# ---- block 1 ----
Fig. 1: block 1, congestion heat map
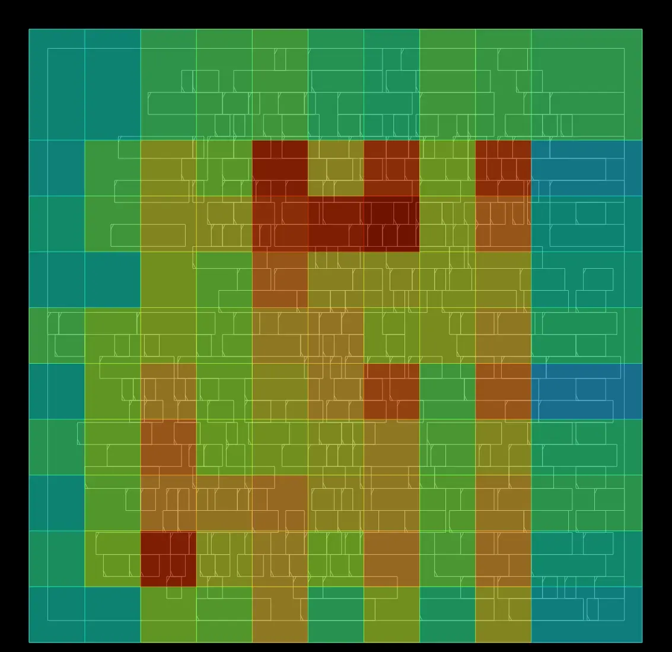
Fig. 2: block 1, cells by drive strength
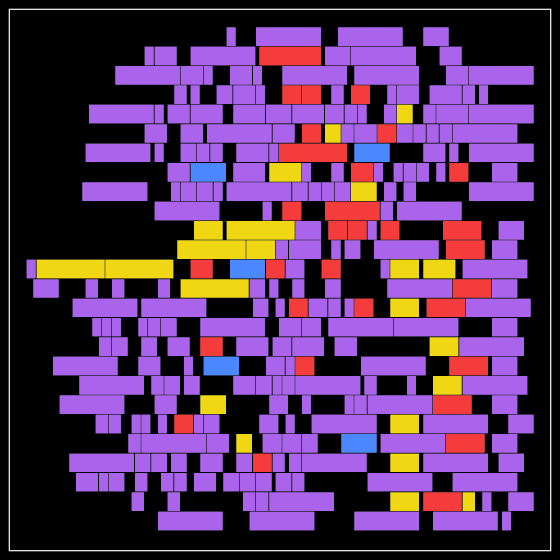
Fig. 3: block 1, the metal 2 layer
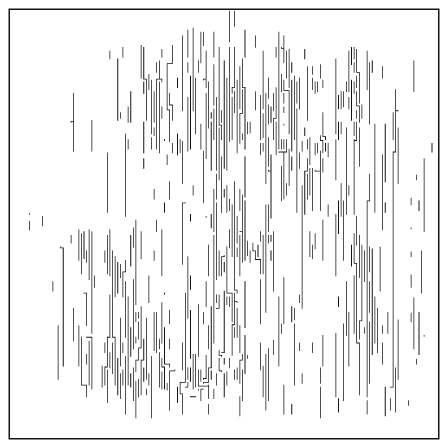
<file path="src/rtl/modbus_uart_rx_if.sv">
// Output bundle from the Modbus RTU byte receiver toward the frame assembler.
// The receiver drives it through the master modport and the frame assembler reads it through slave.
interface modbus_uart_rx_if;
    logic [7:0] dataout;
    logic       Enable;
    logic       frame_err;
    logic       parity_err;
    logic       frame_gap;
    logic       busy;

    modport master (output dataout, Enable, frame_err, parity_err, frame_gap, busy);
    modport slave  (input  dataout, Enable, frame_err, parity_err, frame_gap, busy);
endinterface

</file>
<file path="src/rtl/modbus_uart_rx.sv">
// Oversampling UART byte receiver with t3.5 inter-frame gap detection for Modbus RTU.
// Define MODBUS_UART_PARITY_EN for 8E1 framing; the default build is 8N1 with parity_err tied low.
module modbus_uart_rx #(
    parameter int CLKS_PER_BIT = 434,
    parameter int GAP_BITS     = 39
) (
    input  logic             clk,
    input  logic             rst_n,
    input  logic             rxd,
    modbus_uart_rx_if.master rx
);
    localparam int H        = CLKS_PER_BIT / 2;
    localparam int TW       = $clog2(CLKS_PER_BIT);
    localparam int GAP_CLKS = GAP_BITS * CLKS_PER_BIT;
    localparam int GW       = $clog2(GAP_CLKS + 1);

    localparam logic [TW-1:0] T_S0  = TW'(H - 1);
    localparam logic [TW-1:0] T_S1  = TW'(H);
    localparam logic [TW-1:0] T_DEC = TW'(H + 1);
    localparam logic [TW-1:0] T_END = TW'(CLKS_PER_BIT - 1);
    localparam logic [GW-1:0] GAP_LAST = GW'(GAP_CLKS - 1);
    localparam logic [GW-1:0] GAP_MAX  = GW'(GAP_CLKS);

    localparam logic [2:0] IDLE  = 3'd0;
    localparam logic [2:0] START = 3'd1;
    localparam logic [2:0] DATA  = 3'd2;
    localparam logic [2:0] STOP  = 3'd3;
`ifdef MODBUS_UART_PARITY_EN
    localparam logic [2:0] PARITY = 3'd4;
`endif

    logic          rxd_meta, rxd_s, rxd_prev;
    logic [2:0]    state;
    logic [TW-1:0] timer;
    logic [2:0]    bit_idx;
    logic [7:0]    shift;
    logic          s0, s1;
    logic [GW-1:0] gap_cnt;
    logic          gap_armed;
    logic          par_err_q;

    logic maj, fall, at_dec, at_end, accept;

    assign maj    = (s0 & s1) | (s0 & rxd_s) | (s1 & rxd_s);
    assign fall   = rxd_prev & ~rxd_s;
    assign at_dec = (timer == T_DEC);
    assign at_end = (timer == T_END);
    assign accept = (state == STOP) && at_dec && maj && !par_err_q;

    always_ff @(posedge clk or negedge rst_n) begin
        if (!rst_n) begin
            rxd_meta <= 1'b1;
            rxd_s    <= 1'b1;
            rxd_prev <= 1'b1;
        end else begin
            rxd_meta <= rxd;
            rxd_s    <= rxd_meta;
            rxd_prev <= rxd_s;
        end
    end

    // The edge-detect cycle itself counts as count 0 of the start bit, so the timer is loaded with 1.
    always_ff @(posedge clk or negedge rst_n) begin
        if (!rst_n) begin
            state        <= IDLE;
            timer        <= '0;
            bit_idx      <= '0;
            shift        <= '0;
            s0           <= 1'b1;
            s1           <= 1'b1;
            rx.dataout   <= '0;
            rx.Enable    <= 1'b0;
            rx.frame_err <= 1'b0;
            rx.busy      <= 1'b0;
        end else begin
            rx.Enable    <= 1'b0;
            rx.frame_err <= 1'b0;
            if (timer == T_S0) s0 <= rxd_s;
            if (timer == T_S1) s1 <= rxd_s;
            case (state)
                IDLE: begin
                    timer <= '0;
                    if (fall) begin
                        state   <= START;
                        timer   <= TW'(1);
                        rx.busy <= 1'b1;
                    end
                end
                START: begin
                    timer <= at_end ? '0 : timer + 1'b1;
                    if (at_dec && maj) begin
                        state   <= IDLE;
                        timer   <= '0;
                        rx.busy <= 1'b0;
                    end else if (at_end) begin
                        state   <= DATA;
                        bit_idx <= '0;
                    end
                end
                DATA: begin
                    timer <= at_end ? '0 : timer + 1'b1;
                    if (at_dec) shift <= {maj, shift[7:1]};
                    if (at_end) begin
                        bit_idx <= bit_idx + 1'b1;
`ifdef MODBUS_UART_PARITY_EN
                        if (bit_idx == 3'd7) state <= PARITY;
`else
                        if (bit_idx == 3'd7) state <= STOP;
`endif
                    end
                end
`ifdef MODBUS_UART_PARITY_EN
                PARITY: begin
                    timer <= at_end ? '0 : timer + 1'b1;
                    if (at_end) state <= STOP;
                end
`endif
                // Return to IDLE right at the decision so a back-to-back start edge is not missed.
                STOP: begin
                    timer <= timer + 1'b1;
                    if (at_dec) begin
                        state        <= IDLE;
                        timer        <= '0;
                        rx.busy      <= 1'b0;
                        rx.frame_err <= ~maj;
                        if (maj && !par_err_q) begin
                            rx.dataout <= shift;
                            rx.Enable  <= 1'b1;
                        end
                    end
                end
                default: begin
                    state   <= IDLE;
                    timer   <= '0;
                    rx.busy <= 1'b0;
                end
            endcase
        end
    end

`ifdef MODBUS_UART_PARITY_EN
    always_ff @(posedge clk or negedge rst_n) begin
        if (!rst_n) begin
            par_err_q     <= 1'b0;
            rx.parity_err <= 1'b0;
        end else begin
            rx.parity_err <= 1'b0;
            if (state == PARITY && at_dec) par_err_q <= maj ^ (^shift);
            if (state == STOP && at_dec) rx.parity_err <= par_err_q;
        end
    end
`else
    assign par_err_q     = 1'b0;
    assign rx.parity_err = 1'b0;
`endif

    // Idle-line timer: only an accepted byte arms it, so a gap is flagged at most once per burst.
    always_ff @(posedge clk or negedge rst_n) begin
        if (!rst_n) begin
            gap_cnt      <= '0;
            gap_armed    <= 1'b0;
            rx.frame_gap <= 1'b0;
        end else begin
            rx.frame_gap <= 1'b0;
            if (state != IDLE || fall) begin
                gap_cnt <= '0;
            end else if (rxd_s && gap_cnt != GAP_MAX) begin
                gap_cnt <= gap_cnt + 1'b1;
                if (gap_cnt == GAP_LAST && gap_armed) begin
                    rx.frame_gap <= 1'b1;
                    gap_armed    <= 1'b0;
                end
            end
            if (accept) gap_armed <= 1'b1;
        end
    end
endmodule

</file>
<file path="src/flat_wrapper.sv">
// flat-port wrapper written by rule: the top's interface ports become plain ports
module modbus_uart_rx_flat 
#(
    parameter int CLKS_PER_BIT = 434,
    parameter int GAP_BITS     = 39
)
  (clk, rst_n, rxd, rx_dataout, rx_Enable, rx_frame_err, rx_parity_err, rx_frame_gap, rx_busy);
  modbus_uart_rx_if rx_i ();
  input  logic clk;
  input  logic rst_n;
  input  logic rxd;
  output wire logic [$bits(rx_i.dataout)-1:0] rx_dataout;
  output wire logic [$bits(rx_i.Enable)-1:0] rx_Enable;
  output wire logic [$bits(rx_i.frame_err)-1:0] rx_frame_err;
  output wire logic [$bits(rx_i.parity_err)-1:0] rx_parity_err;
  output wire logic [$bits(rx_i.frame_gap)-1:0] rx_frame_gap;
  output wire logic [$bits(rx_i.busy)-1:0] rx_busy;
  assign rx_dataout = rx_i.dataout;
  assign rx_Enable = rx_i.Enable;
  assign rx_frame_err = rx_i.frame_err;
  assign rx_parity_err = rx_i.parity_err;
  assign rx_frame_gap = rx_i.frame_gap;
  assign rx_busy = rx_i.busy;
  modbus_uart_rx #(.CLKS_PER_BIT(CLKS_PER_BIT), .GAP_BITS(GAP_BITS)) u_core (.clk(clk), .rst_n(rst_n), .rxd(rxd), .rx(rx_i));
endmodule
</file>
<file path="config.mk">
export PLATFORM = sky130hd
export DESIGN_NAME = modbus_uart_rx_flat
export DESIGN_NICKNAME = d
export VERILOG_FILES = /design/src/rtl/modbus_uart_rx_if.sv /design/src/rtl/modbus_uart_rx.sv /design/src/flat_wrapper.sv
export SDC_FILE = /design/constraint.sdc
export NUM_CORES = 1
export LEC_CHECK = 0
export CORE_MARGIN = 2
export CORE_UTILIZATION = 54
export CTS_CLUSTER_DIAMETER = 200
export DETAILED_ROUTE_END_ITERATION = 6
export PLACE_DENSITY = 0.73
export RECOVER_POWER = 25
export SYNTH_ARGS = -nofsm -noshare
export SYNTH_HDL_FRONTEND = slang
export SYNTH_SLANG_ARGS = --single-unit
</file>
<file path="constraint.sdc">
create_clock -name clk -period 1.98 [get_ports clk]
set_input_delay 0.198 -clock clk [delete_from_list [all_inputs] [get_ports clk]]
set_output_delay 0.198 -clock clk [all_outputs]
set_load 0.02 [all_outputs]
</file>
==> out/results.txt <==
Gate power share = 14.2%
Net Sw Power = 0.000678 W
status = finished clean
synth top area cells = dfrtp_1, dfstp_2, mux2_4, ha_1, mux2_2
setup bufs post-CTS = 0
Synth area leader = dfrtp_1
WHS Endpoint = u_core.rxd_s
first-pass GRT wire length = 8790 µm
remaining global-route overflow = 0
Leak = 1.43 nW
routability cong. = 0.797
CTS tree = built
number of cells produced by synthesis = 256
IO Count = 16
Crit. path cell count = 7
R2R cell count = 7
post-route minimum period = 1890 ps
crit path DRT = 2190 ps
Cell Area, Synth = 2790 µm²
Synth Area in Simple Gates = 21.8%
worst reg-to-reg setup slack = 90 ps
M1 WL = 2590 µm
Buf/Inv on CP = 2
Die Y = 75.8 µm
vias in the first global route = 1931
Crit Path Class = reg2reg
Yosys Instances = 256
Met3 Wirelength = 158 µm
core area = 5040 µm²
dpl cell area = 3050 µm²
Seq. pwr = 0.00130 W
cts hold-fix bufs = 1
Area leader share = 44.9%
All-Layer GR Usage = 20.1%
WL met2 = 2560 µm
die extent in x = 75.8 µm
worst path cell trace = inv_1, ha_1, and4bb_1, o211ai_1, a221oi_4, buf_4, nor2_1
post-placement setup slack = 61.3 ps
root buffer cell = clkbuf_8
Dominant flop cell = dfrtp_1
final-layout fill cell count = 416
Final HPWL DP = 3740 µm
num rows = 26
Hold WS = 361 ps
Max Used Layer = met4
FP Util = 55.2%
cts repair resizes = 0
Critical Path AT = 2100 ps
maxcap violations = 0
Post-layout nets = 297
Critical Path Max Stage Delay = 470 ps
CP startpoint kind = register
initial antenna violation count = 0
gr busiest metal = met2
P&R area growth vs syn = 14.7%
worst slew pin tran = 1060 ps
DRC violation count after routing = 0
total power per unit cell area = 710 nW/µm²
CP max FO = 7
period utilisation layout = 95.4%
Switching Fraction = 29.9%
clock group share of total power = 28.3%
max_slew headroom = 29.4%
register share after synthesis = 49.6%
Worst setup EP type = register
About Fig. 1:
M3 GR Usage: 4.50%
met1 usage: 26.8%
Finished Core Util: 63.3%

About Fig. 2:
legend:
  red:
    size: _3 and _4 cells
    cells: 31
  blue:
    size: _6 and larger
    cells: 5
  purple:
    size: _0 and _1 cells
    cells: 228
  yellow:
    size: _2 cells
    cells: 22

About Fig. 3:
nets with wire on the layer: 256
wire length on this layer: 2560 µm
longest straight run: 41.6 µm
via count: 2033
met2 Use GR: 32.2%

-- layout make-up --
cell class | instances | area [µm²] | share of cell area (%)
flip-flops and latches | 55 | 1380 | 43.3
repair buffers | 33 | 273 | 8.54
clock buffers | 5 | 68.8 | 2.15
well taps | 70 | 87.6 | 2.74
inverters | 7 | 26.3 | 0.823
multi-input cells | 183 | 1330 | 41.7
clock inverters | 3 | 25.0 | 0.783
-- stage by stage --
step | std cells | total power (W)
after floorplan | 256 | 0.00152
after global placement | 342 | 0.00161
after detailed placement | 342 | 0.00163
after CTS | 351 | 0.00228
after global routing | 356 | 0.00240
final | 356 | 0.00227
-- registers in the layout, indices dropped and copies added (netlist names), 2 cells and up --
name               cells
u_core.bit_idx         3
u_core.gap_cnt        15
u_core.rx.dataout      8
u_core.shift           8
u_core.state           2
u_core.timer           9
-- synth_stat cells (all sizes together), types with 2 or more instances --
master,number
a21oi,15
a22o,3
and2,2
and3,6
and4,6
and4bb,2
buf,6
clkbuf,6
dfrtp,50
dfstp,5
ha,9
inv,7
mux2,17
nand2,21
nand3,11
nand4,9
nor2,16
nor2b,2
nor3,4
nor4b,3
o211ai,3
o21ai,16
or2,2
or3,7
or4,5
xor2,8

# ---- block 2 ----
Fig. 4: block 2, signal wires on met1
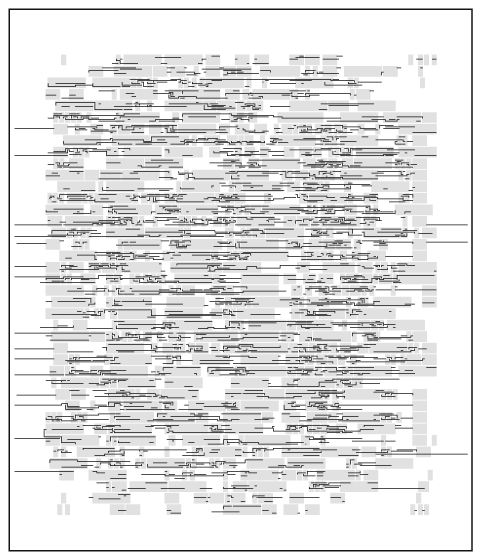
Fig. 5: block 2, the metal 2 layer
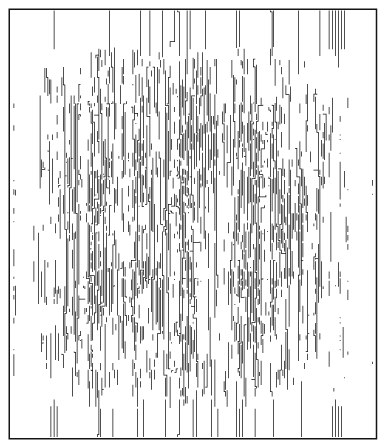
--- config.mk ---
export PLATFORM = sky130hd
export DESIGN_NAME = boot_loader_flat
export DESIGN_NICKNAME = d
export VERILOG_FILES = /design/src/rtl/boot_loader_if.sv /design/src/rtl/boot_loader.sv /design/src/flat_wrapper.sv
export SDC_FILE = /design/constraint.sdc
export NUM_CORES = 1
export LEC_CHECK = 0
export CORE_ASPECT_RATIO = 1.2
export CORE_MARGIN = 8
export CORE_UTILIZATION = 58
export CTS_CLUSTER_SIZE = 10
export DETAILED_ROUTE_END_ITERATION = 10
export PLACE_DENSITY_LB_ADDON = 0.2
export REMOVE_ABC_BUFFERS = 1
export SYNTH_ARGS = -nofsm -noshare
export SYNTH_HDL_FRONTEND = slang
export SYNTH_SLANG_ARGS = --single-unit
--- constraint.sdc ---
create_clock -name clk -period 5.7 [get_ports clk]
set_clock_uncertainty 0.05 [all_clocks]
set_input_delay 1.14 -clock clk [delete_from_list [all_inputs] [get_ports clk]]
set_output_delay 1.14 -clock clk [all_outputs]
set_load 0.005 [all_outputs]
--- src/rtl/boot_loader_if.sv ---
// -----------------------------------------------------------------------------
// boot_loader_if
// Groups the byte-stream handshake and the instruction-memory write bus of the
// boot loader.
//   rx_data    [7:0]  incoming byte (source -> loader)
//   rx_valid          rx_data valid this cycle (source -> loader)
//   rx_ready          loader accepts a byte this cycle (loader -> source)
//   imem_we           one-cycle write strobe per assembled word (loader -> memory)
//   imem_addr  [31:0] byte address of the write (loader -> memory)
//   imem_wdata [31:0] assembled little-endian word (loader -> memory)
// Modports: slave = boot loader side, master = byte source / memory side.
// -----------------------------------------------------------------------------
interface boot_loader_if;
  logic [7:0]  rx_data;
  logic        rx_valid;
  logic        rx_ready;
  logic        imem_we;
  logic [31:0] imem_addr;
  logic [31:0] imem_wdata;

  modport slave (
    input  rx_data,
    input  rx_valid,
    output rx_ready,
    output imem_we,
    output imem_addr,
    output imem_wdata
  );

  modport master (
    output rx_data,
    output rx_valid,
    input  rx_ready,
    input  imem_we,
    input  imem_addr,
    input  imem_wdata
  );
endinterface

--- src/rtl/boot_loader.sv ---
// -----------------------------------------------------------------------------
// boot_loader
// Holds the RV32 core in reset while a byte stream (4-byte little-endian word
// count LEN, then LEN little-endian payload words) is written into instruction
// memory from byte address 0, then releases the core.
// Ports:
//   clk         system clock, rising edge
//   reset       asynchronous active-low reset
//   bus         boot_loader_if.slave: rx_data/rx_valid/rx_ready byte stream and
//               imem_we/imem_addr/imem_wdata write port
//   reload      restart loading; honoured only in RUN or ERR
//   core_hold   1 keeps the core in reset
//   done        program loaded, core running
//   error       load aborted
//   word_count  words written so far
// Optional feature: define BOOT_LOADER_CHECKSUM_EN to add a trailing checksum
// byte; the modulo-256 sum of all header, payload and checksum bytes must be 0.
// All outputs are registered; flag outputs are decoded from the next state.
// -----------------------------------------------------------------------------
module boot_loader #(
  parameter int MAX_WORDS = 1024,
  parameter int CNT_W     = 16
) (
  input  logic             clk,
  input  logic             reset,
  boot_loader_if.slave     bus,
  input  logic             reload,
  output logic             core_hold,
  output logic             done,
  output logic             error,
  output logic [CNT_W-1:0] word_count
);

  typedef enum logic [2:0] {
    ST_HDR   = 3'd0,
    ST_DATA  = 3'd1,
    ST_DRAIN = 3'd2,
    ST_RUN   = 3'd3,
`ifdef BOOT_LOADER_CHECKSUM_EN
    ST_ERR   = 3'd4,
    ST_CSUM  = 3'd5
`else
    ST_ERR   = 3'd4
`endif
  } state_t;

  // State entered once the payload (or an empty header) has been consumed.
`ifdef BOOT_LOADER_CHECKSUM_EN
  localparam state_t ST_END = ST_CSUM;
`else
  localparam state_t ST_END = ST_DRAIN;
`endif

  state_t            state_r;
  state_t            state_nxt_s;

  logic [1:0]        byte_idx_r;
  logic [1:0]        byte_idx_nxt_s;
  logic [31:0]       buf_r;
  logic [31:0]       buf_nxt_s;
  logic [31:0]       len_r;
  logic [31:0]       len_nxt_s;
  logic [CNT_W-1:0]  word_count_r;
  logic [CNT_W-1:0]  word_count_nxt_s;

  logic              rx_ready_r;
  logic              rx_ready_nxt_s;
  logic              imem_we_r;
  logic              imem_we_nxt_s;
  logic [31:0]       imem_addr_r;
  logic [31:0]       imem_addr_nxt_s;
  logic [31:0]       imem_wdata_r;
  logic [31:0]       imem_wdata_nxt_s;
  logic              core_hold_r;
  logic              core_hold_nxt_s;
  logic              done_r;
  logic              done_nxt_s;
  logic              error_r;
  logic              error_nxt_s;

  logic              accept_s;
  logic              last_byte_s;
  logic              last_word_s;
  logic [31:0]       word_s;

  // Byte k of a word lands in bits [8k+7:8k]: shift right, new byte on top.
  assign accept_s    = bus.rx_valid & rx_ready_r;
  assign last_byte_s = accept_s & (byte_idx_r == 2'd3);
  assign word_s      = {bus.rx_data, buf_r[31:8]};
  assign last_word_s = ((32'(word_count_r) + 32'd1) == len_r);

`ifdef BOOT_LOADER_CHECKSUM_EN
  logic [7:0] sum_r;
  logic [7:0] sum_nxt_s;
  logic [7:0] sum_s;

  function automatic logic [7:0] csum_add(input logic [7:0] acc, input logic [7:0] data);
    return acc + data;
  endfunction

  assign sum_s = csum_add(sum_r, bus.rx_data);

  // Running modulo-256 sum of every accepted byte; cleared on reload.
  always_comb begin
    sum_nxt_s = sum_r;
    if (accept_s) begin
      sum_nxt_s = sum_s;
    end else if (((state_r == ST_RUN) || (state_r == ST_ERR)) && reload) begin
      sum_nxt_s = 8'd0;
    end else begin
      sum_nxt_s = sum_r;
    end
  end

  // Checksum accumulator register.
  always_ff @(posedge clk or negedge reset) begin
    if (!reset) begin
      sum_r <= 8'd0;
    end else begin
      sum_r <= sum_nxt_s;
    end
  end
`endif

  // State register.
  always_ff @(posedge clk or negedge reset) begin
    if (!reset) begin
      state_r <= ST_HDR;
    end else begin
      state_r <= state_nxt_s;
    end
  end

  // Next-state logic.
  always_comb begin
    state_nxt_s = state_r;
    case (state_r)
      ST_HDR: begin
        if (last_byte_s) begin
          if (word_s > 32'(MAX_WORDS)) begin
            state_nxt_s = ST_ERR;
          end else if (word_s == 32'd0) begin
            state_nxt_s = ST_END;
          end else begin
            state_nxt_s = ST_DATA;
          end
        end else begin
          state_nxt_s = ST_HDR;
        end
      end
      ST_DATA: begin
        if (last_byte_s && last_word_s) begin
          state_nxt_s = ST_END;
        end else begin
          state_nxt_s = ST_DATA;
        end
      end
`ifdef BOOT_LOADER_CHECKSUM_EN
      ST_CSUM: begin
        if (accept_s) begin
          state_nxt_s = (sum_s == 8'd0) ? ST_DRAIN : ST_ERR;
        end else begin
          state_nxt_s = ST_CSUM;
        end
      end
`endif
      ST_DRAIN: begin
        state_nxt_s = ST_RUN;
      end
      ST_RUN, ST_ERR: begin
        if (reload) begin
          state_nxt_s = ST_HDR;
        end else begin
          state_nxt_s = state_r;
        end
      end
      default: begin
        state_nxt_s = ST_HDR;
      end
    endcase
  end

  // Output and datapath next values.
  always_comb begin
    byte_idx_nxt_s   = byte_idx_r;
    buf_nxt_s        = buf_r;
    len_nxt_s        = len_r;
    word_count_nxt_s = word_count_r;
    imem_we_nxt_s    = 1'b0;
    imem_addr_nxt_s  = imem_addr_r;
    imem_wdata_nxt_s = imem_wdata_r;
    case (state_r)
      ST_HDR: begin
        if (accept_s) begin
          byte_idx_nxt_s = byte_idx_r + 2'd1;
          buf_nxt_s      = word_s;
          if (byte_idx_r == 2'd3) begin
            len_nxt_s = word_s;
          end else begin
            len_nxt_s = len_r;
          end
        end else begin
          byte_idx_nxt_s = byte_idx_r;
        end
      end
      ST_DATA: begin
        if (accept_s) begin
          byte_idx_nxt_s = byte_idx_r + 2'd1;
          buf_nxt_s      = word_s;
          if (byte_idx_r == 2'd3) begin
            imem_we_nxt_s    = 1'b1;
            imem_wdata_nxt_s = word_s;
            imem_addr_nxt_s  = 32'(word_count_r) << 2;
            word_count_nxt_s = word_count_r + CNT_W'(1);
          end else begin
            imem_we_nxt_s = 1'b0;
          end
        end else begin
          byte_idx_nxt_s = byte_idx_r;
        end
      end
      ST_RUN, ST_ERR: begin
        // Memory contents and the last write address/data are left alone.
        if (reload) begin
          byte_idx_nxt_s   = 2'd0;
          buf_nxt_s        = 32'd0;
          len_nxt_s        = 32'd0;
          word_count_nxt_s = '0;
        end else begin
          byte_idx_nxt_s = byte_idx_r;
        end
      end
      default: begin
        byte_idx_nxt_s = byte_idx_r;
      end
    endcase

    // Flags follow the state being entered so they line up with it exactly.
`ifdef BOOT_LOADER_CHECKSUM_EN
    rx_ready_nxt_s  = (state_nxt_s == ST_HDR) || (state_nxt_s == ST_DATA) ||
                      (state_nxt_s == ST_CSUM);
`else
    rx_ready_nxt_s  = (state_nxt_s == ST_HDR) || (state_nxt_s == ST_DATA);
`endif
    core_hold_nxt_s = (state_nxt_s != ST_RUN);
    done_nxt_s      = (state_nxt_s == ST_RUN);
    error_nxt_s     = (state_nxt_s == ST_ERR);
  end

  // Datapath and output registers.
  always_ff @(posedge clk or negedge reset) begin
    if (!reset) begin
      byte_idx_r   <= 2'd0;
      buf_r        <= 32'd0;
      len_r        <= 32'd0;
      word_count_r <= '0;
      rx_ready_r   <= 1'b1;
      imem_we_r    <= 1'b0;
      imem_addr_r  <= 32'd0;
      imem_wdata_r <= 32'd0;
      core_hold_r  <= 1'b1;
      done_r       <= 1'b0;
      error_r      <= 1'b0;
    end else begin
      byte_idx_r   <= byte_idx_nxt_s;
      buf_r        <= buf_nxt_s;
      len_r        <= len_nxt_s;
      word_count_r <= word_count_nxt_s;
      rx_ready_r   <= rx_ready_nxt_s;
      imem_we_r    <= imem_we_nxt_s;
      imem_addr_r  <= imem_addr_nxt_s;
      imem_wdata_r <= imem_wdata_nxt_s;
      core_hold_r  <= core_hold_nxt_s;
      done_r       <= done_nxt_s;
      error_r      <= error_nxt_s;
    end
  end

  assign bus.rx_ready   = rx_ready_r;
  assign bus.imem_we    = imem_we_r;
  assign bus.imem_addr  = imem_addr_r;
  assign bus.imem_wdata = imem_wdata_r;
  assign core_hold      = core_hold_r;
  assign done           = done_r;
  assign error          = error_r;
  assign word_count     = word_count_r;

endmodule

--- src/flat_wrapper.sv ---
// flat-port wrapper written by rule: the top's interface ports become plain ports
module boot_loader_flat 
#(
  parameter int MAX_WORDS = 1024,
  parameter int CNT_W     = 16
)
  (clk, reset, reload, core_hold, done, error, word_count, bus_rx_data, bus_rx_valid, bus_rx_ready, bus_imem_we, bus_imem_addr, bus_imem_wdata);
  boot_loader_if bus_i ();
  input  logic clk;
  input  logic reset;
  input  logic reload;
  output logic core_hold;
  output logic done;
  output logic error;
  output logic [CNT_W-1:0] word_count;
  input wire logic [$bits(bus_i.rx_data)-1:0] bus_rx_data;
  input wire logic [$bits(bus_i.rx_valid)-1:0] bus_rx_valid;
  output wire logic [$bits(bus_i.rx_ready)-1:0] bus_rx_ready;
  output wire logic [$bits(bus_i.imem_we)-1:0] bus_imem_we;
  output wire logic [$bits(bus_i.imem_addr)-1:0] bus_imem_addr;
  output wire logic [$bits(bus_i.imem_wdata)-1:0] bus_imem_wdata;
  assign bus_i.rx_data = bus_rx_data;
  assign bus_i.rx_valid = bus_rx_valid;
  assign bus_rx_ready = bus_i.rx_ready;
  assign bus_imem_we = bus_i.imem_we;
  assign bus_imem_addr = bus_i.imem_addr;
  assign bus_imem_wdata = bus_i.imem_wdata;
  boot_loader #(.MAX_WORDS(MAX_WORDS), .CNT_W(CNT_W)) u_core (.clk(clk), .reset(reset), .bus(bus_i), .reload(reload), .core_hold(core_hold), .done(done), .error(error), .word_count(word_count));
endmodule
==> out/results.txt <==
status = finished clean
register share after synthesis = 54.3%
cts repair resizes = 0
unrepaired setup endpoints after global routing = false
Dominant flop cell = dfrtp_1
setup bufs post-CTS = 0
synth top area cells = dfrtp_1, nand2_1, a22o_1, nand3_1, o21ai_0
worst slew pin tran = 1230 ps
Hold WS = 419 ps
cts hold-fix bufs = 0
DR vias/cell = 5.75
Initial DRC Count = 338
routability cong. = 0.876
Post-Layout Inst Area = 7310 µm²
synth unique cells = 52
initial antenna violation count = 0
Buf/Inv on CP = 4
CP max FO = 36
yosys stat chip area = 5990 µm²
dpl cell area = 6720 µm²
Max Clk Rate = 320 MHz
# setup viols final = 0
CP startpoint kind = primary input
hold path depth = 2
WHS Endpoint = u_core.bus.imem_addr[17]
PortBufs = 80
Hold Path Origin = u_core.bus.imem_addr[17]
Cell Area, Synth = 5990 µm²
non-filler cells, final = 839
number of cells produced by synthesis = 636
layout cell share with drive strength beyond 1 = 7.99%
max_slew headroom = 17.7%
largest net degree at the start of global routing = 73
maxcap violations = 0
Tightest Hold Check Type = reg2reg
drt wl/cell = 16.9 µm
P&R area growth vs syn = 22.0%
About Fig. 4:
wire length on this layer: 5830 µm
share of all routed wire: 41%

About Fig. 5:
share of all routed wire: 51%
wire length on this layer: 7270 µm
longest straight run: 45.9 µm
met2 Use GR: 36.6%
via count: 4822
final wirelength: 14200 µm

[metal layers]
layer | GRT usage [%] | vias up | wire length, µm
li1 | - | 2255 | -
met1 | 25.4 | 2358 | 5830
met2 | 36.6 | 184 | 7270
met3 | 5.68 | 25 | 870
met4 | 8.64 | 0 | 234
met5 | 0 | - | 0
[cell families (layout without fill, tap and decap cells)]
kind of cell / after synthesis / count (layout) / share of synthesized area [%]
flip-flops: 130 / 130 / 54.3
AND-OR/OR-AND: 100 / 100 / 11.6
XOR/XNOR: 19 / 19 / 2.78
multiplexers: 2 / 2 / 0.355
adder cells (fa/ha/maj): 2 / 2 / 0.417
other: 1 / 16 / 0.0626
AND/OR/NAND/NOR: 317 / 317 / 24.1
buffers and inverters: 65 / 127 / 6.35
[area by class of cell]
type / instances / area (µm²)
inverter: 8 / 30.0
timing repair buffer: 87 / 851
multi-input combinational: 456 / 2430
clock buffer: 23 / 488
clock inverter: 9 / 104
tap: 126 / 158
fill: 753 / 2750
sequential: 130 / 3260
[worst register-to-register path, stage by stage, from the launching register on]
cell	delay, ps
dfrtp_1	480
ha_1	390
nand3_4	170
nor3_1	390
and2_1	260
xnor2_1	180
o2111ai_1	190
nor4_2	300
o21ai_0	140

# ---- block 3 ----
Fig. 6: block 3, cells by drive strength
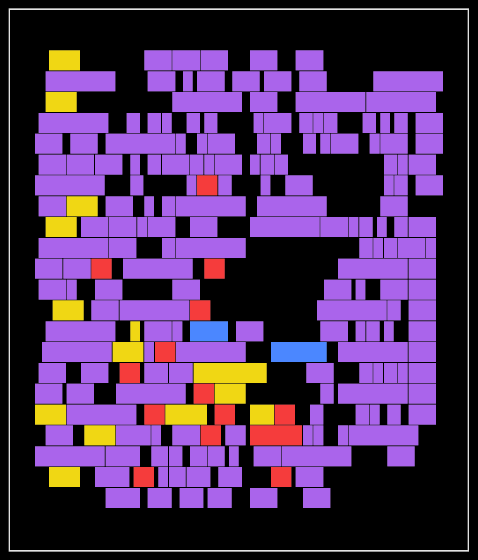
Fig. 7: block 3, the metal 2 layer
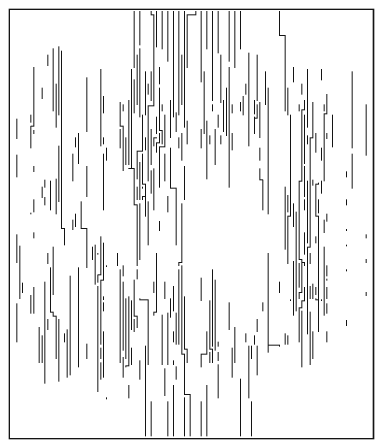
$ cat src/rtl/fpadd_arbiter_if.sv
// Handshake bundle between two requesters, the arbiter and the shared fpadd.
// The arbiter uses the slave modport; requesters and fpadd use master.
interface fpadd_arbiter_if;
  logic       req0;
  logic       req1;
  logic [7:0] a0;
  logic [7:0] b0;
  logic [7:0] a1;
  logic [7:0] b1;
  logic       fp_start;
  logic [7:0] fp_a;
  logic [7:0] fp_b;
  logic       fp_done;
  logic [7:0] fp_s;
  logic       gnt0;
  logic       gnt1;
  logic       done0;
  logic       done1;
  logic [7:0] result;
  logic       err;

  modport slave (
    input  req0, req1, a0, b0, a1, b1, fp_done, fp_s,
    output fp_start, fp_a, fp_b, gnt0, gnt1, done0, done1, result, err
  );

  modport master (
    output req0, req1, a0, b0, a1, b1, fp_done, fp_s,
    input  fp_start, fp_a, fp_b, gnt0, gnt1, done0, done1, result, err
  );
endinterface

$ cat src/rtl/fpadd_arbiter.sv
// Round-robin arbiter sharing one fpadd unit between two requesters.
// Optional WAIT timeout abort enabled by defining FPARB_TIMEOUT_EN.
module fpadd_arbiter #(
  parameter int TIMEOUT = 31
) (
  input  logic            clk,
  input  logic            clr,
  fpadd_arbiter_if.slave  bus
);

  typedef enum logic [1:0] {
    IDLE,
    ISSUE,
    WAIT,
    RESP
  } state_t;

  if (TIMEOUT < 1 || TIMEOUT > 31) begin : g_bad_timeout
    $error("TIMEOUT must fit the 5-bit wait counter");
  end

  state_t     state_q, state_d;
  logic       own_q, own_d;
  logic       last_q, last_d;
  logic [7:0] fpa_q, fpa_d;
  logic [7:0] fpb_q, fpb_d;
  logic [7:0] res_q, res_d;

`ifdef FPARB_TIMEOUT_EN
  logic [4:0] cnt_q, cnt_d;
  logic       err_q, err_d;
`endif

  always_comb begin
    state_d = state_q;
    own_d   = own_q;
    last_d  = last_q;
    fpa_d   = fpa_q;
    fpb_d   = fpb_q;
    res_d   = res_q;
`ifdef FPARB_TIMEOUT_EN
    cnt_d   = cnt_q;
    err_d   = err_q;
`endif
    unique case (state_q)
      IDLE: begin
        if (bus.req0 || bus.req1) begin
          // a lone request wins; a tie goes to whoever was not served last
          own_d   = (bus.req0 && bus.req1) ? ~last_q : bus.req1;
          fpa_d   = own_d ? bus.a1 : bus.a0;
          fpb_d   = own_d ? bus.b1 : bus.b0;
          state_d = ISSUE;
`ifdef FPARB_TIMEOUT_EN
          err_d   = 1'b0;
`endif
        end
      end
      ISSUE: begin
        state_d = WAIT;
`ifdef FPARB_TIMEOUT_EN
        cnt_d   = 5'd0;
`endif
      end
      WAIT: begin
        if (bus.fp_done) begin
          res_d   = bus.fp_s;
          state_d = RESP;
`ifdef FPARB_TIMEOUT_EN
          err_d   = 1'b0;
        end else if (cnt_q + 5'd1 == 5'(TIMEOUT)) begin
          res_d   = 8'h00;
          err_d   = 1'b1;
          state_d = RESP;
        end else begin
          cnt_d   = cnt_q + 5'd1;
`endif
        end
      end
      RESP: begin
        last_d  = own_q;
        state_d = IDLE;
      end
      default: state_d = IDLE;
    endcase
  end

  always_ff @(posedge clk or posedge clr) begin
    if (clr) begin
      state_q <= IDLE;
      own_q   <= 1'b0;
      last_q  <= 1'b1;
      fpa_q   <= 8'h00;
      fpb_q   <= 8'h00;
      res_q   <= 8'h00;
    end else begin
      state_q <= state_d;
      own_q   <= own_d;
      last_q  <= last_d;
      fpa_q   <= fpa_d;
      fpb_q   <= fpb_d;
      res_q   <= res_d;
    end
  end

`ifdef FPARB_TIMEOUT_EN
  always_ff @(posedge clk or posedge clr) begin
    if (clr) begin
      cnt_q <= 5'd0;
      err_q <= 1'b0;
    end else begin
      cnt_q <= cnt_d;
      err_q <= err_d;
    end
  end

  assign bus.err = (state_q == RESP) && err_q;
`else
  assign bus.err = 1'b0;
`endif

  assign bus.fp_start = (state_q == ISSUE);
  assign bus.fp_a     = fpa_q;
  assign bus.fp_b     = fpb_q;
  assign bus.gnt0     = (state_q != IDLE) && !own_q;
  assign bus.gnt1     = (state_q != IDLE) &&  own_q;
  assign bus.done0    = (state_q == RESP) && !own_q;
  assign bus.done1    = (state_q == RESP) &&  own_q;
  assign bus.result   = res_q;

endmodule

$ cat src/flat_wrapper.sv
// flat-port wrapper written by rule: the top's interface ports become plain ports
module fpadd_arbiter_flat 
#(
  parameter int TIMEOUT = 31
)
  (clk, clr, bus_req0, bus_req1, bus_a0, bus_b0, bus_a1, bus_b1, bus_fp_done, bus_fp_s, bus_fp_start, bus_fp_a, bus_fp_b, bus_gnt0, bus_gnt1, bus_done0, bus_done1, bus_result, bus_err);
  fpadd_arbiter_if bus_i ();
  input  logic clk;
  input  logic clr;
  input wire logic [$bits(bus_i.req0)-1:0] bus_req0;
  input wire logic [$bits(bus_i.req1)-1:0] bus_req1;
  input wire logic [$bits(bus_i.a0)-1:0] bus_a0;
  input wire logic [$bits(bus_i.b0)-1:0] bus_b0;
  input wire logic [$bits(bus_i.a1)-1:0] bus_a1;
  input wire logic [$bits(bus_i.b1)-1:0] bus_b1;
  input wire logic [$bits(bus_i.fp_done)-1:0] bus_fp_done;
  input wire logic [$bits(bus_i.fp_s)-1:0] bus_fp_s;
  output wire logic [$bits(bus_i.fp_start)-1:0] bus_fp_start;
  output wire logic [$bits(bus_i.fp_a)-1:0] bus_fp_a;
  output wire logic [$bits(bus_i.fp_b)-1:0] bus_fp_b;
  output wire logic [$bits(bus_i.gnt0)-1:0] bus_gnt0;
  output wire logic [$bits(bus_i.gnt1)-1:0] bus_gnt1;
  output wire logic [$bits(bus_i.done0)-1:0] bus_done0;
  output wire logic [$bits(bus_i.done1)-1:0] bus_done1;
  output wire logic [$bits(bus_i.result)-1:0] bus_result;
  output wire logic [$bits(bus_i.err)-1:0] bus_err;
  assign bus_i.req0 = bus_req0;
  assign bus_i.req1 = bus_req1;
  assign bus_i.a0 = bus_a0;
  assign bus_i.b0 = bus_b0;
  assign bus_i.a1 = bus_a1;
  assign bus_i.b1 = bus_b1;
  assign bus_i.fp_done = bus_fp_done;
  assign bus_i.fp_s = bus_fp_s;
  assign bus_fp_start = bus_i.fp_start;
  assign bus_fp_a = bus_i.fp_a;
  assign bus_fp_b = bus_i.fp_b;
  assign bus_gnt0 = bus_i.gnt0;
  assign bus_gnt1 = bus_i.gnt1;
  assign bus_done0 = bus_i.done0;
  assign bus_done1 = bus_i.done1;
  assign bus_result = bus_i.result;
  assign bus_err = bus_i.err;
  fpadd_arbiter #(.TIMEOUT(TIMEOUT)) u_core (.clk(clk), .clr(clr), .bus(bus_i));
endmodule
$ cat config.mk
export PLATFORM = sky130hd
export DESIGN_NAME = fpadd_arbiter_flat
export DESIGN_NICKNAME = d
export VERILOG_FILES = /design/src/rtl/fpadd_arbiter_if.sv /design/src/rtl/fpadd_arbiter.sv /design/src/flat_wrapper.sv
export SDC_FILE = /design/constraint.sdc
export NUM_CORES = 1
export LEC_CHECK = 0
export CORE_ASPECT_RATIO = 1.2
export CORE_MARGIN = 3
export CORE_UTILIZATION = 38
export DETAILED_ROUTE_END_ITERATION = 16
export PLACE_DENSITY = 0.89
export SLEW_MARGIN = 10
export SYNTH_ARGS = -nofsm -noshare
export SYNTH_HDL_FRONTEND = slang
export SYNTH_SLANG_ARGS = --single-unit
$ cat constraint.sdc
create_clock -name clk -period 1.8 [get_ports clk]
set_input_delay 0.27 -clock clk [delete_from_list [all_inputs] [get_ports clk]]
set_output_delay 0.27 -clock clk [all_outputs]
set_load 0.005 [all_outputs]
==> out/results.txt <==
status = finished clean
ant diodes = 0
register share after synthesis = 53.3%
Final Hold Fails = 0
Worst Setup SP = u_core.state_q[1]
clk_skew = 8.13 ps
Finished Core Util = 68.3%
non-filler cells, final = 249
crit path DRT = 1530 ps
comb. cell area = 566 µm²
clock group share of total power = 9.6%
Leak = 0.965 nW
Power Internal = 0.00215 W
final wirelength = 3470 µm
maxcap violations = 0
Final HPWL DP = 2610 µm
Dominant flop cell = dfrtp_1
largest net degree at the start of global routing = 29
synth top area cells = dfrtp_1, a21oi_1, mux2_2, nor2_1, nand2_1
Synth Area in Simple Gates = 11.9%
H-tree depth = 1
Switching Fraction = 32.4%
final slew viol count = 0
Comb/total area = 25.9%
cts repair resizes = 7
met2 Use GR = 29.9%
Dominant combinational family = AND-OR/OR-AND gates
core area = 3190 µm²
## Picture notes: Fig. 6
legend:
  purple:
    size: _0 and _1 cells
    cells: 183
  blue:
    size: _6 and larger
    cells: 2
  yellow:
    size: _2 cells
    cells: 14
  red:
    size: _3 and _4 cells
    cells: 14
P&R area growth vs syn: 65.4%
worst setup margin: 71.8 ps
Post-Layout Inst Area: 2180 µm²
buffers outside the clock class: 84

## Picture notes: Fig. 7
share of all routed wire: 50%
nets with wire on the layer: 213
longest straight run: 29.2 µm

critical path, cell delays in order, from the launching register on:
cell	delay, ps
dfrtp_1	430
ha_2	190
buf_4	130
and2_1	140
dlygate4sd2_1	250
cell usage in the layout, fill, tap and decap left out:
cell type / instances
clkbuf_4: 3
clkdlybuf4s50_1: 68
mux2_2: 10
a21boi_4: 1
buf_12: 1
conb_1: 1
buf_4: 10
o21ai_2: 1
ha_2: 1
o22a_1: 1
inv_1: 2
nor2b_1: 3
ha_1: 4
a21oi_1: 33
clkbuf_8: 1
nor2_1: 18
and2_1: 1
a22o_1: 1
dlygate4sd2_1: 5
a21bo_1: 1
dfrtp_1: 27
dfstp_2: 1
nand2_1: 17
o21a_1: 1
inv_2: 1
state kept, by name, summed over array words and instances (netlist names):
| register | cells |
|---|---|
| u_core.bus.result | 8 |
| u_core.state_q | 2 |
| u_core.bus.fp_b | 8 |
| u_core.own_q | 1 |
| u_core.bus.fp_a | 8 |
| u_core.last_q | 1 |
per-layer routing:
metal  wire length [µm]  vias to the layer above
met5                  0                        -
li1                   -                      603
met4                 47                        0
met3                342                        6
met1               1330                      564
met2               1750                       60

# ---- block 4 ----
Fig. 8: block 4, signal wires on met1
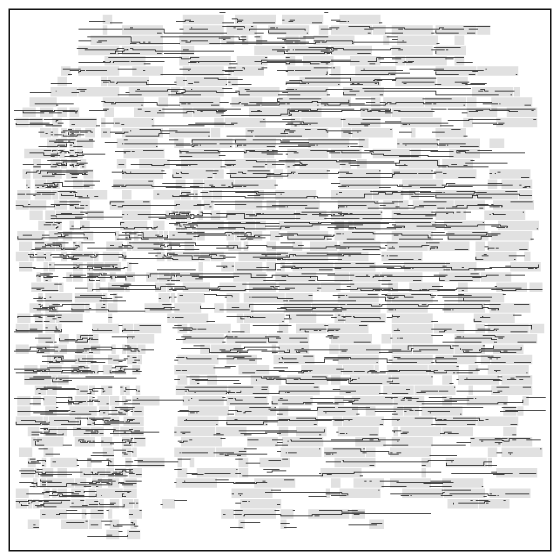
Fig. 9: block 4, the metal 2 layer
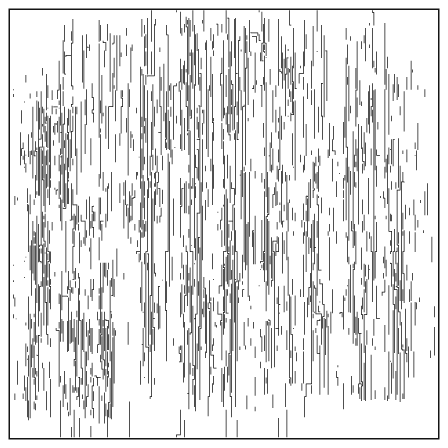
Fig. 10: block 4, M4 wires
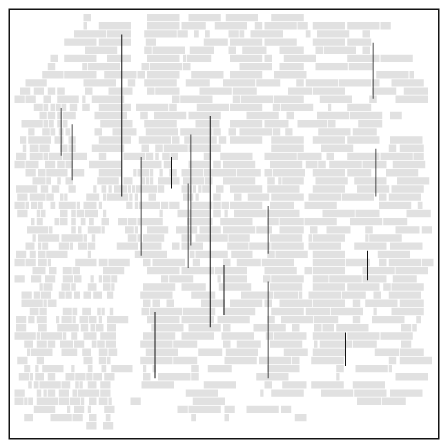
[config.mk]
export PLATFORM = sky130hd
export DESIGN_NAME = fir_out_collector
export DESIGN_NICKNAME = d
export VERILOG_FILES = /design/src/rtl/fir_out_collector.sv
export SDC_FILE = /design/constraint.sdc
export NUM_CORES = 1
export LEC_CHECK = 0
export CAP_MARGIN = 25
export CORE_UTILIZATION = 50
export CTS_BUF_LIST = sky130_fd_sc_hd__clkbuf_4
export DETAILED_ROUTE_END_ITERATION = 12
export PLACE_DENSITY_LB_ADDON = 0.12
export RECOVER_POWER = 50
export SLEW_MARGIN = 20
export SYNTH_ARGS = -nofsm -noshare
export SYNTH_HDL_FRONTEND = slang
export SYNTH_SLANG_ARGS = --single-unit
[constraint.sdc]
create_clock -name CLK -period 2.73 [get_ports CLK]
set_input_delay 0.546 -clock CLK [delete_from_list [all_inputs] [get_ports CLK]]
set_output_delay 0.546 -clock CLK [all_outputs]
set_load 0.005 [all_outputs]
[src/rtl/fir_out_collector.sv]
// FIR output collector: frame-capture FSM feeding a first-word fall-through sample FIFO.
// Optional macro FIR_COLLECT_PEAK_EN adds a PEAK output that tracks the largest |DIN| stored in the frame.
`timescale 1ns/1ps
module fir_out_collector #(
  parameter int DATA_WIDTH = 13,
  parameter int DEPTH      = 16
) (
  input  logic                         CLK,
  input  logic                         RST,
  input  logic                         VIN,
  input  logic signed [DATA_WIDTH-1:0] DIN,
  input  logic                         START,
  input  logic [7:0]                   FRAME_LEN,
  output logic                         RD_VALID,
  input  logic                         RD_READY,
  output logic signed [DATA_WIDTH-1:0] RD_DATA,
  output logic [$clog2(DEPTH):0]       COUNT,
  output logic                         FULL,
  output logic                         EMPTY,
  output logic                         OVF,
  input  logic                         OVF_CLR,
  output logic                         BUSY,
  output logic                         DONE,
`ifdef FIR_COLLECT_PEAK_EN
  output logic [DATA_WIDTH-1:0]        PEAK,
`endif
  output logic [7:0]                   SAMPLE_CNT
);

  localparam int AW = $clog2(DEPTH);
  localparam logic [AW:0] FULL_CNT = (AW+1)'(DEPTH);

  typedef enum logic [1:0] {S_IDLE, S_CAPTURE, S_DONE} state_t;

  state_t                       state, state_n;
  logic [7:0]                   frame_len, frame_len_n;
  logic [7:0]                   sample_cnt, sample_cnt_n;
  logic [7:0]                   cnt_eff, len_eff;
  logic                         in_cap;

  logic signed [DATA_WIDTH-1:0] mem [DEPTH];
  logic [AW-1:0]                wr_ptr, rd_ptr;
  logic [AW:0]                  count;
  logic                         push_req, push, pop, drop;

  assign EMPTY      = (count == '0);
  assign FULL       = (count == FULL_CNT);
  assign COUNT      = count;
  assign RD_VALID   = !EMPTY;
  assign RD_DATA    = mem[rd_ptr];
  assign BUSY       = (state == S_CAPTURE);
  assign DONE       = (state == S_DONE);
  assign SAMPLE_CNT = sample_cnt;

  // START re-arms the frame in the same cycle, so a coincident VIN counts as sample 0
  assign in_cap   = START || (state == S_CAPTURE);
  assign cnt_eff  = START ? 8'd0 : sample_cnt;
  assign len_eff  = START ? FRAME_LEN : frame_len;

  assign pop      = RD_VALID && RD_READY;
  assign push_req = in_cap && VIN;
  assign push     = push_req && (!FULL || pop);
  assign drop     = push_req && !push;

  always_comb begin
    state_n      = state;
    frame_len_n  = len_eff;
    sample_cnt_n = cnt_eff;
    if (START) state_n = S_CAPTURE;
    if (push_req) begin
      sample_cnt_n = cnt_eff + 8'd1;
      if ((len_eff != 8'd0) && (cnt_eff == len_eff - 8'd1)) state_n = S_DONE;
    end
  end

  always_ff @(posedge CLK) begin
    if (RST) begin
      state      <= S_IDLE;
      frame_len  <= 8'd0;
      sample_cnt <= 8'd0;
      OVF        <= 1'b0;
    end else begin
      state      <= state_n;
      frame_len  <= frame_len_n;
      sample_cnt <= sample_cnt_n;
      if (drop)         OVF <= 1'b1;
      else if (OVF_CLR) OVF <= 1'b0;
    end
  end

  always_ff @(posedge CLK) begin
    if (RST) begin
      wr_ptr <= '0;
      rd_ptr <= '0;
      count  <= '0;
    end else begin
      if (push) wr_ptr <= wr_ptr + 1'b1;
      if (pop)  rd_ptr <= rd_ptr + 1'b1;
      case ({push, pop})
        2'b10:   count <= count + 1'b1;
        2'b01:   count <= count - 1'b1;
        default: count <= count;
      endcase
    end
  end

  always_ff @(posedge CLK) begin
    if (push) mem[wr_ptr] <= DIN;
  end

`ifdef FIR_COLLECT_PEAK_EN
  function automatic logic [DATA_WIDTH-1:0] abs_mag(input logic signed [DATA_WIDTH-1:0] x);
    // the most negative value wraps to its own bit pattern, which read unsigned is its magnitude
    return x[DATA_WIDTH-1] ? DATA_WIDTH'(-x) : DATA_WIDTH'(x);
  endfunction

  logic [DATA_WIDTH-1:0] abs_p0;
  logic                  vld_p0;

  // stage p0: magnitude of the stored sample
  always_ff @(posedge CLK) begin
    abs_p0 <= abs_mag(DIN);
  end

  // stage p1: running maximum
  always_ff @(posedge CLK) begin
    if (RST) begin
      vld_p0 <= 1'b0;
      PEAK   <= '0;
    end else begin
      vld_p0 <= push;
      if (START)                         PEAK <= '0;
      else if (vld_p0 && abs_p0 > PEAK)  PEAK <= abs_p0;
    end
  end
`endif

endmodule

==> out/results.txt <==
status = complete, but fails checks
failing checks = setup timing
Post-Syn Nets = 572
Met3 Wirelength = 1070 µm
top power group = registers
Crit Path Class = reg2out
XOR/XNOR share of the synthesized area = 2.39%
Hold WS = 500 ps
initial antenna violation count = 1
Routed Antenna Nets = 0
Synth top cell by count = edfxtp_1
DRC violation count after routing = 0
Slowest-stage cell, CP = mux4_2
Yosys Instances = 534
CTS sink cnt = 244
asr flop ratio synth = 0%
comb. cell area = 2820 µm²
crit path capture = RD_DATA[8]
combinational power = 0.00219 W
final slew viol count = 0
Cell Area, Synth = 9890 µm²
CTS tree = built
die extent in x = 143 µm
first-pass GRT wire length = 31900 µm
synth unique cells = 47
P&R area growth vs syn = 23.4%
worst setup margin = -351 ps
dpl cell area = 11400 µm²
period utilisation layout = 113%
# setup viols final = 16
root buffer cell = clkbuf_4
largest net degree at the start of global routing = 29
cts repair resizes = 68
All-Layer GR Usage = 21.5%
## Picture notes: Fig. 8
longest straight run: 43.2 µm
nets with wire on the layer: 697
main direction: horizontal
wire length on this layer: 8830 µm
share of all routed wire: 43%
met1 usage: 28.6%
final wirelength: 20700 µm
via count: 5530

## Picture notes: Fig. 9
wire length on this layer: 10400 µm
longest straight run: 63.2 µm

## Picture notes: Fig. 10
longest straight run: 70.0 µm
wire length on this layer: 405 µm

## registers in the layout, indices dropped and copies added (netlist names), named ones only
register / cells
frame_len: 8
rd_ptr: 4
mem: 208
COUNT: 5
SAMPLE_CNT: 8
wr_ptr: 4
state: 2
OVF: 1
## cell type report
type                            count  share of cell area [%]
Sequential cell                   244                    57.1
Multi-Input combinational cell    260                    23.1
Timing Repair Buffer              134                    11.3
Clock buffer                       77                    4.74
Tap cell                          265                    2.72
Clock inverter                     25                   0.861
Inverter                            5                   0.154
Antenna cell                        1                  0.0205
## placed cells by master, fill, tap and decap left out, types with 5 or more instances in the layout
cell type,instances
dfxtp_1,34
xor2_1,11
mux4_2,65
clkdlybuf4s50_1,29
clkinv_1,19
nor3_1,10
nand2_1,18
buf_6,6
nor3_2,6
buf_2,9
o21ai_0,8
nor2_1,38
clkbuf_4,77
clkbuf_1,7
dlygate4sd3_1,14
nand2b_1,5
buf_12,18
inv_1,5
mux2i_1,10
a21oi_1,9
buf_4,44
xnor2_1,16
nor2b_1,8
edfxtp_1,208
nand3_1,5
ha_1,10
## per-layer routing
layer  vias up  global-route usage [%]
met3        38                    4.16
met4         0                    7.24
met2       144                    35.8
met5         -                       0
met1      2825                    28.6
li1       2523                       -

# ---- block 5 ----
Fig. 11: block 5, the metal 2 layer
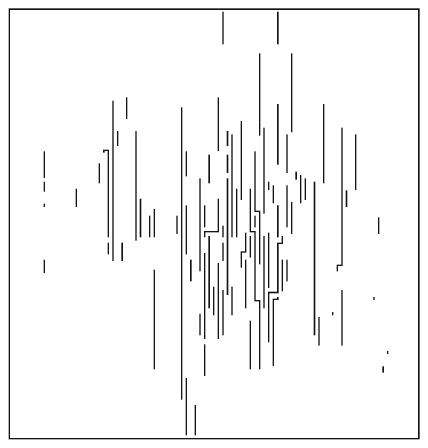
Fig. 12: block 5, cells by drive strength
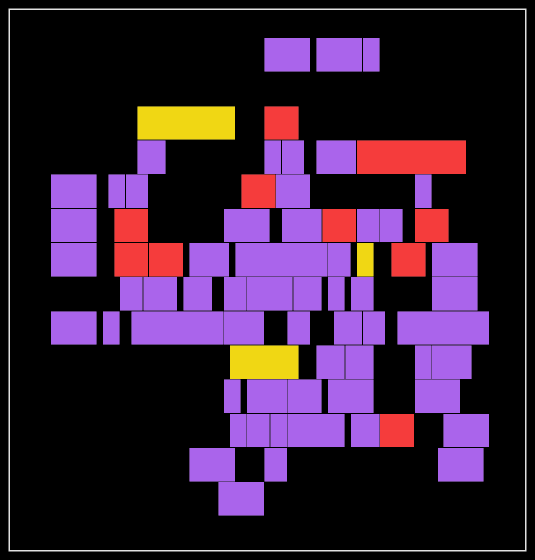
===== config.mk =====
export PLATFORM = sky130hd
export DESIGN_NAME = mod_counter
export DESIGN_NICKNAME = d
export VERILOG_FILES = /design/src/rtl/counter_pkg.sv /design/src/rtl/tick_prescaler.sv /design/src/rtl/mod_counter.sv
export SDC_FILE = /design/constraint.sdc
export NUM_CORES = 1
export LEC_CHECK = 0
export CAP_MARGIN = 0
export CORE_AREA = 2 2 39 41
export DETAILED_ROUTE_END_ITERATION = 10
export DIE_AREA = 0 0 41 43
export GPL_ROUTABILITY_DRIVEN = 0
export SLEW_MARGIN = 20
export SYNTH_ARGS = -nofsm -noshare
export SYNTH_HDL_FRONTEND = slang
export SYNTH_SLANG_ARGS = --single-unit

===== constraint.sdc =====
create_clock -name clk -period 1.63 [get_ports clk]
set_input_delay 0.163 -clock clk [delete_from_list [all_inputs] [get_ports clk]]
set_output_delay 0.163 -clock clk [all_outputs]
set_load 0.005 [all_outputs]

===== src/rtl/counter_pkg.sv =====
// Shared definitions for the modulo counter family: direction encodings,
// a constant clog2 for register sizing and parameter-legality checks.
package counter_pkg;

  localparam logic DIR_UP   = 1'b1;
  localparam logic DIR_DOWN = 1'b0;

  // Ceiling log2; returns 0 for v <= 1.
  function automatic int clog2(input int v);
    int r;
    r = 0;
    while ((1 << r) < v) r++;
    return r;
  endfunction

  // True when the counter parameters describe a buildable counter.
  function automatic bit params_legal(input int width, input int modulo,
                                      input int reset_val, input int prescale);
    bit ok;
    ok = (width >= 1) && (width < 31);
    ok = ok && (modulo >= 2) && (modulo <= (1 << width));
    ok = ok && (reset_val >= 0) && (reset_val < modulo);
    ok = ok && (prescale >= 1);
    return ok;
  endfunction

endpackage


===== src/rtl/tick_prescaler.sv =====
// Rate divider: tick is high on every PRESCALE-th enabled cycle, counting
// from zero after rst or clr.
module tick_prescaler
  import counter_pkg::*;
#(
  parameter int PRESCALE = 1
) (
  input  logic clk,
  input  logic rst,
  input  logic clr,
  input  logic en,
  output logic tick
);

  // A zero-width register is not legal, so PRESCALE = 1 keeps one bit that never leaves 0.
  localparam int CW = (clog2(PRESCALE) < 1) ? 1 : clog2(PRESCALE);
  localparam logic [CW-1:0] LAST = CW'(PRESCALE - 1);

  logic [CW-1:0] cnt;

  assign tick = (cnt == LAST);

  // Advance only on enabled cycles, restarting after the last one.
  always_ff @(posedge clk) begin
    if (rst || clr)  cnt <= '0;
    else if (en)     cnt <= tick ? '0 : cnt + 1'b1;
  end

endmodule


===== src/rtl/mod_counter.sv =====
// Parametrised modulo up/down counter with load, enable and a one-cycle
// terminal-count pulse. Chain stages by feeding tc into the next en.
// Optional prescaler compiled in with `define MOD_COUNTER_PRESCALE_EN.
module mod_counter
  import counter_pkg::*;
#(
  parameter int WIDTH     = 4,
  parameter int MODULO    = 16,
  parameter int RESET_VAL = 0,
  parameter int PRESCALE  = 1
) (
  input  logic             clk,
  input  logic             rst,
  input  logic             en,
  input  logic             up,
  input  logic             load,
  input  logic [WIDTH-1:0] din,
  output logic [WIDTH-1:0] o,
  output logic             tc,
  output logic             zero
);

  if (!params_legal(WIDTH, MODULO, RESET_VAL, PRESCALE)) begin : g_bad_params
    $error("mod_counter: illegal WIDTH/MODULO/RESET_VAL/PRESCALE combination");
  end

  localparam logic [WIDTH-1:0] MAX     = WIDTH'(MODULO - 1);
  localparam logic [WIDTH:0]   MOD_EXT = (WIDTH + 1)'(MODULO);
  localparam logic [WIDTH-1:0] RST_V   = WIDTH'(RESET_VAL);

  logic             tick;
  logic             step;
  logic [WIDTH-1:0] load_val;

`ifdef MOD_COUNTER_PRESCALE_EN
  tick_prescaler #(.PRESCALE(PRESCALE)) u_pre (
    .clk  (clk),
    .rst  (rst),
    .clr  (load),
    .en   (en),
    .tick (tick)
  );
`else
  assign tick = 1'b1;
`endif

  assign step = en & tick;

  // Out-of-range load values clamp to the top of the count range; the
  // extra bit keeps the compare correct when MODULO = 2^WIDTH.
  assign load_val = ({1'b0, din} < MOD_EXT) ? din : MAX;

  assign zero = (o == '0);

  // Count register and tc: rst beats load beats step; tc only on a wrap.
  always_ff @(posedge clk) begin
    if (rst) begin
      o  <= RST_V;
      tc <= 1'b0;
    end else if (load) begin
      o  <= load_val;
      tc <= 1'b0;
    end else if (step) begin
      if (up == DIR_UP) begin
        if (o == MAX) begin
          o  <= '0;
          tc <= 1'b1;
        end else begin
          o  <= o + 1'b1;
          tc <= 1'b0;
        end
      end else begin
        if (o == '0) begin
          o  <= MAX;
          tc <= 1'b1;
        end else begin
          o  <= o - 1'b1;
          tc <= 1'b0;
        end
      end
    end else begin
      tc <= 1'b0;
    end
  end

endmodule

==> out/results.txt <==
status = finished clean
IO Count = 15
Critical Path AT = 1270 ps
# clk buffers = 4
vias in the first global route = 369
num rows = 14
synth unique cells = 27
register share after synthesis = 26.7%
core area = 1380 µm²
maxcap violations = 0
Synth area leader = dfxtp_1
Synth top cell by count = a21oi_1
DR vias/cell = 4.78
Critical Path Max Stage Delay = 550 ps
Routed Antenna Nets = 0
combinational power = 0.000127 W
max_slew headroom = 79.8%
H-tree depth = 1
WHS Endpoint = o[0]
CP max FO = 10
Post-layout nets = 83
Clock Pin Slew Worst Setup and Hold Paths = 50 ps
Max Clk Rate = 697 MHz
Post-synth EDFFs = 0
number of OpenROAD warnings = 27
period utilisation layout = 88.0%
Layout clock area frac = 4.38%
Post-Syn Nets = 60
Clk. pwr = 0.000150 W
Area leader share = 26.7%
crit path DRT = 1470 ps
Leak = 0.249 nW
Seq. pwr = 0.000147 W
Tightest Hold Check Type = in2reg
CTS sink cnt = 5
Compound Share, Synth = 24.7%
remaining global-route overflow = 0
Dominant combinational family = AND-OR/OR-AND gates
Comb/total area = 40.4%
Reg-to-Reg End = o[3]
Tapcells = 16
MI comb cells = 36
Power Internal = 0.000303 W
## Picture notes: Fig. 11
wire length on this layer: 418 µm
nets with wire on the layer: 66
longest straight run: 29.2 µm
share of all routed wire: 46%

## Picture notes: Fig. 12
legend:
  yellow:
    size: _2 cells
    cells: 3
  red:
    size: _3 and _4 cells
    cells: 10
  purple:
    size: _0 and _1 cells
    cells: 58
P&R area growth vs syn: 60.0%
buffers outside the clock class: 20
worst setup margin: 195 ps
Post-Layout Inst Area: 601 µm²

==> placed cells by master, fill, tap and decap left out <==
master,netlist,final
a21oi_1,6,6
a221oi_1,1,1
a311o_1,1,1
and3_1,1,1
buf_4,1,6
clkbuf_1,0,1
clkbuf_4,0,3
clkdlybuf4s50_1,0,13
dfxtp_1,5,3
dfxtp_2,0,1
dfxtp_4,0,1
dlygate4sd2_1,0,1
ha_1,2,1
ha_2,0,1
inv_1,5,5
inv_2,1,1
mux2i_1,2,2
nand2_1,1,1
nand2b_1,1,1
nand3_1,1,1
nand4_1,1,1
nor2_1,3,3
nor2b_1,1,1
nor3_1,1,1
nor3b_1,1,1
nor4_1,1,1
nor4b_1,1,1
o21a_1,1,1
o21ai_0,4,4
o21bai_1,1,1
o41ai_1,1,1
or3_1,2,2
xnor2_1,2,2
==> flip-flops by register name, indices dropped and copies added, names as in the netlist <==
signal and flops:
o 4, tc 1
==> layer usage <==
metal	wire (µm)	global-route usage, %
met5	0	0
met4	12	6.00
met1	408	14.8
met2	418	17.8
met3	77	6.28
==> tightest hold or removal path, stage by stage <==
cell and delay [ps]:
clkdlybuf4s50_1 390, inv_1 50, a221oi_1 60

# ---- block 6 ----
Fig. 13: block 6, signal wires on met1
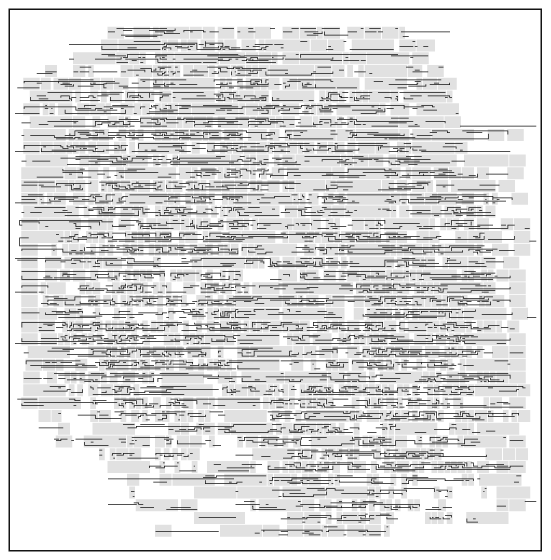
Fig. 14: block 6, the metal 2 layer
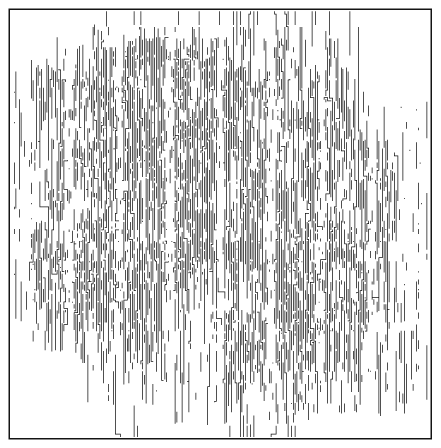
`config.mk`:
```
export PLATFORM = sky130hd
export DESIGN_NAME = vga_frame_scheduler
export DESIGN_NICKNAME = d
export VERILOG_FILES = /design/src/rtl/vga_frame_scheduler.sv
export SDC_FILE = /design/constraint.sdc
export NUM_CORES = 1
export LEC_CHECK = 0
export ABC_AREA = 1
export CAP_MARGIN = 20
export CORE_AREA = 2 2 111 113
export DETAILED_ROUTE_END_ITERATION = 8
export DIE_AREA = 0 0 113 115
export HOLD_SLACK_MARGIN = 0.02
export PLACE_DENSITY = 0.86
export SYNTH_ARGS = -nofsm -noshare
export SYNTH_HDL_FRONTEND = slang
export SYNTH_SLANG_ARGS = --single-unit
export TNS_END_PERCENT = 5
```
`constraint.sdc`:
```
create_clock -name vga_clock -period 2.48 [get_ports vga_clock]
set_input_delay 0.62 -clock vga_clock [delete_from_list [all_inputs] [get_ports vga_clock]]
set_output_delay 0.62 -clock vga_clock [all_outputs]
set_load 0.005 [all_outputs]
```
`src/rtl/vga_frame_scheduler.sv`:
```
// VGA timing generator with a once-per-frame game-state update window.
// Counters and every output are registered together so sync, enable and
// blanking always describe the (column,row) currently presented.
module vga_frame_scheduler #(
    parameter int H_VISIBLE   = 640,
    parameter int H_FRONT     = 16,
    parameter int H_SYNC      = 96,
    parameter int H_BACK      = 48,
    parameter int V_VISIBLE   = 480,
    parameter int V_FRONT     = 10,
    parameter int V_SYNC      = 2,
    parameter int V_BACK      = 33,
    parameter int SYNC_ACTIVE = 0
) (
    input  logic        vga_clock,
    input  logic        reset,
    input  logic        update_req,
    output logic [31:0] row,
    output logic [31:0] column,
    output logic        display_enable,
    output logic        hsync,
    output logic        vsync,
    output logic        vblank,
    output logic        frame_start,
    output logic [7:0]  frame_count,
    output logic        update_grant,
    output logic        update_overrun
);

    localparam logic [31:0] H_TOTAL  = 32'(H_VISIBLE + H_FRONT + H_SYNC + H_BACK);
    localparam logic [31:0] V_TOTAL  = 32'(V_VISIBLE + V_FRONT + V_SYNC + V_BACK);
    localparam logic [31:0] H_VIS    = 32'(H_VISIBLE);
    localparam logic [31:0] V_VIS    = 32'(V_VISIBLE);
    localparam logic [31:0] HS_START = 32'(H_VISIBLE + H_FRONT);
    localparam logic [31:0] HS_END   = 32'(H_VISIBLE + H_FRONT + H_SYNC - 1);
    localparam logic [31:0] VS_START = 32'(V_VISIBLE + V_FRONT);
    localparam logic [31:0] VS_END   = 32'(V_VISIBLE + V_FRONT + V_SYNC - 1);
    localparam logic        SYNC_ON  = (SYNC_ACTIVE != 0);

    typedef enum logic [1:0] {
        ST_ARMED   = 2'd0,
        ST_GRANTED = 2'd1,
        ST_SERVED  = 2'd2
    } state_t;

    logic [31:0] column_q, column_d;
    logic [31:0] row_q, row_d;
    logic        de_q, de_d;
    logic        hsync_q, hsync_d;
    logic        vsync_q, vsync_d;
    logic        vblank_q, vblank_d;
    logic        fs_q, fs_d;
    logic [7:0]  fc_q, fc_d;
    state_t      state_q, state_d;
    logic        ovr_q, ovr_d;

    logic        guard_entry_d;
    logic        in_window;

    // Next raster position: column wraps every line, row advances on that wrap.
    always_comb begin
        column_d = column_q + 32'd1;
        row_d    = row_q;
        if (column_q == H_TOTAL - 32'd1) begin
            column_d = 32'd0;
            row_d    = (row_q == V_TOTAL - 32'd1) ? 32'd0 : row_q + 32'd1;
        end
    end

    // Decode the next position so registered outputs align with the counters.
    always_comb begin
        de_d     = (column_d < H_VIS) && (row_d < V_VIS);
        hsync_d  = ((column_d >= HS_START) && (column_d <= HS_END)) ? SYNC_ON : ~SYNC_ON;
        vsync_d  = ((row_d >= VS_START) && (row_d <= VS_END)) ? SYNC_ON : ~SYNC_ON;
        vblank_d = (row_d >= V_VIS);
        fs_d     = (column_d == 32'd0) && (row_d == 32'd0);
        fc_d     = fs_d ? fc_q + 8'd1 : fc_q;
    end

    // The window is judged on the current row; guard entry on the next position,
    // so a grant is dropped on the very edge that enters the guard line.
    assign in_window     = (row_q >= V_VIS) && (row_q <= V_TOTAL - 32'd2);
    assign guard_entry_d = (column_d == 32'd0) && (row_d == V_TOTAL - 32'd1);

    // Arbiter next state: one grant per frame, force-revoked at the guard line.
    always_comb begin
        state_d = state_q;
        ovr_d   = 1'b0;
        case (state_q)
            ST_ARMED: begin
                if (in_window && update_req && !guard_entry_d) begin
                    state_d = ST_GRANTED;
                end
            end
            ST_GRANTED: begin
                if (guard_entry_d) begin
                    state_d = ST_SERVED;
                    ovr_d   = update_req;
                end else if (!update_req) begin
                    state_d = ST_SERVED;
                end
            end
            ST_SERVED: begin
                state_d = ST_SERVED;
            end
            default: begin
                state_d = ST_SERVED;
            end
        endcase
        if (fs_d) begin
            state_d = ST_ARMED;
        end
    end

    // State and output registers; reset parks counters on the last pixel.
    always_ff @(posedge vga_clock or negedge reset) begin
        if (!reset) begin
            column_q <= H_TOTAL - 32'd1;
            row_q    <= V_TOTAL - 32'd1;
            de_q     <= 1'b0;
            hsync_q  <= ~SYNC_ON;
            vsync_q  <= ~SYNC_ON;
            vblank_q <= 1'b1;
            fs_q     <= 1'b0;
            fc_q     <= 8'd0;
            state_q  <= ST_SERVED;
            ovr_q    <= 1'b0;
        end else begin
            column_q <= column_d;
            row_q    <= row_d;
            de_q     <= de_d;
            hsync_q  <= hsync_d;
            vsync_q  <= vsync_d;
            vblank_q <= vblank_d;
            fs_q     <= fs_d;
            fc_q     <= fc_d;
            state_q  <= state_d;
            ovr_q    <= ovr_d;
        end
    end

    assign column         = column_q;
    assign row            = row_q;
    assign display_enable = de_q;
    assign hsync          = hsync_q;
    assign vsync          = vsync_q;
    assign vblank         = vblank_q;
    assign frame_start    = fs_q;
    assign frame_count    = fc_q;
    assign update_grant   = (state_q == ST_GRANTED);
    assign update_overrun = ovr_q;

endmodule

```
==> out/results.txt <==
status = complete, but fails checks
failing checks = DRC, setup timing
Area-dominant class = multi-input combinational cells
Synth top cell by count = nand2_1
Area leader share = 28.0%
final-layout fill cell count = 838
Finished Core Util = 75.1%
period utilisation layout = 113%
DRC violation count after routing = 9
yosys warns = 0
IO Count = 82
# setup viols final = 16
gr busiest metal = met2
DR vias/cell = 5.51
Met3 Wirelength = 1900 µm
root buffer cell = clkbuf_16
share of power burned in registers = 43.3%
yosys stat chip area = 5900 µm²
Initial DRC Count = 879
Synth area leader = dfrtp_1
Post-layout nets = 1199
crit path DRT = 2730 ps
P&R area growth vs syn = 50.4%
Dominant combinational family = simple AND/OR/NAND/NOR gates
worst setup margin = -332 ps
Critical R2R Launch = column[0]
post-route minimum period = 2810 ps
All-Layer GR Usage = 32.7%
WL met2 = 10400 µm
Final HPWL DP = 14600 µm
FF/Latch Area = 2020 µm²
met1 usage = 39.7%
Comb/total area = 39.9%
vias in the first global route = 7148
worst slew pin tran = 446 ps
num rows = 40
sequential share of cell area = 22.8%
maxcap violations = 0
register share after synthesis = 34.2%
worst reg-to-reg setup slack = -330 ps
CTS tree = built
Clock Pin Slew Worst Setup and Hold Paths = 70 ps
M1 WL = 8230 µm
Tightest Hold Check Type = in2async
Critical Path AT = 3060 ps
Tapcells = 147
Seq. pwr = 0.00131 W
core area = 11800 µm²
CP delay by family, top = simple AND/OR/NAND/NOR gates
Crit. path cell count = 19
CP startpoint kind = register
Slowest-stage cell, CP = dfstp_2
Leak = 4.62 nW
## Picture notes: Fig. 13
share of all routed wire: 38%
wire length on this layer: 8230 µm

## Picture notes: Fig. 14
longest straight run: 36.7 µm
nets with wire on the layer: 1039
main direction: vertical
met2 Use GR: 55.8%
via count: 7405

[what timing repair did]
action	in CTS	in global routing
pin swaps	39	27
buffers inserted	13	4
endpoints found under the setup margin	14	16
cloned	4	1
resized	52	36
hold buffers	0	0
[cell usage in the layout, fill, tap and decap left out, drive strengths merged]
| master | instances |
|---|---|
| a21oi | 2 |
| a31oi | 1 |
| a32oi | 1 |
| buf | 173 |
| bufinv | 4 |
| clkbuf | 11 |
| clkdlybuf4s50 | 80 |
| clkinv | 3 |
| clkinvlp | 1 |
| dfrtp | 66 |
| dfstp | 14 |
| ha | 4 |
| inv | 138 |
| nand2 | 341 |
| nand3 | 68 |
| nand3b | 1 |
| nand4 | 29 |
| nor2 | 205 |
| nor3 | 10 |
| o2111ai | 2 |
| o21a | 1 |
| o21ai | 15 |
| o21bai | 2 |
| or2 | 4 |
| xnor2 | 6 |
| xor2 | 15 |
[metrics by stage]
stage	setup TNS [ps]	total power (W)	instance area [µm²]
after global placement	-1080	0.00136	8000
final	-3480	0.00302	8870
after CTS	-1150	0.00301	8710
after floorplan	0	0.00133	5900
after detailed placement	-1670	0.00136	8000
after global routing	-5560	0.00308	8870

# ---- block 7 ----
==> src/rtl/alu_seq_ctrl_if.sv <==
// Instruction handshake and ALU operand/result bus between the sequencer and its environment.
// The slave modport is the sequencer side; the master modport is the issuer/ALU side.
interface alu_seq_ctrl_if #(
    parameter int unsigned ADDR_W = 4,
    parameter int unsigned DATA_W = 32
) ();
    logic                  instr_valid;
    logic                  instr_ready;
    logic [4+3*ADDR_W-1:0] instr;
    logic [DATA_W-1:0]     alu_a;
    logic [DATA_W-1:0]     alu_b;
    logic [3:0]            alu_op;
    logic [DATA_W-1:0]     alu_res;

    modport master (
        output instr_valid, instr, alu_res,
        input  instr_ready, alu_a, alu_b, alu_op
    );

    modport slave (
        input  instr_valid, instr, alu_res,
        output instr_ready, alu_a, alu_b, alu_op
    );
endinterface

==> src/rtl/alu_seq_ctrl.sv <==
// Operand-fetch / write-back sequencer for a combinational ALU, with its own register RAM.
// Define ALU_SEQ_ZF_EN to add a zero-flag output (zf) updated on retired non-error instructions.
module alu_seq_ctrl #(
    parameter int unsigned ADDR_W = 4,
    parameter int unsigned DATA_W = 32
) (
    input  logic              clk,
    input  logic              rst_n,
    alu_seq_ctrl_if.slave     bus,
    input  logic              ld_we,
    input  logic [ADDR_W-1:0] ld_addr,
    input  logic [DATA_W-1:0] ld_data,
    input  logic [ADDR_W-1:0] dbg_addr,
    output logic [DATA_W-1:0] dbg_data,
    output logic [DATA_W-1:0] result,
    output logic              done,
    output logic              err
`ifdef ALU_SEQ_ZF_EN
    ,
    output logic              zf
`endif
);
    localparam int unsigned Depth = 2**ADDR_W;
    localparam int unsigned IW    = 4 + 3*ADDR_W;
    localparam logic [3:0]  OpMin = 4'b0100;
    localparam logic [3:0]  OpMax = 4'b1101;
    localparam logic [3:0]  OpDiv = 4'b0111;

    typedef enum logic [1:0] {StIdle, StRd, StEx, StWb} state_e;

    state_e            state_q;
    logic [3:0]        op_q;
    logic [ADDR_W-1:0] rd_q;
    logic [ADDR_W-1:0] ra_q;
    logic [ADDR_W-1:0] rb_q;
    logic [DATA_W-1:0] ram [Depth];

    logic              ex_err;
    logic              ram_we;
    logic [ADDR_W-1:0] ram_waddr;
    logic [DATA_W-1:0] ram_wdata;

    assign bus.instr_ready = (state_q == StIdle);
    assign dbg_data        = ram[dbg_addr];

    always_comb begin
        ex_err = (bus.alu_op < OpMin) || (bus.alu_op > OpMax) ||
                 ((bus.alu_op == OpDiv) && (bus.alu_b == '0));
    end

    // Single write port: preload only while idle, write-back at the end of WB.
    always_comb begin
        ram_we    = 1'b0;
        ram_waddr = ld_addr;
        ram_wdata = ld_data;
        if (state_q == StIdle && ld_we) begin
            ram_we = 1'b1;
        end else if (state_q == StWb && !err) begin
            ram_we    = 1'b1;
            ram_waddr = rd_q;
            ram_wdata = result;
        end
    end

    always_ff @(posedge clk) begin
        if (rst_n && ram_we) begin
            ram[ram_waddr] <= ram_wdata;
        end
    end

    always_ff @(posedge clk or negedge rst_n) begin
        if (!rst_n) begin
            state_q    <= StIdle;
            op_q       <= '0;
            rd_q       <= '0;
            ra_q       <= '0;
            rb_q       <= '0;
            bus.alu_a  <= '0;
            bus.alu_b  <= '0;
            bus.alu_op <= '0;
            result     <= '0;
            done       <= 1'b0;
            err        <= 1'b0;
`ifdef ALU_SEQ_ZF_EN
            zf         <= 1'b0;
`endif
        end else begin
            done <= 1'b0;
            err  <= 1'b0;
            case (state_q)
                StIdle: begin
                    if (bus.instr_valid) begin
                        op_q    <= bus.instr[IW-1 -: 4];
                        rd_q    <= bus.instr[3*ADDR_W-1 -: ADDR_W];
                        ra_q    <= bus.instr[2*ADDR_W-1 -: ADDR_W];
                        rb_q    <= bus.instr[ADDR_W-1:0];
                        state_q <= StRd;
                    end
                end
                StRd: begin
                    bus.alu_a  <= ram[ra_q];
                    bus.alu_b  <= ram[rb_q];
                    bus.alu_op <= op_q;
                    state_q    <= StEx;
                end
                StEx: begin
                    result  <= ex_err ? '0 : bus.alu_res;
                    done    <= 1'b1;
                    err     <= ex_err;
                    state_q <= StWb;
                end
                StWb: begin
`ifdef ALU_SEQ_ZF_EN
                    if (!err) begin
                        zf <= (result == '0);
                    end
`endif
                    state_q <= StIdle;
                end
                default: state_q <= StIdle;
            endcase
        end
    end
endmodule

==> src/flat_wrapper.sv <==
// flat-port wrapper written by rule: the top's interface ports become plain ports
module alu_seq_ctrl_flat 
#(
    parameter int unsigned ADDR_W = 4,
    parameter int unsigned DATA_W = 32
)
  (clk, rst_n, ld_we, ld_addr, ld_data, dbg_addr, dbg_data, result, done, err, bus_instr_valid, bus_instr, bus_alu_res, bus_instr_ready, bus_alu_a, bus_alu_b, bus_alu_op);
  alu_seq_ctrl_if #(.ADDR_W(ADDR_W), .DATA_W(DATA_W)) bus_i ();
  input  logic clk;
  input  logic rst_n;
  input  logic ld_we;
  input  logic [ADDR_W-1:0] ld_addr;
  input  logic [DATA_W-1:0] ld_data;
  input  logic [ADDR_W-1:0] dbg_addr;
  output logic [DATA_W-1:0] dbg_data;
  output logic [DATA_W-1:0] result;
  output logic done;
  output logic err;
  input wire logic [$bits(bus_i.instr_valid)-1:0] bus_instr_valid;
  input wire logic [$bits(bus_i.instr)-1:0] bus_instr;
  input wire logic [$bits(bus_i.alu_res)-1:0] bus_alu_res;
  output wire logic [$bits(bus_i.instr_ready)-1:0] bus_instr_ready;
  output wire logic [$bits(bus_i.alu_a)-1:0] bus_alu_a;
  output wire logic [$bits(bus_i.alu_b)-1:0] bus_alu_b;
  output wire logic [$bits(bus_i.alu_op)-1:0] bus_alu_op;
  assign bus_i.instr_valid = bus_instr_valid;
  assign bus_i.instr = bus_instr;
  assign bus_i.alu_res = bus_alu_res;
  assign bus_instr_ready = bus_i.instr_ready;
  assign bus_alu_a = bus_i.alu_a;
  assign bus_alu_b = bus_i.alu_b;
  assign bus_alu_op = bus_i.alu_op;
  alu_seq_ctrl #(.ADDR_W(ADDR_W), .DATA_W(DATA_W)) u_core (.clk(clk), .rst_n(rst_n), .bus(bus_i), .ld_we(ld_we), .ld_addr(ld_addr), .ld_data(ld_data), .dbg_addr(dbg_addr), .dbg_data(dbg_data), .result(result), .done(done), .err(err));
endmodule
==> config.mk <==
export PLATFORM = sky130hd
export DESIGN_NAME = alu_seq_ctrl_flat
export DESIGN_NICKNAME = d
export VERILOG_FILES = /design/src/rtl/alu_seq_ctrl_if.sv /design/src/rtl/alu_seq_ctrl.sv /design/src/flat_wrapper.sv
export SDC_FILE = /design/constraint.sdc
export NUM_CORES = 1
export LEC_CHECK = 0
export CORE_MARGIN = 8
export CORE_UTILIZATION = 60
export DETAILED_ROUTE_END_ITERATION = 12
export PLACE_DENSITY = 0.83
export SLEW_MARGIN = 20
export SYNTH_ARGS = -nofsm -noshare
export SYNTH_HDL_FRONTEND = slang
export SYNTH_SLANG_ARGS = --single-unit
==> constraint.sdc <==
create_clock -name clk -period 5 [get_ports clk]
set_clock_uncertainty 0.1 [all_clocks]
set_input_delay 0.75 -clock clk [delete_from_list [all_inputs] [get_ports clk]]
set_output_delay 0.75 -clock clk [all_outputs]
set_load 0.03 [all_outputs]
==> out/results.txt <==
Clk. pwr = 0.00468 W
drt wl/cell = 37.4 µm
worst path cell trace = clkbuf_8, buf_12, mux4_2, mux4_2, clkdlybuf4s50_1
setup bufs post-CTS = 0
MI comb cells = 902
number of cells produced by synthesis = 1723
number of OpenROAD warnings = 30
root buffer cell = clkbuf_16
total iterations of the first detailed-routing run = 6
yosys warns = 0
status = finished clean
Leak = 12.1 nW
placed cells = 2566
H-tree depth = 3
register share after synthesis = 57.7%
Dominant flop cell = edfxtp_1
sequential share of cell area = 49.5%
Max Used Layer = met5
worst slew pin tran = 1110 ps
PortBufs = 226
CP max FO = 38
ant diodes = 0
maxcap violations = 0
hold path depth = 1
Clock Latency Late Sink = 610 ps
Crit Path Class = in2out
Max Clk Rate = 238 MHz
final slew viol count = 0
DR vias/cell = 7.90
unrepaired setup endpoints after global routing = false
Gate power share = 43.2%
Post-Syn Nets = 1820
TritonCTS buffer count = 66
==> kinds of logic (layout without fill, tap and decap cells) <==
family,count (synthesis),after routing,synth area share (%)
buf+inv,189,464,2.83
fa+ha+maj,5,5,0.197
flops,632,632,57.7
simple gates,120,120,1.70
mux,501,501,32.5
compound gates,276,276,5.07
==> worst max path at each step <==
stage | start | slack, ps | end
4_1_cts | dbg_addr[0] | 780 | dbg_data[12]
5_1_grt | dbg_addr[0] | 710 | dbg_data[2]
2_1_floorplan | u_core.state_q[0] | 510 | u_core.ram[0][0]
3_5_place_dp | dbg_addr[0] | 820 | dbg_data[12]
3_3_place_gp | dbg_addr[0] | 880 | dbg_data[12]
6_report | dbg_addr[0] | 800 | dbg_data[13]
==> placed cells by master, fill, tap and decap left out, types with 36 or more instances in the layout <==
| master | instances |
|---|---|
| nand2_1 | 70 |
| dfrtp_1 | 114 |
| edfxtp_1 | 512 |
| buf_4 | 69 |
| a21oi_1 | 70 |
| clkbuf_16 | 68 |
| o22ai_1 | 160 |
| mux4_2 | 415 |
| clkdlybuf4s50_1 | 221 |
| o21ai_0 | 36 |
| mux2_2 | 85 |
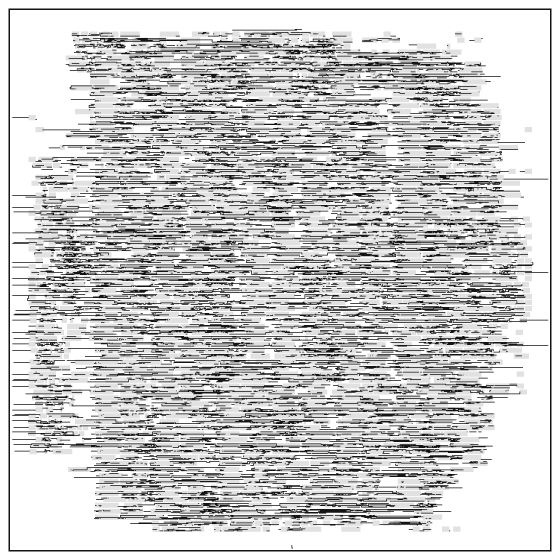
Fig. 15. Signal wires on met1 (block 7).
main direction: horizontal
longest straight run: 82.8 µm
share of all routed wire: 32%
nets with wire on the layer: 1895

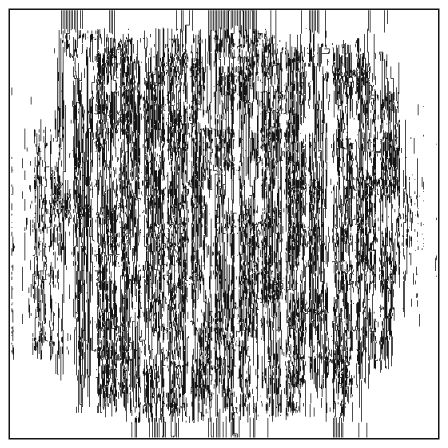
Fig. 16. The metal 2 layer (block 7).
share of all routed wire: 47%
longest straight run: 109 µm
main direction: vertical
final wirelength: 100000 µm
via count: 21200
met2 Use GR: 51.3%


# ---- block 8 ----
## config.mk

```make
export PLATFORM = sky130hd
export DESIGN_NAME = mem_port_arbiter
export DESIGN_NICKNAME = d
export VERILOG_FILES = /design/src/rtl/mem_arb_pkg.sv /design/src/rtl/mem_arb_watchdog.sv /design/src/rtl/mem_port_arbiter.sv
export SDC_FILE = /design/constraint.sdc
export NUM_CORES = 1
export LEC_CHECK = 0
export CORE_ASPECT_RATIO = 0.9
export CORE_MARGIN = 2
export CORE_UTILIZATION = 44
export CTS_CLUSTER_DIAMETER = 60
export DETAILED_ROUTE_END_ITERATION = 16
export PLACE_DENSITY = 0.86
export SYNTH_ARGS = -nofsm -noshare
export SYNTH_HDL_FRONTEND = slang
export SYNTH_HIERARCHICAL = 1
export SYNTH_SLANG_ARGS = --single-unit
```

## constraint.sdc

```tcl
create_clock -name clk -period 2.94 [get_ports clk]
set_input_delay 0.588 -clock clk [delete_from_list [all_inputs] [get_ports clk]]
set_output_delay 0.588 -clock clk [all_outputs]
set_load 0.005 [all_outputs]
```

## src/rtl/mem_arb_pkg.sv

```systemverilog
// mem_arb_pkg: shared types and constants for the two-port memory arbiter.
// State encoding, the latched command record, the SPART register map and
// the default read word returned when the optional watchdog expires.
package mem_arb_pkg;

    // Arbiter FSM states.
    typedef enum logic [1:0] {
        IDLE  = 2'd0,
        ISSUE = 2'd1,
        RESP  = 2'd2
    } arb_state_e;

    // Command captured from the granted requester at grant time.
    typedef struct packed {
        logic        rw;
        logic [27:0] addr;
        logic [31:0] wdata;
    } mem_cmd_t;

    // SPART register addresses reachable through the shared command port.
    localparam logic [27:0] SPART_DATA_ADDR   = 28'h8000000;
    localparam logic [27:0] SPART_STATUS_ADDR = 28'h8000001;

    // Read word handed back when a transaction is abandoned by the watchdog.
    localparam logic [31:0] TIMEOUT_DATA_DEFAULT = 32'hDEADBEEF;

    // Round-robin pick: on a tie the port that was not served last wins,
    // otherwise the only requesting port is chosen. 0 = port 0, 1 = port 1.
    function automatic logic pick_port(input logic v0, input logic v1, input logic last);
        if (v0 && v1) begin
            return ~last;
        end
        return v1;
    endfunction

endpackage : mem_arb_pkg

```

## src/rtl/mem_arb_watchdog.sv

```systemverilog
// mem_arb_watchdog: cycle counter for the ISSUE state. The count sits at
// zero whenever the arbiter is outside ISSUE, so it restarts on every entry,
// and expire_o is high during the LIMIT-th consecutive ISSUE cycle.
module mem_arb_watchdog #(
    parameter int LIMIT = 1024
) (
    input  logic clk,
    input  logic rst,
    input  logic active_i,
    output logic expire_o
);

    localparam int          CNT_W    = $clog2(LIMIT) + 1;
    localparam logic [CNT_W-1:0] LAST_CNT = CNT_W'(LIMIT - 1);

    logic [CNT_W-1:0] count_q;
    logic [CNT_W-1:0] count_d;

    // Count ISSUE cycles; clear as soon as the arbiter leaves ISSUE.
    always_comb begin
        count_d = '0;
        if (active_i) begin
            count_d = count_q + CNT_W'(1);
        end
    end

    // Counter register with synchronous reset.
    always_ff @(posedge clk) begin
        if (rst) begin
            count_q <= '0;
        end else begin
            count_q <= count_d;
        end
    end

    assign expire_o = active_i && (count_q == LAST_CNT);

endmodule : mem_arb_watchdog

```

## src/rtl/mem_port_arbiter.sv

```systemverilog
// mem_port_arbiter: shares one memory/MMIO command port between the
// instruction-side (port 0) and data-side (port 1) cache controllers.
// Round-robin grant, one outstanding transaction, IDLE -> ISSUE -> RESP.
// Optional feature: define MEM_ARB_TIMEOUT_EN to build the ISSUE watchdog
// that abandons a stalled transaction after TIMEOUT_CYCLES cycles.
module mem_port_arbiter
    import mem_arb_pkg::*;
#(
    parameter int          TIMEOUT_CYCLES = 1024,
    parameter logic [31:0] TIMEOUT_DATA   = TIMEOUT_DATA_DEFAULT
) (
    input  logic        clk,
    input  logic        rst,

    input  logic        c0_valid,
    input  logic        c0_rw,
    input  logic [27:0] c0_addr,
    input  logic [31:0] c0_wdata,
    output logic [31:0] c0_rdata,
    output logic        c0_ready,

    input  logic        c1_valid,
    input  logic        c1_rw,
    input  logic [27:0] c1_addr,
    input  logic [31:0] c1_wdata,
    output logic [31:0] c1_rdata,
    output logic        c1_ready,

    output logic        mem_valid,
    output logic        mem_rw,
    output logic [27:0] mem_addr,
    output logic [31:0] mem_wdata,
    input  logic [31:0] mem_rdata,
    input  logic        mem_ready,

    output logic        timeout_err
);

    arb_state_e  state_q,  state_d;
    logic        last_q,   last_d;     // port served by the previous transaction
    logic        grant_q,  grant_d;    // port owning the current transaction
    mem_cmd_t    cmd_q,    cmd_d;
    logic [31:0] rdata0_q, rdata0_d;
    logic [31:0] rdata1_q, rdata1_d;

    mem_cmd_t    c0_cmd;
    mem_cmd_t    c1_cmd;
    logic        granted_valid;
    logic        expire;
    logic        timeout_fire;

    assign c0_cmd = '{rw: c0_rw, addr: c0_addr, wdata: c0_wdata};
    assign c1_cmd = '{rw: c1_rw, addr: c1_addr, wdata: c1_wdata};

    assign granted_valid = grant_q ? c1_valid : c0_valid;

    // A watchdog abandon only counts when the memory did not answer in the
    // same cycle; a real completion always takes priority.
    assign timeout_fire = (state_q == ISSUE) && expire && !mem_ready;

    // Next-state logic: grant, command capture, read-data capture, release.
    always_comb begin
        // NOTE: every target gets a default before the case so that no path
        // leaves a variable unassigned, which would infer a latch.
        state_d  = state_q;
        last_d   = last_q;
        grant_d  = grant_q;
        cmd_d    = cmd_q;
        rdata0_d = rdata0_q;
        rdata1_d = rdata1_q;

        case (state_q)
            IDLE: begin
                // Leave IDLE only once the previous completion has cleared.
                if ((c0_valid || c1_valid) && !mem_ready) begin
                    grant_d = pick_port(c0_valid, c1_valid, last_q);
                    cmd_d   = grant_d ? c1_cmd : c0_cmd;
                    state_d = ISSUE;
                end
            end

            ISSUE: begin
                if (mem_ready) begin
                    if (!cmd_q.rw) begin
                        if (grant_q) begin
                            rdata1_d = mem_rdata;
                        end else begin
                            rdata0_d = mem_rdata;
                        end
                    end
                    state_d = RESP;
                end else if (timeout_fire) begin
                    if (!cmd_q.rw) begin
                        if (grant_q) begin
                            rdata1_d = TIMEOUT_DATA;
                        end else begin
                            rdata0_d = TIMEOUT_DATA;
                        end
                    end
                    state_d = RESP;
                end
            end

            RESP: begin
                // Handshake closes only when the requester has dropped valid
                // and the memory has dropped ready in the same cycle.
                if (!granted_valid && !mem_ready) begin
                    last_d  = grant_q;
                    state_d = IDLE;
                end
            end

            default: begin
                state_d = IDLE;
            end
        endcase
    end

    // Arbiter state registers with synchronous reset.
    always_ff @(posedge clk) begin
        // NOTE: sequential state uses non-blocking assignments so every
        // register samples the pre-edge value of every other register.
        if (rst) begin
            state_q  <= IDLE;
            last_q   <= 1'b1;
            grant_q  <= 1'b0;
            cmd_q    <= '0;
            rdata0_q <= '0;
            rdata1_q <= '0;
        end else begin
            state_q  <= state_d;
            last_q   <= last_d;
            grant_q  <= grant_d;
            cmd_q    <= cmd_d;
            rdata0_q <= rdata0_d;
            rdata1_q <= rdata1_d;
        end
    end

`ifdef MEM_ARB_TIMEOUT_EN
    logic timeout_err_q;

    mem_arb_watchdog #(
        .LIMIT    (TIMEOUT_CYCLES)
    ) u_watchdog (
        .clk      (clk),
        .rst      (rst),
        .active_i (state_q == ISSUE),
        .expire_o (expire)
    );

    // Sticky timeout flag, cleared only by reset.
    always_ff @(posedge clk) begin
        if (rst) begin
            timeout_err_q <= 1'b0;
        end else if (timeout_fire) begin
            timeout_err_q <= 1'b1;
        end
    end

    assign timeout_err = timeout_err_q;
`else
    // No watchdog in this build: the expiry term is a constant false that
    // still references TIMEOUT_CYCLES, and ISSUE waits for mem_ready forever.
    assign expire      = (TIMEOUT_CYCLES < 0);
    assign timeout_err = 1'b0;
`endif

    // Downstream command is driven only during ISSUE and is zero otherwise.
    assign mem_valid = (state_q == ISSUE);
    assign mem_rw    = mem_valid & cmd_q.rw;
    assign mem_addr  = mem_valid ? cmd_q.addr  : '0;
    assign mem_wdata = mem_valid ? cmd_q.wdata : '0;

    // Completion goes to the granted port only.
    assign c0_ready = (state_q == RESP) && !grant_q;
    assign c1_ready = (state_q == RESP) &&  grant_q;

    assign c0_rdata = rdata0_q;
    assign c1_rdata = rdata1_q;

endmodule : mem_port_arbiter
```

==> out/results.txt <==
status = finished clean
ant diodes = 0
Clk. pwr = 0.00235 W
IO Count = 288
P&R area growth vs syn = 59.2%
Cell Area, Synth = 6010 µm²
die area = 14600 µm²
Max Clk Rate = 381 MHz
DRC violation count after routing = 0
max FFs per register = 61
worst slew pin tran = 843 ps
final slew viol count = 0
Total Power = 0.00501 W
All-Layer GR Usage = 24.6%
cts hold-fix bufs = 0
number of OpenROAD warnings = 26
synth top area cells = dfxtp_1, mux2i_1, nand2b_1, o221a_2, and2_1
core area = 13400 µm²
Commonest Layout Cell = clkdlybuf4s50_1
vias in the first global route = 5524
layout cell share with drive strength beyond 1 = 9.68%
asr flop ratio synth = 0%
Routed Antenna Nets = 0
Top reg by flops = cmd_q
first-pass GRT wire length = 28200 µm
Top Layout Cells = clkdlybuf4s50_1, dfxtp_1, nand2b_1
clk_skew = 4.76 ps
synth unique cells = 27
dpl cell area = 8910 µm²
Critical Path AT = 2040 ps
number of cells produced by synthesis = 618
DR vias/cell = 5.22
CTS tree = built
Finished Core Util = 71.6%
Die Y = 115 µm
H-tree depth = 4
register share after synthesis = 43.0%
num rows = 40
FP Util = 45.0%
CP startpoint kind = register
routability cong. = 0.792
maxcap violations = 0
Worst setup EP type = output port
Synth top cells by count = dfxtp_1, nand2b_1, mux2i_1
met2 Use GR = 41.8%
top power group = clock
non-filler cells, final = 1056
Hold WS = 470 ps
M3 GR Usage = 7.49%
==> area by class of cell <==
type,instances,area [µm²],share of cell area [%]
Clock buffer,17,425,4.45
Timing Repair Buffer,296,2990,31.2
Clock inverter,15,231,2.42
Sequential cell,129,2580,27.0
Inverter,62,233,2.43
Multi-Input combinational cell,369,2900,30.3
Tap cell,168,210,2.20
==> cell families (layout without fill, tap and decap cells) <==
family / after synthesis / count (layout) / synth area share (%)
simple gates: 175 / 175 / 18.3
compound gates: 129 / 129 / 18.5
flops: 129 / 129 / 43.0
buf+inv: 120 / 390 / 9.51
mux: 64 / 64 / 10.7
other cells: 1 / 1 / 0.0624
==> tightest hold or removal path: cells and delay by family (launching register included) <==
kind	cells	cell delay, ps
DFF	1	300
and+or+nand+nor	1	60
muxes	1	60
==> path summary, 6_finish.rpt <==
check | from | endpoint | slack, ps | cells after the start
setup / recovery | state_q[0] | mem_addr[6] | 310 | 4
hold reg to reg | c0_rdata[13] | c0_rdata[13] | 470 | 2
hold / removal | c0_rdata[13] | c0_rdata[13] | 470 | 2
setup reg to reg | state_q[0] | c1_rdata[0] | 850 | 4
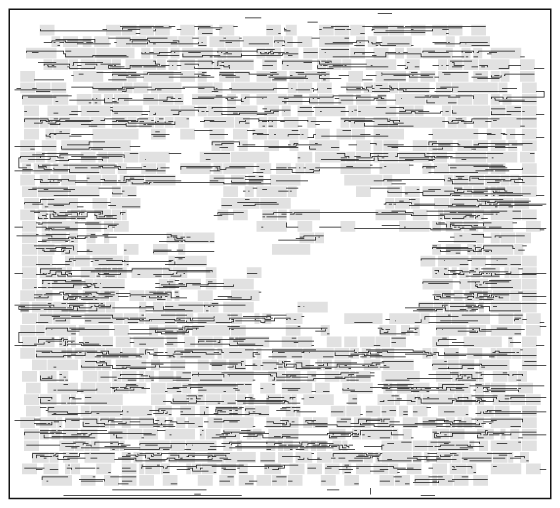
Fig. 17. Signal wires on met1 (block 8).
share of all routed wire: 40%
main direction: horizontal
final wirelength: 18200 µm
via count: 5515

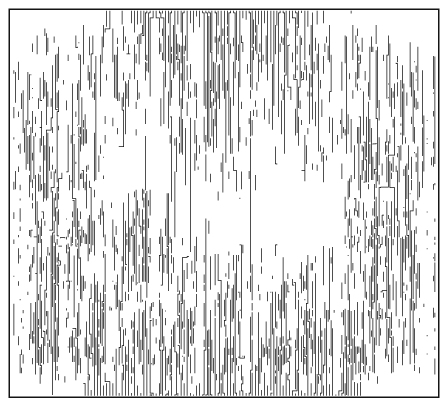
Fig. 18. The metal 2 layer (block 8).
nets with wire on the layer: 895
main direction: vertical
longest straight run: 47.9 µm
wire length on this layer: 8810 µm
share of all routed wire: 48%


# ---- block 9 ----
[src/rtl/instruction_sequencer.sv]
// Multi-cycle instruction sequencer: fetch/decode/execute/writeback control FSM
// driving IR load, PC increment and a per-instruction retire pulse.
module instruction_sequencer #(
  parameter logic [3:0] HALT_OPCODE = 4'hF
) (
  input  logic       clk,
  input  logic       reset,
  input  logic       run,
  input  logic       halt_req,
  input  logic       mem_ready,
  input  logic [3:0] opcode,
  output logic       mem_req,
  output logic       ir_load,
  output logic       pc_inc,
  output logic       update_count,
  output logic       halted,
  output logic [2:0] state_out
);

  typedef enum logic [2:0] {
    IDLE      = 3'd0,
    FETCH     = 3'd1,
    DECODE    = 3'd2,
    EXECUTE   = 3'd3,
    WRITEBACK = 3'd4,
    HALTED    = 3'd5
  } state_t;

  state_t     state;
  logic [3:0] op_q;
  logic [1:0] exec_cnt;

  always_ff @(posedge clk or posedge reset) begin
    if (reset) begin
      state    <= IDLE;
      op_q     <= '0;
      exec_cnt <= '0;
    end else begin
      case (state)
        IDLE: begin
          if (halt_req)  state <= HALTED;
          else if (run)  state <= FETCH;
        end
        FETCH: begin
          if (mem_ready) begin
            op_q  <= opcode;
            state <= DECODE;
          end
        end
        DECODE: begin
          if (op_q == HALT_OPCODE) begin
            state <= WRITEBACK;
          end else begin
            exec_cnt <= op_q[1:0];
            state    <= EXECUTE;
          end
        end
        EXECUTE: begin
          if (exec_cnt == 2'd0) state <= WRITEBACK;
          else                  exec_cnt <= exec_cnt - 2'd1;
        end
        WRITEBACK: begin
          if (op_q == HALT_OPCODE || halt_req) state <= HALTED;
          else if (run)                         state <= FETCH;
          else                                  state <= IDLE;
        end
        HALTED:  state <= HALTED;
        default: state <= IDLE;
      endcase
    end
  end

  // Strobes decode from the state register; only the fetch strobes also see mem_ready.
  always_comb begin
    state_out    = state;
    mem_req      = (state == FETCH);
    ir_load      = (state == FETCH) && mem_ready;
    pc_inc       = (state == FETCH) && mem_ready;
    update_count = (state == WRITEBACK);
    halted       = (state == HALTED);
  end

endmodule

[config.mk]
export PLATFORM = sky130hd
export DESIGN_NAME = instruction_sequencer
export DESIGN_NICKNAME = d
export VERILOG_FILES = /design/src/rtl/instruction_sequencer.sv
export SDC_FILE = /design/constraint.sdc
export NUM_CORES = 1
export LEC_CHECK = 0
export ABC_CLOCK_PERIOD_IN_PS = 1600
export CAP_MARGIN = 10
export CORE_MARGIN = 2
export CORE_UTILIZATION = 44
export DETAILED_ROUTE_END_ITERATION = 6
export PLACE_DENSITY = 0.83
export SKIP_LAST_GASP = 1
export SYNTH_ARGS = -nofsm -noshare
export SYNTH_HDL_FRONTEND = slang
export SYNTH_SLANG_ARGS = --single-unit
[constraint.sdc]
create_clock -name clk -period 1.6 [get_ports clk]
set_input_delay 0.24 -clock clk [delete_from_list [all_inputs] [get_ports clk]]
set_output_delay 0.24 -clock clk [all_outputs]
set_load 0.01 [all_outputs]
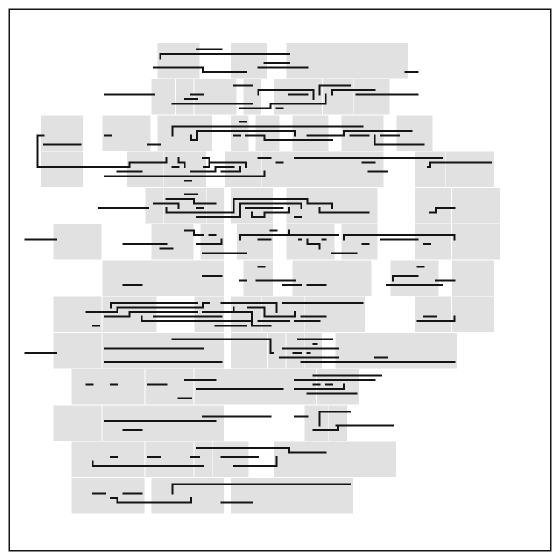
Fig. 19. Signal wires on met1 (block 9).
nets with wire on the layer: 74
share of all routed wire: 43%
wire length on this layer: 513 µm
main direction: horizontal
final wirelength: 1190 µm
via count: 472
met1 usage: 19.0%

==> out/results.txt <==
adder share = 2.13%
vias in the first global route = 454
CP delay by family, top = flip-flops
total negative setup slack = 0 ps
remaining global-route overflow = 0
register share after synthesis = 38.4%
synth unique cells = 30
num rows = 13
worst reg-to-reg setup slack = 130 ps
Reg-to-Reg End = exec_cnt[1]
Cell Area, Synth = 587 µm²
Crit. path cell count = 3
non-filler cells, final = 91
Die Y = 40.5 µm
yosys warns = 0
Routed Antenna Nets = 0
largest net degree at the start of global routing = 10
maxcap violations = 0
Synth Area in Simple Gates = 25.2%
routability cong. = 0.783
worst path cell trace = nand2b_2, nor2_4, dlygate4sd2_1
yosys stat chip area = 587 µm²
Dominant combinational family = simple AND/OR/NAND/NOR gates
drt wl/cell = 13.0 µm
Critical Path Max Stage Delay = 410 ps
H-tree depth = 1
Crit Path Class = reg2out
root buffer cell = clkbuf_4
Final Hold Fails = 0
final-layout fill cell count = 105
post-route minimum period = 1550 ps
total power per unit cell area = 1830 nW/µm²
status = finished clean
Synth top cell by count = dfrtp_1
core area = 1270 µm²
Total Power = 0.00147 W
Clock Pin Slew Worst Setup and Hold Paths = 70 ps
crit path DRT = 1360 ps
Gate power share = 57.8%
asr flop ratio synth = 100%
Net Sw Power = 0.000551 W
P&R area growth vs syn = 37.1%
Synth top cells by count = dfrtp_1, inv_1, mux2_4
placed cells = 85
FP Util = 46.3%
Post-layout nets = 87
layout cell share with drive strength beyond 1 = 31.6%
die area = 1640 µm²
final slew viol count = 0
Initial DRC Count = 11
share of power burned in registers = 29.9%
Yosys Instances = 52
Power Internal = 0.000923 W
number of cells produced by synthesis = 52
IO Count = 17
max FFs per register = 4
dpl cell area = 769 µm²
-- area by class of cell --
cell class	instances	area, µm²	share of cell area [%]
multi-input combinational	35	309	38.4
sequential	9	225	28.0
timing repair buffer	23	205	25.5
clock buffer	3	22.5	2.80
inverter	5	18.8	2.33
tap	15	18.8	2.33
clock inverter	1	5.00	0.622
-- routing by layer --
metal	wire [µm]	track usage, %	vias to the layer above
met5	0	0	-
met4	27	11.7	0
met3	68	4.44	4
met2	576	32.1	17
met1	513	19.0	217
li1	-	-	234
-- logic make-up after synthesis --
group	count (synthesis)
mux	4
buf+inv	8
flops	9
fa+ha+maj	1
simple gates	19
compound gates	11
-- cells in the final DEF, fill, tap and decap left out, drive strengths merged, types with 2 or more instances in the layout --
cell and n:
a21oi 4, buf 7, clkbuf 3, clkdlybuf4s50 10, dfrtp 9, dlygate4sd2 6, inv 5, mux2 4
nand2 3, nand2b 4, nor2 3, nor3b 2
-- power by group through the flow --
stage	clock, W	sequential [W]	combinational (W)
2_1_floorplan	0	0.000453	0.000568
4_1_cts	0.000187	0.000438	0.000860
3_5_place_dp	0	0.000451	0.000861
5_1_grt	0.000198	0.000454	0.000929
3_3_place_gp	0	0.000437	0.000840
6_report	0.000182	0.000440	0.000851

# ---- block 10 ----
$ cat src/rtl/ifmap_window_gen.sv
// rtl/ifmap_window_gen.sv - streaming 3x3 window generator feeding the pe_tensor ifmap port
module ifmap_window_gen #(
  parameter int IMG_W = 8,
  parameter int IMG_H = 8
) (
  input  logic                       clk,
  input  logic                       rst,
  input  logic                       flush,
  input  logic [7:0]                 pixel_in,
  input  logic                       pixel_valid,
  output logic [71:0]                ifmap,
  output logic                       ifmap_valid,
  output logic [$clog2(IMG_H)-1:0]   win_row,
  output logic [$clog2(IMG_W)-1:0]   win_col,
  output logic                       frame_done
);

  localparam int RW = $clog2(IMG_H);
  localparam int CW = $clog2(IMG_W);
  localparam logic [CW-1:0] COL_LAST = CW'(IMG_W - 1);
  localparam logic [RW-1:0] ROW_LAST = RW'(IMG_H - 1);

  logic [CW-1:0] col;
  logic [RW-1:0] row;
  logic [71:0]   win_q;
  logic [71:0]   win_next;
  logic [7:0]    lb0 [IMG_W];
  logic [7:0]    lb1 [IMG_W];
  logic          accept;
  logic          win_ok;
  logic          last_px;

  // flush wins over a coincident pixel, so that pixel is simply dropped
  assign accept  = pixel_valid && !flush;
  // windows touching row 0/1 (stale line buffers) or straddling a row wrap are suppressed
  assign win_ok  = (row >= RW'(2)) && (col >= CW'(2));
  assign last_px = (row == ROW_LAST) && (col == COL_LAST);

  // shift the window one column left; the new column {lb1, lb0, pixel} enters at c = 2
  always_comb begin
    win_next = win_q;
    for (int r = 0; r < 3; r++) begin
      win_next[8*(3*r)   +: 8] = win_q[8*(3*r+1) +: 8];
      win_next[8*(3*r+1) +: 8] = win_q[8*(3*r+2) +: 8];
    end
    win_next[8*2 +: 8] = lb1[col];
    win_next[8*5 +: 8] = lb0[col];
    win_next[8*8 +: 8] = pixel_in;
  end

  // line buffers age by one row per accepted pixel; contents are never reset
  always_ff @(posedge clk) begin
    if (accept) begin
      lb1[col] <= lb0[col];
      lb0[col] <= pixel_in;
    end
  end

  // raster counters and the working window register
  always_ff @(posedge clk or posedge rst) begin
    if (rst) begin
      row   <= '0;
      col   <= '0;
      win_q <= '0;
    end else if (flush) begin
      row <= '0;
      col <= '0;
    end else if (accept) begin
      win_q <= win_next;
      if (col == COL_LAST) begin
        col <= '0;
        row <= (row == ROW_LAST) ? '0 : row + RW'(1);
      end else begin
        col <= col + CW'(1);
      end
    end
  end

  // registered outputs; data and position hold while the valid pulse is low
  always_ff @(posedge clk or posedge rst) begin
    if (rst) begin
      ifmap       <= '0;
      ifmap_valid <= 1'b0;
      win_row     <= '0;
      win_col     <= '0;
      frame_done  <= 1'b0;
    end else begin
      ifmap_valid <= 1'b0;
      frame_done  <= 1'b0;
      if (accept && win_ok) begin
        ifmap       <= win_next;
        ifmap_valid <= 1'b1;
        win_row     <= row - RW'(2);
        win_col     <= col - CW'(2);
        frame_done  <= last_px;
      end
    end
  end

endmodule

$ cat config.mk
export PLATFORM = sky130hd
export DESIGN_NAME = ifmap_window_gen
export DESIGN_NICKNAME = d
export VERILOG_FILES = /design/src/rtl/ifmap_window_gen.sv
export SDC_FILE = /design/constraint.sdc
export NUM_CORES = 1
export LEC_CHECK = 0
export CAP_MARGIN = 20
export CORE_MARGIN = 1.5
export CORE_UTILIZATION = 39
export CTS_CLUSTER_SIZE = 16
export DETAILED_ROUTE_END_ITERATION = 10
export SYNTH_ARGS = -nofsm -noshare
export SYNTH_HDL_FRONTEND = slang
export SYNTH_SLANG_ARGS = --single-unit
$ cat constraint.sdc
create_clock -name clk -period 7.59 [get_ports clk]
set_clock_uncertainty 0.05 [all_clocks]
set_input_delay 1.8975 -clock clk [delete_from_list [all_inputs] [get_ports clk]]
set_output_delay 1.8975 -clock clk [all_outputs]
set_load 0.02 [all_outputs]
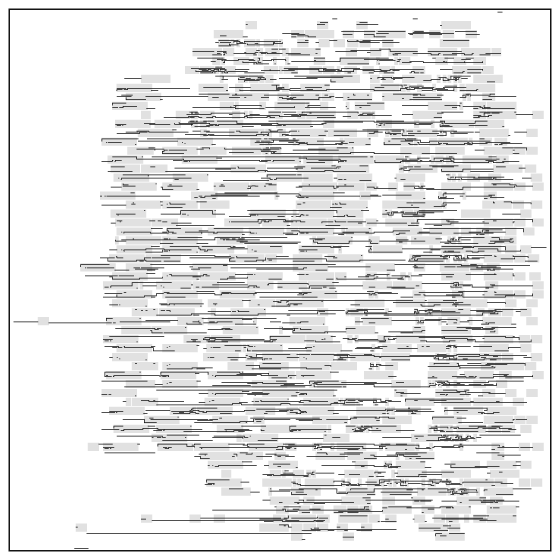
Fig. 20. Signal wires on met1 (block 10).
longest straight run: 68.1 µm
main direction: horizontal
share of all routed wire: 49%
wire length on this layer: 9280 µm

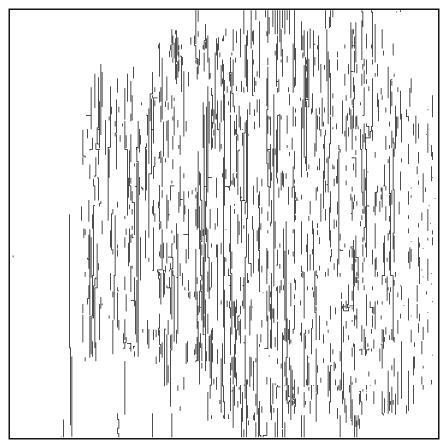
Fig. 21. The metal 2 layer (block 10).
nets with wire on the layer: 634
wire length on this layer: 8640 µm
met2 Use GR: 22.5%
final wirelength: 19000 µm
via count: 5179

==> out/results.txt <==
met1 usage = 21.8%
ant diodes = 0
Commonest Layout Cell = dfrtp_1
FF/Latch Area = 7200 µm²
Hold Path Origin = win_q[34]
biggest regs = ifmap: 72 flops, lb0: 64 flops, lb1: 64 flops
drt wl/cell = 17.8 µm
root buffer cell = clkbuf_16
status = finished clean
Hold WS = 417 ps
inverters = 33
All-Layer GR Usage = 14.6%
yosys warns = 0
first-pass GRT wire length = 30300 µm
Buf/Inv on CP = 4
post-placement setup slack = 2590 ps
Yosys Instances = 621
Clock Latency Late Sink = 520 ps
non-clock buffer share of cell area = 7.91%
sequential share of cell area = 59.6%
setup bufs post-CTS = 0
num rows = 58
WL met2 = 8640 µm
yosys stat chip area = 10100 µm²
non-filler cells, final = 1066
sequential cell count = 262
final-layout fill cell count = 2141
cts hold-fix bufs = 0
Top reg by flops = ifmap
Post-Layout Inst Area = 12100 µm²
remaining global-route overflow = 0
FP Util = 39.9%
die extent in x = 164 µm
PortBufs = 91
dpl cell area = 11300 µm²
synth top area cells = edfxtp_1, dfrtp_1, mux4_2, mux2_1, nand2_1
core area = 25300 µm²
die area = 26800 µm²
M1 WL = 9280 µm
number of OpenROAD warnings = 31
cts repair resizes = 0
Critical Path AT = 4750 ps
total negative setup slack = 0 ps
total power per unit cell area = 243 nW/µm²
clk buf depth = 3
M3 GR Usage = 1.97%
Layout clock area frac = 6.61%
Gate power share = 5.7%
layout cell share with drive strength beyond 1 = 11.5%
Post-Syn Nets = 644
comb. cell area = 2590 µm²
Met3 Wirelength = 754 µm
maximum vdd drop = 0.164 mV
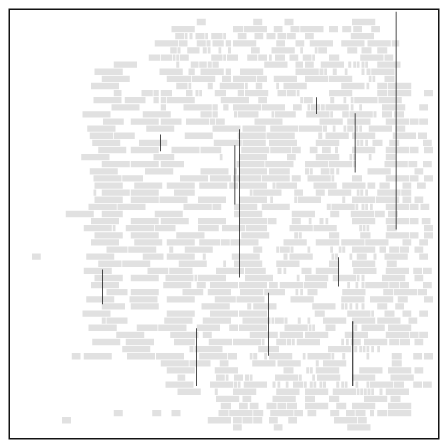
Fig. 22. M4 wires (block 10).
wire length on this layer: 290 µm
main direction: vertical
longest straight run: 83.0 µm
nets with wire on the layer: 4

[power by group through the flow]
stage	Combinational (W)	Sequential [W]	Clock (W)
floorplan	0.000113	0.00161	0
global placement	0.000166	0.00161	0
detailed placement	0.000172	0.00162	0
CTS	0.000172	0.00159	0.00121
global route	0.000190	0.00159	0.00127
finish	0.000167	0.00159	0.00118
[synth_stat cells, drive strengths merged]
master and n:
dfrtp 134, edfxtp 128, nand2 114, mux2 60, mux2i 38, inv 33, mux4 32, o21ai 16
buf 15, clkbuf 15, ha 11, and3 9, nor2 7, nand2b 3, a21oi 2, a221oi 1
a311oi 1, nand3 1, nor2b 1
[cell families after synthesis]
| group | synth area share [%] |
|---|---|
| AND/OR/NAND/NOR | 5.37 |
| multiplexers | 17.6 |
| buffers and inverters | 2.93 |
| AND-OR/OR-AND | 1.24 |
| flip-flops | 71.5 |
| adder cells (fa/ha/maj) | 1.37 |
[worst max-delay path by stage]
stage               start        end  slack (ps)  depth (start not counted)
CTS                 flush  ifmap[66]        3140                          7
detailed placement  flush  ifmap[61]        2590                          7
global placement    flush  ifmap[70]        2660                          7
global route        flush  ifmap[28]        2980                          7
floorplan             rst     col[0]        2060                          1
finish              flush  ifmap[51]        3180                          7

# ---- block 11 ----
**src/rtl/dd_sequencer.sv**
```systemverilog
// Sequencer for a double-dabble binary-to-BCD converter: loads an external
// shift register, clocks BIN_W bits out of it MSB first and accumulates BCD.
module dd_sequencer #(
    parameter int BIN_W  = 8,
    parameter int DIGITS = 3,
    parameter int CNT_W  = 3
) (
    input  logic                  clk,
    input  logic                  clear_bar,
    input  logic                  start,
    input  logic [BIN_W-1:0]      bin_in,
    output logic                  busy,
    output logic                  done,
    output logic [4*DIGITS-1:0]   bcd_out,
    output logic [BIN_W-1:0]      ir_parallel_in,
    output logic                  ir_mode,
    output logic                  ir_serial_in,
    input  logic                  ir_serial_out
);
    localparam int ACC_W = 4 * DIGITS;

    typedef enum logic [1:0] {
        IDLE  = 2'd0,
        LOAD  = 2'd1,
        SHIFT = 2'd2,
        DONE  = 2'd3
    } state_t;

    state_t             state;
    logic [CNT_W-1:0]   cnt;
    logic [ACC_W-1:0]   acc;
    logic [ACC_W-1:0]   acc_adj;
    logic [ACC_W-1:0]   acc_next;

    // Add-3 correction per digit; digits never carry into each other.
    for (genvar d = 0; d < DIGITS; d++) begin : g_adj
        assign acc_adj[4*d +: 4] = (acc[4*d +: 4] >= 4'd5) ? acc[4*d +: 4] + 4'd3
                                                           : acc[4*d +: 4];
    end

    assign acc_next     = {acc_adj[ACC_W-2:0], ir_serial_out};
    assign ir_serial_in = 1'b0;

    always_ff @(posedge clk) begin
        if (!clear_bar) begin
            state          <= IDLE;
            busy           <= 1'b0;
            done           <= 1'b0;
            bcd_out        <= '0;
            ir_parallel_in <= '0;
            ir_mode        <= 1'b1;
            acc            <= '0;
            cnt            <= '0;
        end else begin
            case (state)
                IDLE: begin
                    ir_mode <= 1'b1;
                    if (start) begin
                        ir_parallel_in <= bin_in;
                        acc            <= '0;
                        busy           <= 1'b1;
                        state          <= LOAD;
                    end
                end
                LOAD: begin
                    cnt     <= '0;
                    ir_mode <= 1'b0;
                    state   <= SHIFT;
                end
                SHIFT: begin
                    acc <= acc_next;
                    cnt <= cnt + 1'b1;
                    if (cnt == CNT_W'(BIN_W - 1)) begin
                        bcd_out <= acc_next;
                        done    <= 1'b1;
                        ir_mode <= 1'b1;
                        state   <= DONE;
                    end
                end
                DONE: begin
                    done  <= 1'b0;
                    busy  <= 1'b0;
                    state <= IDLE;
                end
                default: state <= IDLE;
            endcase
        end
    end
endmodule

```
**config.mk**
```make
export PLATFORM = sky130hd
export DESIGN_NAME = dd_sequencer
export DESIGN_NICKNAME = d
export VERILOG_FILES = /design/src/rtl/dd_sequencer.sv
export SDC_FILE = /design/constraint.sdc
export NUM_CORES = 1
export LEC_CHECK = 0
export CAP_MARGIN = 20
export CORE_MARGIN = 4
export CORE_UTILIZATION = 46
export CTS_CLUSTER_DIAMETER = 150
export DETAILED_ROUTE_END_ITERATION = 10
export PLACE_DENSITY = 0.72
export SLEW_MARGIN = 20
export SYNTH_ARGS = -nofsm -noshare
export SYNTH_HDL_FRONTEND = slang
export SYNTH_SLANG_ARGS = --single-unit
```
**constraint.sdc**
```tcl
create_clock -name clk -period 1.52 [get_ports clk]
set_input_delay 0.304 -clock clk [delete_from_list [all_inputs] [get_ports clk]]
set_output_delay 0.304 -clock clk [all_outputs]
set_load 0.05 [all_outputs]
```
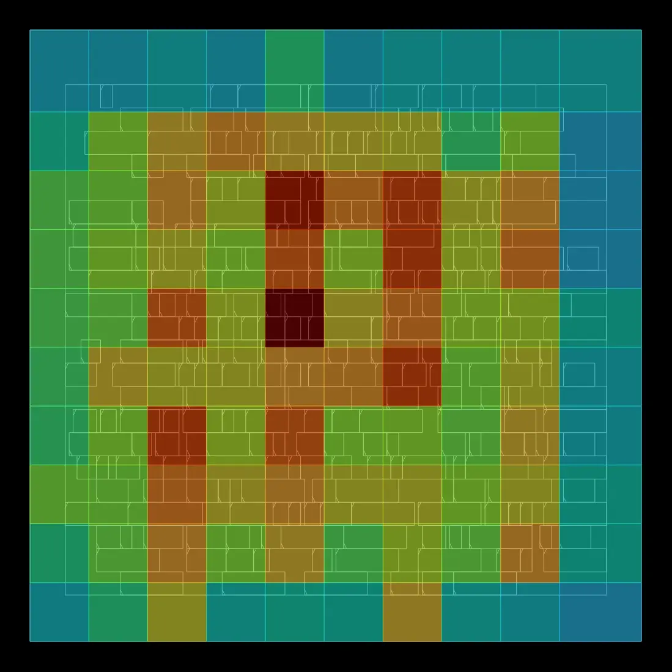
Fig. 23. Congestion heat map (block 11).
All-Layer GR Usage: 18.0%
drt wl/cell: 14.3 µm

==> out/results.txt <==
status = finished clean
setup bufs post-CTS = 0
comb. cell area = 1080 µm²
routability cong. = 0.845
placed cells = 307
buffers outside the clock class = 60
clk buf depth = 2
Met3 Wirelength = 234 µm
WHS Endpoint = acc[1]
total negative setup slack = 0 ps
register share after synthesis = 42.9%
sequential cell count = 40
# setup viols final = 0
Area-dominant class = multi-input combinational cells
Buf/Inv on CP = 1
yosys stat chip area = 1870 µm²
Area leader share = 42.9%
yosys warns = 0
clk_skew = 10.5 ps
Final HPWL DP = 3220 µm
post-route minimum period = 1480 ps
Synth top cells by count = dfxtp_1, nand2_1, nand3_1, o21ai_1, ha_1
Hold Path Origin = acc[1]
Hold WS = 485 ps
core area = 3800 µm²
Critical Path AT = 1720 ps
sequential share of cell area = 28.1%
crit path DRT = 1750 ps
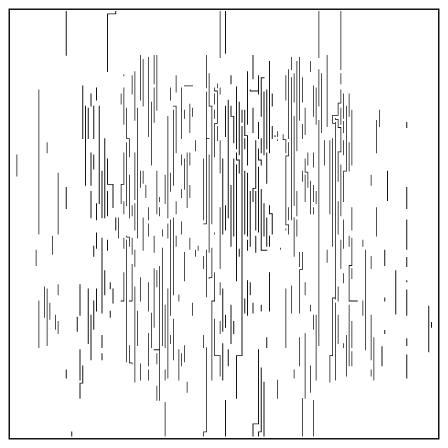
Fig. 24. The metal 2 layer (block 11).
main direction: vertical
wire length on this layer: 2110 µm
nets with wire on the layer: 238
share of all routed wire: 47%

==> kinds of logic (layout without fill, tap and decap cells) <==
| logic type | count (synthesis) | count (layout) | share of synthesized area (%) |
|---|---|---|---|
| muxes | 5 | 5 | 2.88 |
| AOI/OAI and AO/OA | 61 | 61 | 20.6 |
| and+or+nand+nor | 69 | 69 | 19.3 |
| DFF | 40 | 40 | 42.9 |
| buffers and inverters | 19 | 78 | 4.49 |
| adders and majority gates | 13 | 13 | 8.71 |
| other | 1 | 1 | 0.201 |
| xor gates and xnor gates | 2 | 2 | 0.939 |
==> sequential cells by signal, summed over array words and instances, names as in the netlist <==
signal	count
acc	12
bcd_out	12
busy	1
cnt	3
done	1
ir_mode	1
ir_parallel_in	8
state	2
==> report_power, final <==
| part | switching [W] | internal (W) |
|---|---|---|
| Clock | 0.000394 | 0.000494 |
| Combinational | 0.000743 | 0.000699 |
| Sequential | 0.0000964 | 0.00115 |
==> worst min-delay path: stages, from the launching register on <==
cell and delay, ps:
dfxtp_2 330, nand3_1 60, o21ai_1 60

# ---- block 12 ----
Fig. 25: block 12, cells by drive strength
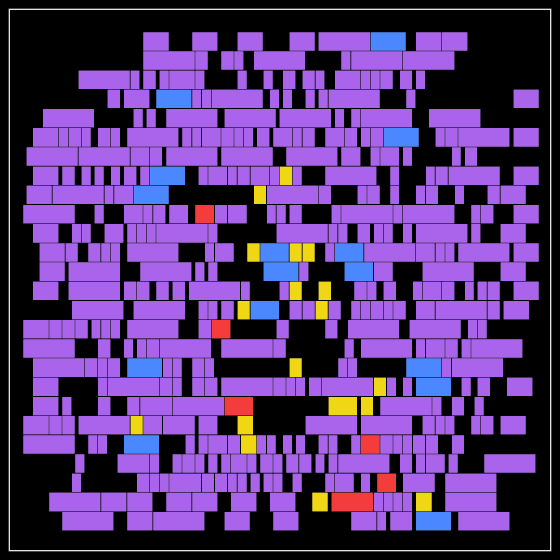
Fig. 26: block 12, cell area per tile
The bar under the picture is 20 µm long. 8 x 8 tiles, from dark blue (low) to red (high), 0 to 100% covered.
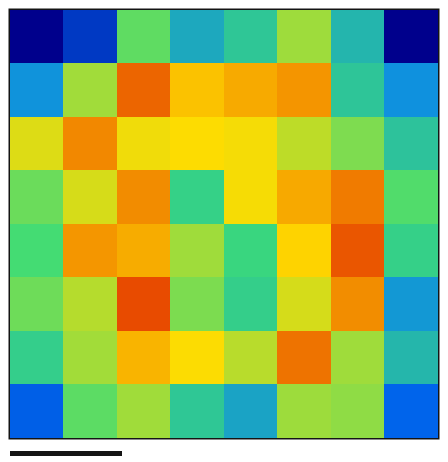
===== src/rtl/register_io_pkg.sv =====
// rtl/register_io_pkg.sv - shared types and sizing helpers for the serial word loader
//   Provides the loader state encoding and the lane-count / word-width helpers
//   that turn log2 parameters into sizes.
package register_io_pkg;

  typedef enum logic [1:0] {
    IDLE  = 2'd0,
    SHIFT = 2'd1,
    HOLD  = 2'd2
  } state_e;

  // Number of lanes for a log2 lane-count parameter.
  function automatic int lane_count(input int narray);
    return 2 ** narray;
  endfunction

  // Word width in bits for a log2 word-width parameter.
  function automatic int word_width(input int nword);
    return 2 ** nword;
  endfunction

endpackage


===== src/rtl/register_in_bit_counter.sv =====
// rtl/register_in_bit_counter.sv - frame bit counter with clear-over-enable priority
//   clk : rising-edge clock
//   rst : synchronous active-high reset, counter to 0
//   clr : synchronous clear, wins over en
//   en  : increment by one
//   cnt : current count, Nword+1 bits
module bit_counter #(
  parameter int Nword = 3
) (
  input  logic           clk,
  input  logic           rst,
  input  logic           clr,
  input  logic           en,
  output logic [Nword:0] cnt
);

  logic [Nword:0] cnt_q;
  logic [Nword:0] cnt_d;

  always_comb begin
    cnt_d = cnt_q;
    if (clr) begin
      cnt_d = '0;
    end else if (en) begin
      cnt_d = cnt_q + 1'b1;
    end
  end

  always_ff @(posedge clk) begin
    if (rst) begin
      cnt_q <= '0;
    end else begin
      cnt_q <= cnt_d;
    end
  end

  assign cnt = cnt_q;

endmodule


===== src/rtl/register_in.sv =====
// rtl/register_in.sv - serial-to-parallel word loader, one MSB-first bit per lane
//   clk        : rising-edge clock
//   rst        : synchronous active-high reset, highest priority
//   write_in   : frame enable, data_in sampled every cycle while high
//   data_in    : one serial bit per lane
//   data_ack   : consumer took data_out; only meaningful in HOLD
//   data_out   : assembled words per lane, registered
//   data_valid : data_out holds a complete, unacknowledged frame
//   busy       : loader is not idle
//   overrun    : sticky, bits arrived while a frame was held unacknowledged
module register_in
  import register_io_pkg::*;
#(
  parameter int Narray = 2,
  parameter int Nword  = 3
) (
  input  logic                              clk,
  input  logic                              rst,
  input  logic                              write_in,
  input  logic [lane_count(Narray)-1:0]     data_in,
  input  logic                              data_ack,
  output logic [word_width(Nword)-1:0]      data_out [lane_count(Narray)-1:0],
  output logic                              data_valid,
  output logic                              busy,
  output logic                              overrun
);

  localparam int L = lane_count(Narray);
  localparam int W = word_width(Nword);
  localparam logic [Nword:0] LAST_CNT = (Nword + 1)'(W - 1);

  state_e         state_q, state_d;
  logic           data_valid_q, data_valid_d;
  logic           busy_q, busy_d;
  logic           overrun_q, overrun_d;

  logic           shift_en;   // accept data_in into the shift registers
  logic           load_out;   // data_in completes the frame; publish it
  logic           cnt_clr;
  logic           cnt_en;
  logic [Nword:0] cnt;

  bit_counter #(
    .Nword(Nword)
  ) u_bit_counter (
    .clk(clk),
    .rst(rst),
    .clr(cnt_clr),
    .en (cnt_en),
    .cnt(cnt)
  );

  always_comb begin
    state_d      = state_q;
    data_valid_d = data_valid_q;
    overrun_d    = overrun_q;
    shift_en     = 1'b0;
    load_out     = 1'b0;
    cnt_clr      = 1'b0;
    cnt_en       = 1'b0;

    case (state_q)
      IDLE: begin
        if (write_in) begin
          // Counter is already 0 here, so one increment lands on 1.
          shift_en = 1'b1;
          cnt_en   = 1'b1;
          state_d  = SHIFT;
        end
      end

      SHIFT: begin
        if (!write_in) begin
          // Abort: stale shift contents are flushed by the next full frame.
          cnt_clr = 1'b1;
          state_d = IDLE;
        end else if (cnt == LAST_CNT) begin
          load_out     = 1'b1;
          cnt_clr      = 1'b1;
          data_valid_d = 1'b1;
          state_d      = HOLD;
        end else begin
          shift_en = 1'b1;
          cnt_en   = 1'b1;
        end
      end

      HOLD: begin
        if (data_ack) begin
          data_valid_d = 1'b0;
          if (write_in) begin
            // Gapless restart: this bit is the first of the next frame.
            shift_en = 1'b1;
            cnt_en   = 1'b1;
            state_d  = SHIFT;
          end else begin
            state_d = IDLE;
          end
        end else if (write_in) begin
          // Nowhere to put the bit while the held frame is unconsumed.
          overrun_d = 1'b1;
        end
      end

      default: begin
        state_d = IDLE;
      end
    endcase

    busy_d = (state_d != IDLE);
  end

  always_ff @(posedge clk) begin
    if (rst) begin
      state_q      <= IDLE;
      data_valid_q <= 1'b0;
      busy_q       <= 1'b0;
      overrun_q    <= 1'b0;
    end else begin
      state_q      <= state_d;
      data_valid_q <= data_valid_d;
      busy_q       <= busy_d;
      overrun_q    <= overrun_d;
    end
  end

  for (genvar i = 0; i < L; i++) begin : g_lane
    logic [W-1:0] sreg_q, sreg_d;
    logic [W-1:0] word_q, word_d;
    logic [W-1:0] shifted;

    always_comb begin
      shifted = {sreg_q[W-2:0], data_in[i]};
      sreg_d  = shift_en ? shifted : sreg_q;
      word_d  = load_out ? shifted : word_q;
    end

    always_ff @(posedge clk) begin
      if (rst) begin
        sreg_q <= '0;
        word_q <= '0;
      end else begin
        sreg_q <= sreg_d;
        word_q <= word_d;
      end
    end

    assign data_out[i] = word_q;
  end

  assign data_valid = data_valid_q;
  assign busy       = busy_q;
  assign overrun    = overrun_q;

endmodule


===== config.mk =====
export PLATFORM = sky130hd
export DESIGN_NAME = register_in
export DESIGN_NICKNAME = d
export VERILOG_FILES = /design/src/rtl/register_io_pkg.sv /design/src/rtl/register_in_bit_counter.sv /design/src/rtl/register_in.sv
export SDC_FILE = /design/constraint.sdc
export NUM_CORES = 1
export LEC_CHECK = 0
export ABC_AREA = 1
export CAP_MARGIN = 20
export CORE_MARGIN = 1.5
export CORE_UTILIZATION = 53
export CTS_CLUSTER_DIAMETER = 150
export DETAILED_ROUTE_END_ITERATION = 7
export GPL_TIMING_DRIVEN = 0
export HOLD_SLACK_MARGIN = 0.06
export PLACE_DENSITY_LB_ADDON = 0.15
export RECOVER_POWER = 25
export SLEW_MARGIN = 15
export SYNTH_ARGS = -nofsm -noshare
export SYNTH_HDL_FRONTEND = slang
export SYNTH_SLANG_ARGS = --single-unit

===== constraint.sdc =====
create_clock -name clk -period 2.1 [get_ports clk]
set_input_delay 0.21 -clock clk [delete_from_list [all_inputs] [get_ports clk]]
set_output_delay 0.21 -clock clk [all_outputs]
set_load 0.005 [all_outputs]

==> out/results.txt <==
IO Count = 43
Max Clk Rate = 563 MHz
sequential share of cell area = 39.0%
period utilisation layout = 84.5%
core area = 5170 µm²
DRC violation count after routing = 0
final slew viol count = 0
All-Layer GR Usage = 23.9%
maxcap violations = 0
final-layout fill cell count = 415
Routed Antenna Nets = 0
Commonest Layout Cell = nor2_1
comb. cell area = 1260 µm²
# clk buffers = 12
Yosys Instances = 372
Finished Core Util = 68.4%
Leak = 1.67 nW
Synth top cells by count = nor2_1, dfxtp_1, nand2_1
num rows = 26
cts repair resizes = 0
initial antenna violation count = 0
Mux area share = 0%
number of OpenROAD warnings = 29
setup bufs post-CTS = 0
Initial DRC Count = 150
Crit Path Class = reg2reg
register share after synthesis = 48.2%
layout cell share with drive strength beyond 1 = 9.11%
vias in the first global route = 2390
Post-Syn Nets = 385
Met3 Wirelength = 321 µm
Post-synth EDFFs = 0
synth unique cells = 26
CTS tree = built
largest net degree at the start of global routing = 11
Area-dominant class = registers
total negative setup slack = 0 ps
non-clock buffer share of cell area = 16.1%
total iterations of the first detailed-routing run = 4
Clock Latency Late Sink = 340 ps
yosys warns = 0
Buf/Inv on CP = 3
synth top area cells = dfxtp_1, nor2_1, a21oi_1, o21ai_0, nand2_1
WL met2 = 3020 µm
CP startpoint kind = register
Critical Path AT = 2020 ps
unrepaired setup endpoints after global routing = false
Slowest-stage cell, CP = dfxtp_1
Clock Pin Slew Worst Setup and Hold Paths = 70 ps
Critical Path Max Stage Delay = 340 ps
die extent in x = 76.5 µm
Post-layout nets = 438
asr flop ratio synth = 0%
FF/Latch Area = 1380 µm²
Synth area leader = dfxtp_1
Synth top cell by count = nor2_1
Max Used Layer = met4
Avg Inst Size Synth = 7.70 µm²
inverters = 21
status = finished clean
## Picture notes: Fig. 25
legend:
  blue:
    size: _6 and larger
    cells: 15
  purple:
    size: _0 and _1 cells
    cells: 389
  red:
    size: _3 and _4 cells
    cells: 6
  yellow:
    size: _2 cells
    cells: 18
buffers outside the clock class: 66
P&R area growth vs syn: 23.5%

## Picture notes: Fig. 26
mean over tiles: 59%
fullest tile: 92%
nearly empty tiles: 3.1%
tiles over 75% full: 25%

==> state kept, by name (all words and copies together) (netlist names) <==
name / count
overrun: 1
busy: 1
state_q: 2
u_bit_counter.cnt: 4
data_valid: 1
g_lane.sreg_q: 28
g_lane.word_q: 32
==> worst paths after layout <==
check | startpoint | to | slack, ps | cells after the start
hold reg to reg | overrun | overrun | 470 | 1
hold / removal | data_in[2] | g_lane[2].word_q[0] | 430 | 3
setup reg to reg | state_q[1] | g_lane[2].word_q[7] | 330 | 8
setup / recovery | state_q[1] | g_lane[2].word_q[7] | 330 | 8
==> metrics by stage <==
step	instances	cell area, µm²	worst slack (ps)
3_5_place_dp	484	3370	231
2_1_floorplan	372	2870	624
5_1_grt	498	3540	186
4_1_cts	498	3540	333
6_report	498	3540	325
3_3_place_gp	484	3370	244
==> power breakdown <==
part | internal (W) | total, W | switching [W]
sequential | 0.00137 | 0.00141 | 0.0000399
combinational | 0.000132 | 0.000302 | 0.000171
clock | 0.000476 | 0.000936 | 0.000460
==> routing by layer <==
layer / global-route usage [%] / vias up
li1: - / 1306
met4: 13.3 / 0
met2: 37.7 / 62
met5: 0 / -
met1: 30.8 / 1191
met3: 4.43 / 7

# ---- block 13 ----
File: config.mk
export PLATFORM = sky130hd
export DESIGN_NAME = pio_input_irq
export DESIGN_NICKNAME = d
export VERILOG_FILES = /design/src/rtl/pio_pkg.sv /design/src/rtl/pio_debounce.sv /design/src/rtl/pio_input_irq.sv
export SDC_FILE = /design/constraint.sdc
export NUM_CORES = 1
export LEC_CHECK = 0
export ABC_AREA = 1
export CAP_MARGIN = 30
export CORE_MARGIN = 1
export CORE_UTILIZATION = 40
export DETAILED_ROUTE_END_ITERATION = 16
export PLACE_DENSITY = 0.67
export SETUP_SLACK_MARGIN = 0.1
export SYNTH_ARGS = -nofsm -noshare
export SYNTH_HDL_FRONTEND = slang
export SYNTH_HIERARCHICAL = 1
export SYNTH_SLANG_ARGS = --single-unit
File: constraint.sdc
create_clock -name clk -period 1.4 [get_ports clk]
set_clock_uncertainty 0.2 [all_clocks]
set_input_delay 0.14 -clock clk [delete_from_list [all_inputs] [get_ports clk]]
set_output_delay 0.14 -clock clk [all_outputs]
set_load 0.02 [all_outputs]
File: src/rtl/pio_pkg.sv
// Shared definitions for the PIO input/interrupt block: register word
// addresses and the legal ranges of the block parameters.
package pio_pkg;

    localparam logic [2:0] ADDR_DATA     = 3'd0;
    localparam logic [2:0] ADDR_RISE_EN  = 3'd1;
    localparam logic [2:0] ADDR_FALL_EN  = 3'd2;
    localparam logic [2:0] ADDR_EDGE_CAP = 3'd3;
    localparam logic [2:0] ADDR_IRQ_MASK = 3'd4;

    localparam int WIDTH_MIN       = 1;
    localparam int WIDTH_MAX       = 32;
    localparam int SYNC_STAGES_MIN = 2;
    localparam int SYNC_STAGES_MAX = 4;
    localparam int DEBOUNCE_MIN    = 0;
    localparam int DEBOUNCE_MAX    = 65535;

endpackage

File: src/rtl/pio_debounce.sv
// One input channel: synchroniser chain followed by an optional debounce
// filter whose output only follows after a run of stable samples.
module pio_debounce
    import pio_pkg::*;
#(
    parameter int SYNC_STAGES     = 2,
    parameter int DEBOUNCE_CYCLES = 0
) (
    input  logic clk,
    input  logic reset_n,
    input  logic din,
    output logic filt
);

    logic [SYNC_STAGES-1:0] sync_r;
    logic                   sync_s;
    logic                   filt_r;

    // Synchroniser chain; the last stage is the first safe sample.
    always_ff @(posedge clk or negedge reset_n) begin
        if (!reset_n) begin
            sync_r <= {SYNC_STAGES{1'b0}};
        end else begin
            sync_r <= {sync_r[SYNC_STAGES-2:0], din};
        end
    end

    assign sync_s = sync_r[SYNC_STAGES-1];

    if (DEBOUNCE_CYCLES == 0) begin : g_bypass
        // Filter bypassed: one register stage only.
        always_ff @(posedge clk or negedge reset_n) begin
            if (!reset_n) begin
                filt_r <= 1'b0;
            end else begin
                filt_r <= sync_s;
            end
        end
    end else begin : g_debounce
        localparam int               CNT_W    = $clog2(DEBOUNCE_CYCLES + 1);
        localparam logic [CNT_W-1:0] CNT_LAST = CNT_W'(DEBOUNCE_CYCLES - 1);
        localparam logic [CNT_W-1:0] CNT_MAX  = {CNT_W{1'b1}};

        logic [CNT_W-1:0] cnt_r;

        // Count consecutive disagreeing samples; the Nth one commits the new value.
        always_ff @(posedge clk or negedge reset_n) begin
            if (!reset_n) begin
                cnt_r  <= {CNT_W{1'b0}};
                filt_r <= 1'b0;
            end else if (sync_s == filt_r) begin
                cnt_r  <= {CNT_W{1'b0}};
            end else if (cnt_r == CNT_LAST) begin
                cnt_r  <= {CNT_W{1'b0}};
                filt_r <= sync_s;
            end else if (cnt_r != CNT_MAX) begin
                cnt_r  <= cnt_r + CNT_W'(1);
            end else begin
                cnt_r  <= cnt_r;
            end
        end
    end

    assign filt = filt_r;

endmodule

File: src/rtl/pio_input_irq.sv
// Avalon-MM PIO input port with per-channel synchronise/debounce, edge
// capture with rise/fall enables, and a masked level interrupt.
module pio_input_irq
    import pio_pkg::*;
#(
    parameter int WIDTH           = 8,
    parameter int SYNC_STAGES     = 2,
    parameter int DEBOUNCE_CYCLES = 0
) (
    input  logic             clk,
    input  logic             reset_n,
    input  logic [2:0]       address,
    input  logic             chipselect,
    input  logic             write_n,
    input  logic [31:0]      writedata,
    output logic [31:0]      readdata,
    input  logic [WIDTH-1:0] in_port,
    output logic             irq
);

    logic [WIDTH-1:0] filt_s;
    logic [WIDTH-1:0] rise_s;
    logic [WIDTH-1:0] fall_s;
    logic [WIDTH-1:0] set_s;
    logic [WIDTH-1:0] clr_s;
    logic [WIDTH-1:0] prev_r;
    logic [WIDTH-1:0] rise_en_r;
    logic [WIDTH-1:0] fall_en_r;
    logic [WIDTH-1:0] cap_r;
    logic [WIDTH-1:0] mask_r;
    logic [31:0]      rdmux_s;
    logic [31:0]      readdata_r;
    logic             wr_s;
    logic             irq_r;
    logic             unused_s;

    for (genvar i = 0; i < WIDTH; i++) begin : g_chan
        pio_debounce #(
            .SYNC_STAGES    (SYNC_STAGES),
            .DEBOUNCE_CYCLES(DEBOUNCE_CYCLES)
        ) u_debounce (
            .clk    (clk),
            .reset_n(reset_n),
            .din    (in_port[i]),
            .filt   (filt_s[i])
        );
    end

    // Upper write-data bits have no destination when WIDTH < 32.
    assign unused_s = ^writedata;

    // Edge detection, bus decode and read multiplexer.
    always_comb begin
        wr_s   = chipselect & ~write_n;
        rise_s = filt_s & ~prev_r;
        fall_s = ~filt_s & prev_r;
        set_s  = (rise_s & rise_en_r) | (fall_s & fall_en_r);
        if (wr_s && (address == ADDR_EDGE_CAP)) begin
            clr_s = writedata[WIDTH-1:0];
        end else begin
            clr_s = {WIDTH{1'b0}};
        end
        rdmux_s = 32'd0;
        case (address)
            ADDR_DATA:     rdmux_s[WIDTH-1:0] = filt_s;
            ADDR_RISE_EN:  rdmux_s[WIDTH-1:0] = rise_en_r;
            ADDR_FALL_EN:  rdmux_s[WIDTH-1:0] = fall_en_r;
            ADDR_EDGE_CAP: rdmux_s[WIDTH-1:0] = cap_r;
            ADDR_IRQ_MASK: rdmux_s[WIDTH-1:0] = mask_r;
            default:       rdmux_s = 32'd0;
        endcase
    end

    // Control registers and edge capture; a new edge outranks a same-cycle clear.
    always_ff @(posedge clk or negedge reset_n) begin
        if (!reset_n) begin
            prev_r    <= {WIDTH{1'b0}};
            rise_en_r <= {WIDTH{1'b0}};
            fall_en_r <= {WIDTH{1'b0}};
            cap_r     <= {WIDTH{1'b0}};
            mask_r    <= {WIDTH{1'b0}};
        end else begin
            prev_r <= filt_s;
            cap_r  <= (cap_r & ~clr_s) | set_s;
            if (wr_s) begin
                case (address)
                    ADDR_RISE_EN:  rise_en_r <= writedata[WIDTH-1:0];
                    ADDR_FALL_EN:  fall_en_r <= writedata[WIDTH-1:0];
                    ADDR_IRQ_MASK: mask_r    <= writedata[WIDTH-1:0];
                    default: begin
                        rise_en_r <= rise_en_r;
                        fall_en_r <= fall_en_r;
                        mask_r    <= mask_r;
                    end
                endcase
            end
        end
    end

    // Registered bus-facing outputs.
    always_ff @(posedge clk or negedge reset_n) begin
        if (!reset_n) begin
            readdata_r <= 32'd0;
            irq_r      <= 1'b0;
        end else begin
            readdata_r <= rdmux_s;
            irq_r      <= |(cap_r & mask_r);
        end
    end

    assign readdata = readdata_r;
    assign irq      = irq_r;

endmodule

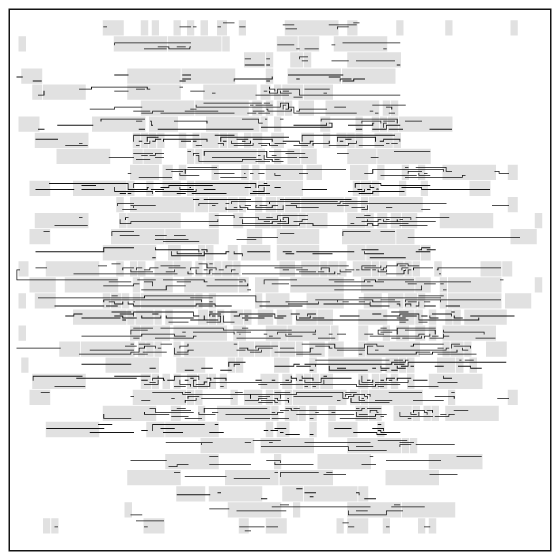
Fig. 27. Signal wires on met1 (block 13).
main direction: horizontal
nets with wire on the layer: 352
via count: 2293
met1 usage: 22.1%
final wirelength: 6420 µm

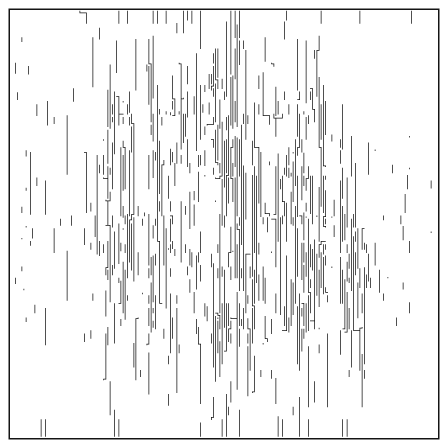
Fig. 28. The metal 2 layer (block 13).
wire length on this layer: 3030 µm
longest straight run: 33.3 µm
nets with wire on the layer: 333

## synthesized netlist by cell type
cell,n
nand3_1,16
nand4_1,11
inv_1,27
nand3_4,2
buf_6,7
o21ai_2,18
nor2_1,27
inv_2,4
o21ai_0,4
nor2_4,1
buf_2,1
inv_6,1
nand2_1,85
and3_1,1
nor2_8,1
a21oi_1,6
nand3b_1,1
nand2_4,1
nand2_2,3
buf_4,25
a31oi_1,3
o21ai_1,7
dfrtp_1,73
conb_1,1
nand3_2,3
## flip-flops by register name, indices dropped and copies added, names as in the netlist
register                  cells
irq                           1
readdata                      8
mask_r                        8
cap_r                         8
g_chan.u_debounce/filt        8
rise_en_r                     8
prev_r                        8
g_chan.u_debounce/sync_r     16
fall_en_r                     8
## worst max-delay path: cells and delay by family
kind / cells / cell delay (ps)
AND-OR/OR-AND: 1 / 60
AND/OR/NAND/NOR: 3 / 290
buffers and inverters: 3 / 760
## layer usage
metal | vias to the layer above | GRT usage (%) | wire, µm
li1 | 1117 | - | -
met1 | 1101 | 22.1 | 2930
met2 | 64 | 25.5 | 3030
met3 | 11 | 3.77 | 361
met4 | 0 | 7.54 | 98
met5 | - | 0 | 0
==> out/results.txt <==
status = finished clean
Synth Area in Simple Gates = 22.2%
placed cells = 472
die area = 8360 µm²
routability cong. = 0.789
Crit Path Class = in2reg
Critical Path AT = 1270 ps
worst setup margin = 171 ps
Commonest Layout Cell = nand2_1
top power group = registers
inverters = 32
CP max FO = 16
ant diodes = 0
Critical R2R Launch = mask_r[6]
crit path capture = fall_en_r[2]
number of cells produced by synthesis = 329
Mux area share = 0%
remaining global-route overflow = 0
register share after synthesis = 57.1%

# ---- block 14 ----
Fig. 29: block 14, signal wires on met1
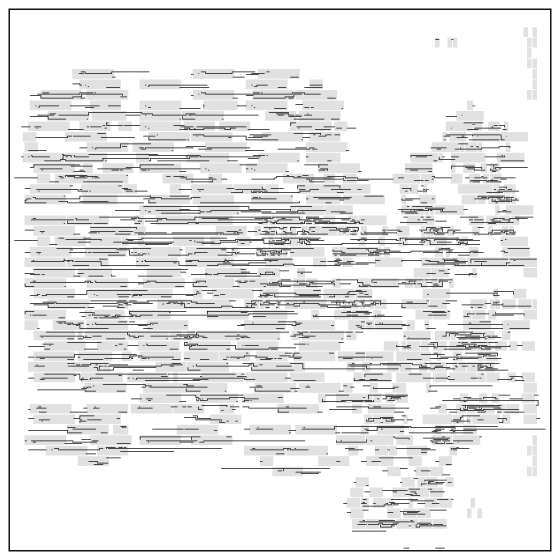
Fig. 30: block 14, the metal 2 layer
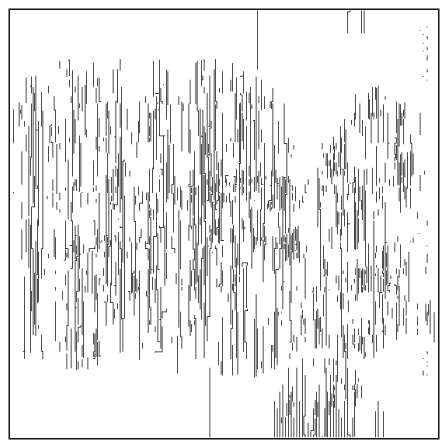
$ cat src/rtl/mmio_uart_pkg.sv
// Shared definitions for the memory-mapped UART transmitter: register offsets,
// STATUS bit positions and the transmit FSM encoding.
package mmio_uart_pkg;

  localparam logic [31:0] TXD_OFFSET    = 32'h0;
  localparam logic [31:0] STATUS_OFFSET = 32'h4;

  localparam int BUSY_BIT   = 0;
  localparam int FULL_BIT   = 1;
  localparam int EMPTY_BIT  = 2;
  localparam int OVF_BIT    = 3;
  localparam int IRQEN_BIT  = 4;
  localparam int DONE_BIT   = 5;
  localparam int COUNT_LSB  = 8;
  localparam int COUNT_MSB  = 15;

  typedef enum logic [1:0] {
    IDLE  = 2'd0,
    START = 2'd1,
    DATA  = 2'd2,
    STOP  = 2'd3
  } txState_e;

endpackage

$ cat src/rtl/uart_tx_fifo.sv
// Synchronous show-ahead FIFO for the UART transmitter; popData always presents
// the oldest entry, and push/pop requests are ignored when full/empty.
module uart_tx_fifo
  import mmio_uart_pkg::*;
#(
  parameter int DEPTH = 16,
  parameter int WIDTH = 8
) (
  input  logic                     clk,
  input  logic                     reset,
  input  logic                     push,
  input  logic [WIDTH-1:0]         pushData,
  input  logic                     pop,
  output logic [WIDTH-1:0]         popData,
  output logic                     full,
  output logic                     empty,
  output logic [$clog2(DEPTH):0]   count
);

  localparam int AW = $clog2(DEPTH);

  logic [WIDTH-1:0] mem [DEPTH];
  logic [AW-1:0]    wrPtr;
  logic [AW-1:0]    rdPtr;
  logic             doPush;
  logic             doPop;

  assign doPush  = push && !full;
  assign doPop   = pop && !empty;
  assign full    = (count == (AW+1)'(DEPTH));
  assign empty   = (count == '0);
  assign popData = mem[rdPtr];

  // NOTE: storage has no reset; only pointers and count define validity,
  // so a reset here would just cost a reset net on every bit.
  always_ff @(posedge clk) begin
    if (doPush) mem[wrPtr] <= pushData;
  end

  // NOTE: sequential state uses non-blocking assignments so every register
  // samples pre-edge values regardless of statement order.
  always_ff @(posedge clk) begin
    if (!reset) begin
      wrPtr <= '0;
      rdPtr <= '0;
      count <= '0;
    end else begin
      if (doPush) wrPtr <= wrPtr + 1'b1;
      if (doPop)  rdPtr <= rdPtr + 1'b1;
      case ({doPush, doPop})
        2'b10:   count <= count + 1'b1;
        2'b01:   count <= count - 1'b1;
        default: count <= count;
      endcase
    end
  end

endmodule

$ cat src/rtl/mmio_uart_tx.sv
// Memory-mapped 8N1 UART transmitter: TXD/STATUS decode, baud timing and frame FSM.
// Define MMIO_UART_IRQ_EN to add irq_enable/done bits and the tx_irq output.
module mmio_uart_tx
  import mmio_uart_pkg::*;
#(
  parameter int          CLKS_PER_BIT = 868,
  parameter int          FIFO_DEPTH   = 16,
  parameter logic [31:0] BASE_ADDR    = 32'h4000_0018
) (
  input  logic        clk,
  input  logic        reset,
  input  logic        MemRead,
  input  logic        MemWrite,
  input  logic [31:0] MemBus_Address,
  input  logic [31:0] MemBus_Write_Data,
  output logic [31:0] Device_Read_Data,
  output logic        uart_txd,
  output logic        tx_irq
);

  localparam int AW    = $clog2(FIFO_DEPTH);
  localparam int CNT_W = (CLKS_PER_BIT > 1) ? $clog2(CLKS_PER_BIT) : 1;
  localparam logic [31:0]      TXD_ADDR    = BASE_ADDR + TXD_OFFSET;
  localparam logic [31:0]      STATUS_ADDR = BASE_ADDR + STATUS_OFFSET;
  localparam logic [CNT_W-1:0] BAUD_LAST   = CNT_W'(CLKS_PER_BIT - 1);

  txState_e         state;
  logic [CNT_W-1:0] baudCnt;
  logic [2:0]       bitIdx;
  logic [7:0]       shiftReg;
  logic             bitEnd;

  logic             isTxd, isStatus, pushReq, statusWr;
  logic             fifoPop, fifoFull, fifoEmpty;
  logic [7:0]       fifoData;
  logic [AW:0]      fifoCount;
  logic             overflow;
  logic             irqEn, doneFlag;
  logic [31:0]      statusWord;
  logic             unusedBusBits;

  assign isTxd    = (MemBus_Address[31:2] == TXD_ADDR[31:2]);
  assign isStatus = (MemBus_Address[31:2] == STATUS_ADDR[31:2]);
  assign pushReq  = MemWrite && isTxd;
  assign statusWr = MemWrite && isStatus;
  assign unusedBusBits = ^{MemBus_Address[1:0], MemBus_Write_Data[31:8]};

  assign bitEnd  = (baudCnt == BAUD_LAST);
  // A byte leaves the FIFO only when a new frame begins.
  assign fifoPop = !fifoEmpty && ((state == IDLE) || (state == STOP && bitEnd));

  uart_tx_fifo #(
    .DEPTH (FIFO_DEPTH),
    .WIDTH (8)
  ) u_fifo (
    .clk      (clk),
    .reset    (reset),
    .push     (pushReq),
    .pushData (MemBus_Write_Data[7:0]),
    .pop      (fifoPop),
    .popData  (fifoData),
    .full     (fifoFull),
    .empty    (fifoEmpty),
    .count    (fifoCount)
  );

  always_ff @(posedge clk) begin
    if (!reset) begin
      state    <= IDLE;
      baudCnt  <= '0;
      bitIdx   <= '0;
      shiftReg <= '0;
      uart_txd <= 1'b1;
    end else begin
      baudCnt <= (state == IDLE || bitEnd) ? '0 : baudCnt + 1'b1;
      case (state)
        IDLE: begin
          uart_txd <= 1'b1;
          if (fifoPop) begin
            shiftReg <= fifoData;
            uart_txd <= 1'b0;
            state    <= START;
          end
        end
        START: if (bitEnd) begin
          uart_txd <= shiftReg[0];
          shiftReg <= shiftReg >> 1;
          bitIdx   <= '0;
          state    <= DATA;
        end
        DATA: if (bitEnd) begin
          if (bitIdx == 3'd7) begin
            uart_txd <= 1'b1;
            state    <= STOP;
          end else begin
            uart_txd <= shiftReg[0];
            shiftReg <= shiftReg >> 1;
            bitIdx   <= bitIdx + 1'b1;
          end
        end
        STOP: if (bitEnd) begin
          if (fifoPop) begin
            shiftReg <= fifoData;
            uart_txd <= 1'b0;
            state    <= START;
          end else begin
            state    <= IDLE;
          end
        end
        default: state <= IDLE;
      endcase
    end
  end

  // A dropped push sets overflow; if software clears it in the same cycle the set wins.
  always_ff @(posedge clk) begin
    if (!reset) begin
      overflow <= 1'b0;
    end else if (pushReq && fifoFull) begin
      overflow <= 1'b1;
    end else if (statusWr && MemBus_Write_Data[OVF_BIT]) begin
      overflow <= 1'b0;
    end
  end

`ifdef MMIO_UART_IRQ_EN
  logic stopDone;
  assign stopDone = (state == STOP) && bitEnd && fifoEmpty;

  always_ff @(posedge clk) begin
    if (!reset) begin
      irqEn    <= 1'b0;
      doneFlag <= 1'b0;
      tx_irq   <= 1'b0;
    end else begin
      if (statusWr) irqEn <= MemBus_Write_Data[IRQEN_BIT];
      if (stopDone)
        doneFlag <= 1'b1;
      else if (statusWr && MemBus_Write_Data[DONE_BIT])
        doneFlag <= 1'b0;
      tx_irq <= irqEn & doneFlag;
    end
  end
`else
  assign irqEn    = 1'b0;
  assign doneFlag = 1'b0;
  assign tx_irq   = 1'b0;
`endif

  // NOTE: every bit gets a default first so always_comb can never infer a latch.
  always_comb begin
    statusWord                      = '0;
    statusWord[BUSY_BIT]            = (state != IDLE);
    statusWord[FULL_BIT]            = fifoFull;
    statusWord[EMPTY_BIT]           = fifoEmpty;
    statusWord[OVF_BIT]             = overflow;
    statusWord[IRQEN_BIT]           = irqEn;
    statusWord[DONE_BIT]            = doneFlag;
    statusWord[COUNT_MSB:COUNT_LSB] = 8'(fifoCount);
  end

  assign Device_Read_Data = (MemRead && isStatus) ? statusWord : 32'h0;

endmodule

$ cat config.mk
export PLATFORM = sky130hd
export DESIGN_NAME = mmio_uart_tx
export DESIGN_NICKNAME = d
export VERILOG_FILES = /design/src/rtl/mmio_uart_pkg.sv /design/src/rtl/uart_tx_fifo.sv /design/src/rtl/mmio_uart_tx.sv
export SDC_FILE = /design/constraint.sdc
export NUM_CORES = 1
export LEC_CHECK = 0
export ABC_CLOCK_PERIOD_IN_PS = 7860
export CORE_MARGIN = 3
export CORE_UTILIZATION = 41
export DETAILED_ROUTE_END_ITERATION = 6
export PLACE_DENSITY = 0.65
export SYNTH_ARGS = -nofsm -noshare
export SYNTH_HDL_FRONTEND = slang
export SYNTH_SLANG_ARGS = --single-unit
$ cat constraint.sdc
create_clock -name clk -period 7.86 [get_ports clk]
set_clock_uncertainty 0.2 [all_clocks]
set_input_delay 1.179 -clock clk [delete_from_list [all_inputs] [get_ports clk]]
set_output_delay 1.179 -clock clk [all_outputs]
set_load 0.02 [all_outputs]
==> out/results.txt <==
status = finished clean
Hold WS = 272 ps
Critical R2R Launch = baudCnt[0]
FP Util = 42.4%
Tapcells = 225
synth top area cells = edfxtp_1, dfxtp_1, mux4_2, mux2i_1, ha_1
Yosys Instances = 506
inverters = 11
largest net degree at the start of global routing = 38
total power per unit cell area = 225 nW/µm²
final slew viol count = 0
Final HPWL DP = 9280 µm
Initial DRC Count = 213
Top Layout Cells = edfxtp_1, clkdlybuf4s50_1, dfxtp_1
total negative setup slack = 0 ps
Synth Area in Simple Gates = 9.75%
Die Y = 140 µm
yosys stat chip area = 7400 µm²
yosys warns = 0
Mux area share = 13.2%
IO Count = 102
Synth top cells by count = edfxtp_1, dfxtp_1, mux4_2, nor2_1, buf_4
first-pass GRT wire length = 22700 µm
XOR/XNOR share of the synthesized area = 1.89%
non-clock buffer share of cell area = 6.18%
TritonCTS buffer count = 17
post-route minimum period = 5000 ps
Max Clk Rate = 200 MHz
Leak = 2.87 nW
period utilisation layout = 63.6%
Buf/Inv on CP = 2
hold path depth = 1
number of OpenROAD warnings = 59
non-filler cells, final = 790
CTS sink cnt = 170
About Fig. 29:
wire length on this layer: 5970 µm
share of all routed wire: 42%
longest straight run: 40.0 µm
nets with wire on the layer: 544
main direction: horizontal
final wirelength: 14300 µm
met1 usage: 18.9%
via count: 4068

About Fig. 30:
main direction: vertical
longest straight run: 45.2 µm
share of all routed wire: 52%
met2 Use GR: 25.5%

## per-layer routing
metal | vias up | part of all wire [%] | global-route usage [%]
li1 | 1945 | - | -
met1 | 2013 | 42 | 18.9
met2 | 96 | 52 | 25.5
met3 | 14 | 5.3 | 4.13
met4 | 0 | 1.3 | 4.69
met5 | - | 0 | 0
## report_power, final
part | leakage [nW] | total (W) | internal (W) | switching, W
registers | 1.49 | 0.000986 | 0.000978 | 0.00000810
clock network | 0.284 | 0.000831 | 0.000474 | 0.000357
logic | 1.10 | 0.000121 | 0.0000482 | 0.0000727
total | 2.87 | 0.00194 | 0.00150 | 0.000437
## state kept, by name, summed over array words and instances, names as in the netlist, named ones only
| register | flops |
|---|---|
| baudCnt | 10 |
| bitIdx | 3 |
| overflow | 1 |
| shiftReg | 8 |
| state | 2 |
| u_fifo.count | 5 |
| u_fifo.mem | 128 |
| u_fifo.rdPtr | 4 |
| u_fifo.wrPtr | 4 |
| uart_txd | 1 |
## per-stage QoR
stage	setup WS (ps)	util, %
6_report	2860	49.4
5_1_grt	2680	49.4
4_1_cts	2810	49.4
3_5_place_dp	2810	46.0
3_3_place_gp	2870	46.0
2_1_floorplan	3970	-

# ---- block 15 ----
Fig. 31: block 15, the metal 2 layer
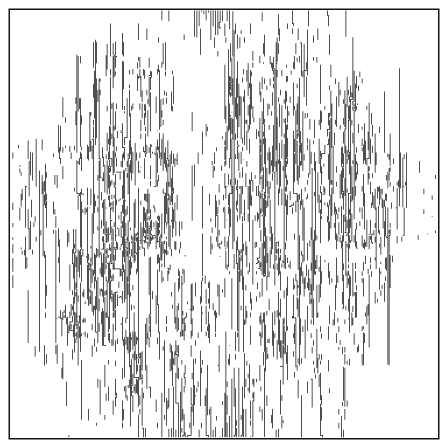
Fig. 32: block 15, signal wires on met1
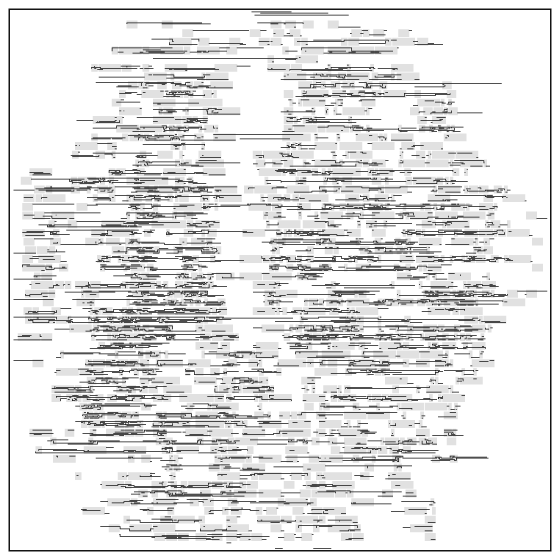
[config.mk]
export PLATFORM = sky130hd
export DESIGN_NAME = draw_win_overlay
export DESIGN_NICKNAME = d
export VERILOG_FILES = /design/src/rtl/draw_win_overlay_pkg.sv /design/src/rtl/draw_win_overlay_rom.sv /design/src/rtl/draw_win_overlay.sv
export SDC_FILE = /design/constraint.sdc
export NUM_CORES = 1
export LEC_CHECK = 0
export CORE_MARGIN = 2
export CORE_UTILIZATION = 35
export CTS_CLUSTER_SIZE = 16
export DETAILED_ROUTE_END_ITERATION = 10
export PLACE_DENSITY = 0.55
export SYNTH_ARGS = -nofsm -noshare
export SYNTH_HDL_FRONTEND = slang
export SYNTH_SLANG_ARGS = --single-unit
[constraint.sdc]
create_clock -name clk -period 9.56 [get_ports clk]
set_input_delay 1.434 -clock clk [delete_from_list [all_inputs] [get_ports clk]]
set_output_delay 1.434 -clock clk [all_outputs]
set_load 0.1 [all_outputs]
[src/rtl/draw_win_overlay_pkg.sv]
// Shared constants for the end-of-game overlay: FSM states, winner encoding,
// sprite codes, overlay colours and the per-channel alpha blend.
package draw_win_overlay_pkg;

  localparam logic [1:0] ST_IDLE = 2'd0;
  localparam logic [1:0] ST_FADE = 2'd1;
  localparam logic [1:0] ST_SHOW = 2'd2;

  typedef enum logic [1:0] {
    WIN_NONE = 2'd0,
    WIN_W    = 2'd1,
    WIN_B    = 2'd2,
    WIN_DRAW = 2'd3
  } winner_t;

  localparam logic [1:0] CODE_CLEAR   = 2'd0;
  localparam logic [1:0] CODE_OUTLINE = 2'd1;
  localparam logic [1:0] CODE_FILL    = 2'd2;
  localparam logic [1:0] CODE_ACCENT  = 2'd3;

  localparam logic [11:0] OUTLINE_RGB   = 12'h666;
  localparam logic [11:0] FILL_W_RGB    = 12'hfff;
  localparam logic [11:0] FILL_B_RGB    = 12'h000;
  localparam logic [11:0] FILL_DRAW_RGB = 12'h888;
  localparam logic [11:0] ACCENT_RGB    = 12'hfc0;

  localparam logic [4:0] ALPHA_MAX = 5'd16;

  // Weights sum to 16, so the 9-bit sum never exceeds 240 and >>4 fits a nibble.
  function automatic logic [3:0] blendChannel(input logic [3:0] bg, input logic [3:0] fg,
                                              input logic [4:0] alpha);
    logic [8:0] sum;
    sum = 9'(bg) * 9'(ALPHA_MAX - alpha) + 9'(fg) * 9'(alpha);
    return 4'(sum >> 4);
  endfunction

endpackage

[src/rtl/draw_win_overlay_rom.sv]
// Trophy sprite, 2 bits per cell, registered read so the code lines up with
// pipeline stage 1 of the overlay.
module draw_win_overlay_rom
  import draw_win_overlay_pkg::*;
#(
  parameter int SPR_W = 20,
  parameter int SPR_H = 23,
  parameter int ROW_W = 5,
  parameter int COL_W = 5
) (
  input  logic             clk,
  input  logic             rst,
  input  logic [ROW_W-1:0] i_row,
  input  logic [COL_W-1:0] i_col,
  output logic [1:0]       o_code
);

  logic [39:0] w_masks;
  logic [5:0]  w_bitIdx;
  logic [1:0]  w_code;

  // Each row is {outline mask, fill mask}, column 0 at the MSB; accent cells set both.
  function automatic logic [39:0] rowMasks(input int row);
    case (row)
      0:               return {20'b00011111111111111000, 20'b00000000000000000000};
      1, 7:            return {20'b00010000000000001000, 20'b00001111111111110000};
      2, 6:            return {20'b11110000000000001111, 20'b00001111111111110000};
      3:               return {20'b10010000000000001001, 20'b00001111111111110000};
      4, 5:            return {20'b10010000110000001001, 20'b00001111111111110000};
      8, 20, 21:       return {20'b00001000000000010000, 20'b00000111111111100000};
      9, 18, 19:       return {20'b00000100000000100000, 20'b00000011111111000000};
      10, 16:          return {20'b00000010000001000000, 20'b00000001111110000000};
      11, 15:          return {20'b00000001000010000000, 20'b00000000111100000000};
      12, 13, 14:      return {20'b00000000100100000000, 20'b00000000011000000000};
      17:              return {20'b00000111111111100000, 20'b00000000000000000000};
      22:              return {20'b00001111111111110000, 20'b00000000000000000000};
      default:         return 40'd0;
    endcase
  endfunction

  always_comb begin
    w_masks  = rowMasks(int'(i_row));
    w_bitIdx = 6'd0;
    w_code   = CODE_CLEAR;
    if (int'(i_row) < SPR_H && int'(i_col) < SPR_W && int'(i_col) < 20) begin
      w_bitIdx = 6'(19 - int'(i_col));
      w_code   = {w_masks[w_bitIdx], w_masks[6'd20 + w_bitIdx]};
    end
  end

  always_ff @(posedge clk) begin
    if (rst) o_code <= CODE_CLEAR;
    else     o_code <= w_code;
  end

endmodule

[src/rtl/draw_win_overlay.sv]
// End-of-game overlay: latches the result, fades a trophy sprite and backdrop in
// over the live VGA stream with a fixed 2-cycle latency, and holds it until new_game.
module draw_win_overlay
  import draw_win_overlay_pkg::*;
#(
  parameter int          X0        = 272,
  parameter int          Y0        = 116,
  parameter int          CELL      = 24,
  parameter int          SPR_W     = 20,
  parameter int          SPR_H     = 23,
  parameter int          FADE_STEP = 1,
  parameter logic [11:0] BG_RGB    = 12'h0f0
) (
  input  logic        clk,
  input  logic        rst,
  input  logic        i_white_win,
  input  logic        i_black_win,
  input  logic        i_new_game,
  input  logic [10:0] i_vga_hcount,
  input  logic [10:0] i_vga_vcount,
  input  logic        i_vga_hsync,
  input  logic        i_vga_vsync,
  input  logic        i_vga_hblnk,
  input  logic        i_vga_vblnk,
  input  logic [11:0] i_vga_rgb,
  output logic [10:0] o_vga_hcount,
  output logic [10:0] o_vga_vcount,
  output logic        o_vga_hsync,
  output logic        o_vga_vsync,
  output logic        o_vga_hblnk,
  output logic        o_vga_vblnk,
  output logic [11:0] o_vga_rgb,
  output logic        o_shown
);

  localparam int COL_W = $clog2(SPR_W > 1 ? SPR_W : 2);
  localparam int ROW_W = $clog2(SPR_H > 1 ? SPR_H : 2);

  logic [1:0]  r_state;
  logic [4:0]  r_alpha;
  winner_t     r_winner;
  logic        r_prevVblnk;
  logic        w_frameTick;
  logic [5:0]  w_alphaSum;
  logic [4:0]  w_alphaNext;

  logic [10:0] r_prevH, r_prevV, r_col, r_row, r_subX, r_subY;
  logic [10:0] w_col, w_row, w_subX, w_subY;
  logic        w_inSpr;
  logic [1:0]  w_code;

  logic [10:0] r_s1Hcount, r_s1Vcount;
  logic        r_s1Hsync, r_s1Vsync, r_s1Hblnk, r_s1Vblnk, r_s1InSpr;
  logic [11:0] r_s1Rgb;
  logic [11:0] w_fg, w_blend, w_rgbOut;

  assign w_frameTick = i_vga_vblnk & ~r_prevVblnk;
  assign w_alphaSum  = {1'b0, r_alpha} + 6'(FADE_STEP);
  assign w_alphaNext = (w_alphaSum >= 6'(ALPHA_MAX)) ? ALPHA_MAX : w_alphaSum[4:0];
  assign o_shown     = (r_state == ST_SHOW);

  // new_game wins over everything; alpha only moves on frame boundaries to avoid tearing.
  always_ff @(posedge clk) begin
    if (rst) begin
      r_state     <= ST_IDLE;
      r_alpha     <= 5'd0;
      r_winner    <= WIN_NONE;
      r_prevVblnk <= 1'b0;
    end else begin
      r_prevVblnk <= i_vga_vblnk;
      if (i_new_game) begin
        r_state  <= ST_IDLE;
        r_alpha  <= 5'd0;
        r_winner <= WIN_NONE;
      end else begin
        case (r_state)
          ST_IDLE: begin
            if (i_white_win || i_black_win) begin
              r_state <= ST_FADE;
              if (i_white_win && i_black_win) r_winner <= WIN_DRAW;
              else if (i_white_win)           r_winner <= WIN_W;
              else                            r_winner <= WIN_B;
            end
          end
          ST_FADE: begin
            if (w_frameTick) begin
              r_alpha <= w_alphaNext;
              if (w_alphaNext == ALPHA_MAX) r_state <= ST_SHOW;
            end
          end
          ST_SHOW: r_alpha <= ALPHA_MAX;
          default: r_state <= ST_IDLE;
        endcase
      end
    end
  end

  // Cell position tracks the pixel stream instead of dividing: restart at the
  // sprite origin, advance whenever the coordinate moves, roll over every CELL pixels.
  always_comb begin
    w_col  = r_col;
    w_subX = r_subX;
    if (i_vga_hcount == 11'(X0)) begin
      w_col  = 11'd0;
      w_subX = 11'd0;
    end else if (i_vga_hcount != r_prevH) begin
      if (r_subX == 11'(CELL - 1)) begin
        w_col  = r_col + 11'd1;
        w_subX = 11'd0;
      end else begin
        w_subX = r_subX + 11'd1;
      end
    end
    w_row  = r_row;
    w_subY = r_subY;
    if (i_vga_vcount == 11'(Y0)) begin
      w_row  = 11'd0;
      w_subY = 11'd0;
    end else if (i_vga_vcount != r_prevV) begin
      if (r_subY == 11'(CELL - 1)) begin
        w_row  = r_row + 11'd1;
        w_subY = 11'd0;
      end else begin
        w_subY = r_subY + 11'd1;
      end
    end
  end

  assign w_inSpr = (int'(i_vga_hcount) >= X0) && (int'(i_vga_hcount) < X0 + SPR_W * CELL) &&
                   (int'(i_vga_vcount) >= Y0) && (int'(i_vga_vcount) < Y0 + SPR_H * CELL) &&
                   (i_vga_hcount < 11'd1024) && (i_vga_vcount < 11'd768);

  draw_win_overlay_rom #(
    .SPR_W(SPR_W),
    .SPR_H(SPR_H),
    .ROW_W(ROW_W),
    .COL_W(COL_W)
  ) u_rom (
    .clk   (clk),
    .rst   (rst),
    .i_row (w_row[ROW_W-1:0]),
    .i_col (w_col[COL_W-1:0]),
    .o_code(w_code)
  );

  always_ff @(posedge clk) begin
    if (rst) begin
      r_prevH    <= 11'd0;
      r_prevV    <= 11'd0;
      r_col      <= 11'd0;
      r_row      <= 11'd0;
      r_subX     <= 11'd0;
      r_subY     <= 11'd0;
      r_s1Hcount <= 11'd0;
      r_s1Vcount <= 11'd0;
      r_s1Hsync  <= 1'b0;
      r_s1Vsync  <= 1'b0;
      r_s1Hblnk  <= 1'b0;
      r_s1Vblnk  <= 1'b0;
      r_s1Rgb    <= 12'h000;
      r_s1InSpr  <= 1'b0;
    end else begin
      r_prevH    <= i_vga_hcount;
      r_prevV    <= i_vga_vcount;
      r_col      <= w_col;
      r_row      <= w_row;
      r_subX     <= w_subX;
      r_subY     <= w_subY;
      r_s1Hcount <= i_vga_hcount;
      r_s1Vcount <= i_vga_vcount;
      r_s1Hsync  <= i_vga_hsync;
      r_s1Vsync  <= i_vga_vsync;
      r_s1Hblnk  <= i_vga_hblnk;
      r_s1Vblnk  <= i_vga_vblnk;
      r_s1Rgb    <= i_vga_rgb;
      r_s1InSpr  <= w_inSpr;
    end
  end

  always_comb begin
    w_fg = BG_RGB;
    if (r_s1InSpr) begin
      case (w_code)
        CODE_OUTLINE: w_fg = OUTLINE_RGB;
        CODE_FILL: begin
          case (r_winner)
            WIN_W:   w_fg = FILL_W_RGB;
            WIN_B:   w_fg = FILL_B_RGB;
            default: w_fg = FILL_DRAW_RGB;
          endcase
        end
        CODE_ACCENT: w_fg = (r_winner == WIN_DRAW) ? OUTLINE_RGB : ACCENT_RGB;
        default:     w_fg = BG_RGB;
      endcase
    end
    w_blend = {blendChannel(r_s1Rgb[11:8], w_fg[11:8], r_alpha),
               blendChannel(r_s1Rgb[7:4],  w_fg[7:4],  r_alpha),
               blendChannel(r_s1Rgb[3:0],  w_fg[3:0],  r_alpha)};
    // IDLE bypasses the blender so pass-through is bit-exact by construction.
    if (r_state == ST_IDLE)            w_rgbOut = r_s1Rgb;
    else if (r_s1Hblnk || r_s1Vblnk)   w_rgbOut = 12'h000;
    else                               w_rgbOut = w_blend;
  end

  always_ff @(posedge clk) begin
    if (rst) begin
      o_vga_hcount <= 11'd0;
      o_vga_vcount <= 11'd0;
      o_vga_hsync  <= 1'b0;
      o_vga_vsync  <= 1'b0;
      o_vga_hblnk  <= 1'b0;
      o_vga_vblnk  <= 1'b0;
      o_vga_rgb    <= 12'h000;
    end else begin
      o_vga_hcount <= r_s1Hcount;
      o_vga_vcount <= r_s1Vcount;
      o_vga_hsync  <= r_s1Hsync;
      o_vga_vsync  <= r_s1Vsync;
      o_vga_hblnk  <= r_s1Hblnk;
      o_vga_vblnk  <= r_s1Vblnk;
      o_vga_rgb    <= w_rgbOut;
    end
  end

endmodule

==> out/results.txt <==
Area-dominant class = multi-input combinational cells
Avg Inst Size Synth = 8.57 µm²
non-clock buffer share of cell area = 7.59%
Finished Core Util = 41.8%
total iterations of the first detailed-routing run = 5
cts repair resizes = 0
total power per unit cell area = 124 nW/µm²
non-filler cells, final = 1527
FF/Latch Area = 2400 µm²
Crit. path cell count = 22
period utilisation layout = 63.6%
Total Power = 0.00139 W
drt wl/cell = 15.1 µm
register share after synthesis = 25.2%
setup bufs post-CTS = 0
Critical Path AT = 6360 ps
Synth area leader = dfxtp_1
Worst setup EP type = register
adder share = 22.2%
layout cell share with drive strength beyond 1 = 5.40%
Max Clk Rate = 164 MHz
unrepaired setup endpoints after global routing = false
sequential share of cell area = 21.4%
PortBufs = 81
Critical R2R Launch = r_alpha[0]
status = finished clean
CTS tree = built
Die Y = 169 µm
Area leader share = 25.2%
Layout clock area frac = 5.43%
met1 usage = 21.4%
Dominant flop cell = dfxtp_1
WL met2 = 11300 µm
Routed Antenna Nets = 0
clock group share of total power = 48.9%
M3 GR Usage = 2.53%
Mux area share = 1.19%
first-pass GRT wire length = 38100 µm
Yosys Instances = 1113
CTS sink cnt = 120
Critical Path Max Stage Delay = 830 ps
Net Sw Power = 0.000386 W
# clk buffers = 19
inverters = 131
Synth Area in Simple Gates = 25.2%
Reg-to-Reg End = o_vga_rgb[3]
Compound Share, Synth = 9.76%
Crit Path Class = reg2reg
DRC violation count after routing = 0
Tightest Hold Check Type = reg2reg
Power Internal = 0.00100 W
FP Util = 35.5%
Leak = 4.62 nW
cts hold-fix bufs = 0
Post-Layout Inst Area = 11200 µm²
maximum vdd drop = 0.0681 mV
dpl cell area = 10600 µm²
Gate power share = 12.6%
routability cong. = 0.855
## Picture notes: Fig. 31
main direction: vertical
share of all routed wire: 49%
wire length on this layer: 11300 µm
longest straight run: 83.3 µm
via count: 7599
final wirelength: 23100 µm
met2 Use GR: 28.9%

## Picture notes: Fig. 32
main direction: horizontal
wire length on this layer: 10700 µm
longest straight run: 46.7 µm
share of all routed wire: 46%
nets with wire on the layer: 1258

[sequential cells by signal (all words and copies together) (netlist names), 2 cells and up]
signal        flops
r_state           2
u_rom.o_code      2
r_s1Hcount       11
o_vga_rgb        12
r_subX           11
o_vga_vcount     11
r_alpha           5
r_row             5
r_subY           11
r_col             5
o_vga_hcount     11
r_s1Vcount       11
r_winner          2
r_s1Rgb          12
[worst min path at each step]
stage                       end  depth (start not counted)  startpoint  slack (ps)
detailed placement  o_vga_hsync                          1   r_s1Hsync         430
finish              o_vga_hsync                          1   r_s1Hsync         440
global placement    o_vga_hsync                          1   r_s1Hsync         420
floorplan           o_vga_hsync                          1   r_s1Hsync         410
CTS                 o_vga_hsync                          1   r_s1Hsync         440
global route        o_vga_hsync                          1   r_s1Hsync         460
[placed cells by master, fill, tap and decap left out, types with 55 or more instances in the layout]
cell,netlist,layout
nor2b_1,70,70
xnor2_1,56,56
nand2_1,85,85
and2_1,55,55
ha_1,59,59
nor2_1,89,89
fa_1,69,69
dfxtp_1,120,120
inv_1,128,128
clkdlybuf4s50_1,0,80

# ---- block 16 ----
`src/rtl/lebug_pkg.sv`:
```
// Shared types and the reduction operator used by both the tree nodes and the frame accumulator.
package lebug_pkg;

   typedef enum logic [1:0] {
      RED_SUM  = 2'b00,
      RED_MAX  = 2'b01,
      RED_MIN  = 2'b10,
      RED_PASS = 2'b11
   } red_op_t;

   typedef enum logic {
      S_IDLE,
      S_ACCUM
   } fsm_state_t;

   // Operands are sign-extended to this width, so any DATA_WIDTH up to 64 compares correctly
   localparam int RED_W = 64;

   typedef struct packed {
      logic    valid;
      logic    eof;
      red_op_t op;
      logic    acc_mode;
   } side_t;

   // Ties keep operand a (lower lane, or the running accumulator); PASS keeps a
   function automatic logic signed [RED_W-1:0] red_combine(
      input red_op_t                 op,
      input logic signed [RED_W-1:0] a,
      input logic signed [RED_W-1:0] b
   );
      logic signed [RED_W-1:0] r;
      r = a;
      case (op)
         RED_SUM: r = a + b;
         RED_MAX: if (b > a) r = b;
         RED_MIN: if (b < a) r = b;
         default: r = a;
      endcase
      return r;
   endfunction

endpackage

```
`src/rtl/reduce_tree_stage.sv`:
```
// One registered level of the reduction tree: pairs adjacent lanes and carries the sideband along.
module reduce_tree_stage
   import lebug_pkg::*;
#(
   parameter int LANES_IN   = 8,
   parameter int DATA_WIDTH = 32
) (
   input  logic                                  clk,
   input  logic                                  rst_n,
   input  side_t                                 side_in,
   input  logic [LANES_IN*DATA_WIDTH-1:0]        lanes_in,
   output side_t                                 side_out,
   output logic [(LANES_IN/2)*DATA_WIDTH-1:0]    lanes_out
);

   localparam int LANES_OUT = LANES_IN / 2;

   logic [LANES_OUT*DATA_WIDTH-1:0] lanes_nxt;

   always_comb begin
      lanes_nxt = '0;
      for (int i = 0; i < LANES_OUT; i++) begin
         lanes_nxt[i*DATA_WIDTH +: DATA_WIDTH] = DATA_WIDTH'(red_combine(
            side_in.op,
            RED_W'($signed(lanes_in[(2*i)*DATA_WIDTH +: DATA_WIDTH])),
            RED_W'($signed(lanes_in[(2*i+1)*DATA_WIDTH +: DATA_WIDTH]))));
      end
   end

   // NOTE: state is updated with <= so every stage samples the previous stage's old value on the same edge.
   always_ff @(posedge clk or negedge rst_n) begin
      if (!rst_n) begin
         side_out  <= '0;
         lanes_out <= '0;
      end else begin
         side_out <= side_in;
         if (side_in.valid) lanes_out <= lanes_nxt;
      end
   end

endmodule

```
`src/rtl/vector_reduce_unit.sv`:
```
// Reduces each N-lane vector to a scalar through a pipelined tree, optionally accumulating over a frame.
module vector_reduce_unit
   import lebug_pkg::*;
#(
   parameter int N          = 8,
   parameter int DATA_WIDTH = 32
) (
   input  logic                  clk,
   input  logic                  rst_n,
   input  logic                  valid_in,
   input  logic                  eof_in,
   input  logic [DATA_WIDTH-1:0] vector_in [N-1:0],
   input  logic [1:0]            op_in,
   input  logic                  acc_mode_in,
   output logic                  valid_out,
   output logic                  eof_out,
   output logic [DATA_WIDTH-1:0] scalar_out,
   output logic                  frame_open
);

   localparam int LAT    = $clog2(N) + 1;
   localparam int STAGES = LAT - 1;

   // Frame-level op/mode latch on the input side
   logic    in_frame_q;
   red_op_t op_q;
   logic    mode_q;

   side_t                   side0;
   logic [N*DATA_WIDTH-1:0] lanes0;

   always_comb begin
      side0.valid    = valid_in;
      side0.eof      = valid_in & eof_in;
      side0.op       = in_frame_q ? op_q : red_op_t'(op_in);
      side0.acc_mode = in_frame_q ? mode_q : acc_mode_in;
      lanes0         = '0;
      for (int i = 0; i < N; i++) lanes0[i*DATA_WIDTH +: DATA_WIDTH] = vector_in[i];
   end

   for (genvar k = 0; k < STAGES; k++) begin : g_tree
      localparam int LIN = N >> k;
      side_t                            side_q;
      logic [(LIN/2)*DATA_WIDTH-1:0]    lanes_q;
      if (k == 0) begin : g_first
         reduce_tree_stage #(.LANES_IN(LIN), .DATA_WIDTH(DATA_WIDTH)) u_stage (
            .clk       (clk),
            .rst_n     (rst_n),
            .side_in   (side0),
            .lanes_in  (lanes0),
            .side_out  (side_q),
            .lanes_out (lanes_q)
         );
      end else begin : g_next
         reduce_tree_stage #(.LANES_IN(LIN), .DATA_WIDTH(DATA_WIDTH)) u_stage (
            .clk       (clk),
            .rst_n     (rst_n),
            .side_in   (g_tree[k-1].side_q),
            .lanes_in  (g_tree[k-1].lanes_q),
            .side_out  (side_q),
            .lanes_out (lanes_q)
         );
      end
   end

   side_t                 t_side;
   logic [DATA_WIDTH-1:0] t_res;
   assign t_side = g_tree[STAGES-1].side_q;
   assign t_res  = g_tree[STAGES-1].lanes_q;

   fsm_state_t            state_q, state_d;
   logic [DATA_WIDTH-1:0] acc_q, acc_d, combined;
   logic [DATA_WIDTH-1:0] scalar_d;
   logic                  valid_d, eof_d;

   // NOTE: every always_comb output gets a default first, so no path can leave one unassigned and infer a latch.
   always_comb begin
      state_d  = state_q;
      acc_d    = acc_q;
      valid_d  = 1'b0;
      eof_d    = 1'b0;
      scalar_d = scalar_out;
      combined = DATA_WIDTH'(red_combine(t_side.op, RED_W'($signed(acc_q)), RED_W'($signed(t_res))));
      case (state_q)
         S_IDLE: begin
            if (t_side.valid) begin
               if (!t_side.acc_mode || t_side.eof) begin
                  valid_d  = 1'b1;
                  eof_d    = t_side.eof;
                  scalar_d = t_res;
               end else begin
                  acc_d   = t_res;
                  state_d = S_ACCUM;
               end
            end
         end
         S_ACCUM: begin
            if (t_side.valid) begin
               if (t_side.eof) begin
                  valid_d  = 1'b1;
                  eof_d    = 1'b1;
                  scalar_d = combined;
                  state_d  = S_IDLE;
               end else begin
                  acc_d = combined;
               end
            end
         end
         default: state_d = S_IDLE;
      endcase
   end

   always_ff @(posedge clk or negedge rst_n) begin
      if (!rst_n) begin
         state_q    <= S_IDLE;
         acc_q      <= '0;
         valid_out  <= 1'b0;
         eof_out    <= 1'b0;
         scalar_out <= '0;
         in_frame_q <= 1'b0;
         op_q       <= RED_SUM;
         mode_q     <= 1'b0;
      end else begin
         state_q    <= state_d;
         acc_q      <= acc_d;
         valid_out  <= valid_d;
         eof_out    <= eof_d;
         scalar_out <= scalar_d;
         if (valid_in) begin
            in_frame_q <= !eof_in;
            op_q       <= side0.op;
            mode_q     <= side0.acc_mode;
         end
      end
   end

   assign frame_open = (state_q == S_ACCUM);

endmodule

```
`config.mk`:
```
export PLATFORM = sky130hd
export DESIGN_NAME = vector_reduce_unit
export DESIGN_NICKNAME = d
export VERILOG_FILES = /design/src/rtl/lebug_pkg.sv /design/src/rtl/reduce_tree_stage.sv /design/src/rtl/vector_reduce_unit.sv
export SDC_FILE = /design/constraint.sdc
export NUM_CORES = 2
export LEC_CHECK = 0
export CORE_MARGIN = 8
export CORE_UTILIZATION = 55
export DETAILED_ROUTE_END_ITERATION = 7
export HOLD_SLACK_MARGIN = 0.15
export PLACE_DENSITY = 0.79
export SETUP_SLACK_MARGIN = 0.05
export SLEW_MARGIN = 20
export SYNTH_ARGS = -nofsm -noshare
export SYNTH_HDL_FRONTEND = slang
export SYNTH_SLANG_ARGS = --single-unit
export TNS_END_PERCENT = 20
```
`constraint.sdc`:
```
create_clock -name clk -period 3.63 [get_ports clk]
set_input_delay 0.726 -clock clk [delete_from_list [all_inputs] [get_ports clk]]
set_output_delay 0.726 -clock clk [all_outputs]
set_load 0.01 [all_outputs]
```
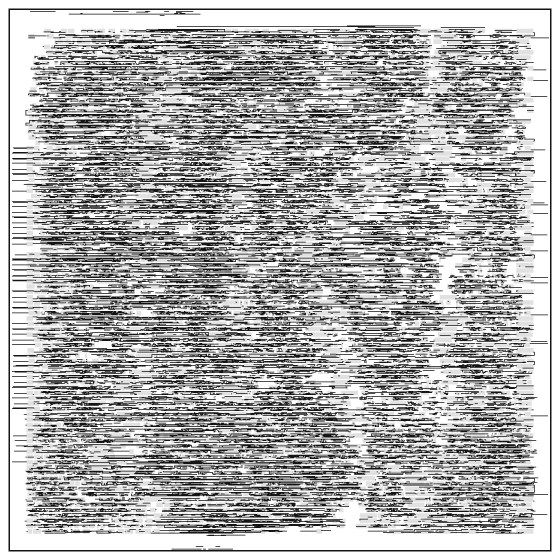
Fig. 33. Signal wires on met1 (block 16).
longest straight run: 101 µm
share of all routed wire: 38%
wire length on this layer: 62.8 mm
main direction: horizontal
nets with wire on the layer: 6378
via count: 45600
final wirelength: 167000 µm
met1 usage: 51.4%

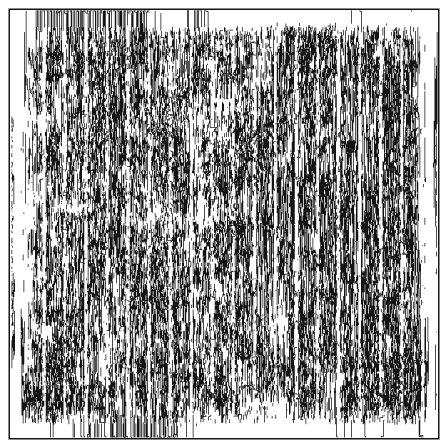
Fig. 34. The metal 2 layer (block 16).
wire length on this layer: 72.3 mm
share of all routed wire: 43%
met2 Use GR: 63.7%

==> out/results.txt <==
dpl cell area = 49200 µm²
# clk buffers = 56
Clk. pwr = 0.00412 W
gr busiest metal = met2
WL met2 = 72300 µm
Buf/Inv on CP = 5
worst slew pin tran = 945 ps
remaining global-route overflow = 0
asr flop ratio synth = 100%
core area = 67000 µm²
Final Hold Fails = 0
Power Internal = 0.0214 W
status = complete, but fails checks
Synth Register Bits = 310
Hold Path Origin = g_tree[0].g_first.u_stage.side_out[3]
worst reg-to-reg setup slack = -80 ps
yosys warns = 0
worst setup margin = -75.8 ps
comb. cell area = 28500 µm²
failing checks = DRC, setup timing
initial antenna violation count = 7
routability cong. = 1.10
Top Layout Cells = buf_4, nor2_1, a21oi_1
# setup viols final = 10
DRC violation count after routing = 34
Gate power share = 75.6%
logic make-up (layout without fill, tap and decap cells):
kind of cell	Yosys count	count (layout)	share of synthesized area (%)
other	0	6	0
DFF	310	310	20.9
muxes	97	97	2.75
adders and majority gates	512	512	17.4
xor gates and xnor gates	207	207	4.88
and+or+nand+nor	1342	1344	16.6
AOI/OAI and AO/OA	1699	1699	29.9
buffers and inverters	738	2041	7.52
per-stage QoR:
| stage | TNS [ps] | setup slack [ps] | std cells | util (%) |
|---|---|---|---|---|
| 6_report | -384 | -75.8 | 7089 | 78.6 |
| 3_5_place_dp | -80430 | -847 | 6975 | 73.4 |
| 2_1_floorplan | 0 | 32.5 | 4905 | - |
| 5_1_grt | -4020 | -182 | 7089 | 78.6 |
| 4_1_cts | -7.88 | -7.60 | 7056 | 76.1 |
| 3_3_place_gp | -66340 | -685 | 6975 | 73.4 |
sequential cells by signal, indices dropped and copies added, names as in the netlist, 2 cells and up:
register                          cells
g_tree.g_first.u_stage.lanes_out    128
g_tree.g_next.u_stage.lanes_out      96
acc_q                                32
scalar_out                           32
g_tree.g_next.u_stage.side_out       10
g_tree.g_first.u_stage.side_out       5
op_q                                  2

# ---- block 17 ----
### config.mk
export PLATFORM = sky130hd
export DESIGN_NAME = sat_counter
export DESIGN_NICKNAME = d
export VERILOG_FILES = /design/src/rtl/sat_counter.sv
export SDC_FILE = /design/constraint.sdc
export NUM_CORES = 1
export LEC_CHECK = 0
export CAP_MARGIN = 20
export CORE_AREA = 2 2 39 41
export CTS_CLUSTER_DIAMETER = 30
export DETAILED_ROUTE_END_ITERATION = 6
export DIE_AREA = 0 0 41 43
export HOLD_SLACK_MARGIN = 0.12
export PLACE_DENSITY_LB_ADDON = 0.3
export SKIP_CTS_REPAIR_TIMING = 1
export SLEW_MARGIN = 5
export SYNTH_ARGS = -nofsm -noshare
export SYNTH_HDL_FRONTEND = slang
export SYNTH_SLANG_ARGS = --single-unit
### constraint.sdc
create_clock -name clk -period 1.4 [get_ports clk]
set_clock_uncertainty 0.2 [all_clocks]
set_input_delay 0.14 -clock clk [delete_from_list [all_inputs] [get_ports clk]]
set_output_delay 0.14 -clock clk [all_outputs]
set_load 0.01 [all_outputs]
### src/rtl/sat_counter.sv
// Saturating up-counter with synchronous clear. When clr and inc arrive in
// the same cycle the result is 1, so the event that coincides with the clear
// is still recorded.
module sat_counter #(
  parameter int W = 8
) (
  input  logic         clk,
  input  logic         rst,
  input  logic         inc,
  input  logic         clr,
  output logic [W-1:0] count
);

  localparam logic [W-1:0] ONE  = W'(1);
  localparam logic [W-1:0] ZERO = '0;
  localparam logic [W-1:0] MAX  = '1;

  // Count register: clear has priority but keeps a coincident increment,
  // and the count sticks at all-ones once it gets there.
  always_ff @(posedge clk) begin
    if (rst) begin
      count <= ZERO;
    end else if (clr) begin
      count <= inc ? ONE : ZERO;
    end else if (inc && (count != MAX)) begin
      count <= count + ONE;
    end
  end

endmodule

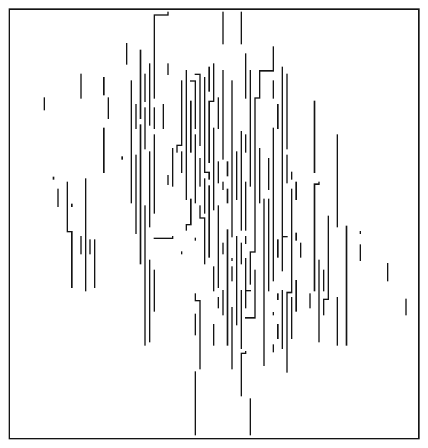
Fig. 35. The metal 2 layer (block 17).
share of all routed wire: 48%
wire length on this layer: 656 µm

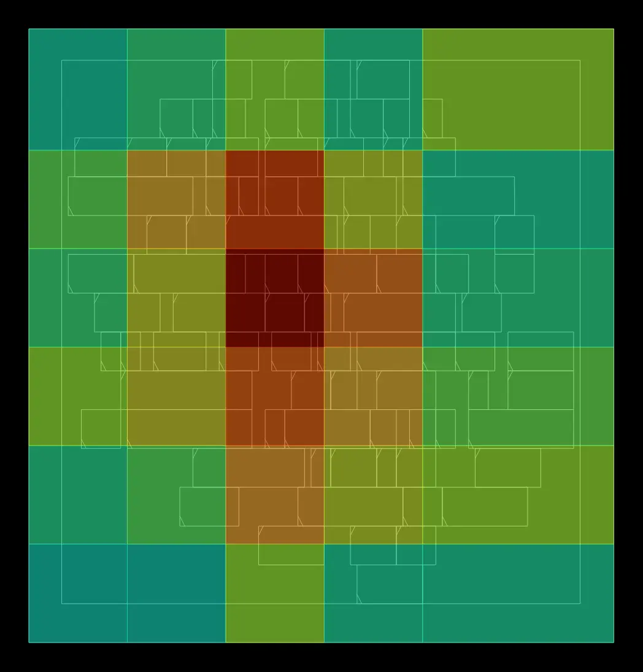
Fig. 36. Congestion heat map (block 17).
Finished Core Util: 60.0%
met1 usage: 21.9%
drt wl/cell: 13.6 µm
M3 GR Usage: 6.28%

==> out/results.txt <==
DR vias/cell = 5.66
Critical R2R Launch = count[1]
MI comb cells = 40
Synth area leader = dfxtp_1
status = complete, but fails checks
failing checks = setup timing
worst reg-to-reg setup slack = -70 ps
CTS tree = built
final wirelength = 1360 µm
dpl cell area = 703 µm²
layout cell share with drive strength beyond 1 = 44.0%
number of cells produced by synthesis = 53
crit path DRT = 1380 ps
final-layout fill cell count = 132
Clock Latency Late Sink = 260 ps
share of power burned in registers = 47.3%
Compound Share, Synth = 22.3%
total iterations of the first detailed-routing run = 4
maxcap violations = 0
initial antenna violation count = 0
Critical Path AT = 1450 ps
number of OpenROAD warnings = 28
asr flop ratio synth = 0%
Synth Register Bits = 8
# setup viols final = 3
Cell Area, Synth = 444 µm²
Post-Syn Nets = 58
XOR/XNOR share of the synthesized area = 0%
worst setup margin = -68.2 ps
Dominant flop cell = dfxtp_1
max FFs per register = 8
Layout clock area frac = 2.71%
WHS Endpoint = count[3]
DRC violation count after routing = 0
WL met2 = 656 µm
TritonCTS buffer count = 3
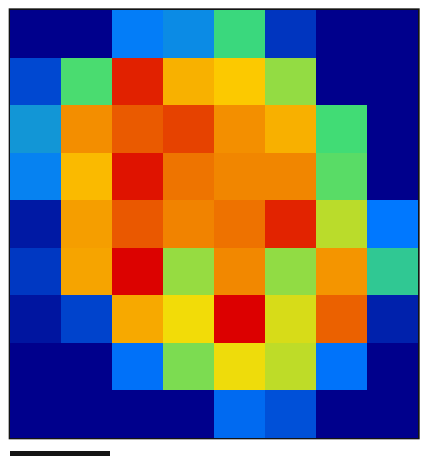
Fig. 37. Cell area per tile (block 17).
The bar under the picture is 10 µm long. 8 x 9 tiles, from dark blue (low) to red (high), 0 to 100% covered.
densest ninth of the die: middle
nearly empty tiles: 24%
fullest tile: 100%
mean over tiles: 46%
emptiest ninth of the die: bottom left
core area: 1380 µm²
FP Util: 32.1%

placed cells by master, fill, tap and decap left out, drive strengths merged, types with 2 or more instances in the layout:
cell,n
nor2,2
inv,4
nand2,5
a31oi,4
dfxtp,8
a21oi,4
and4,2
o21ai,2
clkdlybuf4s50,3
clkbuf,3
and3,2
nand3,2
mux2i,3
nand4,3
buf,18
dlymetal6s2s,8
per-stage QoR:
step | std cells | hold slack (ps) | TNS, ps | setup WS [ps] | power, W
floorplan | 53 | 2.00 | -5.14 | -5.14 | 0.000262
finish | 100 | 316 | -141 | -68.2 | 0.000495
CTS | 98 | 304 | -1530 | -271 | 0.000494
global placement | 95 | 294 | -882 | -180 | 0.000304
detailed placement | 95 | 291 | -933 | -210 | 0.000304
global route | 100 | 352 | -270 | -116 | 0.000516
worst max-delay path, stage by stage, from the launching register on:
cell,delay (ps)
dfxtp_4,350
buf_6,110
ha_4,170
and4_4,170
a31o_4,220
a31oi_1,160
how the worst max path moves through the flow:
stage | startpoint | endpoint
finish | count[1] | count[0]
global route | count[1] | count[0]
CTS | count[1] | count[1]
floorplan | count[1] | count[1]
detailed placement | inc | count[5]
global placement | inc | count[5]

# ---- block 18 ----
$ cat config.mk
export PLATFORM = sky130hd
export DESIGN_NAME = cam_tx_gen
export DESIGN_NICKNAME = d
export VERILOG_FILES = /design/src/rtl/cam_tx_gen.sv
export SDC_FILE = /design/constraint.sdc
export NUM_CORES = 1
export LEC_CHECK = 0
export CORE_MARGIN = 2
export CORE_UTILIZATION = 35
export CTS_CLUSTER_DIAMETER = 200
export DETAILED_ROUTE_END_ITERATION = 8
export GPL_ROUTABILITY_DRIVEN = 0
export PLACE_DENSITY_LB_ADDON = 0.2
export SLEW_MARGIN = 20
export SYNTH_ARGS = -nofsm -noshare
export SYNTH_HDL_FRONTEND = slang
export SYNTH_SLANG_ARGS = --single-unit
$ cat constraint.sdc
create_clock -name clk -period 2.8 [get_ports clk]
set_input_delay 0.84 -clock clk [delete_from_list [all_inputs] [get_ports clk]]
set_output_delay 0.84 -clock clk [all_outputs]
set_load 0.01 [all_outputs]
$ cat src/rtl/cam_tx_gen.sv
// Camera-bus transmitter: frames pixels onto PCLK/VSYNC/HREF/D as high/low nibbles.
// Optional test-pattern source is built only when CAM_TX_PATTERN_EN is defined.
module cam_tx_gen #(
    parameter int H_ACTIVE    = 640,
    parameter int H_BLANK     = 144,
    parameter int V_ACTIVE    = 480,
    parameter int VSYNC_LINES = 3,
    parameter int V_BP        = 17,
    parameter int V_FP        = 10
) (
    input  logic       clk,
    input  logic       rst,
    input  logic       enable,
    input  logic       pattern_sel,
    input  logic [7:0] pix_data,
    input  logic       pix_valid,
    output logic       pix_ready,
    output logic       PCLK,
    output logic       VSYNC,
    output logic       HREF,
    output logic [3:0] D,
    output logic       frame_done,
    output logic       underflow
);
    localparam int SLOTS   = 2 * H_ACTIVE + H_BLANK;
    localparam int VMAX_AB = (V_ACTIVE > VSYNC_LINES) ? V_ACTIVE : VSYNC_LINES;
    localparam int VMAX_CD = (V_BP > V_FP) ? V_BP : V_FP;
    localparam int VMAX    = (VMAX_AB > VMAX_CD) ? VMAX_AB : VMAX_CD;
    localparam int SW      = $clog2(SLOTS + 1);
    localparam int LW      = $clog2(VMAX + 1);
    localparam logic [SW-1:0] SLOT_LAST = SW'(SLOTS - 1);
    localparam logic [SW-1:0] HREF_END  = SW'(2 * H_ACTIVE);

    typedef enum logic [2:0] {S_IDLE, S_VS, S_VBP, S_ACT, S_VFP} state_t;

    state_t          state_q, state_d;
    logic [LW-1:0]   line_q, line_d, last_line_s;
    logic [SW-1:0]   slot_q, slot_d;
    logic            prime_q, pclk_q, vsync_q, href_q, ready_q, done_q, uflow_q;
    logic [3:0]      d_q, low_q;
    logic            frame_end_s, href_s, pat_mode_s;
    logic [7:0]      pat_pix_s, stream_pix_s;

    // Position of the slot that the next PCLK falling edge will put on the bus.
    // prime_q marks a fresh frame whose first slot is already addressed.
    always_comb begin
        state_d     = state_q;
        line_d      = line_q;
        slot_d      = slot_q;
        frame_end_s = 1'b0;
        case (state_q)
            S_VS:    last_line_s = LW'(VSYNC_LINES - 1);
            S_VBP:   last_line_s = LW'(V_BP - 1);
            S_ACT:   last_line_s = LW'(V_ACTIVE - 1);
            S_VFP:   last_line_s = LW'(V_FP - 1);
            default: last_line_s = {LW{1'b0}};
        endcase
        if (prime_q) begin
            slot_d = slot_q;
        end else if (slot_q != SLOT_LAST) begin
            slot_d = slot_q + SW'(1);
        end else if (line_q != last_line_s) begin
            slot_d = {SW{1'b0}};
            line_d = line_q + LW'(1);
        end else begin
            slot_d = {SW{1'b0}};
            line_d = {LW{1'b0}};
            case (state_q)
                S_VS:  state_d = S_VBP;
                S_VBP: state_d = S_ACT;
                S_ACT: state_d = S_VFP;
                S_VFP: begin
                    frame_end_s = 1'b1;
                    state_d     = enable ? S_VS : S_IDLE;
                end
                default: state_d = S_IDLE;
            endcase
        end
    end

    assign href_s       = (state_d == S_ACT) && (slot_d < HREF_END);
    assign stream_pix_s = pix_valid ? pix_data : 8'h00;

`ifdef CAM_TX_PATTERN_EN
    assign pat_mode_s = pattern_sel;
    assign pat_pix_s  = {4'(slot_d >> 1), 4'(line_d)};
`else
    assign pat_mode_s = pattern_sel & 1'b0;
    assign pat_pix_s  = 8'h00;
`endif

    // Frame FSM: PCLK toggles each clk; bus outputs and counters move on PCLK 1->0.
    always_ff @(posedge clk) begin
        if (rst) begin
            state_q <= S_IDLE;
            line_q  <= {LW{1'b0}};
            slot_q  <= {SW{1'b0}};
            prime_q <= 1'b0;
            pclk_q  <= 1'b0;
            vsync_q <= 1'b0;
            href_q  <= 1'b0;
            d_q     <= 4'h0;
            low_q   <= 4'h0;
            ready_q <= 1'b0;
            done_q  <= 1'b0;
            uflow_q <= 1'b0;
        end else begin
            done_q  <= 1'b0;
            ready_q <= 1'b0;
            if (state_q == S_IDLE) begin
                pclk_q <= 1'b0;
                if (enable) begin
                    state_q <= S_VS;
                    line_q  <= {LW{1'b0}};
                    slot_q  <= {SW{1'b0}};
                    prime_q <= 1'b1;
                    pclk_q  <= 1'b1;
                end
            end else if (!pclk_q) begin
                pclk_q  <= 1'b1;
                // Request the pixel one clk before its high nibble goes out.
                ready_q <= href_s && !slot_d[0] && !pat_mode_s;
            end else begin
                pclk_q  <= 1'b0;
                prime_q <= 1'b0;
                state_q <= state_d;
                line_q  <= line_d;
                slot_q  <= slot_d;
                done_q  <= frame_end_s;
                vsync_q <= (state_d == S_VS);
                href_q  <= href_s;
                if (!href_s) begin
                    d_q <= 4'h0;
                end else if (slot_d[0]) begin
                    d_q <= low_q;
                end else if (pat_mode_s) begin
                    d_q   <= pat_pix_s[7:4];
                    low_q <= pat_pix_s[3:0];
                end else begin
                    d_q   <= stream_pix_s[7:4];
                    low_q <= stream_pix_s[3:0];
                    if (!pix_valid) begin
                        uflow_q <= 1'b1;
                    end
                end
            end
        end
    end

    assign PCLK       = pclk_q;
    assign VSYNC      = vsync_q;
    assign HREF       = href_q;
    assign D          = d_q;
    assign pix_ready  = ready_q;
    assign frame_done = done_q;
    assign underflow  = uflow_q;

endmodule

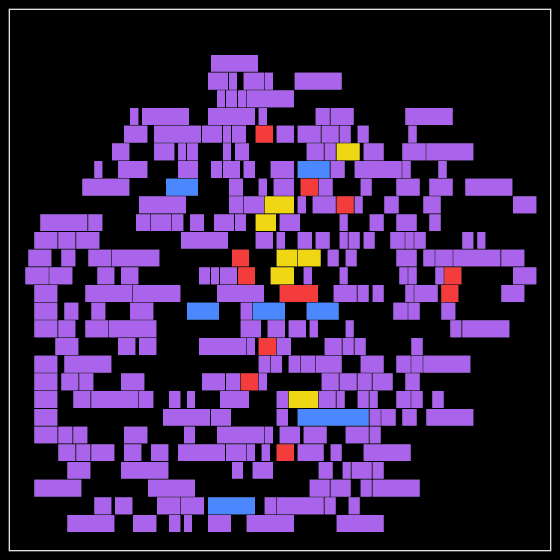
Fig. 38. Cells by drive strength (block 18).
legend:
  yellow:
    size: _2 cells
    cells: 7
  red:
    size: _3 and _4 cells
    cells: 11
  purple:
    size: _0 and _1 cells
    cells: 258
  blue:
    size: _6 and larger
    cells: 7

==> out/results.txt <==
Dominant combinational family = simple AND/OR/NAND/NOR gates
hold path depth = 2
CP startpoint kind = primary input
buffers outside the clock class = 31
post-route minimum period = 2490 ps
P&R area growth vs syn = 20.3%
# clk buffers = 6
Yosys Instances = 258
Tapcells = 75
WHS Endpoint = VSYNC
ant diodes = 0
vias in the first global route = 1751
Worst Setup SP = enable
CP max FO = 5
All-Layer GR Usage = 14.5%
Commonest Layout Cell = dfxtp_1
Final Hold Fails = 0
R2R cell count = 6
Critical R2R Launch = state_q[0]
first-pass GRT wire length = 8270 µm
layout cell share with drive strength beyond 1 = 8.83%
drt wl/cell = 13.6 µm
die area = 6890 µm²
DR vias/cell = 5.40
period utilisation layout = 88.9%
clk buf depth = 2
Synth area leader = dfxtp_1
dpl cell area = 2520 µm²
adder share = 1.15%
num rows = 28
final-layout fill cell count = 613
Die Y = 83.0 µm
register share after synthesis = 34.8%
inverters = 2
Cell Area, Synth = 2180 µm²
Final HPWL DP = 3470 µm
Post-layout nets = 297
Area-dominant class = multi-input combinational cells
status = finished clean
CTS tree = built
[worst max-delay path, stage by stage]
cell and delay (ps):
clkdlybuf4s50_1 490, or4b_1 540, a21boi_1 190, buf_4 190
nor3_1 220, xnor2_1 140, nor2_1 50
[sequential cells by signal, indices dropped and copies added, names as in the netlist]
signal,count
D,4
HREF,1
PCLK,1
VSYNC,1
frame_done,1
line_q,9
low_q,4
pix_ready,1
prime_q,1
slot_q,11
state_q,3
underflow,1
[routing by layer]
layer / vias up / GRT usage, % / wire length [µm] / part of all wire, %
li1: 1008 / - / - / -
met1: 890 / 20.0 / 2550 / 52
met2: 32 / 22.7 / 2110 / 43
met3: 4 / 3.28 / 168 / 3.4
met4: 0 / 3.58 / 55 / 1.1
met5: - / 0 / 0 / 0
[where the power goes]
group          switching [W]  internal [W]  leakage [nW]
clock               0.000202      0.000266        0.0514
combinational      0.0000751     0.0000697         0.589
sequential         0.0000152      0.000546         0.307
total               0.000293      0.000882         0.947
[through the flow]
stage	cells	setup slack (ps)
floorplan	258	580
global placement	350	14.7
CTS	358	317
finish	358	312
detailed placement	350	19.4
global route	358	242

# ---- block 19 ----
### src/rtl/dm_arbiter.sv
// Round-robin arbiter sharing one word-wide data memory between CPU (port 0) and loader (port 1).
// Optional range check on latched addresses is enabled by defining DM_ARB_RANGE_CHK_EN.
module dm_arbiter #(
   parameter logic [31:0] ADDR_MAX = 32'h00002fff,
   parameter int          RR_RESET = 0
) (
   input  logic        Clk,
   input  logic        Reset_n,
   input  logic        P0_Req,
   input  logic [31:0] P0_Ad,
   input  logic [31:0] P0_Wd,
   input  logic        P0_Wr,
   input  logic [3:0]  P0_Be,
   input  logic [31:0] P0_Pc,
   output logic        P0_Ack,
   output logic [31:0] P0_Rd,
   input  logic        P1_Req,
   input  logic [31:0] P1_Ad,
   input  logic [31:0] P1_Wd,
   input  logic        P1_Wr,
   input  logic [3:0]  P1_Be,
   input  logic [31:0] P1_Pc,
   output logic        P1_Ack,
   output logic [31:0] P1_Rd,
   output logic [31:0] M_Ad,
   output logic [31:0] M_Wd,
   output logic        M_Wr,
   output logic [31:0] M_Pc,
   input  logic [31:0] M_Rd,
   output logic        Err,
   output logic [1:0]  dbg_state
);

`ifdef DM_ARB_RANGE_CHK_EN
   localparam bit RANGE_EN = 1'b1;
`else
   localparam bit RANGE_EN = 1'b0;
`endif

   typedef enum logic [1:0] {IDLE = 2'd0, ACC = 2'd1, MRG = 2'd2, RESP = 2'd3} state_t;

   state_t      state;
   logic        gnt;
   logic        ptr;
   logic        wr_q;
   logic [3:0]  be_q;
   logic [31:0] wd_q;
   logic        bad_q;
   logic        ack0_q;
   logic        ack1_q;
   logic        err_q;
   logic [31:0] rd_q;

   logic        any_req;
   logic        sel;
   logic [31:0] sel_ad;
   logic [31:0] sel_wd;
   logic [31:0] sel_pc;
   logic        sel_wr;
   logic [3:0]  sel_be;
   logic        bad_next;
   logic [31:0] merged;

   // On contention the pointer names the favoured port; a lone requester always wins.
   always_comb begin
      any_req  = P0_Req | P1_Req;
      sel      = (P0_Req && P1_Req) ? ptr : P1_Req;
      sel_ad   = sel ? P1_Ad : P0_Ad;
      sel_wd   = sel ? P1_Wd : P0_Wd;
      sel_pc   = sel ? P1_Pc : P0_Pc;
      sel_wr   = sel ? P1_Wr : P0_Wr;
      sel_be   = sel ? P1_Be : P0_Be;
      bad_next = RANGE_EN && (sel_ad > ADDR_MAX);
   end

   always_comb begin
      merged = M_Rd;
      for (int i = 0; i < 4; i++) begin
         if (be_q[i]) merged[8*i +: 8] = wd_q[8*i +: 8];
      end
   end

   always_ff @(posedge Clk or negedge Reset_n) begin
      if (!Reset_n) begin
         state  <= IDLE;
         ptr    <= (RR_RESET != 0);
         gnt    <= 1'b0;
         wr_q   <= 1'b0;
         be_q   <= 4'h0;
         wd_q   <= 32'h0;
         bad_q  <= 1'b0;
         ack0_q <= 1'b0;
         ack1_q <= 1'b0;
         err_q  <= 1'b0;
         rd_q   <= 32'h0;
         M_Ad   <= 32'h0;
         M_Wd   <= 32'h0;
         M_Wr   <= 1'b0;
         M_Pc   <= 32'h0;
      end else begin
         case (state)
            IDLE: begin
               if (any_req) begin
                  gnt   <= sel;
                  ptr   <= ~sel;
                  wr_q  <= sel_wr;
                  be_q  <= sel_be;
                  wd_q  <= sel_wd;
                  bad_q <= bad_next;
                  M_Ad  <= {sel_ad[31:2], 2'b00};
                  M_Pc  <= sel_pc;
                  // A full-word store writes straight away during ACC.
                  M_Wr  <= sel_wr && (sel_be == 4'hF) && !bad_next;
                  M_Wd  <= (sel_wr && (sel_be == 4'hF)) ? sel_wd : 32'h0;
                  state <= ACC;
               end
            end
            ACC: begin
               if (wr_q && (be_q != 4'hF) && (be_q != 4'h0)) begin
                  M_Wr  <= !bad_q;
                  M_Wd  <= merged;
                  state <= MRG;
               end else begin
                  M_Wr   <= 1'b0;
                  ack0_q <= !gnt;
                  ack1_q <= gnt;
                  err_q  <= bad_q;
                  rd_q   <= (!wr_q && !bad_q) ? M_Rd : 32'h0;
                  state  <= RESP;
               end
            end
            MRG: begin
               M_Wr   <= 1'b0;
               ack0_q <= !gnt;
               ack1_q <= gnt;
               err_q  <= bad_q;
               rd_q   <= 32'h0;
               state  <= RESP;
            end
            RESP: begin
               ack0_q <= 1'b0;
               ack1_q <= 1'b0;
               err_q  <= 1'b0;
               rd_q   <= 32'h0;
               M_Ad   <= 32'h0;
               M_Wd   <= 32'h0;
               M_Pc   <= 32'h0;
               state  <= IDLE;
            end
            default: state <= IDLE;
         endcase
      end
   end

   assign P0_Ack    = ack0_q;
   assign P1_Ack    = ack1_q;
   assign P0_Rd     = gnt ? 32'h0 : rd_q;
   assign P1_Rd     = gnt ? rd_q : 32'h0;
   assign Err       = err_q;
   assign dbg_state = state;

endmodule

### config.mk
export PLATFORM = sky130hd
export DESIGN_NAME = dm_arbiter
export DESIGN_NICKNAME = d
export VERILOG_FILES = /design/src/rtl/dm_arbiter.sv
export SDC_FILE = /design/constraint.sdc
export NUM_CORES = 1
export LEC_CHECK = 0
export CORE_AREA = 2 2 158 160
export DETAILED_ROUTE_END_ITERATION = 16
export DIE_AREA = 0 0 160 162
export GPL_ROUTABILITY_DRIVEN = 1
export HOLD_SLACK_MARGIN = 0.05
export PLACE_DENSITY = 0.73
export SKIP_LAST_GASP = 1
export SYNTH_ARGS = -nofsm -noshare
export SYNTH_HDL_FRONTEND = slang
export SYNTH_SLANG_ARGS = --single-unit
### constraint.sdc
create_clock -name Clk -period 5.2 [get_ports Clk]
set_input_delay 0.78 -clock Clk [delete_from_list [all_inputs] [get_ports Clk]]
set_output_delay 0.78 -clock Clk [all_outputs]
set_load 0.005 [all_outputs]
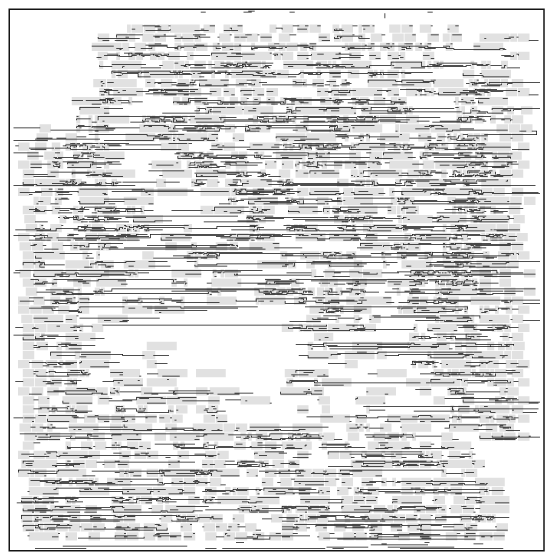
Fig. 39. Signal wires on met1 (block 19).
wire length on this layer: 13300 µm
longest straight run: 75.0 µm
nets with wire on the layer: 1367

==> out/results.txt <==
number of cells produced by synthesis = 993
met2 Use GR = 41.2%
total negative setup slack = 0 ps
Mux area share = 11.5%
DR vias/cell = 5.16
non-filler cells, final = 1675
XOR/XNOR share of the synthesized area = 0%
CP delay by family, top = buffers and inverters
TritonCTS buffer count = 17
vias in the first global route = 8727
final wirelength = 32100 µm
core area = 24100 µm²
adder share = 0.819%
setup bufs post-CTS = 0
inverters = 4
Commonest Layout Cell = clkdlybuf4s50_1
H-tree depth = 4
FF/Latch Area = 4260 µm²
Cell Area, Synth = 9160 µm²
Tapcells = 324
status = finished clean
Clock Latency Late Sink = 430 ps
CP max FO = 62
DRC violation count after routing = 0
die area = 25900 µm²
met1 usage = 31.2%
initial antenna violation count = 2
IO Count = 404
num rows = 57
Avg Inst Size Synth = 9.23 µm²
Area leader share = 46.4%
Final Hold Fails = 0
post-placement setup slack = 1680 ps
ant diodes = 1
# setup viols final = 0
Final HPWL DP = 22700 µm
Total Power = 0.00704 W
Area-dominant class = multi-input combinational cells
via count = 8646
Top Layout Cells = clkdlybuf4s50_1, nand2_1, dfrtp_1
PortBufs = 396
maximum vdd drop = 0.354 mV
Routed Antenna Nets = 0
Reg-to-Reg End = M_Pc[2]
crit path DRT = 5520 ps
CTS sink cnt = 170
Initial DRC Count = 559
worst reg-to-reg setup slack = 2210 ps
first-pass GRT wire length = 49600 µm
post-route minimum period = 3050 ps
Dominant combinational family = AND-OR/OR-AND gates
Comb/total area = 32.7%
Leak = 5.99 nW
Crit Path Class = in2reg
worst slew pin tran = 1140 ps
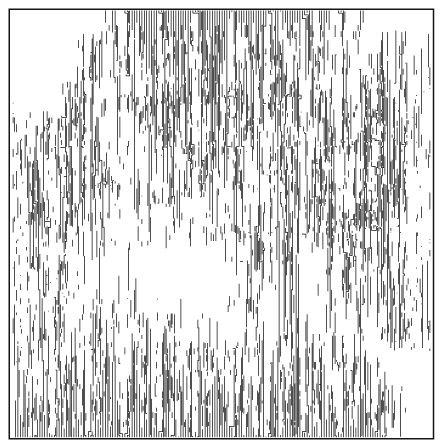
Fig. 40. The metal 2 layer (block 19).
share of all routed wire: 49%
main direction: vertical

-- routing by layer --
metal | share of wire [%] | vias to the layer above | wire, µm
li1 | - | 4162 | -
met1 | 41 | 4096 | 13300
met2 | 49 | 341 | 15700
met3 | 7.4 | 47 | 2360
met4 | 2.5 | 0 | 803
met5 | 0 | - | 0
-- sequential cells by signal (all words and copies together) (netlist names) --
| register | flops |
|---|---|
| M_Ad | 30 |
| M_Pc | 32 |
| M_Wd | 32 |
| M_Wr | 1 |
| P0_Ack | 1 |
| P1_Ack | 1 |
| be_q | 4 |
| dbg_state | 2 |
| gnt | 1 |
| ptr | 1 |
| rd_q | 32 |
| wd_q | 32 |
| wr_q | 1 |
-- power by group --
group / total, W / switching, W / internal (W)
logic: 0.00348 / 0.00179 / 0.00169
registers: 0.00232 / 0.000440 / 0.00188
clock network: 0.00124 / 0.000588 / 0.000656
total: 0.00704 / 0.00282 / 0.00422
-- through the flow --
step                      hold WS, ps  instance area (µm²)  utilization (%)
after global routing              437                13900             57.5
after floorplan                   440                 9170                -
after CTS                         417                13900             57.5
final                             374                13900             57.5
after global placement            452                13300             55.2
after detailed placement          458                13300             55.2

# ---- block 20 ----
Fig. 41: block 20, cell area per tile
The bar under the picture is 20 µm long. 8 x 8 tiles, from dark blue (low) to red (high), 0 to 100% covered.
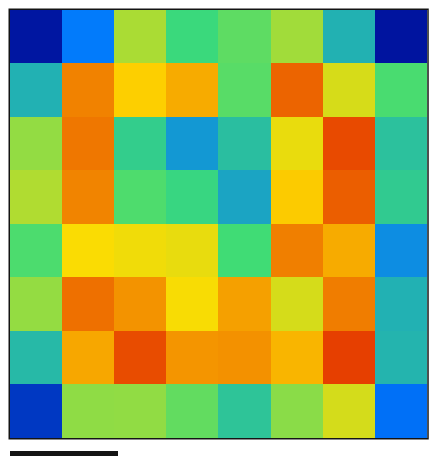
`config.mk`:
```
export PLATFORM = sky130hd
export DESIGN_NAME = mov_pipe
export DESIGN_NICKNAME = d
export VERILOG_FILES = /design/src/rtl/mov_pipe.sv
export SDC_FILE = /design/constraint.sdc
export NUM_CORES = 1
export LEC_CHECK = 0
export CAP_MARGIN = 20
export CORE_AREA = 2 2 75 77
export CTS_BUF_LIST = sky130_fd_sc_hd__clkbuf_2 sky130_fd_sc_hd__clkbuf_4 sky130_fd_sc_hd__clkbuf_8
export DETAILED_ROUTE_END_ITERATION = 16
export DIE_AREA = 0 0 77 79
export GPL_TIMING_DRIVEN = 0
export HOLD_SLACK_MARGIN = 0.03
export PLACE_DENSITY = 0.87
export SLEW_MARGIN = 10
export SYNTH_ARGS = -nofsm -noshare
export SYNTH_HDL_FRONTEND = slang
export SYNTH_SLANG_ARGS = --single-unit
```
`constraint.sdc`:
```
create_clock -name clk -period 2.8 [get_ports clk]
set_clock_uncertainty 0.15 [all_clocks]
set_input_delay 0.42 -clock clk [delete_from_list [all_inputs] [get_ports clk]]
set_output_delay 0.42 -clock clk [all_outputs]
set_load 0.005 [all_outputs]
```
`src/rtl/mov_pipe.sv`:
```
// mov_pipe: elastic DEPTH-stage register pipeline with valid/ready handshakes.
// Words move unchanged and in order, one per cycle at full throughput.
// Empty stages collapse while the output is stalled, and a synchronous flush
// drops every held word.
// Optional feature macro: MOV_PIPE_OCC_EN adds the registered occupancy
// output 'occ', which counts the stages that currently hold a word.
module mov_pipe #(
  parameter int N     = 32,
  parameter int DEPTH = 2
) (
  input  logic                       clk,
  input  logic                       rst_n,
  input  logic                       flush,
  input  logic                       in_valid,
  output logic                       in_ready,
  input  logic [N-1:0]               in_data,
  output logic                       out_valid,
  input  logic                       out_ready,
  output logic [N-1:0]               out_data
`ifdef MOV_PIPE_OCC_EN
  ,
  output logic [$clog2(DEPTH+1)-1:0] occ
`endif
);

  // Per-stage valid flags and data registers.
  logic [DEPTH-1:0] vld;
  logic [N-1:0]     dat [DEPTH];

  // rdy[i] is high when stage i may load this cycle. rdy[DEPTH] is the consumer.
  logic [DEPTH:0]   rdy;

  // Source of each stage: the input port for stage 0, the stage before it otherwise.
  logic [DEPTH-1:0] src_vld;
  logic [N-1:0]     src_dat [DEPTH];

  // Ready chain. The running 'chain' variable avoids a combinational self-loop on rdy.
  always_comb begin
    logic chain;
    rdy        = '0;
    chain      = out_ready;
    rdy[DEPTH] = out_ready;
    for (int i = DEPTH - 1; i >= 0; i--) begin
      chain  = !vld[i] || chain;
      rdy[i] = chain;
    end
  end

  // Select the word and valid flag that each stage takes when it loads.
  always_comb begin
    src_vld    = '0;
    src_vld[0] = in_valid;
    src_dat[0] = in_data;
    for (int i = 1; i < DEPTH; i++) begin
      src_vld[i] = vld[i-1];
      src_dat[i] = dat[i-1];
    end
  end

  // A flush blocks both handshakes for the cycle in which it is asserted.
  assign in_ready  = rdy[0] && !flush;
  assign out_valid = vld[DEPTH-1] && !flush;
  assign out_data  = dat[DEPTH-1];

  // Valid flags advance on ready. A flush clears all of them, and so does reset.
  always_ff @(posedge clk or negedge rst_n) begin
    if (!rst_n) begin
      vld <= '0;
    end else if (flush) begin
      vld <= '0;
    end else begin
      for (int i = 0; i < DEPTH; i++) begin
        if (rdy[i]) begin
          vld[i] <= src_vld[i];
        end
      end
    end
  end

  // Data registers load only when a real word arrives, so bubbles cause no toggling.
  always_ff @(posedge clk or negedge rst_n) begin
    if (!rst_n) begin
      for (int i = 0; i < DEPTH; i++) begin
        dat[i] <= '0;
      end
    end else if (!flush) begin
      for (int i = 0; i < DEPTH; i++) begin
        if (rdy[i] && src_vld[i]) begin
          dat[i] <= src_dat[i];
        end
      end
    end
  end

`ifdef MOV_PIPE_OCC_EN
  localparam int OW = $clog2(DEPTH + 1);

  logic in_xfer;
  logic out_xfer;

  assign in_xfer  = in_valid && in_ready;
  assign out_xfer = out_valid && out_ready;

  // The occupancy counter follows the transfers. It equals the number of set valid flags.
  always_ff @(posedge clk or negedge rst_n) begin
    if (!rst_n) begin
      occ <= '0;
    end else if (flush) begin
      occ <= '0;
    end else begin
      case ({in_xfer, out_xfer})
        2'b10:   occ <= occ + OW'(1);
        2'b01:   occ <= occ - OW'(1);
        default: occ <= occ;
      endcase
    end
  end
`endif

endmodule
```
==> out/results.txt <==
status = finished clean
Final HPWL DP = 3310 µm
clk buf depth = 2
met1 usage = 19.1%
Mux area share = 29.4%
M1 WL = 1900 µm
synth unique cells = 14
R2R cell count = 5
WL met2 = 2520 µm
Final Hold Fails = 0
crit path capture = in_ready
Cell Area, Synth = 2840 µm²
num rows = 27
layout cell share with drive strength beyond 1 = 45.3%
setup bufs post-CTS = 0
Synth area leader = dfrtp_1
Synth Register Bits = 66
non-filler cells, final = 337
final slew viol count = 0
worst slew pin tran = 784 ps
Synth Area in Simple Gates = 1.72%
Yosys Instances = 179
via count = 1564
Max Clk Rate = 433 MHz
routability cong. = 0.697
PortBufs = 70
Worst setup EP type = output port
worst reg-to-reg setup slack = 950 ps
largest net degree at the start of global routing = 67
CTS sink cnt = 66
Commonest Layout Cell = clkdlybuf4s50_1
Post-Layout Inst Area = 3800 µm²
Finished Core Util = 71.2%
M3 GR Usage = 4.32%
Avg Inst Size Synth = 15.8 µm²
total negative setup slack = 0 ps
Critical Path AT = 1740 ps
cts hold-fix bufs = 0
Initial DRC Count = 20
XOR/XNOR share of the synthesized area = 0%
gr busiest metal = met2
Area leader share = 58.2%
Top Layout Cells = clkdlybuf4s50_1, dfrtp_1, mux2_2
drt wl/cell = 13.8 µm
Compound Share, Synth = 0.176%
## Picture notes: Fig. 41
fullest tile: 93%
tiles over 75% full: 33%
mean over tiles: 61%
FP Util: 53.1%
core area: 5340 µm²

[layout make-up]
| type | count | area share (%) |
|---|---|---|
| Buffer | 39 | 7.74 |
| Inverter | 1 | 0.0988 |
| Timing Repair Buffer | 70 | 18.4 |
| Sequential cell | 66 | 43.5 |
| Clock inverter | 3 | 0.395 |
| Clock buffer | 13 | 4.21 |
| Tap cell | 72 | 2.37 |
| Multi-Input combinational cell | 73 | 23.3 |
[power breakdown]
| group | switching [W] | internal (W) | total, W |
|---|---|---|---|
| combinational | 0.000206 | 0.000655 | 0.000861 |
| sequential | 0.000110 | 0.00117 | 0.00128 |
| clock | 0.000319 | 0.000371 | 0.000690 |
| total | 0.000635 | 0.00220 | 0.00283 |
[synthesized netlist by cell type, drive strengths merged]
cell / count
nand3b: 1
nor2: 3
buf: 39
and3b: 1
inv: 1
dfrtp: 66
a21oi: 1
or3b: 1
mux2: 64
nor2b: 1
nand2b: 1
[sequential cells by signal, summed over array words and instances (netlist names)]
| register | cells |
|---|---|
| dat | 32 |
| out_data | 32 |
| vld | 2 |
[critical path, cell delays in order]
cell	delay, ps
clkdlybuf4s50_1	470
and3b_1	210
nor2_1	110
clkdlybuf4s50_1	530

# ---- block 21 ----
**src/rtl/axi_llc_data_rsp_buf.sv**
```systemverilog
// rtl/axi_llc_data_rsp_buf.sv - SRAM read-response buffer with credit-gated request acceptance
// Optional feature macro AXI_LLC_DATA_RSP_BUF_WR_ACK_EN: writes take a credit and return an ack entry.
module axi_llc_data_rsp_buf #(
  parameter int AddrWidth = 10,
  parameter int DataWidth = 128,
  parameter int ByteWidth = 8,
  parameter int Latency   = 1,
  parameter int FifoDepth = 2,
  localparam int BeWidth  = (DataWidth + ByteWidth - 1) / ByteWidth
) (
  input  logic                 clk_i,
  input  logic                 rst_ni,
  input  logic                 req_valid_i,
  output logic                 req_ready_o,
  input  logic                 req_we_i,
  input  logic [AddrWidth-1:0] req_addr_i,
  input  logic [DataWidth-1:0] req_wdata_i,
  input  logic [BeWidth-1:0]   req_be_i,
  output logic                 ram_req_o,
  output logic                 ram_we_o,
  output logic [AddrWidth-1:0] ram_addr_o,
  output logic [DataWidth-1:0] ram_wdata_o,
  output logic [BeWidth-1:0]   ram_be_o,
  input  logic [DataWidth-1:0] ram_rdata_i,
  output logic                 rsp_valid_o,
  input  logic                 rsp_ready_i,
  output logic [DataWidth-1:0] rsp_rdata_o,
  output logic                 rsp_wr_o
);

  localparam int PtrW = (FifoDepth > 1) ? $clog2(FifoDepth) : 1;
  localparam int CntW = $clog2(FifoDepth + 1);

  if (FifoDepth < 1) begin : g_depth_chk
    $error("FifoDepth must be at least 1");
  end
  if (Latency < 1) begin : g_lat_chk
    $error("Latency must be at least 1");
  end

  logic                 has_credit;
  logic                 req_fire;
  logic                 consume;
  logic                 wr_tag;
  logic                 push;
  logic                 pop;
  logic [DataWidth-1:0] push_data;
  logic                 push_wr;

  logic [Latency-1:0]   vld_q, vld_d;
  logic [Latency-1:0]   wtag_q, wtag_d;
  logic [PtrW-1:0]      wptr_q, wptr_d;
  logic [PtrW-1:0]      rptr_q, rptr_d;
  logic [CntW-1:0]      count_q, count_d;
  logic [CntW-1:0]      credit_q, credit_d;
  logic [DataWidth-1:0] data_mem_q [FifoDepth];
  logic [FifoDepth-1:0] wr_mem_q;

  function automatic logic [PtrW-1:0] ptr_inc(input logic [PtrW-1:0] p);
    return (p == PtrW'(FifoDepth - 1)) ? '0 : p + 1'b1;
  endfunction

  // Readiness looks only at the registered credit count, never at rsp_ready_i.
  assign has_credit = (credit_q != '0);

`ifdef AXI_LLC_DATA_RSP_BUF_WR_ACK_EN
  assign req_ready_o = rst_ni & has_credit;
  assign consume     = req_fire;
  assign wr_tag      = req_we_i;
`else
  assign req_ready_o = rst_ni & (req_we_i | has_credit);
  assign consume     = req_fire & ~req_we_i;
  assign wr_tag      = 1'b0;
`endif

  assign req_fire    = req_valid_i & req_ready_o;
  assign ram_req_o   = req_fire;
  assign ram_we_o    = req_we_i;
  assign ram_addr_o  = req_addr_i;
  assign ram_wdata_o = req_wdata_i;
  assign ram_be_o    = req_be_i;

  assign push      = vld_q[Latency-1];
  assign push_wr   = wtag_q[Latency-1];
  assign push_data = push_wr ? '0 : ram_rdata_i;

  assign rsp_valid_o = rst_ni & (count_q != '0);
  assign rsp_rdata_o = data_mem_q[rptr_q];
  assign rsp_wr_o    = rsp_valid_o & wr_mem_q[rptr_q];
  assign pop         = rsp_valid_o & rsp_ready_i;

  always_comb begin
    vld_d     = '0;
    wtag_d    = '0;
    vld_d[0]  = consume;
    wtag_d[0] = wr_tag;
    for (int i = 1; i < Latency; i++) begin
      vld_d[i]  = vld_q[i-1];
      wtag_d[i] = wtag_q[i-1];
    end
  end

  always_comb begin
    wptr_d   = push ? ptr_inc(wptr_q) : wptr_q;
    rptr_d   = pop ? ptr_inc(rptr_q) : rptr_q;
    count_d  = count_q + CntW'(push) - CntW'(pop);
    credit_d = credit_q - CntW'(consume) + CntW'(pop);
  end

  always_ff @(posedge clk_i) begin
    if (!rst_ni) begin
      vld_q    <= '0;
      wtag_q   <= '0;
      wptr_q   <= '0;
      rptr_q   <= '0;
      count_q  <= '0;
      credit_q <= CntW'(FifoDepth);
    end else begin
      vld_q    <= vld_d;
      wtag_q   <= wtag_d;
      wptr_q   <= wptr_d;
      rptr_q   <= rptr_d;
      count_q  <= count_d;
      credit_q <= credit_d;
    end
  end

  // Storage needs no reset: an entry is only visible once count_q covers it.
  always_ff @(posedge clk_i) begin
    if (push) begin
      data_mem_q[wptr_q] <= push_data;
      wr_mem_q[wptr_q]   <= push_wr;
    end
  end

endmodule

```
**config.mk**
```make
export PLATFORM = sky130hd
export DESIGN_NAME = axi_llc_data_rsp_buf
export DESIGN_NICKNAME = d
export VERILOG_FILES = /design/src/rtl/axi_llc_data_rsp_buf.sv
export SDC_FILE = /design/constraint.sdc
export NUM_CORES = 1
export LEC_CHECK = 0
export ABC_CLOCK_PERIOD_IN_PS = 8600
export CORE_AREA = 3 3 224 226
export CTS_BUF_LIST = sky130_fd_sc_hd__clkbuf_8
export CTS_CLUSTER_SIZE = 8
export DETAILED_ROUTE_END_ITERATION = 8
export DIE_AREA = 0 0 227 229
export PLACE_DENSITY = 0.49
export SYNTH_ARGS = -nofsm -noshare
export SYNTH_HDL_FRONTEND = slang
export SYNTH_SLANG_ARGS = --single-unit
```
**constraint.sdc**
```tcl
create_clock -name clk_i -period 8.6 [get_ports clk_i]
set_clock_uncertainty 0.15 [all_clocks]
set_input_delay 2.15 -clock clk_i [delete_from_list [all_inputs] [get_ports clk_i]]
set_output_delay 2.15 -clock clk_i [all_outputs]
set_load 0.02 [all_outputs]
```
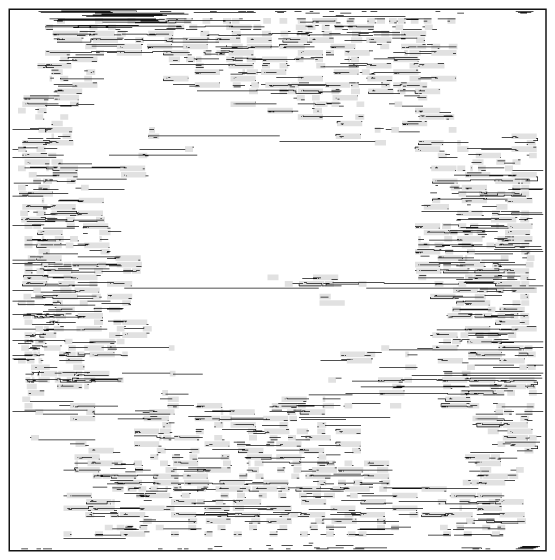
Fig. 42. Signal wires on met1 (block 21).
wire length on this layer: 9850 µm
nets with wire on the layer: 868
share of all routed wire: 40%
met1 usage: 10.4%
final wirelength: 24900 µm
via count: 5371

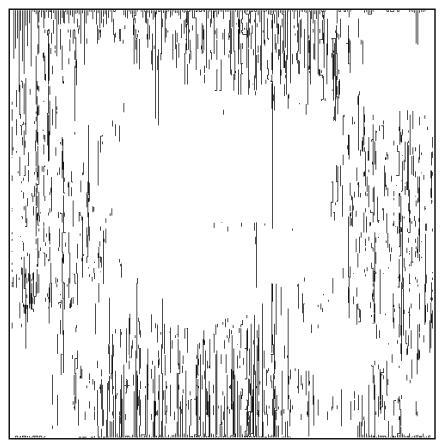
Fig. 43. The metal 2 layer (block 21).
share of all routed wire: 46%
main direction: vertical
longest straight run: 78.7 µm

==> stage by stage <==
stage                     hold WS [ps]  cells  worst slack (ps)  cell area [µm²]  power (W)
after global routing               394   1406              2420            14000    0.00307
after CTS                          360   1405              2500            14000    0.00300
after floorplan                    331    600              1750            11000    0.00180
after detailed placement           352   1323              2530            13100    0.00188
after global placement             362   1323              2550            13100    0.00188
final                              355   1406              2530            14000    0.00291
==> layout make-up <==
type	count	area, µm²	area share (%)
Tap cell	622	778	5.58
Antenna cell	1	2.50	0.0179
Clock buffer	50	688	4.93
Multi-Input combinational cell	160	1710	12.2
Inverter	4	15.0	0.108
Timing Repair Buffer	271	2700	19.3
Clock inverter	32	159	1.14
Sequential cell	266	7910	56.7
==> layer usage <==
| layer | share of wire, % | wire (µm) | up-vias | global-route usage, % |
|---|---|---|---|---|
| met4 | 3.0 | 740 | 2 | 4.08 |
| met1 | 40 | 9850 | 2647 | 10.4 |
| met2 | 46 | 11300 | 286 | 13.9 |
| met3 | 12 | 2950 | 59 | 5.69 |
| met5 | 0.028 | 7 | - | 0 |
| li1 | - | - | 2377 | - |
==> out/results.txt <==
Die Y = 229 µm
Final Hold Fails = 0
Tightest Hold Check Type = reg2reg
status = finished clean
share of power burned in registers = 50.6%
crit path capture = rsp_wr_o
All-Layer GR Usage = 9.23%
yosys warns = 0
Clk. pwr = 0.00107 W
Synth top cells by count = edfxtp_1, buf_4, mux2_2
Final HPWL DP = 16100 µm
Routed Antenna Nets = 0
Post-layout nets = 1042
Top reg by flops = data_mem_q
DR vias/cell = 3.82
Post-Syn Nets = 891
Synth Register Bits = 266
num rows = 81
die area = 52000 µm²
Yosys Instances = 600
Critical Path AT = 3770 ps
Dominant flop cell = edfxtp_1
Critical Path Max Stage Delay = 650 ps
Mux area share = 13.4%
Synth top cell by count = edfxtp_1
Max Clk Rate = 165 MHz
Cell Area, Synth = 11000 µm²
XOR/XNOR share of the synthesized area = 0.411%
worst slew pin tran = 949 ps
period utilisation layout = 70.6%
cts repair resizes = 0
top power group = registers
setup bufs post-CTS = 0
Finished Core Util = 28.8%
number of OpenROAD warnings = 26
Compound Share, Synth = 0.183%
PortBufs = 265
Commonest Layout Cell = clkdlybuf4s50_1
clock group share of total power = 36.6%
Switching Fraction = 23.6%
Reg-to-Reg End = data_mem_q[0][71]
Clock Latency Late Sink = 570 ps
register share after synthesis = 72.1%
total negative setup slack = 0 ps
drt wl/cell = 17.7 µm
P&R area growth vs syn = 27.3%
synth unique cells = 19
DRC violation count after routing = 0
Buf/Inv on CP = 2
Power Internal = 0.00222 W
Slowest-stage cell, CP = clkdlybuf4s50_1
core area = 48500 µm²

# ---- block 22 ----
### src/rtl/prng_lfsr_gen_pkg.sv
// Shared constants for the LFSR generator: mode encoding, maximal-length tap masks and default seeds.
package prng_lfsr_gen_pkg;

  typedef enum logic {
    MODE_FIB = 1'b0,
    MODE_GAL = 1'b1
  } prng_mode_e;

  localparam logic [7:0]  TAPS_W8  = 8'hB8;
  localparam logic [15:0] TAPS_W16 = 16'hB400;
  localparam logic [23:0] TAPS_W24 = 24'hE10000;
  localparam logic [31:0] TAPS_W32 = 32'hA3000000;

  localparam logic [7:0]  SEED_W8  = 8'hA5;
  localparam logic [15:0] SEED_W16 = 16'hACE1;
  localparam logic [23:0] SEED_W24 = 24'hACE1A5;
  localparam logic [31:0] SEED_W32 = 32'hACE1ACE1;

endpackage

### src/rtl/prng_lfsr_gen_step.sv
// One combinational LFSR shift in either Fibonacci or Galois form, sharing a single tap mask.
module prng_step
  import prng_lfsr_gen_pkg::*;
#(
  parameter int unsigned       WIDTH = 16,
  parameter logic [WIDTH-1:0] TAPS  = TAPS_W16
) (
  input  logic [WIDTH-1:0] state_i,
  input  prng_mode_e       mode_i,
  output logic [WIDTH-1:0] state_o
);

  always_comb begin
    state_o = state_i;
    if (mode_i == MODE_GAL) begin
      state_o = {1'b0, state_i[WIDTH-1:1]} ^ ({WIDTH{state_i[0]}} & TAPS);
    end else begin
      state_o = {state_i[WIDTH-2:0], ^(state_i & TAPS)};
    end
  end

endmodule

### src/rtl/prng_lfsr_gen.sv
// Parametrised LFSR random-word source with seed load, lockup recovery and a valid/ready output.
// Optional period checker enabled by defining PRNG_PERIOD_CHK_EN.
module prng_lfsr_gen
  import prng_lfsr_gen_pkg::*;
#(
  parameter int unsigned       WIDTH = 16,
  parameter logic [WIDTH-1:0] TAPS  = TAPS_W16,
  parameter logic [WIDTH-1:0] SEED  = SEED_W16,
  parameter int unsigned       OUT_W = 8,
  parameter int unsigned       STEPS = 1,
  parameter int unsigned       CNT_W = 32
) (
  input  logic             clk,
  input  logic             rst_n,
  input  logic             en,
  input  logic             mode,
  input  logic             seed_load,
  input  logic [WIDTH-1:0] seed_in,
  output logic             seed_err,
  output logic             lockup,
  output logic             rnd_valid,
  input  logic             rnd_ready,
  output logic [OUT_W-1:0] rnd_data,
  output logic [CNT_W-1:0] draw_cnt,
  output logic             period_wrap,
  output logic [CNT_W-1:0] period_len
);

  // A zero seed would lock the register, so it is silently promoted to 1.
  localparam logic [WIDTH-1:0] SEED_EFF = (SEED == '0) ? WIDTH'(1) : SEED;

  logic [WIDTH-1:0] state_q, state_d;
  logic [CNT_W-1:0] cnt_q, cnt_d;
  logic             seed_err_q, seed_err_d;
  logic             lockup_q, lockup_d;
  logic             state_zero;
  logic             advance;
  prng_mode_e       mode_e;
  logic [WIDTH-1:0] chain [STEPS+1];

  assign mode_e     = prng_mode_e'(mode);
  assign state_zero = (state_q == '0);
  assign rnd_valid  = en & ~seed_load & ~state_zero;
  assign advance    = rnd_valid & rnd_ready;
  assign rnd_data   = state_q[OUT_W-1:0];
  assign draw_cnt   = cnt_q;
  assign seed_err   = seed_err_q;
  assign lockup     = lockup_q;

  assign chain[0] = state_q;
  for (genvar s = 0; s < STEPS; s++) begin : g_step
    prng_step #(
      .WIDTH (WIDTH),
      .TAPS  (TAPS)
    ) u_step (
      .state_i (chain[s]),
      .mode_i  (mode_e),
      .state_o (chain[s+1])
    );
  end

  always_comb begin
    state_d    = state_q;
    cnt_d      = cnt_q;
    seed_err_d = 1'b0;
    lockup_d   = 1'b0;
    if (seed_load) begin
      cnt_d = '0;
      if (seed_in == '0) begin
        state_d    = SEED_EFF;
        seed_err_d = 1'b1;
      end else begin
        state_d = seed_in;
      end
    end else if (state_zero) begin
      state_d  = SEED_EFF;
      lockup_d = 1'b1;
    end else if (advance) begin
      state_d = chain[STEPS];
      cnt_d   = cnt_q + CNT_W'(1);
    end
  end

  always_ff @(posedge clk or negedge rst_n) begin
    if (!rst_n) begin
      state_q    <= SEED_EFF;
      cnt_q      <= '0;
      seed_err_q <= 1'b0;
      lockup_q   <= 1'b0;
    end else begin
      state_q    <= state_d;
      cnt_q      <= cnt_d;
      seed_err_q <= seed_err_d;
      lockup_q   <= lockup_d;
    end
  end

`ifdef PRNG_PERIOD_CHK_EN
  logic [WIDTH-1:0] ref_q, ref_d;
  logic [CNT_W-1:0] per_cnt_q, per_cnt_d;
  logic [CNT_W-1:0] plen_q, plen_d;
  logic             wrap_q, wrap_d;

  // Any event that re-bases the sequence also re-bases the reference point.
  always_comb begin
    ref_d     = ref_q;
    per_cnt_d = per_cnt_q;
    plen_d    = plen_q;
    wrap_d    = 1'b0;
    if (seed_load || state_zero) begin
      ref_d     = state_d;
      per_cnt_d = '0;
    end else if (advance) begin
      if (chain[STEPS] == ref_q) begin
        wrap_d    = 1'b1;
        plen_d    = per_cnt_q + CNT_W'(1);
        per_cnt_d = '0;
      end else begin
        per_cnt_d = per_cnt_q + CNT_W'(1);
      end
    end
  end

  always_ff @(posedge clk or negedge rst_n) begin
    if (!rst_n) begin
      ref_q     <= SEED_EFF;
      per_cnt_q <= '0;
      plen_q    <= '0;
      wrap_q    <= 1'b0;
    end else begin
      ref_q     <= ref_d;
      per_cnt_q <= per_cnt_d;
      plen_q    <= plen_d;
      wrap_q    <= wrap_d;
    end
  end

  assign period_wrap = wrap_q;
  assign period_len  = plen_q;
`else
  assign period_wrap = 1'b0;
  assign period_len  = '0;
`endif

endmodule

### config.mk
export PLATFORM = sky130hd
export DESIGN_NAME = prng_lfsr_gen
export DESIGN_NICKNAME = d
export VERILOG_FILES = /design/src/rtl/prng_lfsr_gen_pkg.sv /design/src/rtl/prng_lfsr_gen_step.sv /design/src/rtl/prng_lfsr_gen.sv
export SDC_FILE = /design/constraint.sdc
export NUM_CORES = 1
export LEC_CHECK = 0
export CORE_UTILIZATION = 51
export CTS_CLUSTER_SIZE = 8
export DETAILED_ROUTE_END_ITERATION = 10
export HOLD_SLACK_MARGIN = 0.1
export PLACE_DENSITY = 0.84
export SYNTH_ARGS = -nofsm -noshare
export SYNTH_HDL_FRONTEND = slang
export SYNTH_SLANG_ARGS = --single-unit
### constraint.sdc
create_clock -name clk -period 4.19 [get_ports clk]
set_clock_uncertainty 0.15 [all_clocks]
set_input_delay 0.6285 -clock clk [delete_from_list [all_inputs] [get_ports clk]]
set_output_delay 0.6285 -clock clk [all_outputs]
set_load 0.03 [all_outputs]
==> out/results.txt <==
Synth Area in Simple Gates = 23.3%
Yosys Instances = 352
setup bufs post-CTS = 0
synth top area cells = dfrtp_1, buf_4, dfstp_2, nand2_1, nor2_1
Post-synth EDFFs = 0
remaining global-route overflow = 0
placed cells = 468
total power per unit cell area = 278 nW/µm²
WL met2 = 3540 µm
status = finished clean
synth unique cells = 41
Clk. pwr = 0.000295 W
Routed Antenna Nets = 0
IO Count = 98
yosys warns = 0
non-clock buffer share of cell area = 18.0%
sequential share of cell area = 34.0%
adder share = 0.800%
Clock Latency Late Sink = 310 ps
vias in the first global route = 2395
Crit Path Class = reg2out
post-route minimum period = 3310 ps
Leak = 1.56 nW
root buffer cell = clkbuf_8
Synth Register Bits = 50
## cell usage in the layout (no fill, tap or decap), drive strengths merged, types with 2 or more instances in the layout
cell,n
xor2,13
nand4,14
mux2i,13
o31ai,10
conb,33
ha,2
or4,10
dfrtp,42
inv,9
clkbuf,6
nand3,11
and2,2
dfstp,8
nor2,37
buf,4
and3,4
a21oi,23
o21ai,14
nand2,39
a211oi,2
nor4,8
clkdlybuf4s50,63
xnor2,7
o31a,2
or3,4
o22ai,8
nor3,5
## metrics by stage
step	hold WS, ps	cell area, µm²	total power (W)	setup slack [ps]	utilization, %
3_5_place_dp	324	3600	0.000742	784	60.8
5_1_grt	356	3710	0.00108	726	62.6
2_1_floorplan	183	3250	0.000704	1700	-
4_1_cts	335	3710	0.00103	891	62.6
6_report	332	3710	0.00103	878	62.6
3_3_place_gp	316	3600	0.000738	906	60.8
## flip-flops by register name, indices dropped and copies added, names as in the netlist
name	count
lockup	1
draw_cnt	32
seed_err	1
state_q	16
## timing repair
| item | CTS | global route |
|---|---|---|
| endpoints found under the setup margin | 0 | 0 |
| hold buffers | 1 | 0 |
| endpoints found under the hold margin | 14 | 0 |
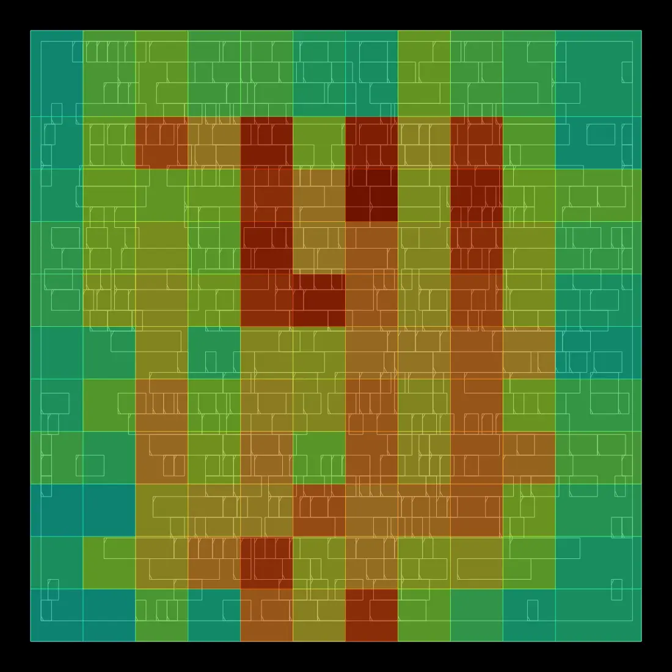
Fig. 44. Congestion heat map (block 22).
M3 GR Usage: 3.98%
All-Layer GR Usage: 23.0%
met2 Use GR: 38.5%
met1 usage: 30.1%
gr busiest metal: met2

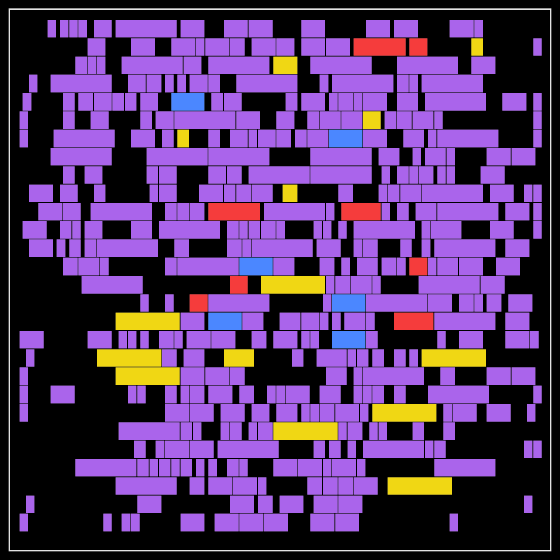
Fig. 45. Cells by drive strength (block 22).
legend:
  blue:
    size: _6 and larger
    cells: 6
  red:
    size: _3 and _4 cells
    cells: 8
  purple:
    size: _0 and _1 cells
    cells: 374
  yellow:
    size: _2 cells
    cells: 14
worst setup margin: 878 ps
P&R area growth vs syn: 18.6%
buffers outside the clock class: 68
Post-Layout Inst Area: 3710 µm²

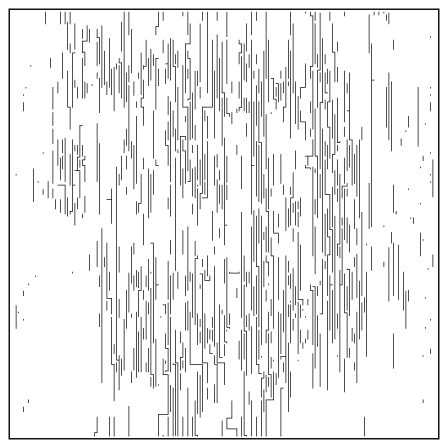
Fig. 46. The metal 2 layer (block 22).
longest straight run: 36.2 µm
nets with wire on the layer: 367
via count: 2671
final wirelength: 7120 µm


# ---- block 23 ----
Fig. 47: block 23, the metal 2 layer
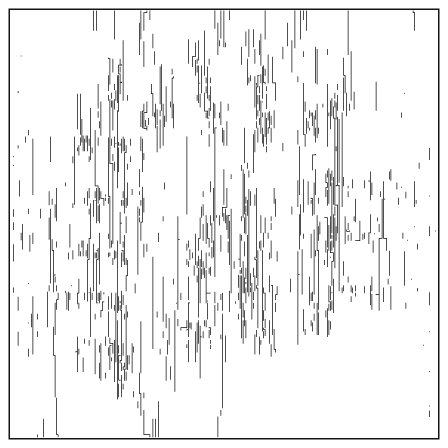
File: src/rtl/btn_debounce_n.sv
// Push-button / slide-switch input stage: 2-FF synchroniser, per-channel polarity
// correction, tick-sampled debounce, press/release pulses and optional auto-repeat.
module btn_debounce_n #(
  parameter int             N        = 12,
  parameter int             DIV      = 1250000,
  parameter int             STABLE   = 3,
  parameter logic [N-1:0]   INV_MASK = 12'h003,
  parameter logic [N-1:0]   REP_EN   = 12'h000,
  parameter int             REP_DLY  = 20,
  parameter int             REP_RATE = 4
) (
  input  logic         CLK,
  input  logic         RST,
  input  logic [N-1:0] IN,
  output logic [N-1:0] LEVEL,
  output logic [N-1:0] PRESS,
  output logic [N-1:0] RELEASE,
  output logic [N-1:0] REPEAT,
  output logic         TICK
);

  localparam int             CW          = (DIV > 1) ? $clog2(DIV) : 1;
  localparam logic [CW-1:0]  CNT_MAX     = CW'(DIV - 1);
  localparam int             SW          = (STABLE > 0) ? $clog2(STABLE + 1) : 1;
  localparam logic [SW-1:0]  SCNT_MAX    = SW'(STABLE - 1);
  localparam int             RW          = $clog2(REP_DLY + 1);
  localparam logic [RW-1:0]  RCNT_TOP    = RW'(REP_DLY - 1);
  localparam logic [RW-1:0]  RCNT_RELOAD = RW'(REP_DLY - REP_RATE);

  logic [CW-1:0] r_cnt;
  logic          w_tick;
  logic [N-1:0]  r_sync1;
  logic [N-1:0]  r_sync2;

  assign w_tick = (r_cnt == CNT_MAX);
  assign TICK   = w_tick;

  // NOTE: sequential state uses non-blocking assignments so every flop samples
  // pre-edge values; async active-low reset puts all state in a known value.
  always_ff @(posedge CLK or negedge RST) begin
    if (!RST) begin
      r_cnt <= '0;
    end else if (w_tick) begin
      r_cnt <= '0;
    end else begin
      r_cnt <= r_cnt + 1'b1;
    end
  end

  // Active-low pins are flipped before the chain so everything downstream sees 1 = pressed.
  always_ff @(posedge CLK or negedge RST) begin
    if (!RST) begin
      r_sync1 <= '0;
      r_sync2 <= '0;
    end else begin
      r_sync1 <= IN ^ INV_MASK;
      r_sync2 <= r_sync1;
    end
  end

  for (genvar gi = 0; gi < N; gi++) begin : g_ch
    logic [SW-1:0] r_scnt;
    logic          r_level;
    logic          r_press;
    logic          r_release;
    logic          w_diff;
    logic          w_accept;

    assign w_diff   = r_sync2[gi] ^ r_level;
    assign w_accept = w_tick & w_diff & (r_scnt == SCNT_MAX);

    always_ff @(posedge CLK or negedge RST) begin
      if (!RST) begin
        r_scnt    <= '0;
        r_level   <= 1'b0;
        r_press   <= 1'b0;
        r_release <= 1'b0;
      end else begin
        r_press   <= w_accept & r_sync2[gi];
        r_release <= w_accept & ~r_sync2[gi];
        if (w_tick) begin
          if (!w_diff || w_accept) begin
            r_scnt <= '0;
          end else begin
            r_scnt <= r_scnt + 1'b1;
          end
        end
        if (w_accept) begin
          r_level <= r_sync2[gi];
        end
      end
    end

    assign LEVEL[gi]   = r_level;
    assign PRESS[gi]   = r_press;
    assign RELEASE[gi] = r_release;

    if (REP_EN[gi]) begin : g_rep
      logic [RW-1:0] r_rcnt;
      logic          r_repeat;

      // While pressed, w_accept can only be the release edge, so it also suppresses REPEAT.
      always_ff @(posedge CLK or negedge RST) begin
        if (!RST) begin
          r_rcnt   <= '0;
          r_repeat <= 1'b0;
        end else begin
          r_repeat <= 1'b0;
          if (!r_level || w_accept) begin
            r_rcnt <= '0;
          end else if (w_tick) begin
            if (r_rcnt == RCNT_TOP) begin
              r_repeat <= 1'b1;
              r_rcnt   <= RCNT_RELOAD;
            end else begin
              r_rcnt <= r_rcnt + 1'b1;
            end
          end
        end
      end

      assign REPEAT[gi] = r_repeat;
    end else begin : g_norep
      assign REPEAT[gi] = 1'b0;
    end
  end

endmodule

File: config.mk
export PLATFORM = sky130hd
export DESIGN_NAME = btn_debounce_n
export DESIGN_NICKNAME = d
export VERILOG_FILES = /design/src/rtl/btn_debounce_n.sv
export SDC_FILE = /design/constraint.sdc
export NUM_CORES = 1
export LEC_CHECK = 0
export ABC_AREA = 1
export CORE_MARGIN = 2
export CORE_UTILIZATION = 30
export DETAILED_ROUTE_END_ITERATION = 16
export PLACE_DENSITY = 0.51
export SYNTH_ARGS = -nofsm -noshare
export SYNTH_HDL_FRONTEND = slang
export SYNTH_SLANG_ARGS = --single-unit
File: constraint.sdc
create_clock -name CLK -period 2.8 [get_ports CLK]
set_input_delay 0.7 -clock CLK [delete_from_list [all_inputs] [get_ports CLK]]
set_output_delay 0.7 -clock CLK [all_outputs]
set_load 0.03 [all_outputs]
==> out/results.txt <==
status = finished clean
Clk. pwr = 0.00130 W
CP max FO = 5
Top Layout Cells = nand2_1, inv_1, dfrtp_1
Avg Inst Size Synth = 8.48 µm²
DR vias/cell = 4.14
combinational power = 0.0000946 W
Reg-to-Reg End = g_ch[2].r_level
top power group = registers
post-route minimum period = 2290 ps
root buffer cell = clkbuf_16
maxcap violations = 0
H-tree depth = 3
register share after synthesis = 52.6%
worst reg-to-reg setup slack = 940 ps
# setup viols final = 0
Dominant combinational family = simple AND/OR/NAND/NOR gates
Worst Setup SP = r_cnt[0]
drt wl/cell = 11.0 µm
num rows = 47
Post-synth EDFFs = 0
Leak = 3.09 nW
crit path DRT = 2100 ps
yosys warns = 0
clock group share of total power = 44.2%
Post-layout nets = 637
largest net degree at the start of global routing = 49
Critical R2R Launch = r_cnt[5]
crit path capture = TICK
Die Y = 133 µm
Crit Path Class = reg2out
Routed Antenna Nets = 0
adder share = 3.25%
All-Layer GR Usage = 11.8%
period utilisation layout = 81.7%
Finished Core Util = 35.2%
routability cong. = 0.838
Final HPWL DP = 6220 µm
XOR/XNOR share of the synthesized area = 1.93%
total power per unit cell area = 508 nW/µm²
FF/Latch Area = 2630 µm²
R2R cell count = 10
Switching Fraction = 22.1%
Seq. pwr = 0.00154 W
layout cell share with drive strength beyond 1 = 6.02%
synth top area cells = dfrtp_1, nand2_1, inv_1, buf_4, nand4_1
Commonest Layout Cell = nand2_1
Initial DRC Count = 207
share of power burned in registers = 52.6%
yosys stat chip area = 5000 µm²
Worst setup EP type = output port
Notes on Fig. 47 above:
main direction: vertical
share of all routed wire: 46%
longest straight run: 46.2 µm
final wirelength: 9190 µm
via count: 3461

metal layers:
| metal | up-vias | GRT usage [%] | part of all wire [%] |
|---|---|---|---|
| li1 | 1766 | - | - |
| met1 | 1605 | 14.7 | 46 |
| met2 | 75 | 18.9 | 46 |
| met3 | 15 | 3.37 | 5.1 |
| met4 | 0 | 5.44 | 2.1 |
| met5 | - | 0 | 0 |
through the flow:
stage	total power, W	hold slack [ps]	cells
global placement	0.00167	333	819
CTS	0.00299	317	835
detailed placement	0.00167	335	819
global route	0.00307	328	835
floorplan	0.00162	331	600
finish	0.00293	302	835
area by class of cell:
cell class              instances  area share (%)
inverters                     116            7.54
well taps                     220            4.77
flip-flops and latches        105            45.5
repair buffers                 57            9.92
multi-input cells             321            27.0
clock buffers                  11            4.20
clock inverters                 5            1.08
worst max-delay path, cell delays in order (launching register included):
cell,delay (ps)
dfrtp_1,400
ha_1,240
nand3_2,120
nor2_2,130
nand3_1,120
inv_1,70
buf_4,150
state kept, by name (all words and copies together), names as in the netlist:
register and flops:
g_ch.r_scnt 24, g_ch.r_release 12, r_cnt 21, g_ch.r_level 12, r_sync2 12, r_sync1 12
g_ch.r_press 12

# ---- block 24 ----
Fig. 48: block 24, congestion heat map
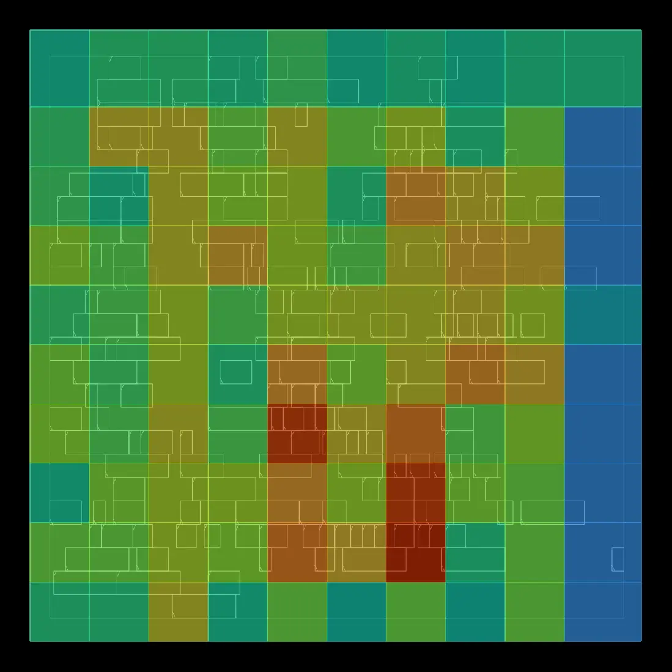
===== config.mk =====
export PLATFORM = sky130hd
export DESIGN_NAME = uart_rx_framed
export DESIGN_NICKNAME = d
export VERILOG_FILES = /design/src/rtl/uart_pkg.sv /design/src/rtl/bit_sync.sv /design/src/rtl/uart_rx_framed.sv
export SDC_FILE = /design/constraint.sdc
export NUM_CORES = 1
export LEC_CHECK = 0
export CELL_PAD_IN_SITES_DETAIL_PLACEMENT = 0
export CELL_PAD_IN_SITES_GLOBAL_PLACEMENT = 1
export CORE_MARGIN = 2
export CORE_UTILIZATION = 36
export CTS_CLUSTER_SIZE = 25
export DETAILED_ROUTE_END_ITERATION = 10
export GPL_TIMING_DRIVEN = 1
export PLACE_DENSITY_LB_ADDON = 0.1
export SLEW_MARGIN = 20
export SYNTH_ARGS = -nofsm -noshare
export SYNTH_HDL_FRONTEND = slang
export SYNTH_SLANG_ARGS = --single-unit

===== constraint.sdc =====
create_clock -name clk_in -period 5.8 [get_ports clk_in]
set_input_delay 0.87 -clock clk_in [delete_from_list [all_inputs] [get_ports clk_in]]
set_output_delay 0.87 -clock clk_in [all_outputs]
set_load 0.005 [all_outputs]

===== src/rtl/uart_pkg.sv =====
// Shared UART definitions: parity modes and receiver FSM states.
package uart_pkg;

  localparam int unsigned PARITY_NONE = 0;
  localparam int unsigned PARITY_ODD  = 1;
  localparam int unsigned PARITY_EVEN = 2;

  typedef enum logic [2:0] {IDLE, START, DATA, PARITY, STOP} rx_state_t;

endpackage


===== src/rtl/bit_sync.sv =====
// Multi-flop synchroniser for an asynchronous single-bit input; resets to 1.
module bit_sync #(
  parameter int unsigned STAGES = 2
) (
  input  logic clk_in,
  input  logic rst_in,
  input  logic async_in,
  output logic sync_out
);

  if (STAGES < 2) begin : g_bad_stages
    $error("bit_sync: STAGES must be >= 2");
  end

  logic [STAGES-1:0] sync_q;

  always_ff @(posedge clk_in) begin
    if (rst_in) sync_q <= '1;
    else        sync_q <= {sync_q[STAGES-2:0], async_in};
  end

  assign sync_out = sync_q[STAGES-1];

endmodule


===== src/rtl/uart_rx_framed.sv =====
// UART receiver with input synchroniser, mid-bit sampling, optional parity,
// one or two stop bits and parity/framing error reporting.
module uart_rx_framed
  import uart_pkg::*;
#(
  parameter int unsigned CLK_BAUD_RATIO = 25,
  parameter int unsigned DATA_SIZE      = 8,
  parameter int unsigned PARITY         = 0,
  parameter int unsigned STOP_BITS      = 1,
  parameter int unsigned SYNC_STAGES    = 2
) (
  input  logic                 clk_in,
  input  logic                 rst_in,
  input  logic                 rx_in,
  output logic [DATA_SIZE-1:0] data_out,
  output logic                 new_data_out,
  output logic                 parity_err_out,
  output logic                 frame_err_out,
  output logic                 busy_out
);

  if (CLK_BAUD_RATIO < 4) begin : g_bad_ratio
    $error("uart_rx_framed: CLK_BAUD_RATIO must be >= 4");
  end
  if (DATA_SIZE < 1 || DATA_SIZE > 16) begin : g_bad_size
    $error("uart_rx_framed: DATA_SIZE must be 1..16");
  end
  if (PARITY > 2) begin : g_bad_parity
    $error("uart_rx_framed: PARITY must be 0, 1 or 2");
  end
  if (STOP_BITS < 1 || STOP_BITS > 2) begin : g_bad_stop
    $error("uart_rx_framed: STOP_BITS must be 1 or 2");
  end

  localparam int unsigned HALF   = CLK_BAUD_RATIO / 2;
  localparam int unsigned BAUD_W = $clog2(CLK_BAUD_RATIO);
  localparam int unsigned BIT_W  = (DATA_SIZE > 1) ? $clog2(DATA_SIZE) : 1;

  logic rxs;

  bit_sync #(.STAGES(SYNC_STAGES)) u_sync (
    .clk_in   (clk_in),
    .rst_in   (rst_in),
    .async_in (rx_in),
    .sync_out (rxs)
  );

  rx_state_t            state_q, state_d;
  logic [BAUD_W-1:0]    baud_q, baud_d;
  logic [BIT_W-1:0]     bit_q, bit_d;
  logic [DATA_SIZE-1:0] shreg_q, shreg_d;
  logic                 par_q, par_d;
  logic                 ferr_q, ferr_d;
  logic                 wait_high_q, wait_high_d;
  logic [DATA_SIZE-1:0] data_d;
  logic                 new_d, perr_d, fe_d, busy_d;
  logic                 tick;
  logic                 fe_acc;
  logic                 perr_calc;

  assign tick   = (baud_q == '0);
  assign fe_acc = ferr_q | ~rxs;

  // Accumulated XOR covers data and parity bit; expected 1 for odd, 0 for even.
  always_comb begin
    perr_calc = 1'b0;
    if (PARITY == PARITY_ODD)       perr_calc = ~par_q;
    else if (PARITY == PARITY_EVEN) perr_calc = par_q;
  end

  always_comb begin
    state_d     = state_q;
    baud_d      = baud_q;
    bit_d       = bit_q;
    shreg_d     = shreg_q;
    par_d       = par_q;
    ferr_d      = ferr_q;
    wait_high_d = wait_high_q;
    data_d      = data_out;
    new_d       = 1'b0;
    perr_d      = parity_err_out;
    fe_d        = frame_err_out;
    busy_d      = busy_out;

    unique case (state_q)
      IDLE: begin
        busy_d = 1'b0;
        if (rxs) wait_high_d = 1'b0;
        // After a break the same low level must not start a new frame.
        if (!rxs && !wait_high_q) begin
          state_d = START;
          baud_d  = BAUD_W'(HALF - 1);
          busy_d  = 1'b1;
        end
      end
      START: begin
        if (!tick) baud_d = baud_q - BAUD_W'(1);
        else if (rxs) begin
          state_d = IDLE;
          busy_d  = 1'b0;
        end else begin
          state_d = DATA;
          baud_d  = BAUD_W'(CLK_BAUD_RATIO - 1);
          bit_d   = '0;
          par_d   = 1'b0;
          ferr_d  = 1'b0;
        end
      end
      DATA: begin
        if (!tick) baud_d = baud_q - BAUD_W'(1);
        else begin
          shreg_d = (shreg_q >> 1) | (DATA_SIZE'(rxs) << (DATA_SIZE - 1));
          par_d   = par_q ^ rxs;
          baud_d  = BAUD_W'(CLK_BAUD_RATIO - 1);
          if (bit_q == BIT_W'(DATA_SIZE - 1)) begin
            bit_d   = '0;
            state_d = (PARITY != PARITY_NONE) ? uart_pkg::PARITY : STOP;
          end else begin
            bit_d = bit_q + BIT_W'(1);
          end
        end
      end
      uart_pkg::PARITY: begin
        if (!tick) baud_d = baud_q - BAUD_W'(1);
        else begin
          par_d   = par_q ^ rxs;
          baud_d  = BAUD_W'(CLK_BAUD_RATIO - 1);
          bit_d   = '0;
          state_d = STOP;
        end
      end
      STOP: begin
        if (!tick) baud_d = baud_q - BAUD_W'(1);
        else if (bit_q == BIT_W'(STOP_BITS - 1)) begin
          // Return to IDLE at the stop-bit centre so a following start is not missed.
          state_d     = IDLE;
          new_d       = 1'b1;
          data_d      = shreg_q;
          perr_d      = perr_calc;
          fe_d        = fe_acc;
          busy_d      = 1'b0;
          wait_high_d = ~rxs;
          bit_d       = '0;
        end else begin
          ferr_d = fe_acc;
          bit_d  = bit_q + BIT_W'(1);
          baud_d = BAUD_W'(CLK_BAUD_RATIO - 1);
        end
      end
      default: state_d = IDLE;
    endcase
  end

  always_ff @(posedge clk_in) begin
    if (rst_in) begin
      state_q        <= IDLE;
      baud_q         <= '0;
      bit_q          <= '0;
      shreg_q        <= '0;
      par_q          <= 1'b0;
      ferr_q         <= 1'b0;
      wait_high_q    <= 1'b0;
      data_out       <= '0;
      new_data_out   <= 1'b0;
      parity_err_out <= 1'b0;
      frame_err_out  <= 1'b0;
      busy_out       <= 1'b0;
    end else begin
      state_q        <= state_d;
      baud_q         <= baud_d;
      bit_q          <= bit_d;
      shreg_q        <= shreg_d;
      par_q          <= par_d;
      ferr_q         <= ferr_d;
      wait_high_q    <= wait_high_d;
      data_out       <= data_d;
      new_data_out   <= new_d;
      parity_err_out <= perr_d;
      frame_err_out  <= fe_d;
      busy_out       <= busy_d;
    end
  end

endmodule


==> out/results.txt <==
Final HPWL DP = 2340 µm
Post-synth EDFFs = 0
worst path cell trace = inv_1, ha_1, nor4b_2, buf_4, nand4_1, nor2b_1, a311oi_1
Synth area leader = dfxtp_1
M1 WL = 1580 µm
Initial DRC Count = 100
synth unique cells = 49
MI comb cells = 123
Mux area share = 13.1%
CTS tree = built
Synth Area in Simple Gates = 23.9%
# setup viols final = 0
setup bufs post-CTS = 0
die extent in x = 71.0 µm
Compound Share, Synth = 12.8%
core area = 4350 µm²
gr busiest metal = met2
met2 Use GR = 24.2%
Synth top cells by count = dfxtp_1, nor2_1, mux2i_1
Critical Path AT = 2540 ps
Comb/total area = 46.1%
Post-layout nets = 193
XOR/XNOR share of the synthesized area = 0%
num rows = 24
maximum vdd drop = 0.162 mV
Area-dominant class = multi-input combinational cells
number of OpenROAD warnings = 27
# clk buffers = 6
CTS sink cnt = 34
Buf/Inv on CP = 2
share of power burned in registers = 53.3%
WL met2 = 1620 µm
CP startpoint kind = register
status = finished clean
Avg Inst Size Synth = 9.19 µm²
Clk. pwr = 0.000170 W
Area leader share = 42.1%
PortBufs = 13
Leak = 0.702 nW
layout cell share with drive strength beyond 1 = 8.56%
remaining global-route overflow = 0
Post-Syn Nets = 183
cts hold-fix bufs = 0
clk buf depth = 2
## Picture notes: Fig. 48
All-Layer GR Usage: 14.8%
M3 GR Usage: 4.70%
drt wl/cell: 14.2 µm

[path summary, 6_finish.rpt]
kind	end	slack, ps	cells after the start
min	u_sync.sync_q[1]	420	1
max reg2reg	wait_high_q	3440	7
min reg2reg	u_sync.sync_q[1]	420	1
max	wait_high_q	3440	7
[stage by stage]
step	hold WS, ps	std cells	util (%)	setup WS (ps)	instance area (µm²)
CTS	425	239	42.8	3430	1860
global placement	393	231	40.8	3310	1780
floorplan	389	176	-	3910	1620
finish	419	239	42.8	3440	1860
detailed placement	407	231	40.8	3280	1780
global route	448	239	42.8	3170	1860
[cells in the final DEF (no fill, tap or decap), drive strengths merged, types with 2 or more instances in the layout]
master / Yosys / final
o21ai: 4 / 4
inv: 6 / 6
nand4: 2 / 2
clkbuf: 8 / 6
or2: 2 / 2
nand4bb: 2 / 2
nor3: 5 / 5
nand2: 11 / 11
nor4: 2 / 2
or4b: 2 / 2
nor4b: 3 / 3
dfxtp: 34 / 34
mux2i: 20 / 20
o41ai: 2 / 2
or4: 2 / 2
a21oi: 5 / 5
buf: 4 / 2
ha: 4 / 4
nand2b: 3 / 3
clkinv: 1 / 3
nor2: 24 / 24
nor2b: 6 / 6
clkdlybuf4s50: 0 / 13
a21boi: 2 / 2


==> gallery <==
M4 wires.
picture 1
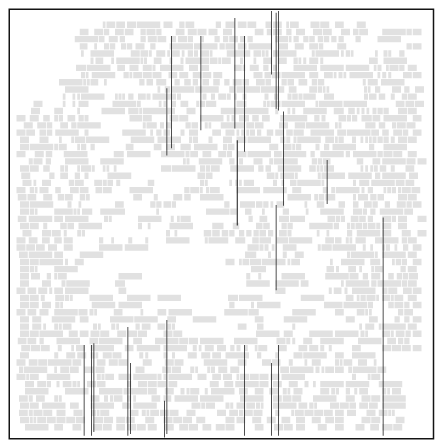
picture 2
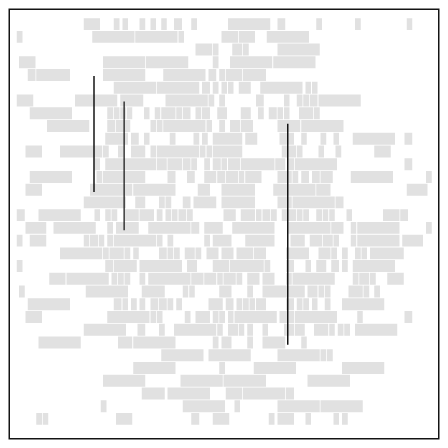
picture 3
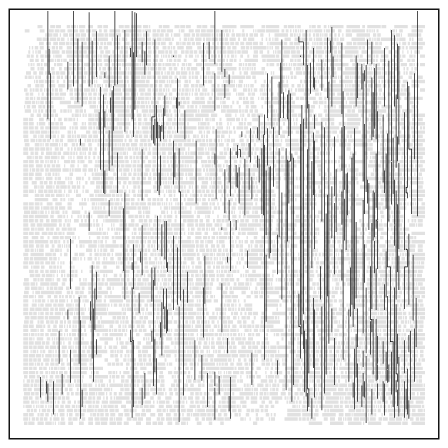
picture 4
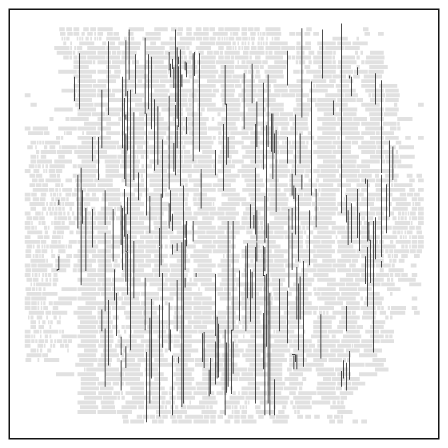
picture 5
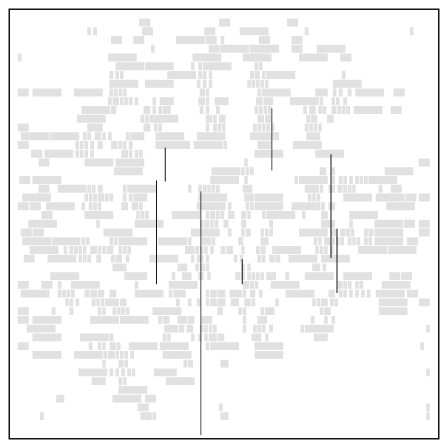
picture 6
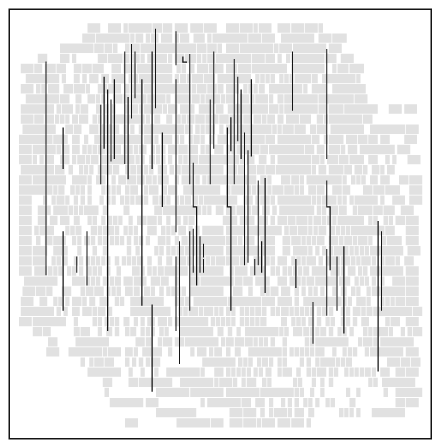
Block 16 is picture 3.
Block 6 is picture 6.
Block 7 is picture 4.
Block 19 is picture 1.
Block 23 is picture 5.
Block 13 is picture 2.

Key to picture 2:
wire length on this layer: 98.6 µm
share of all routed wire: 1.5%
nets with wire on the layer: 2
longest straight run: 46.9 µm


==> notes/layouts.md <==
Pictures saved along the way, in no particular order.

Congestion heat map.
Plate I
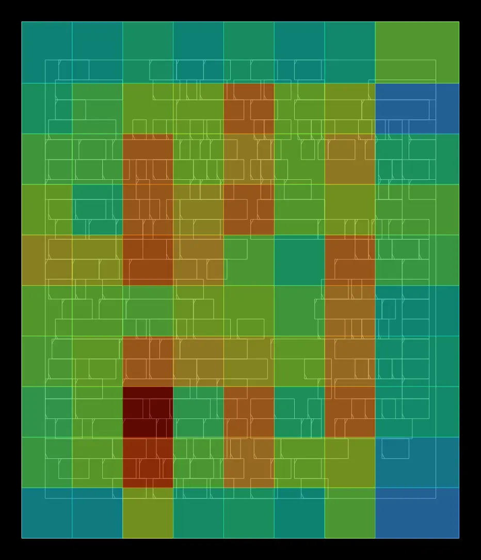
Plate II
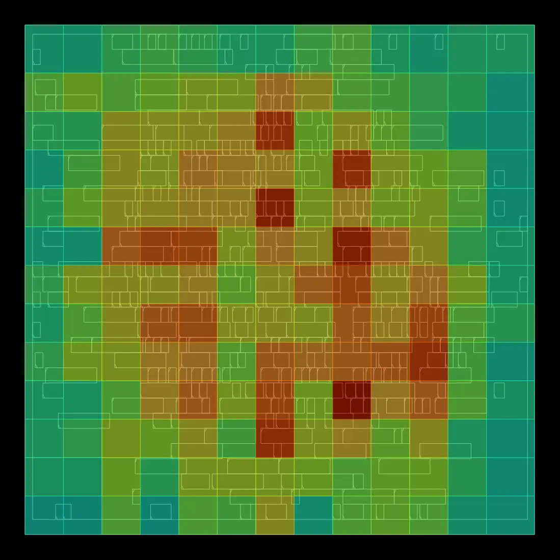
Plate III
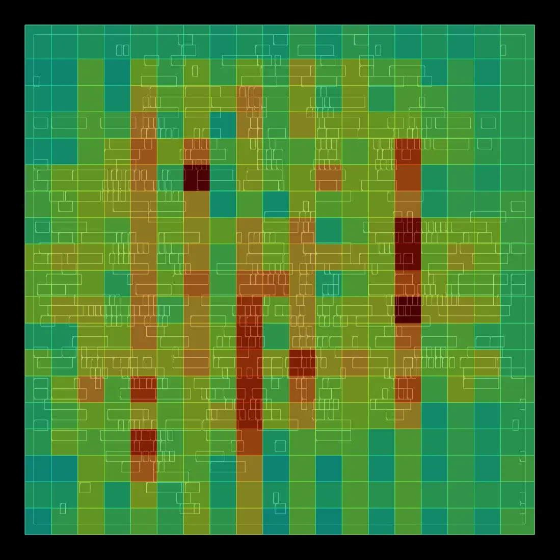
Plate IV
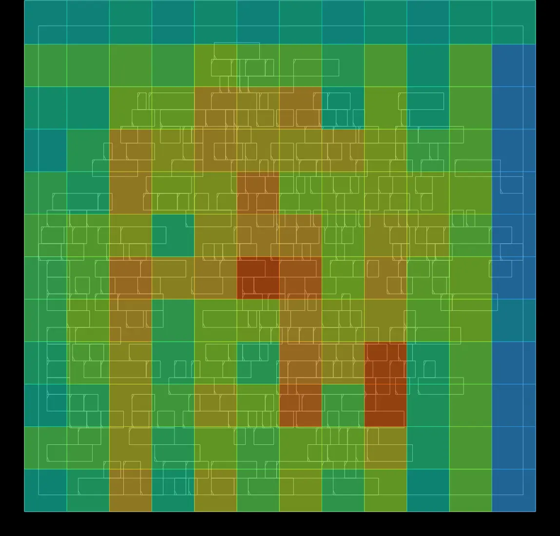
Plate V
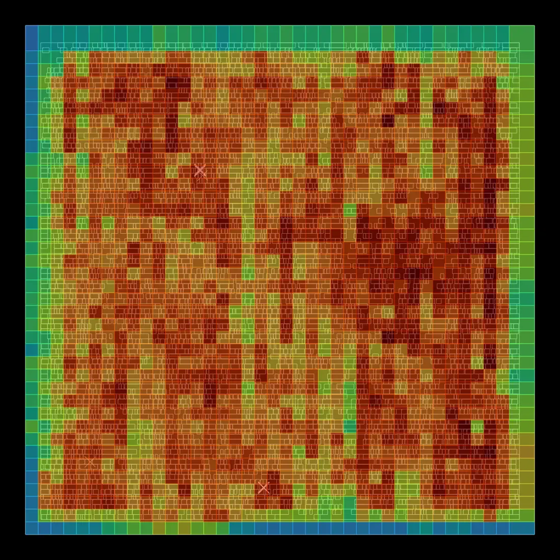
Plate VI
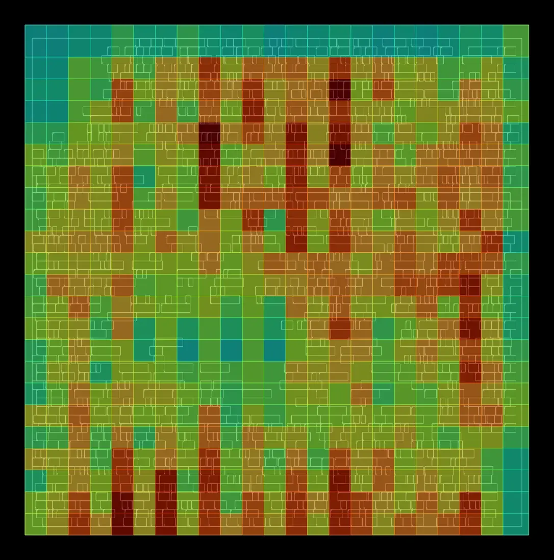
Of these, least wire per cell: Plate III
block 18 -> Plate IV
block 3 -> Plate I
block 16 -> Plate V
block 13 -> Plate II
block 19 -> Plate VI
block 23 -> Plate III

Power figures rest on the tool's default switching activity, not on a simulated workload.
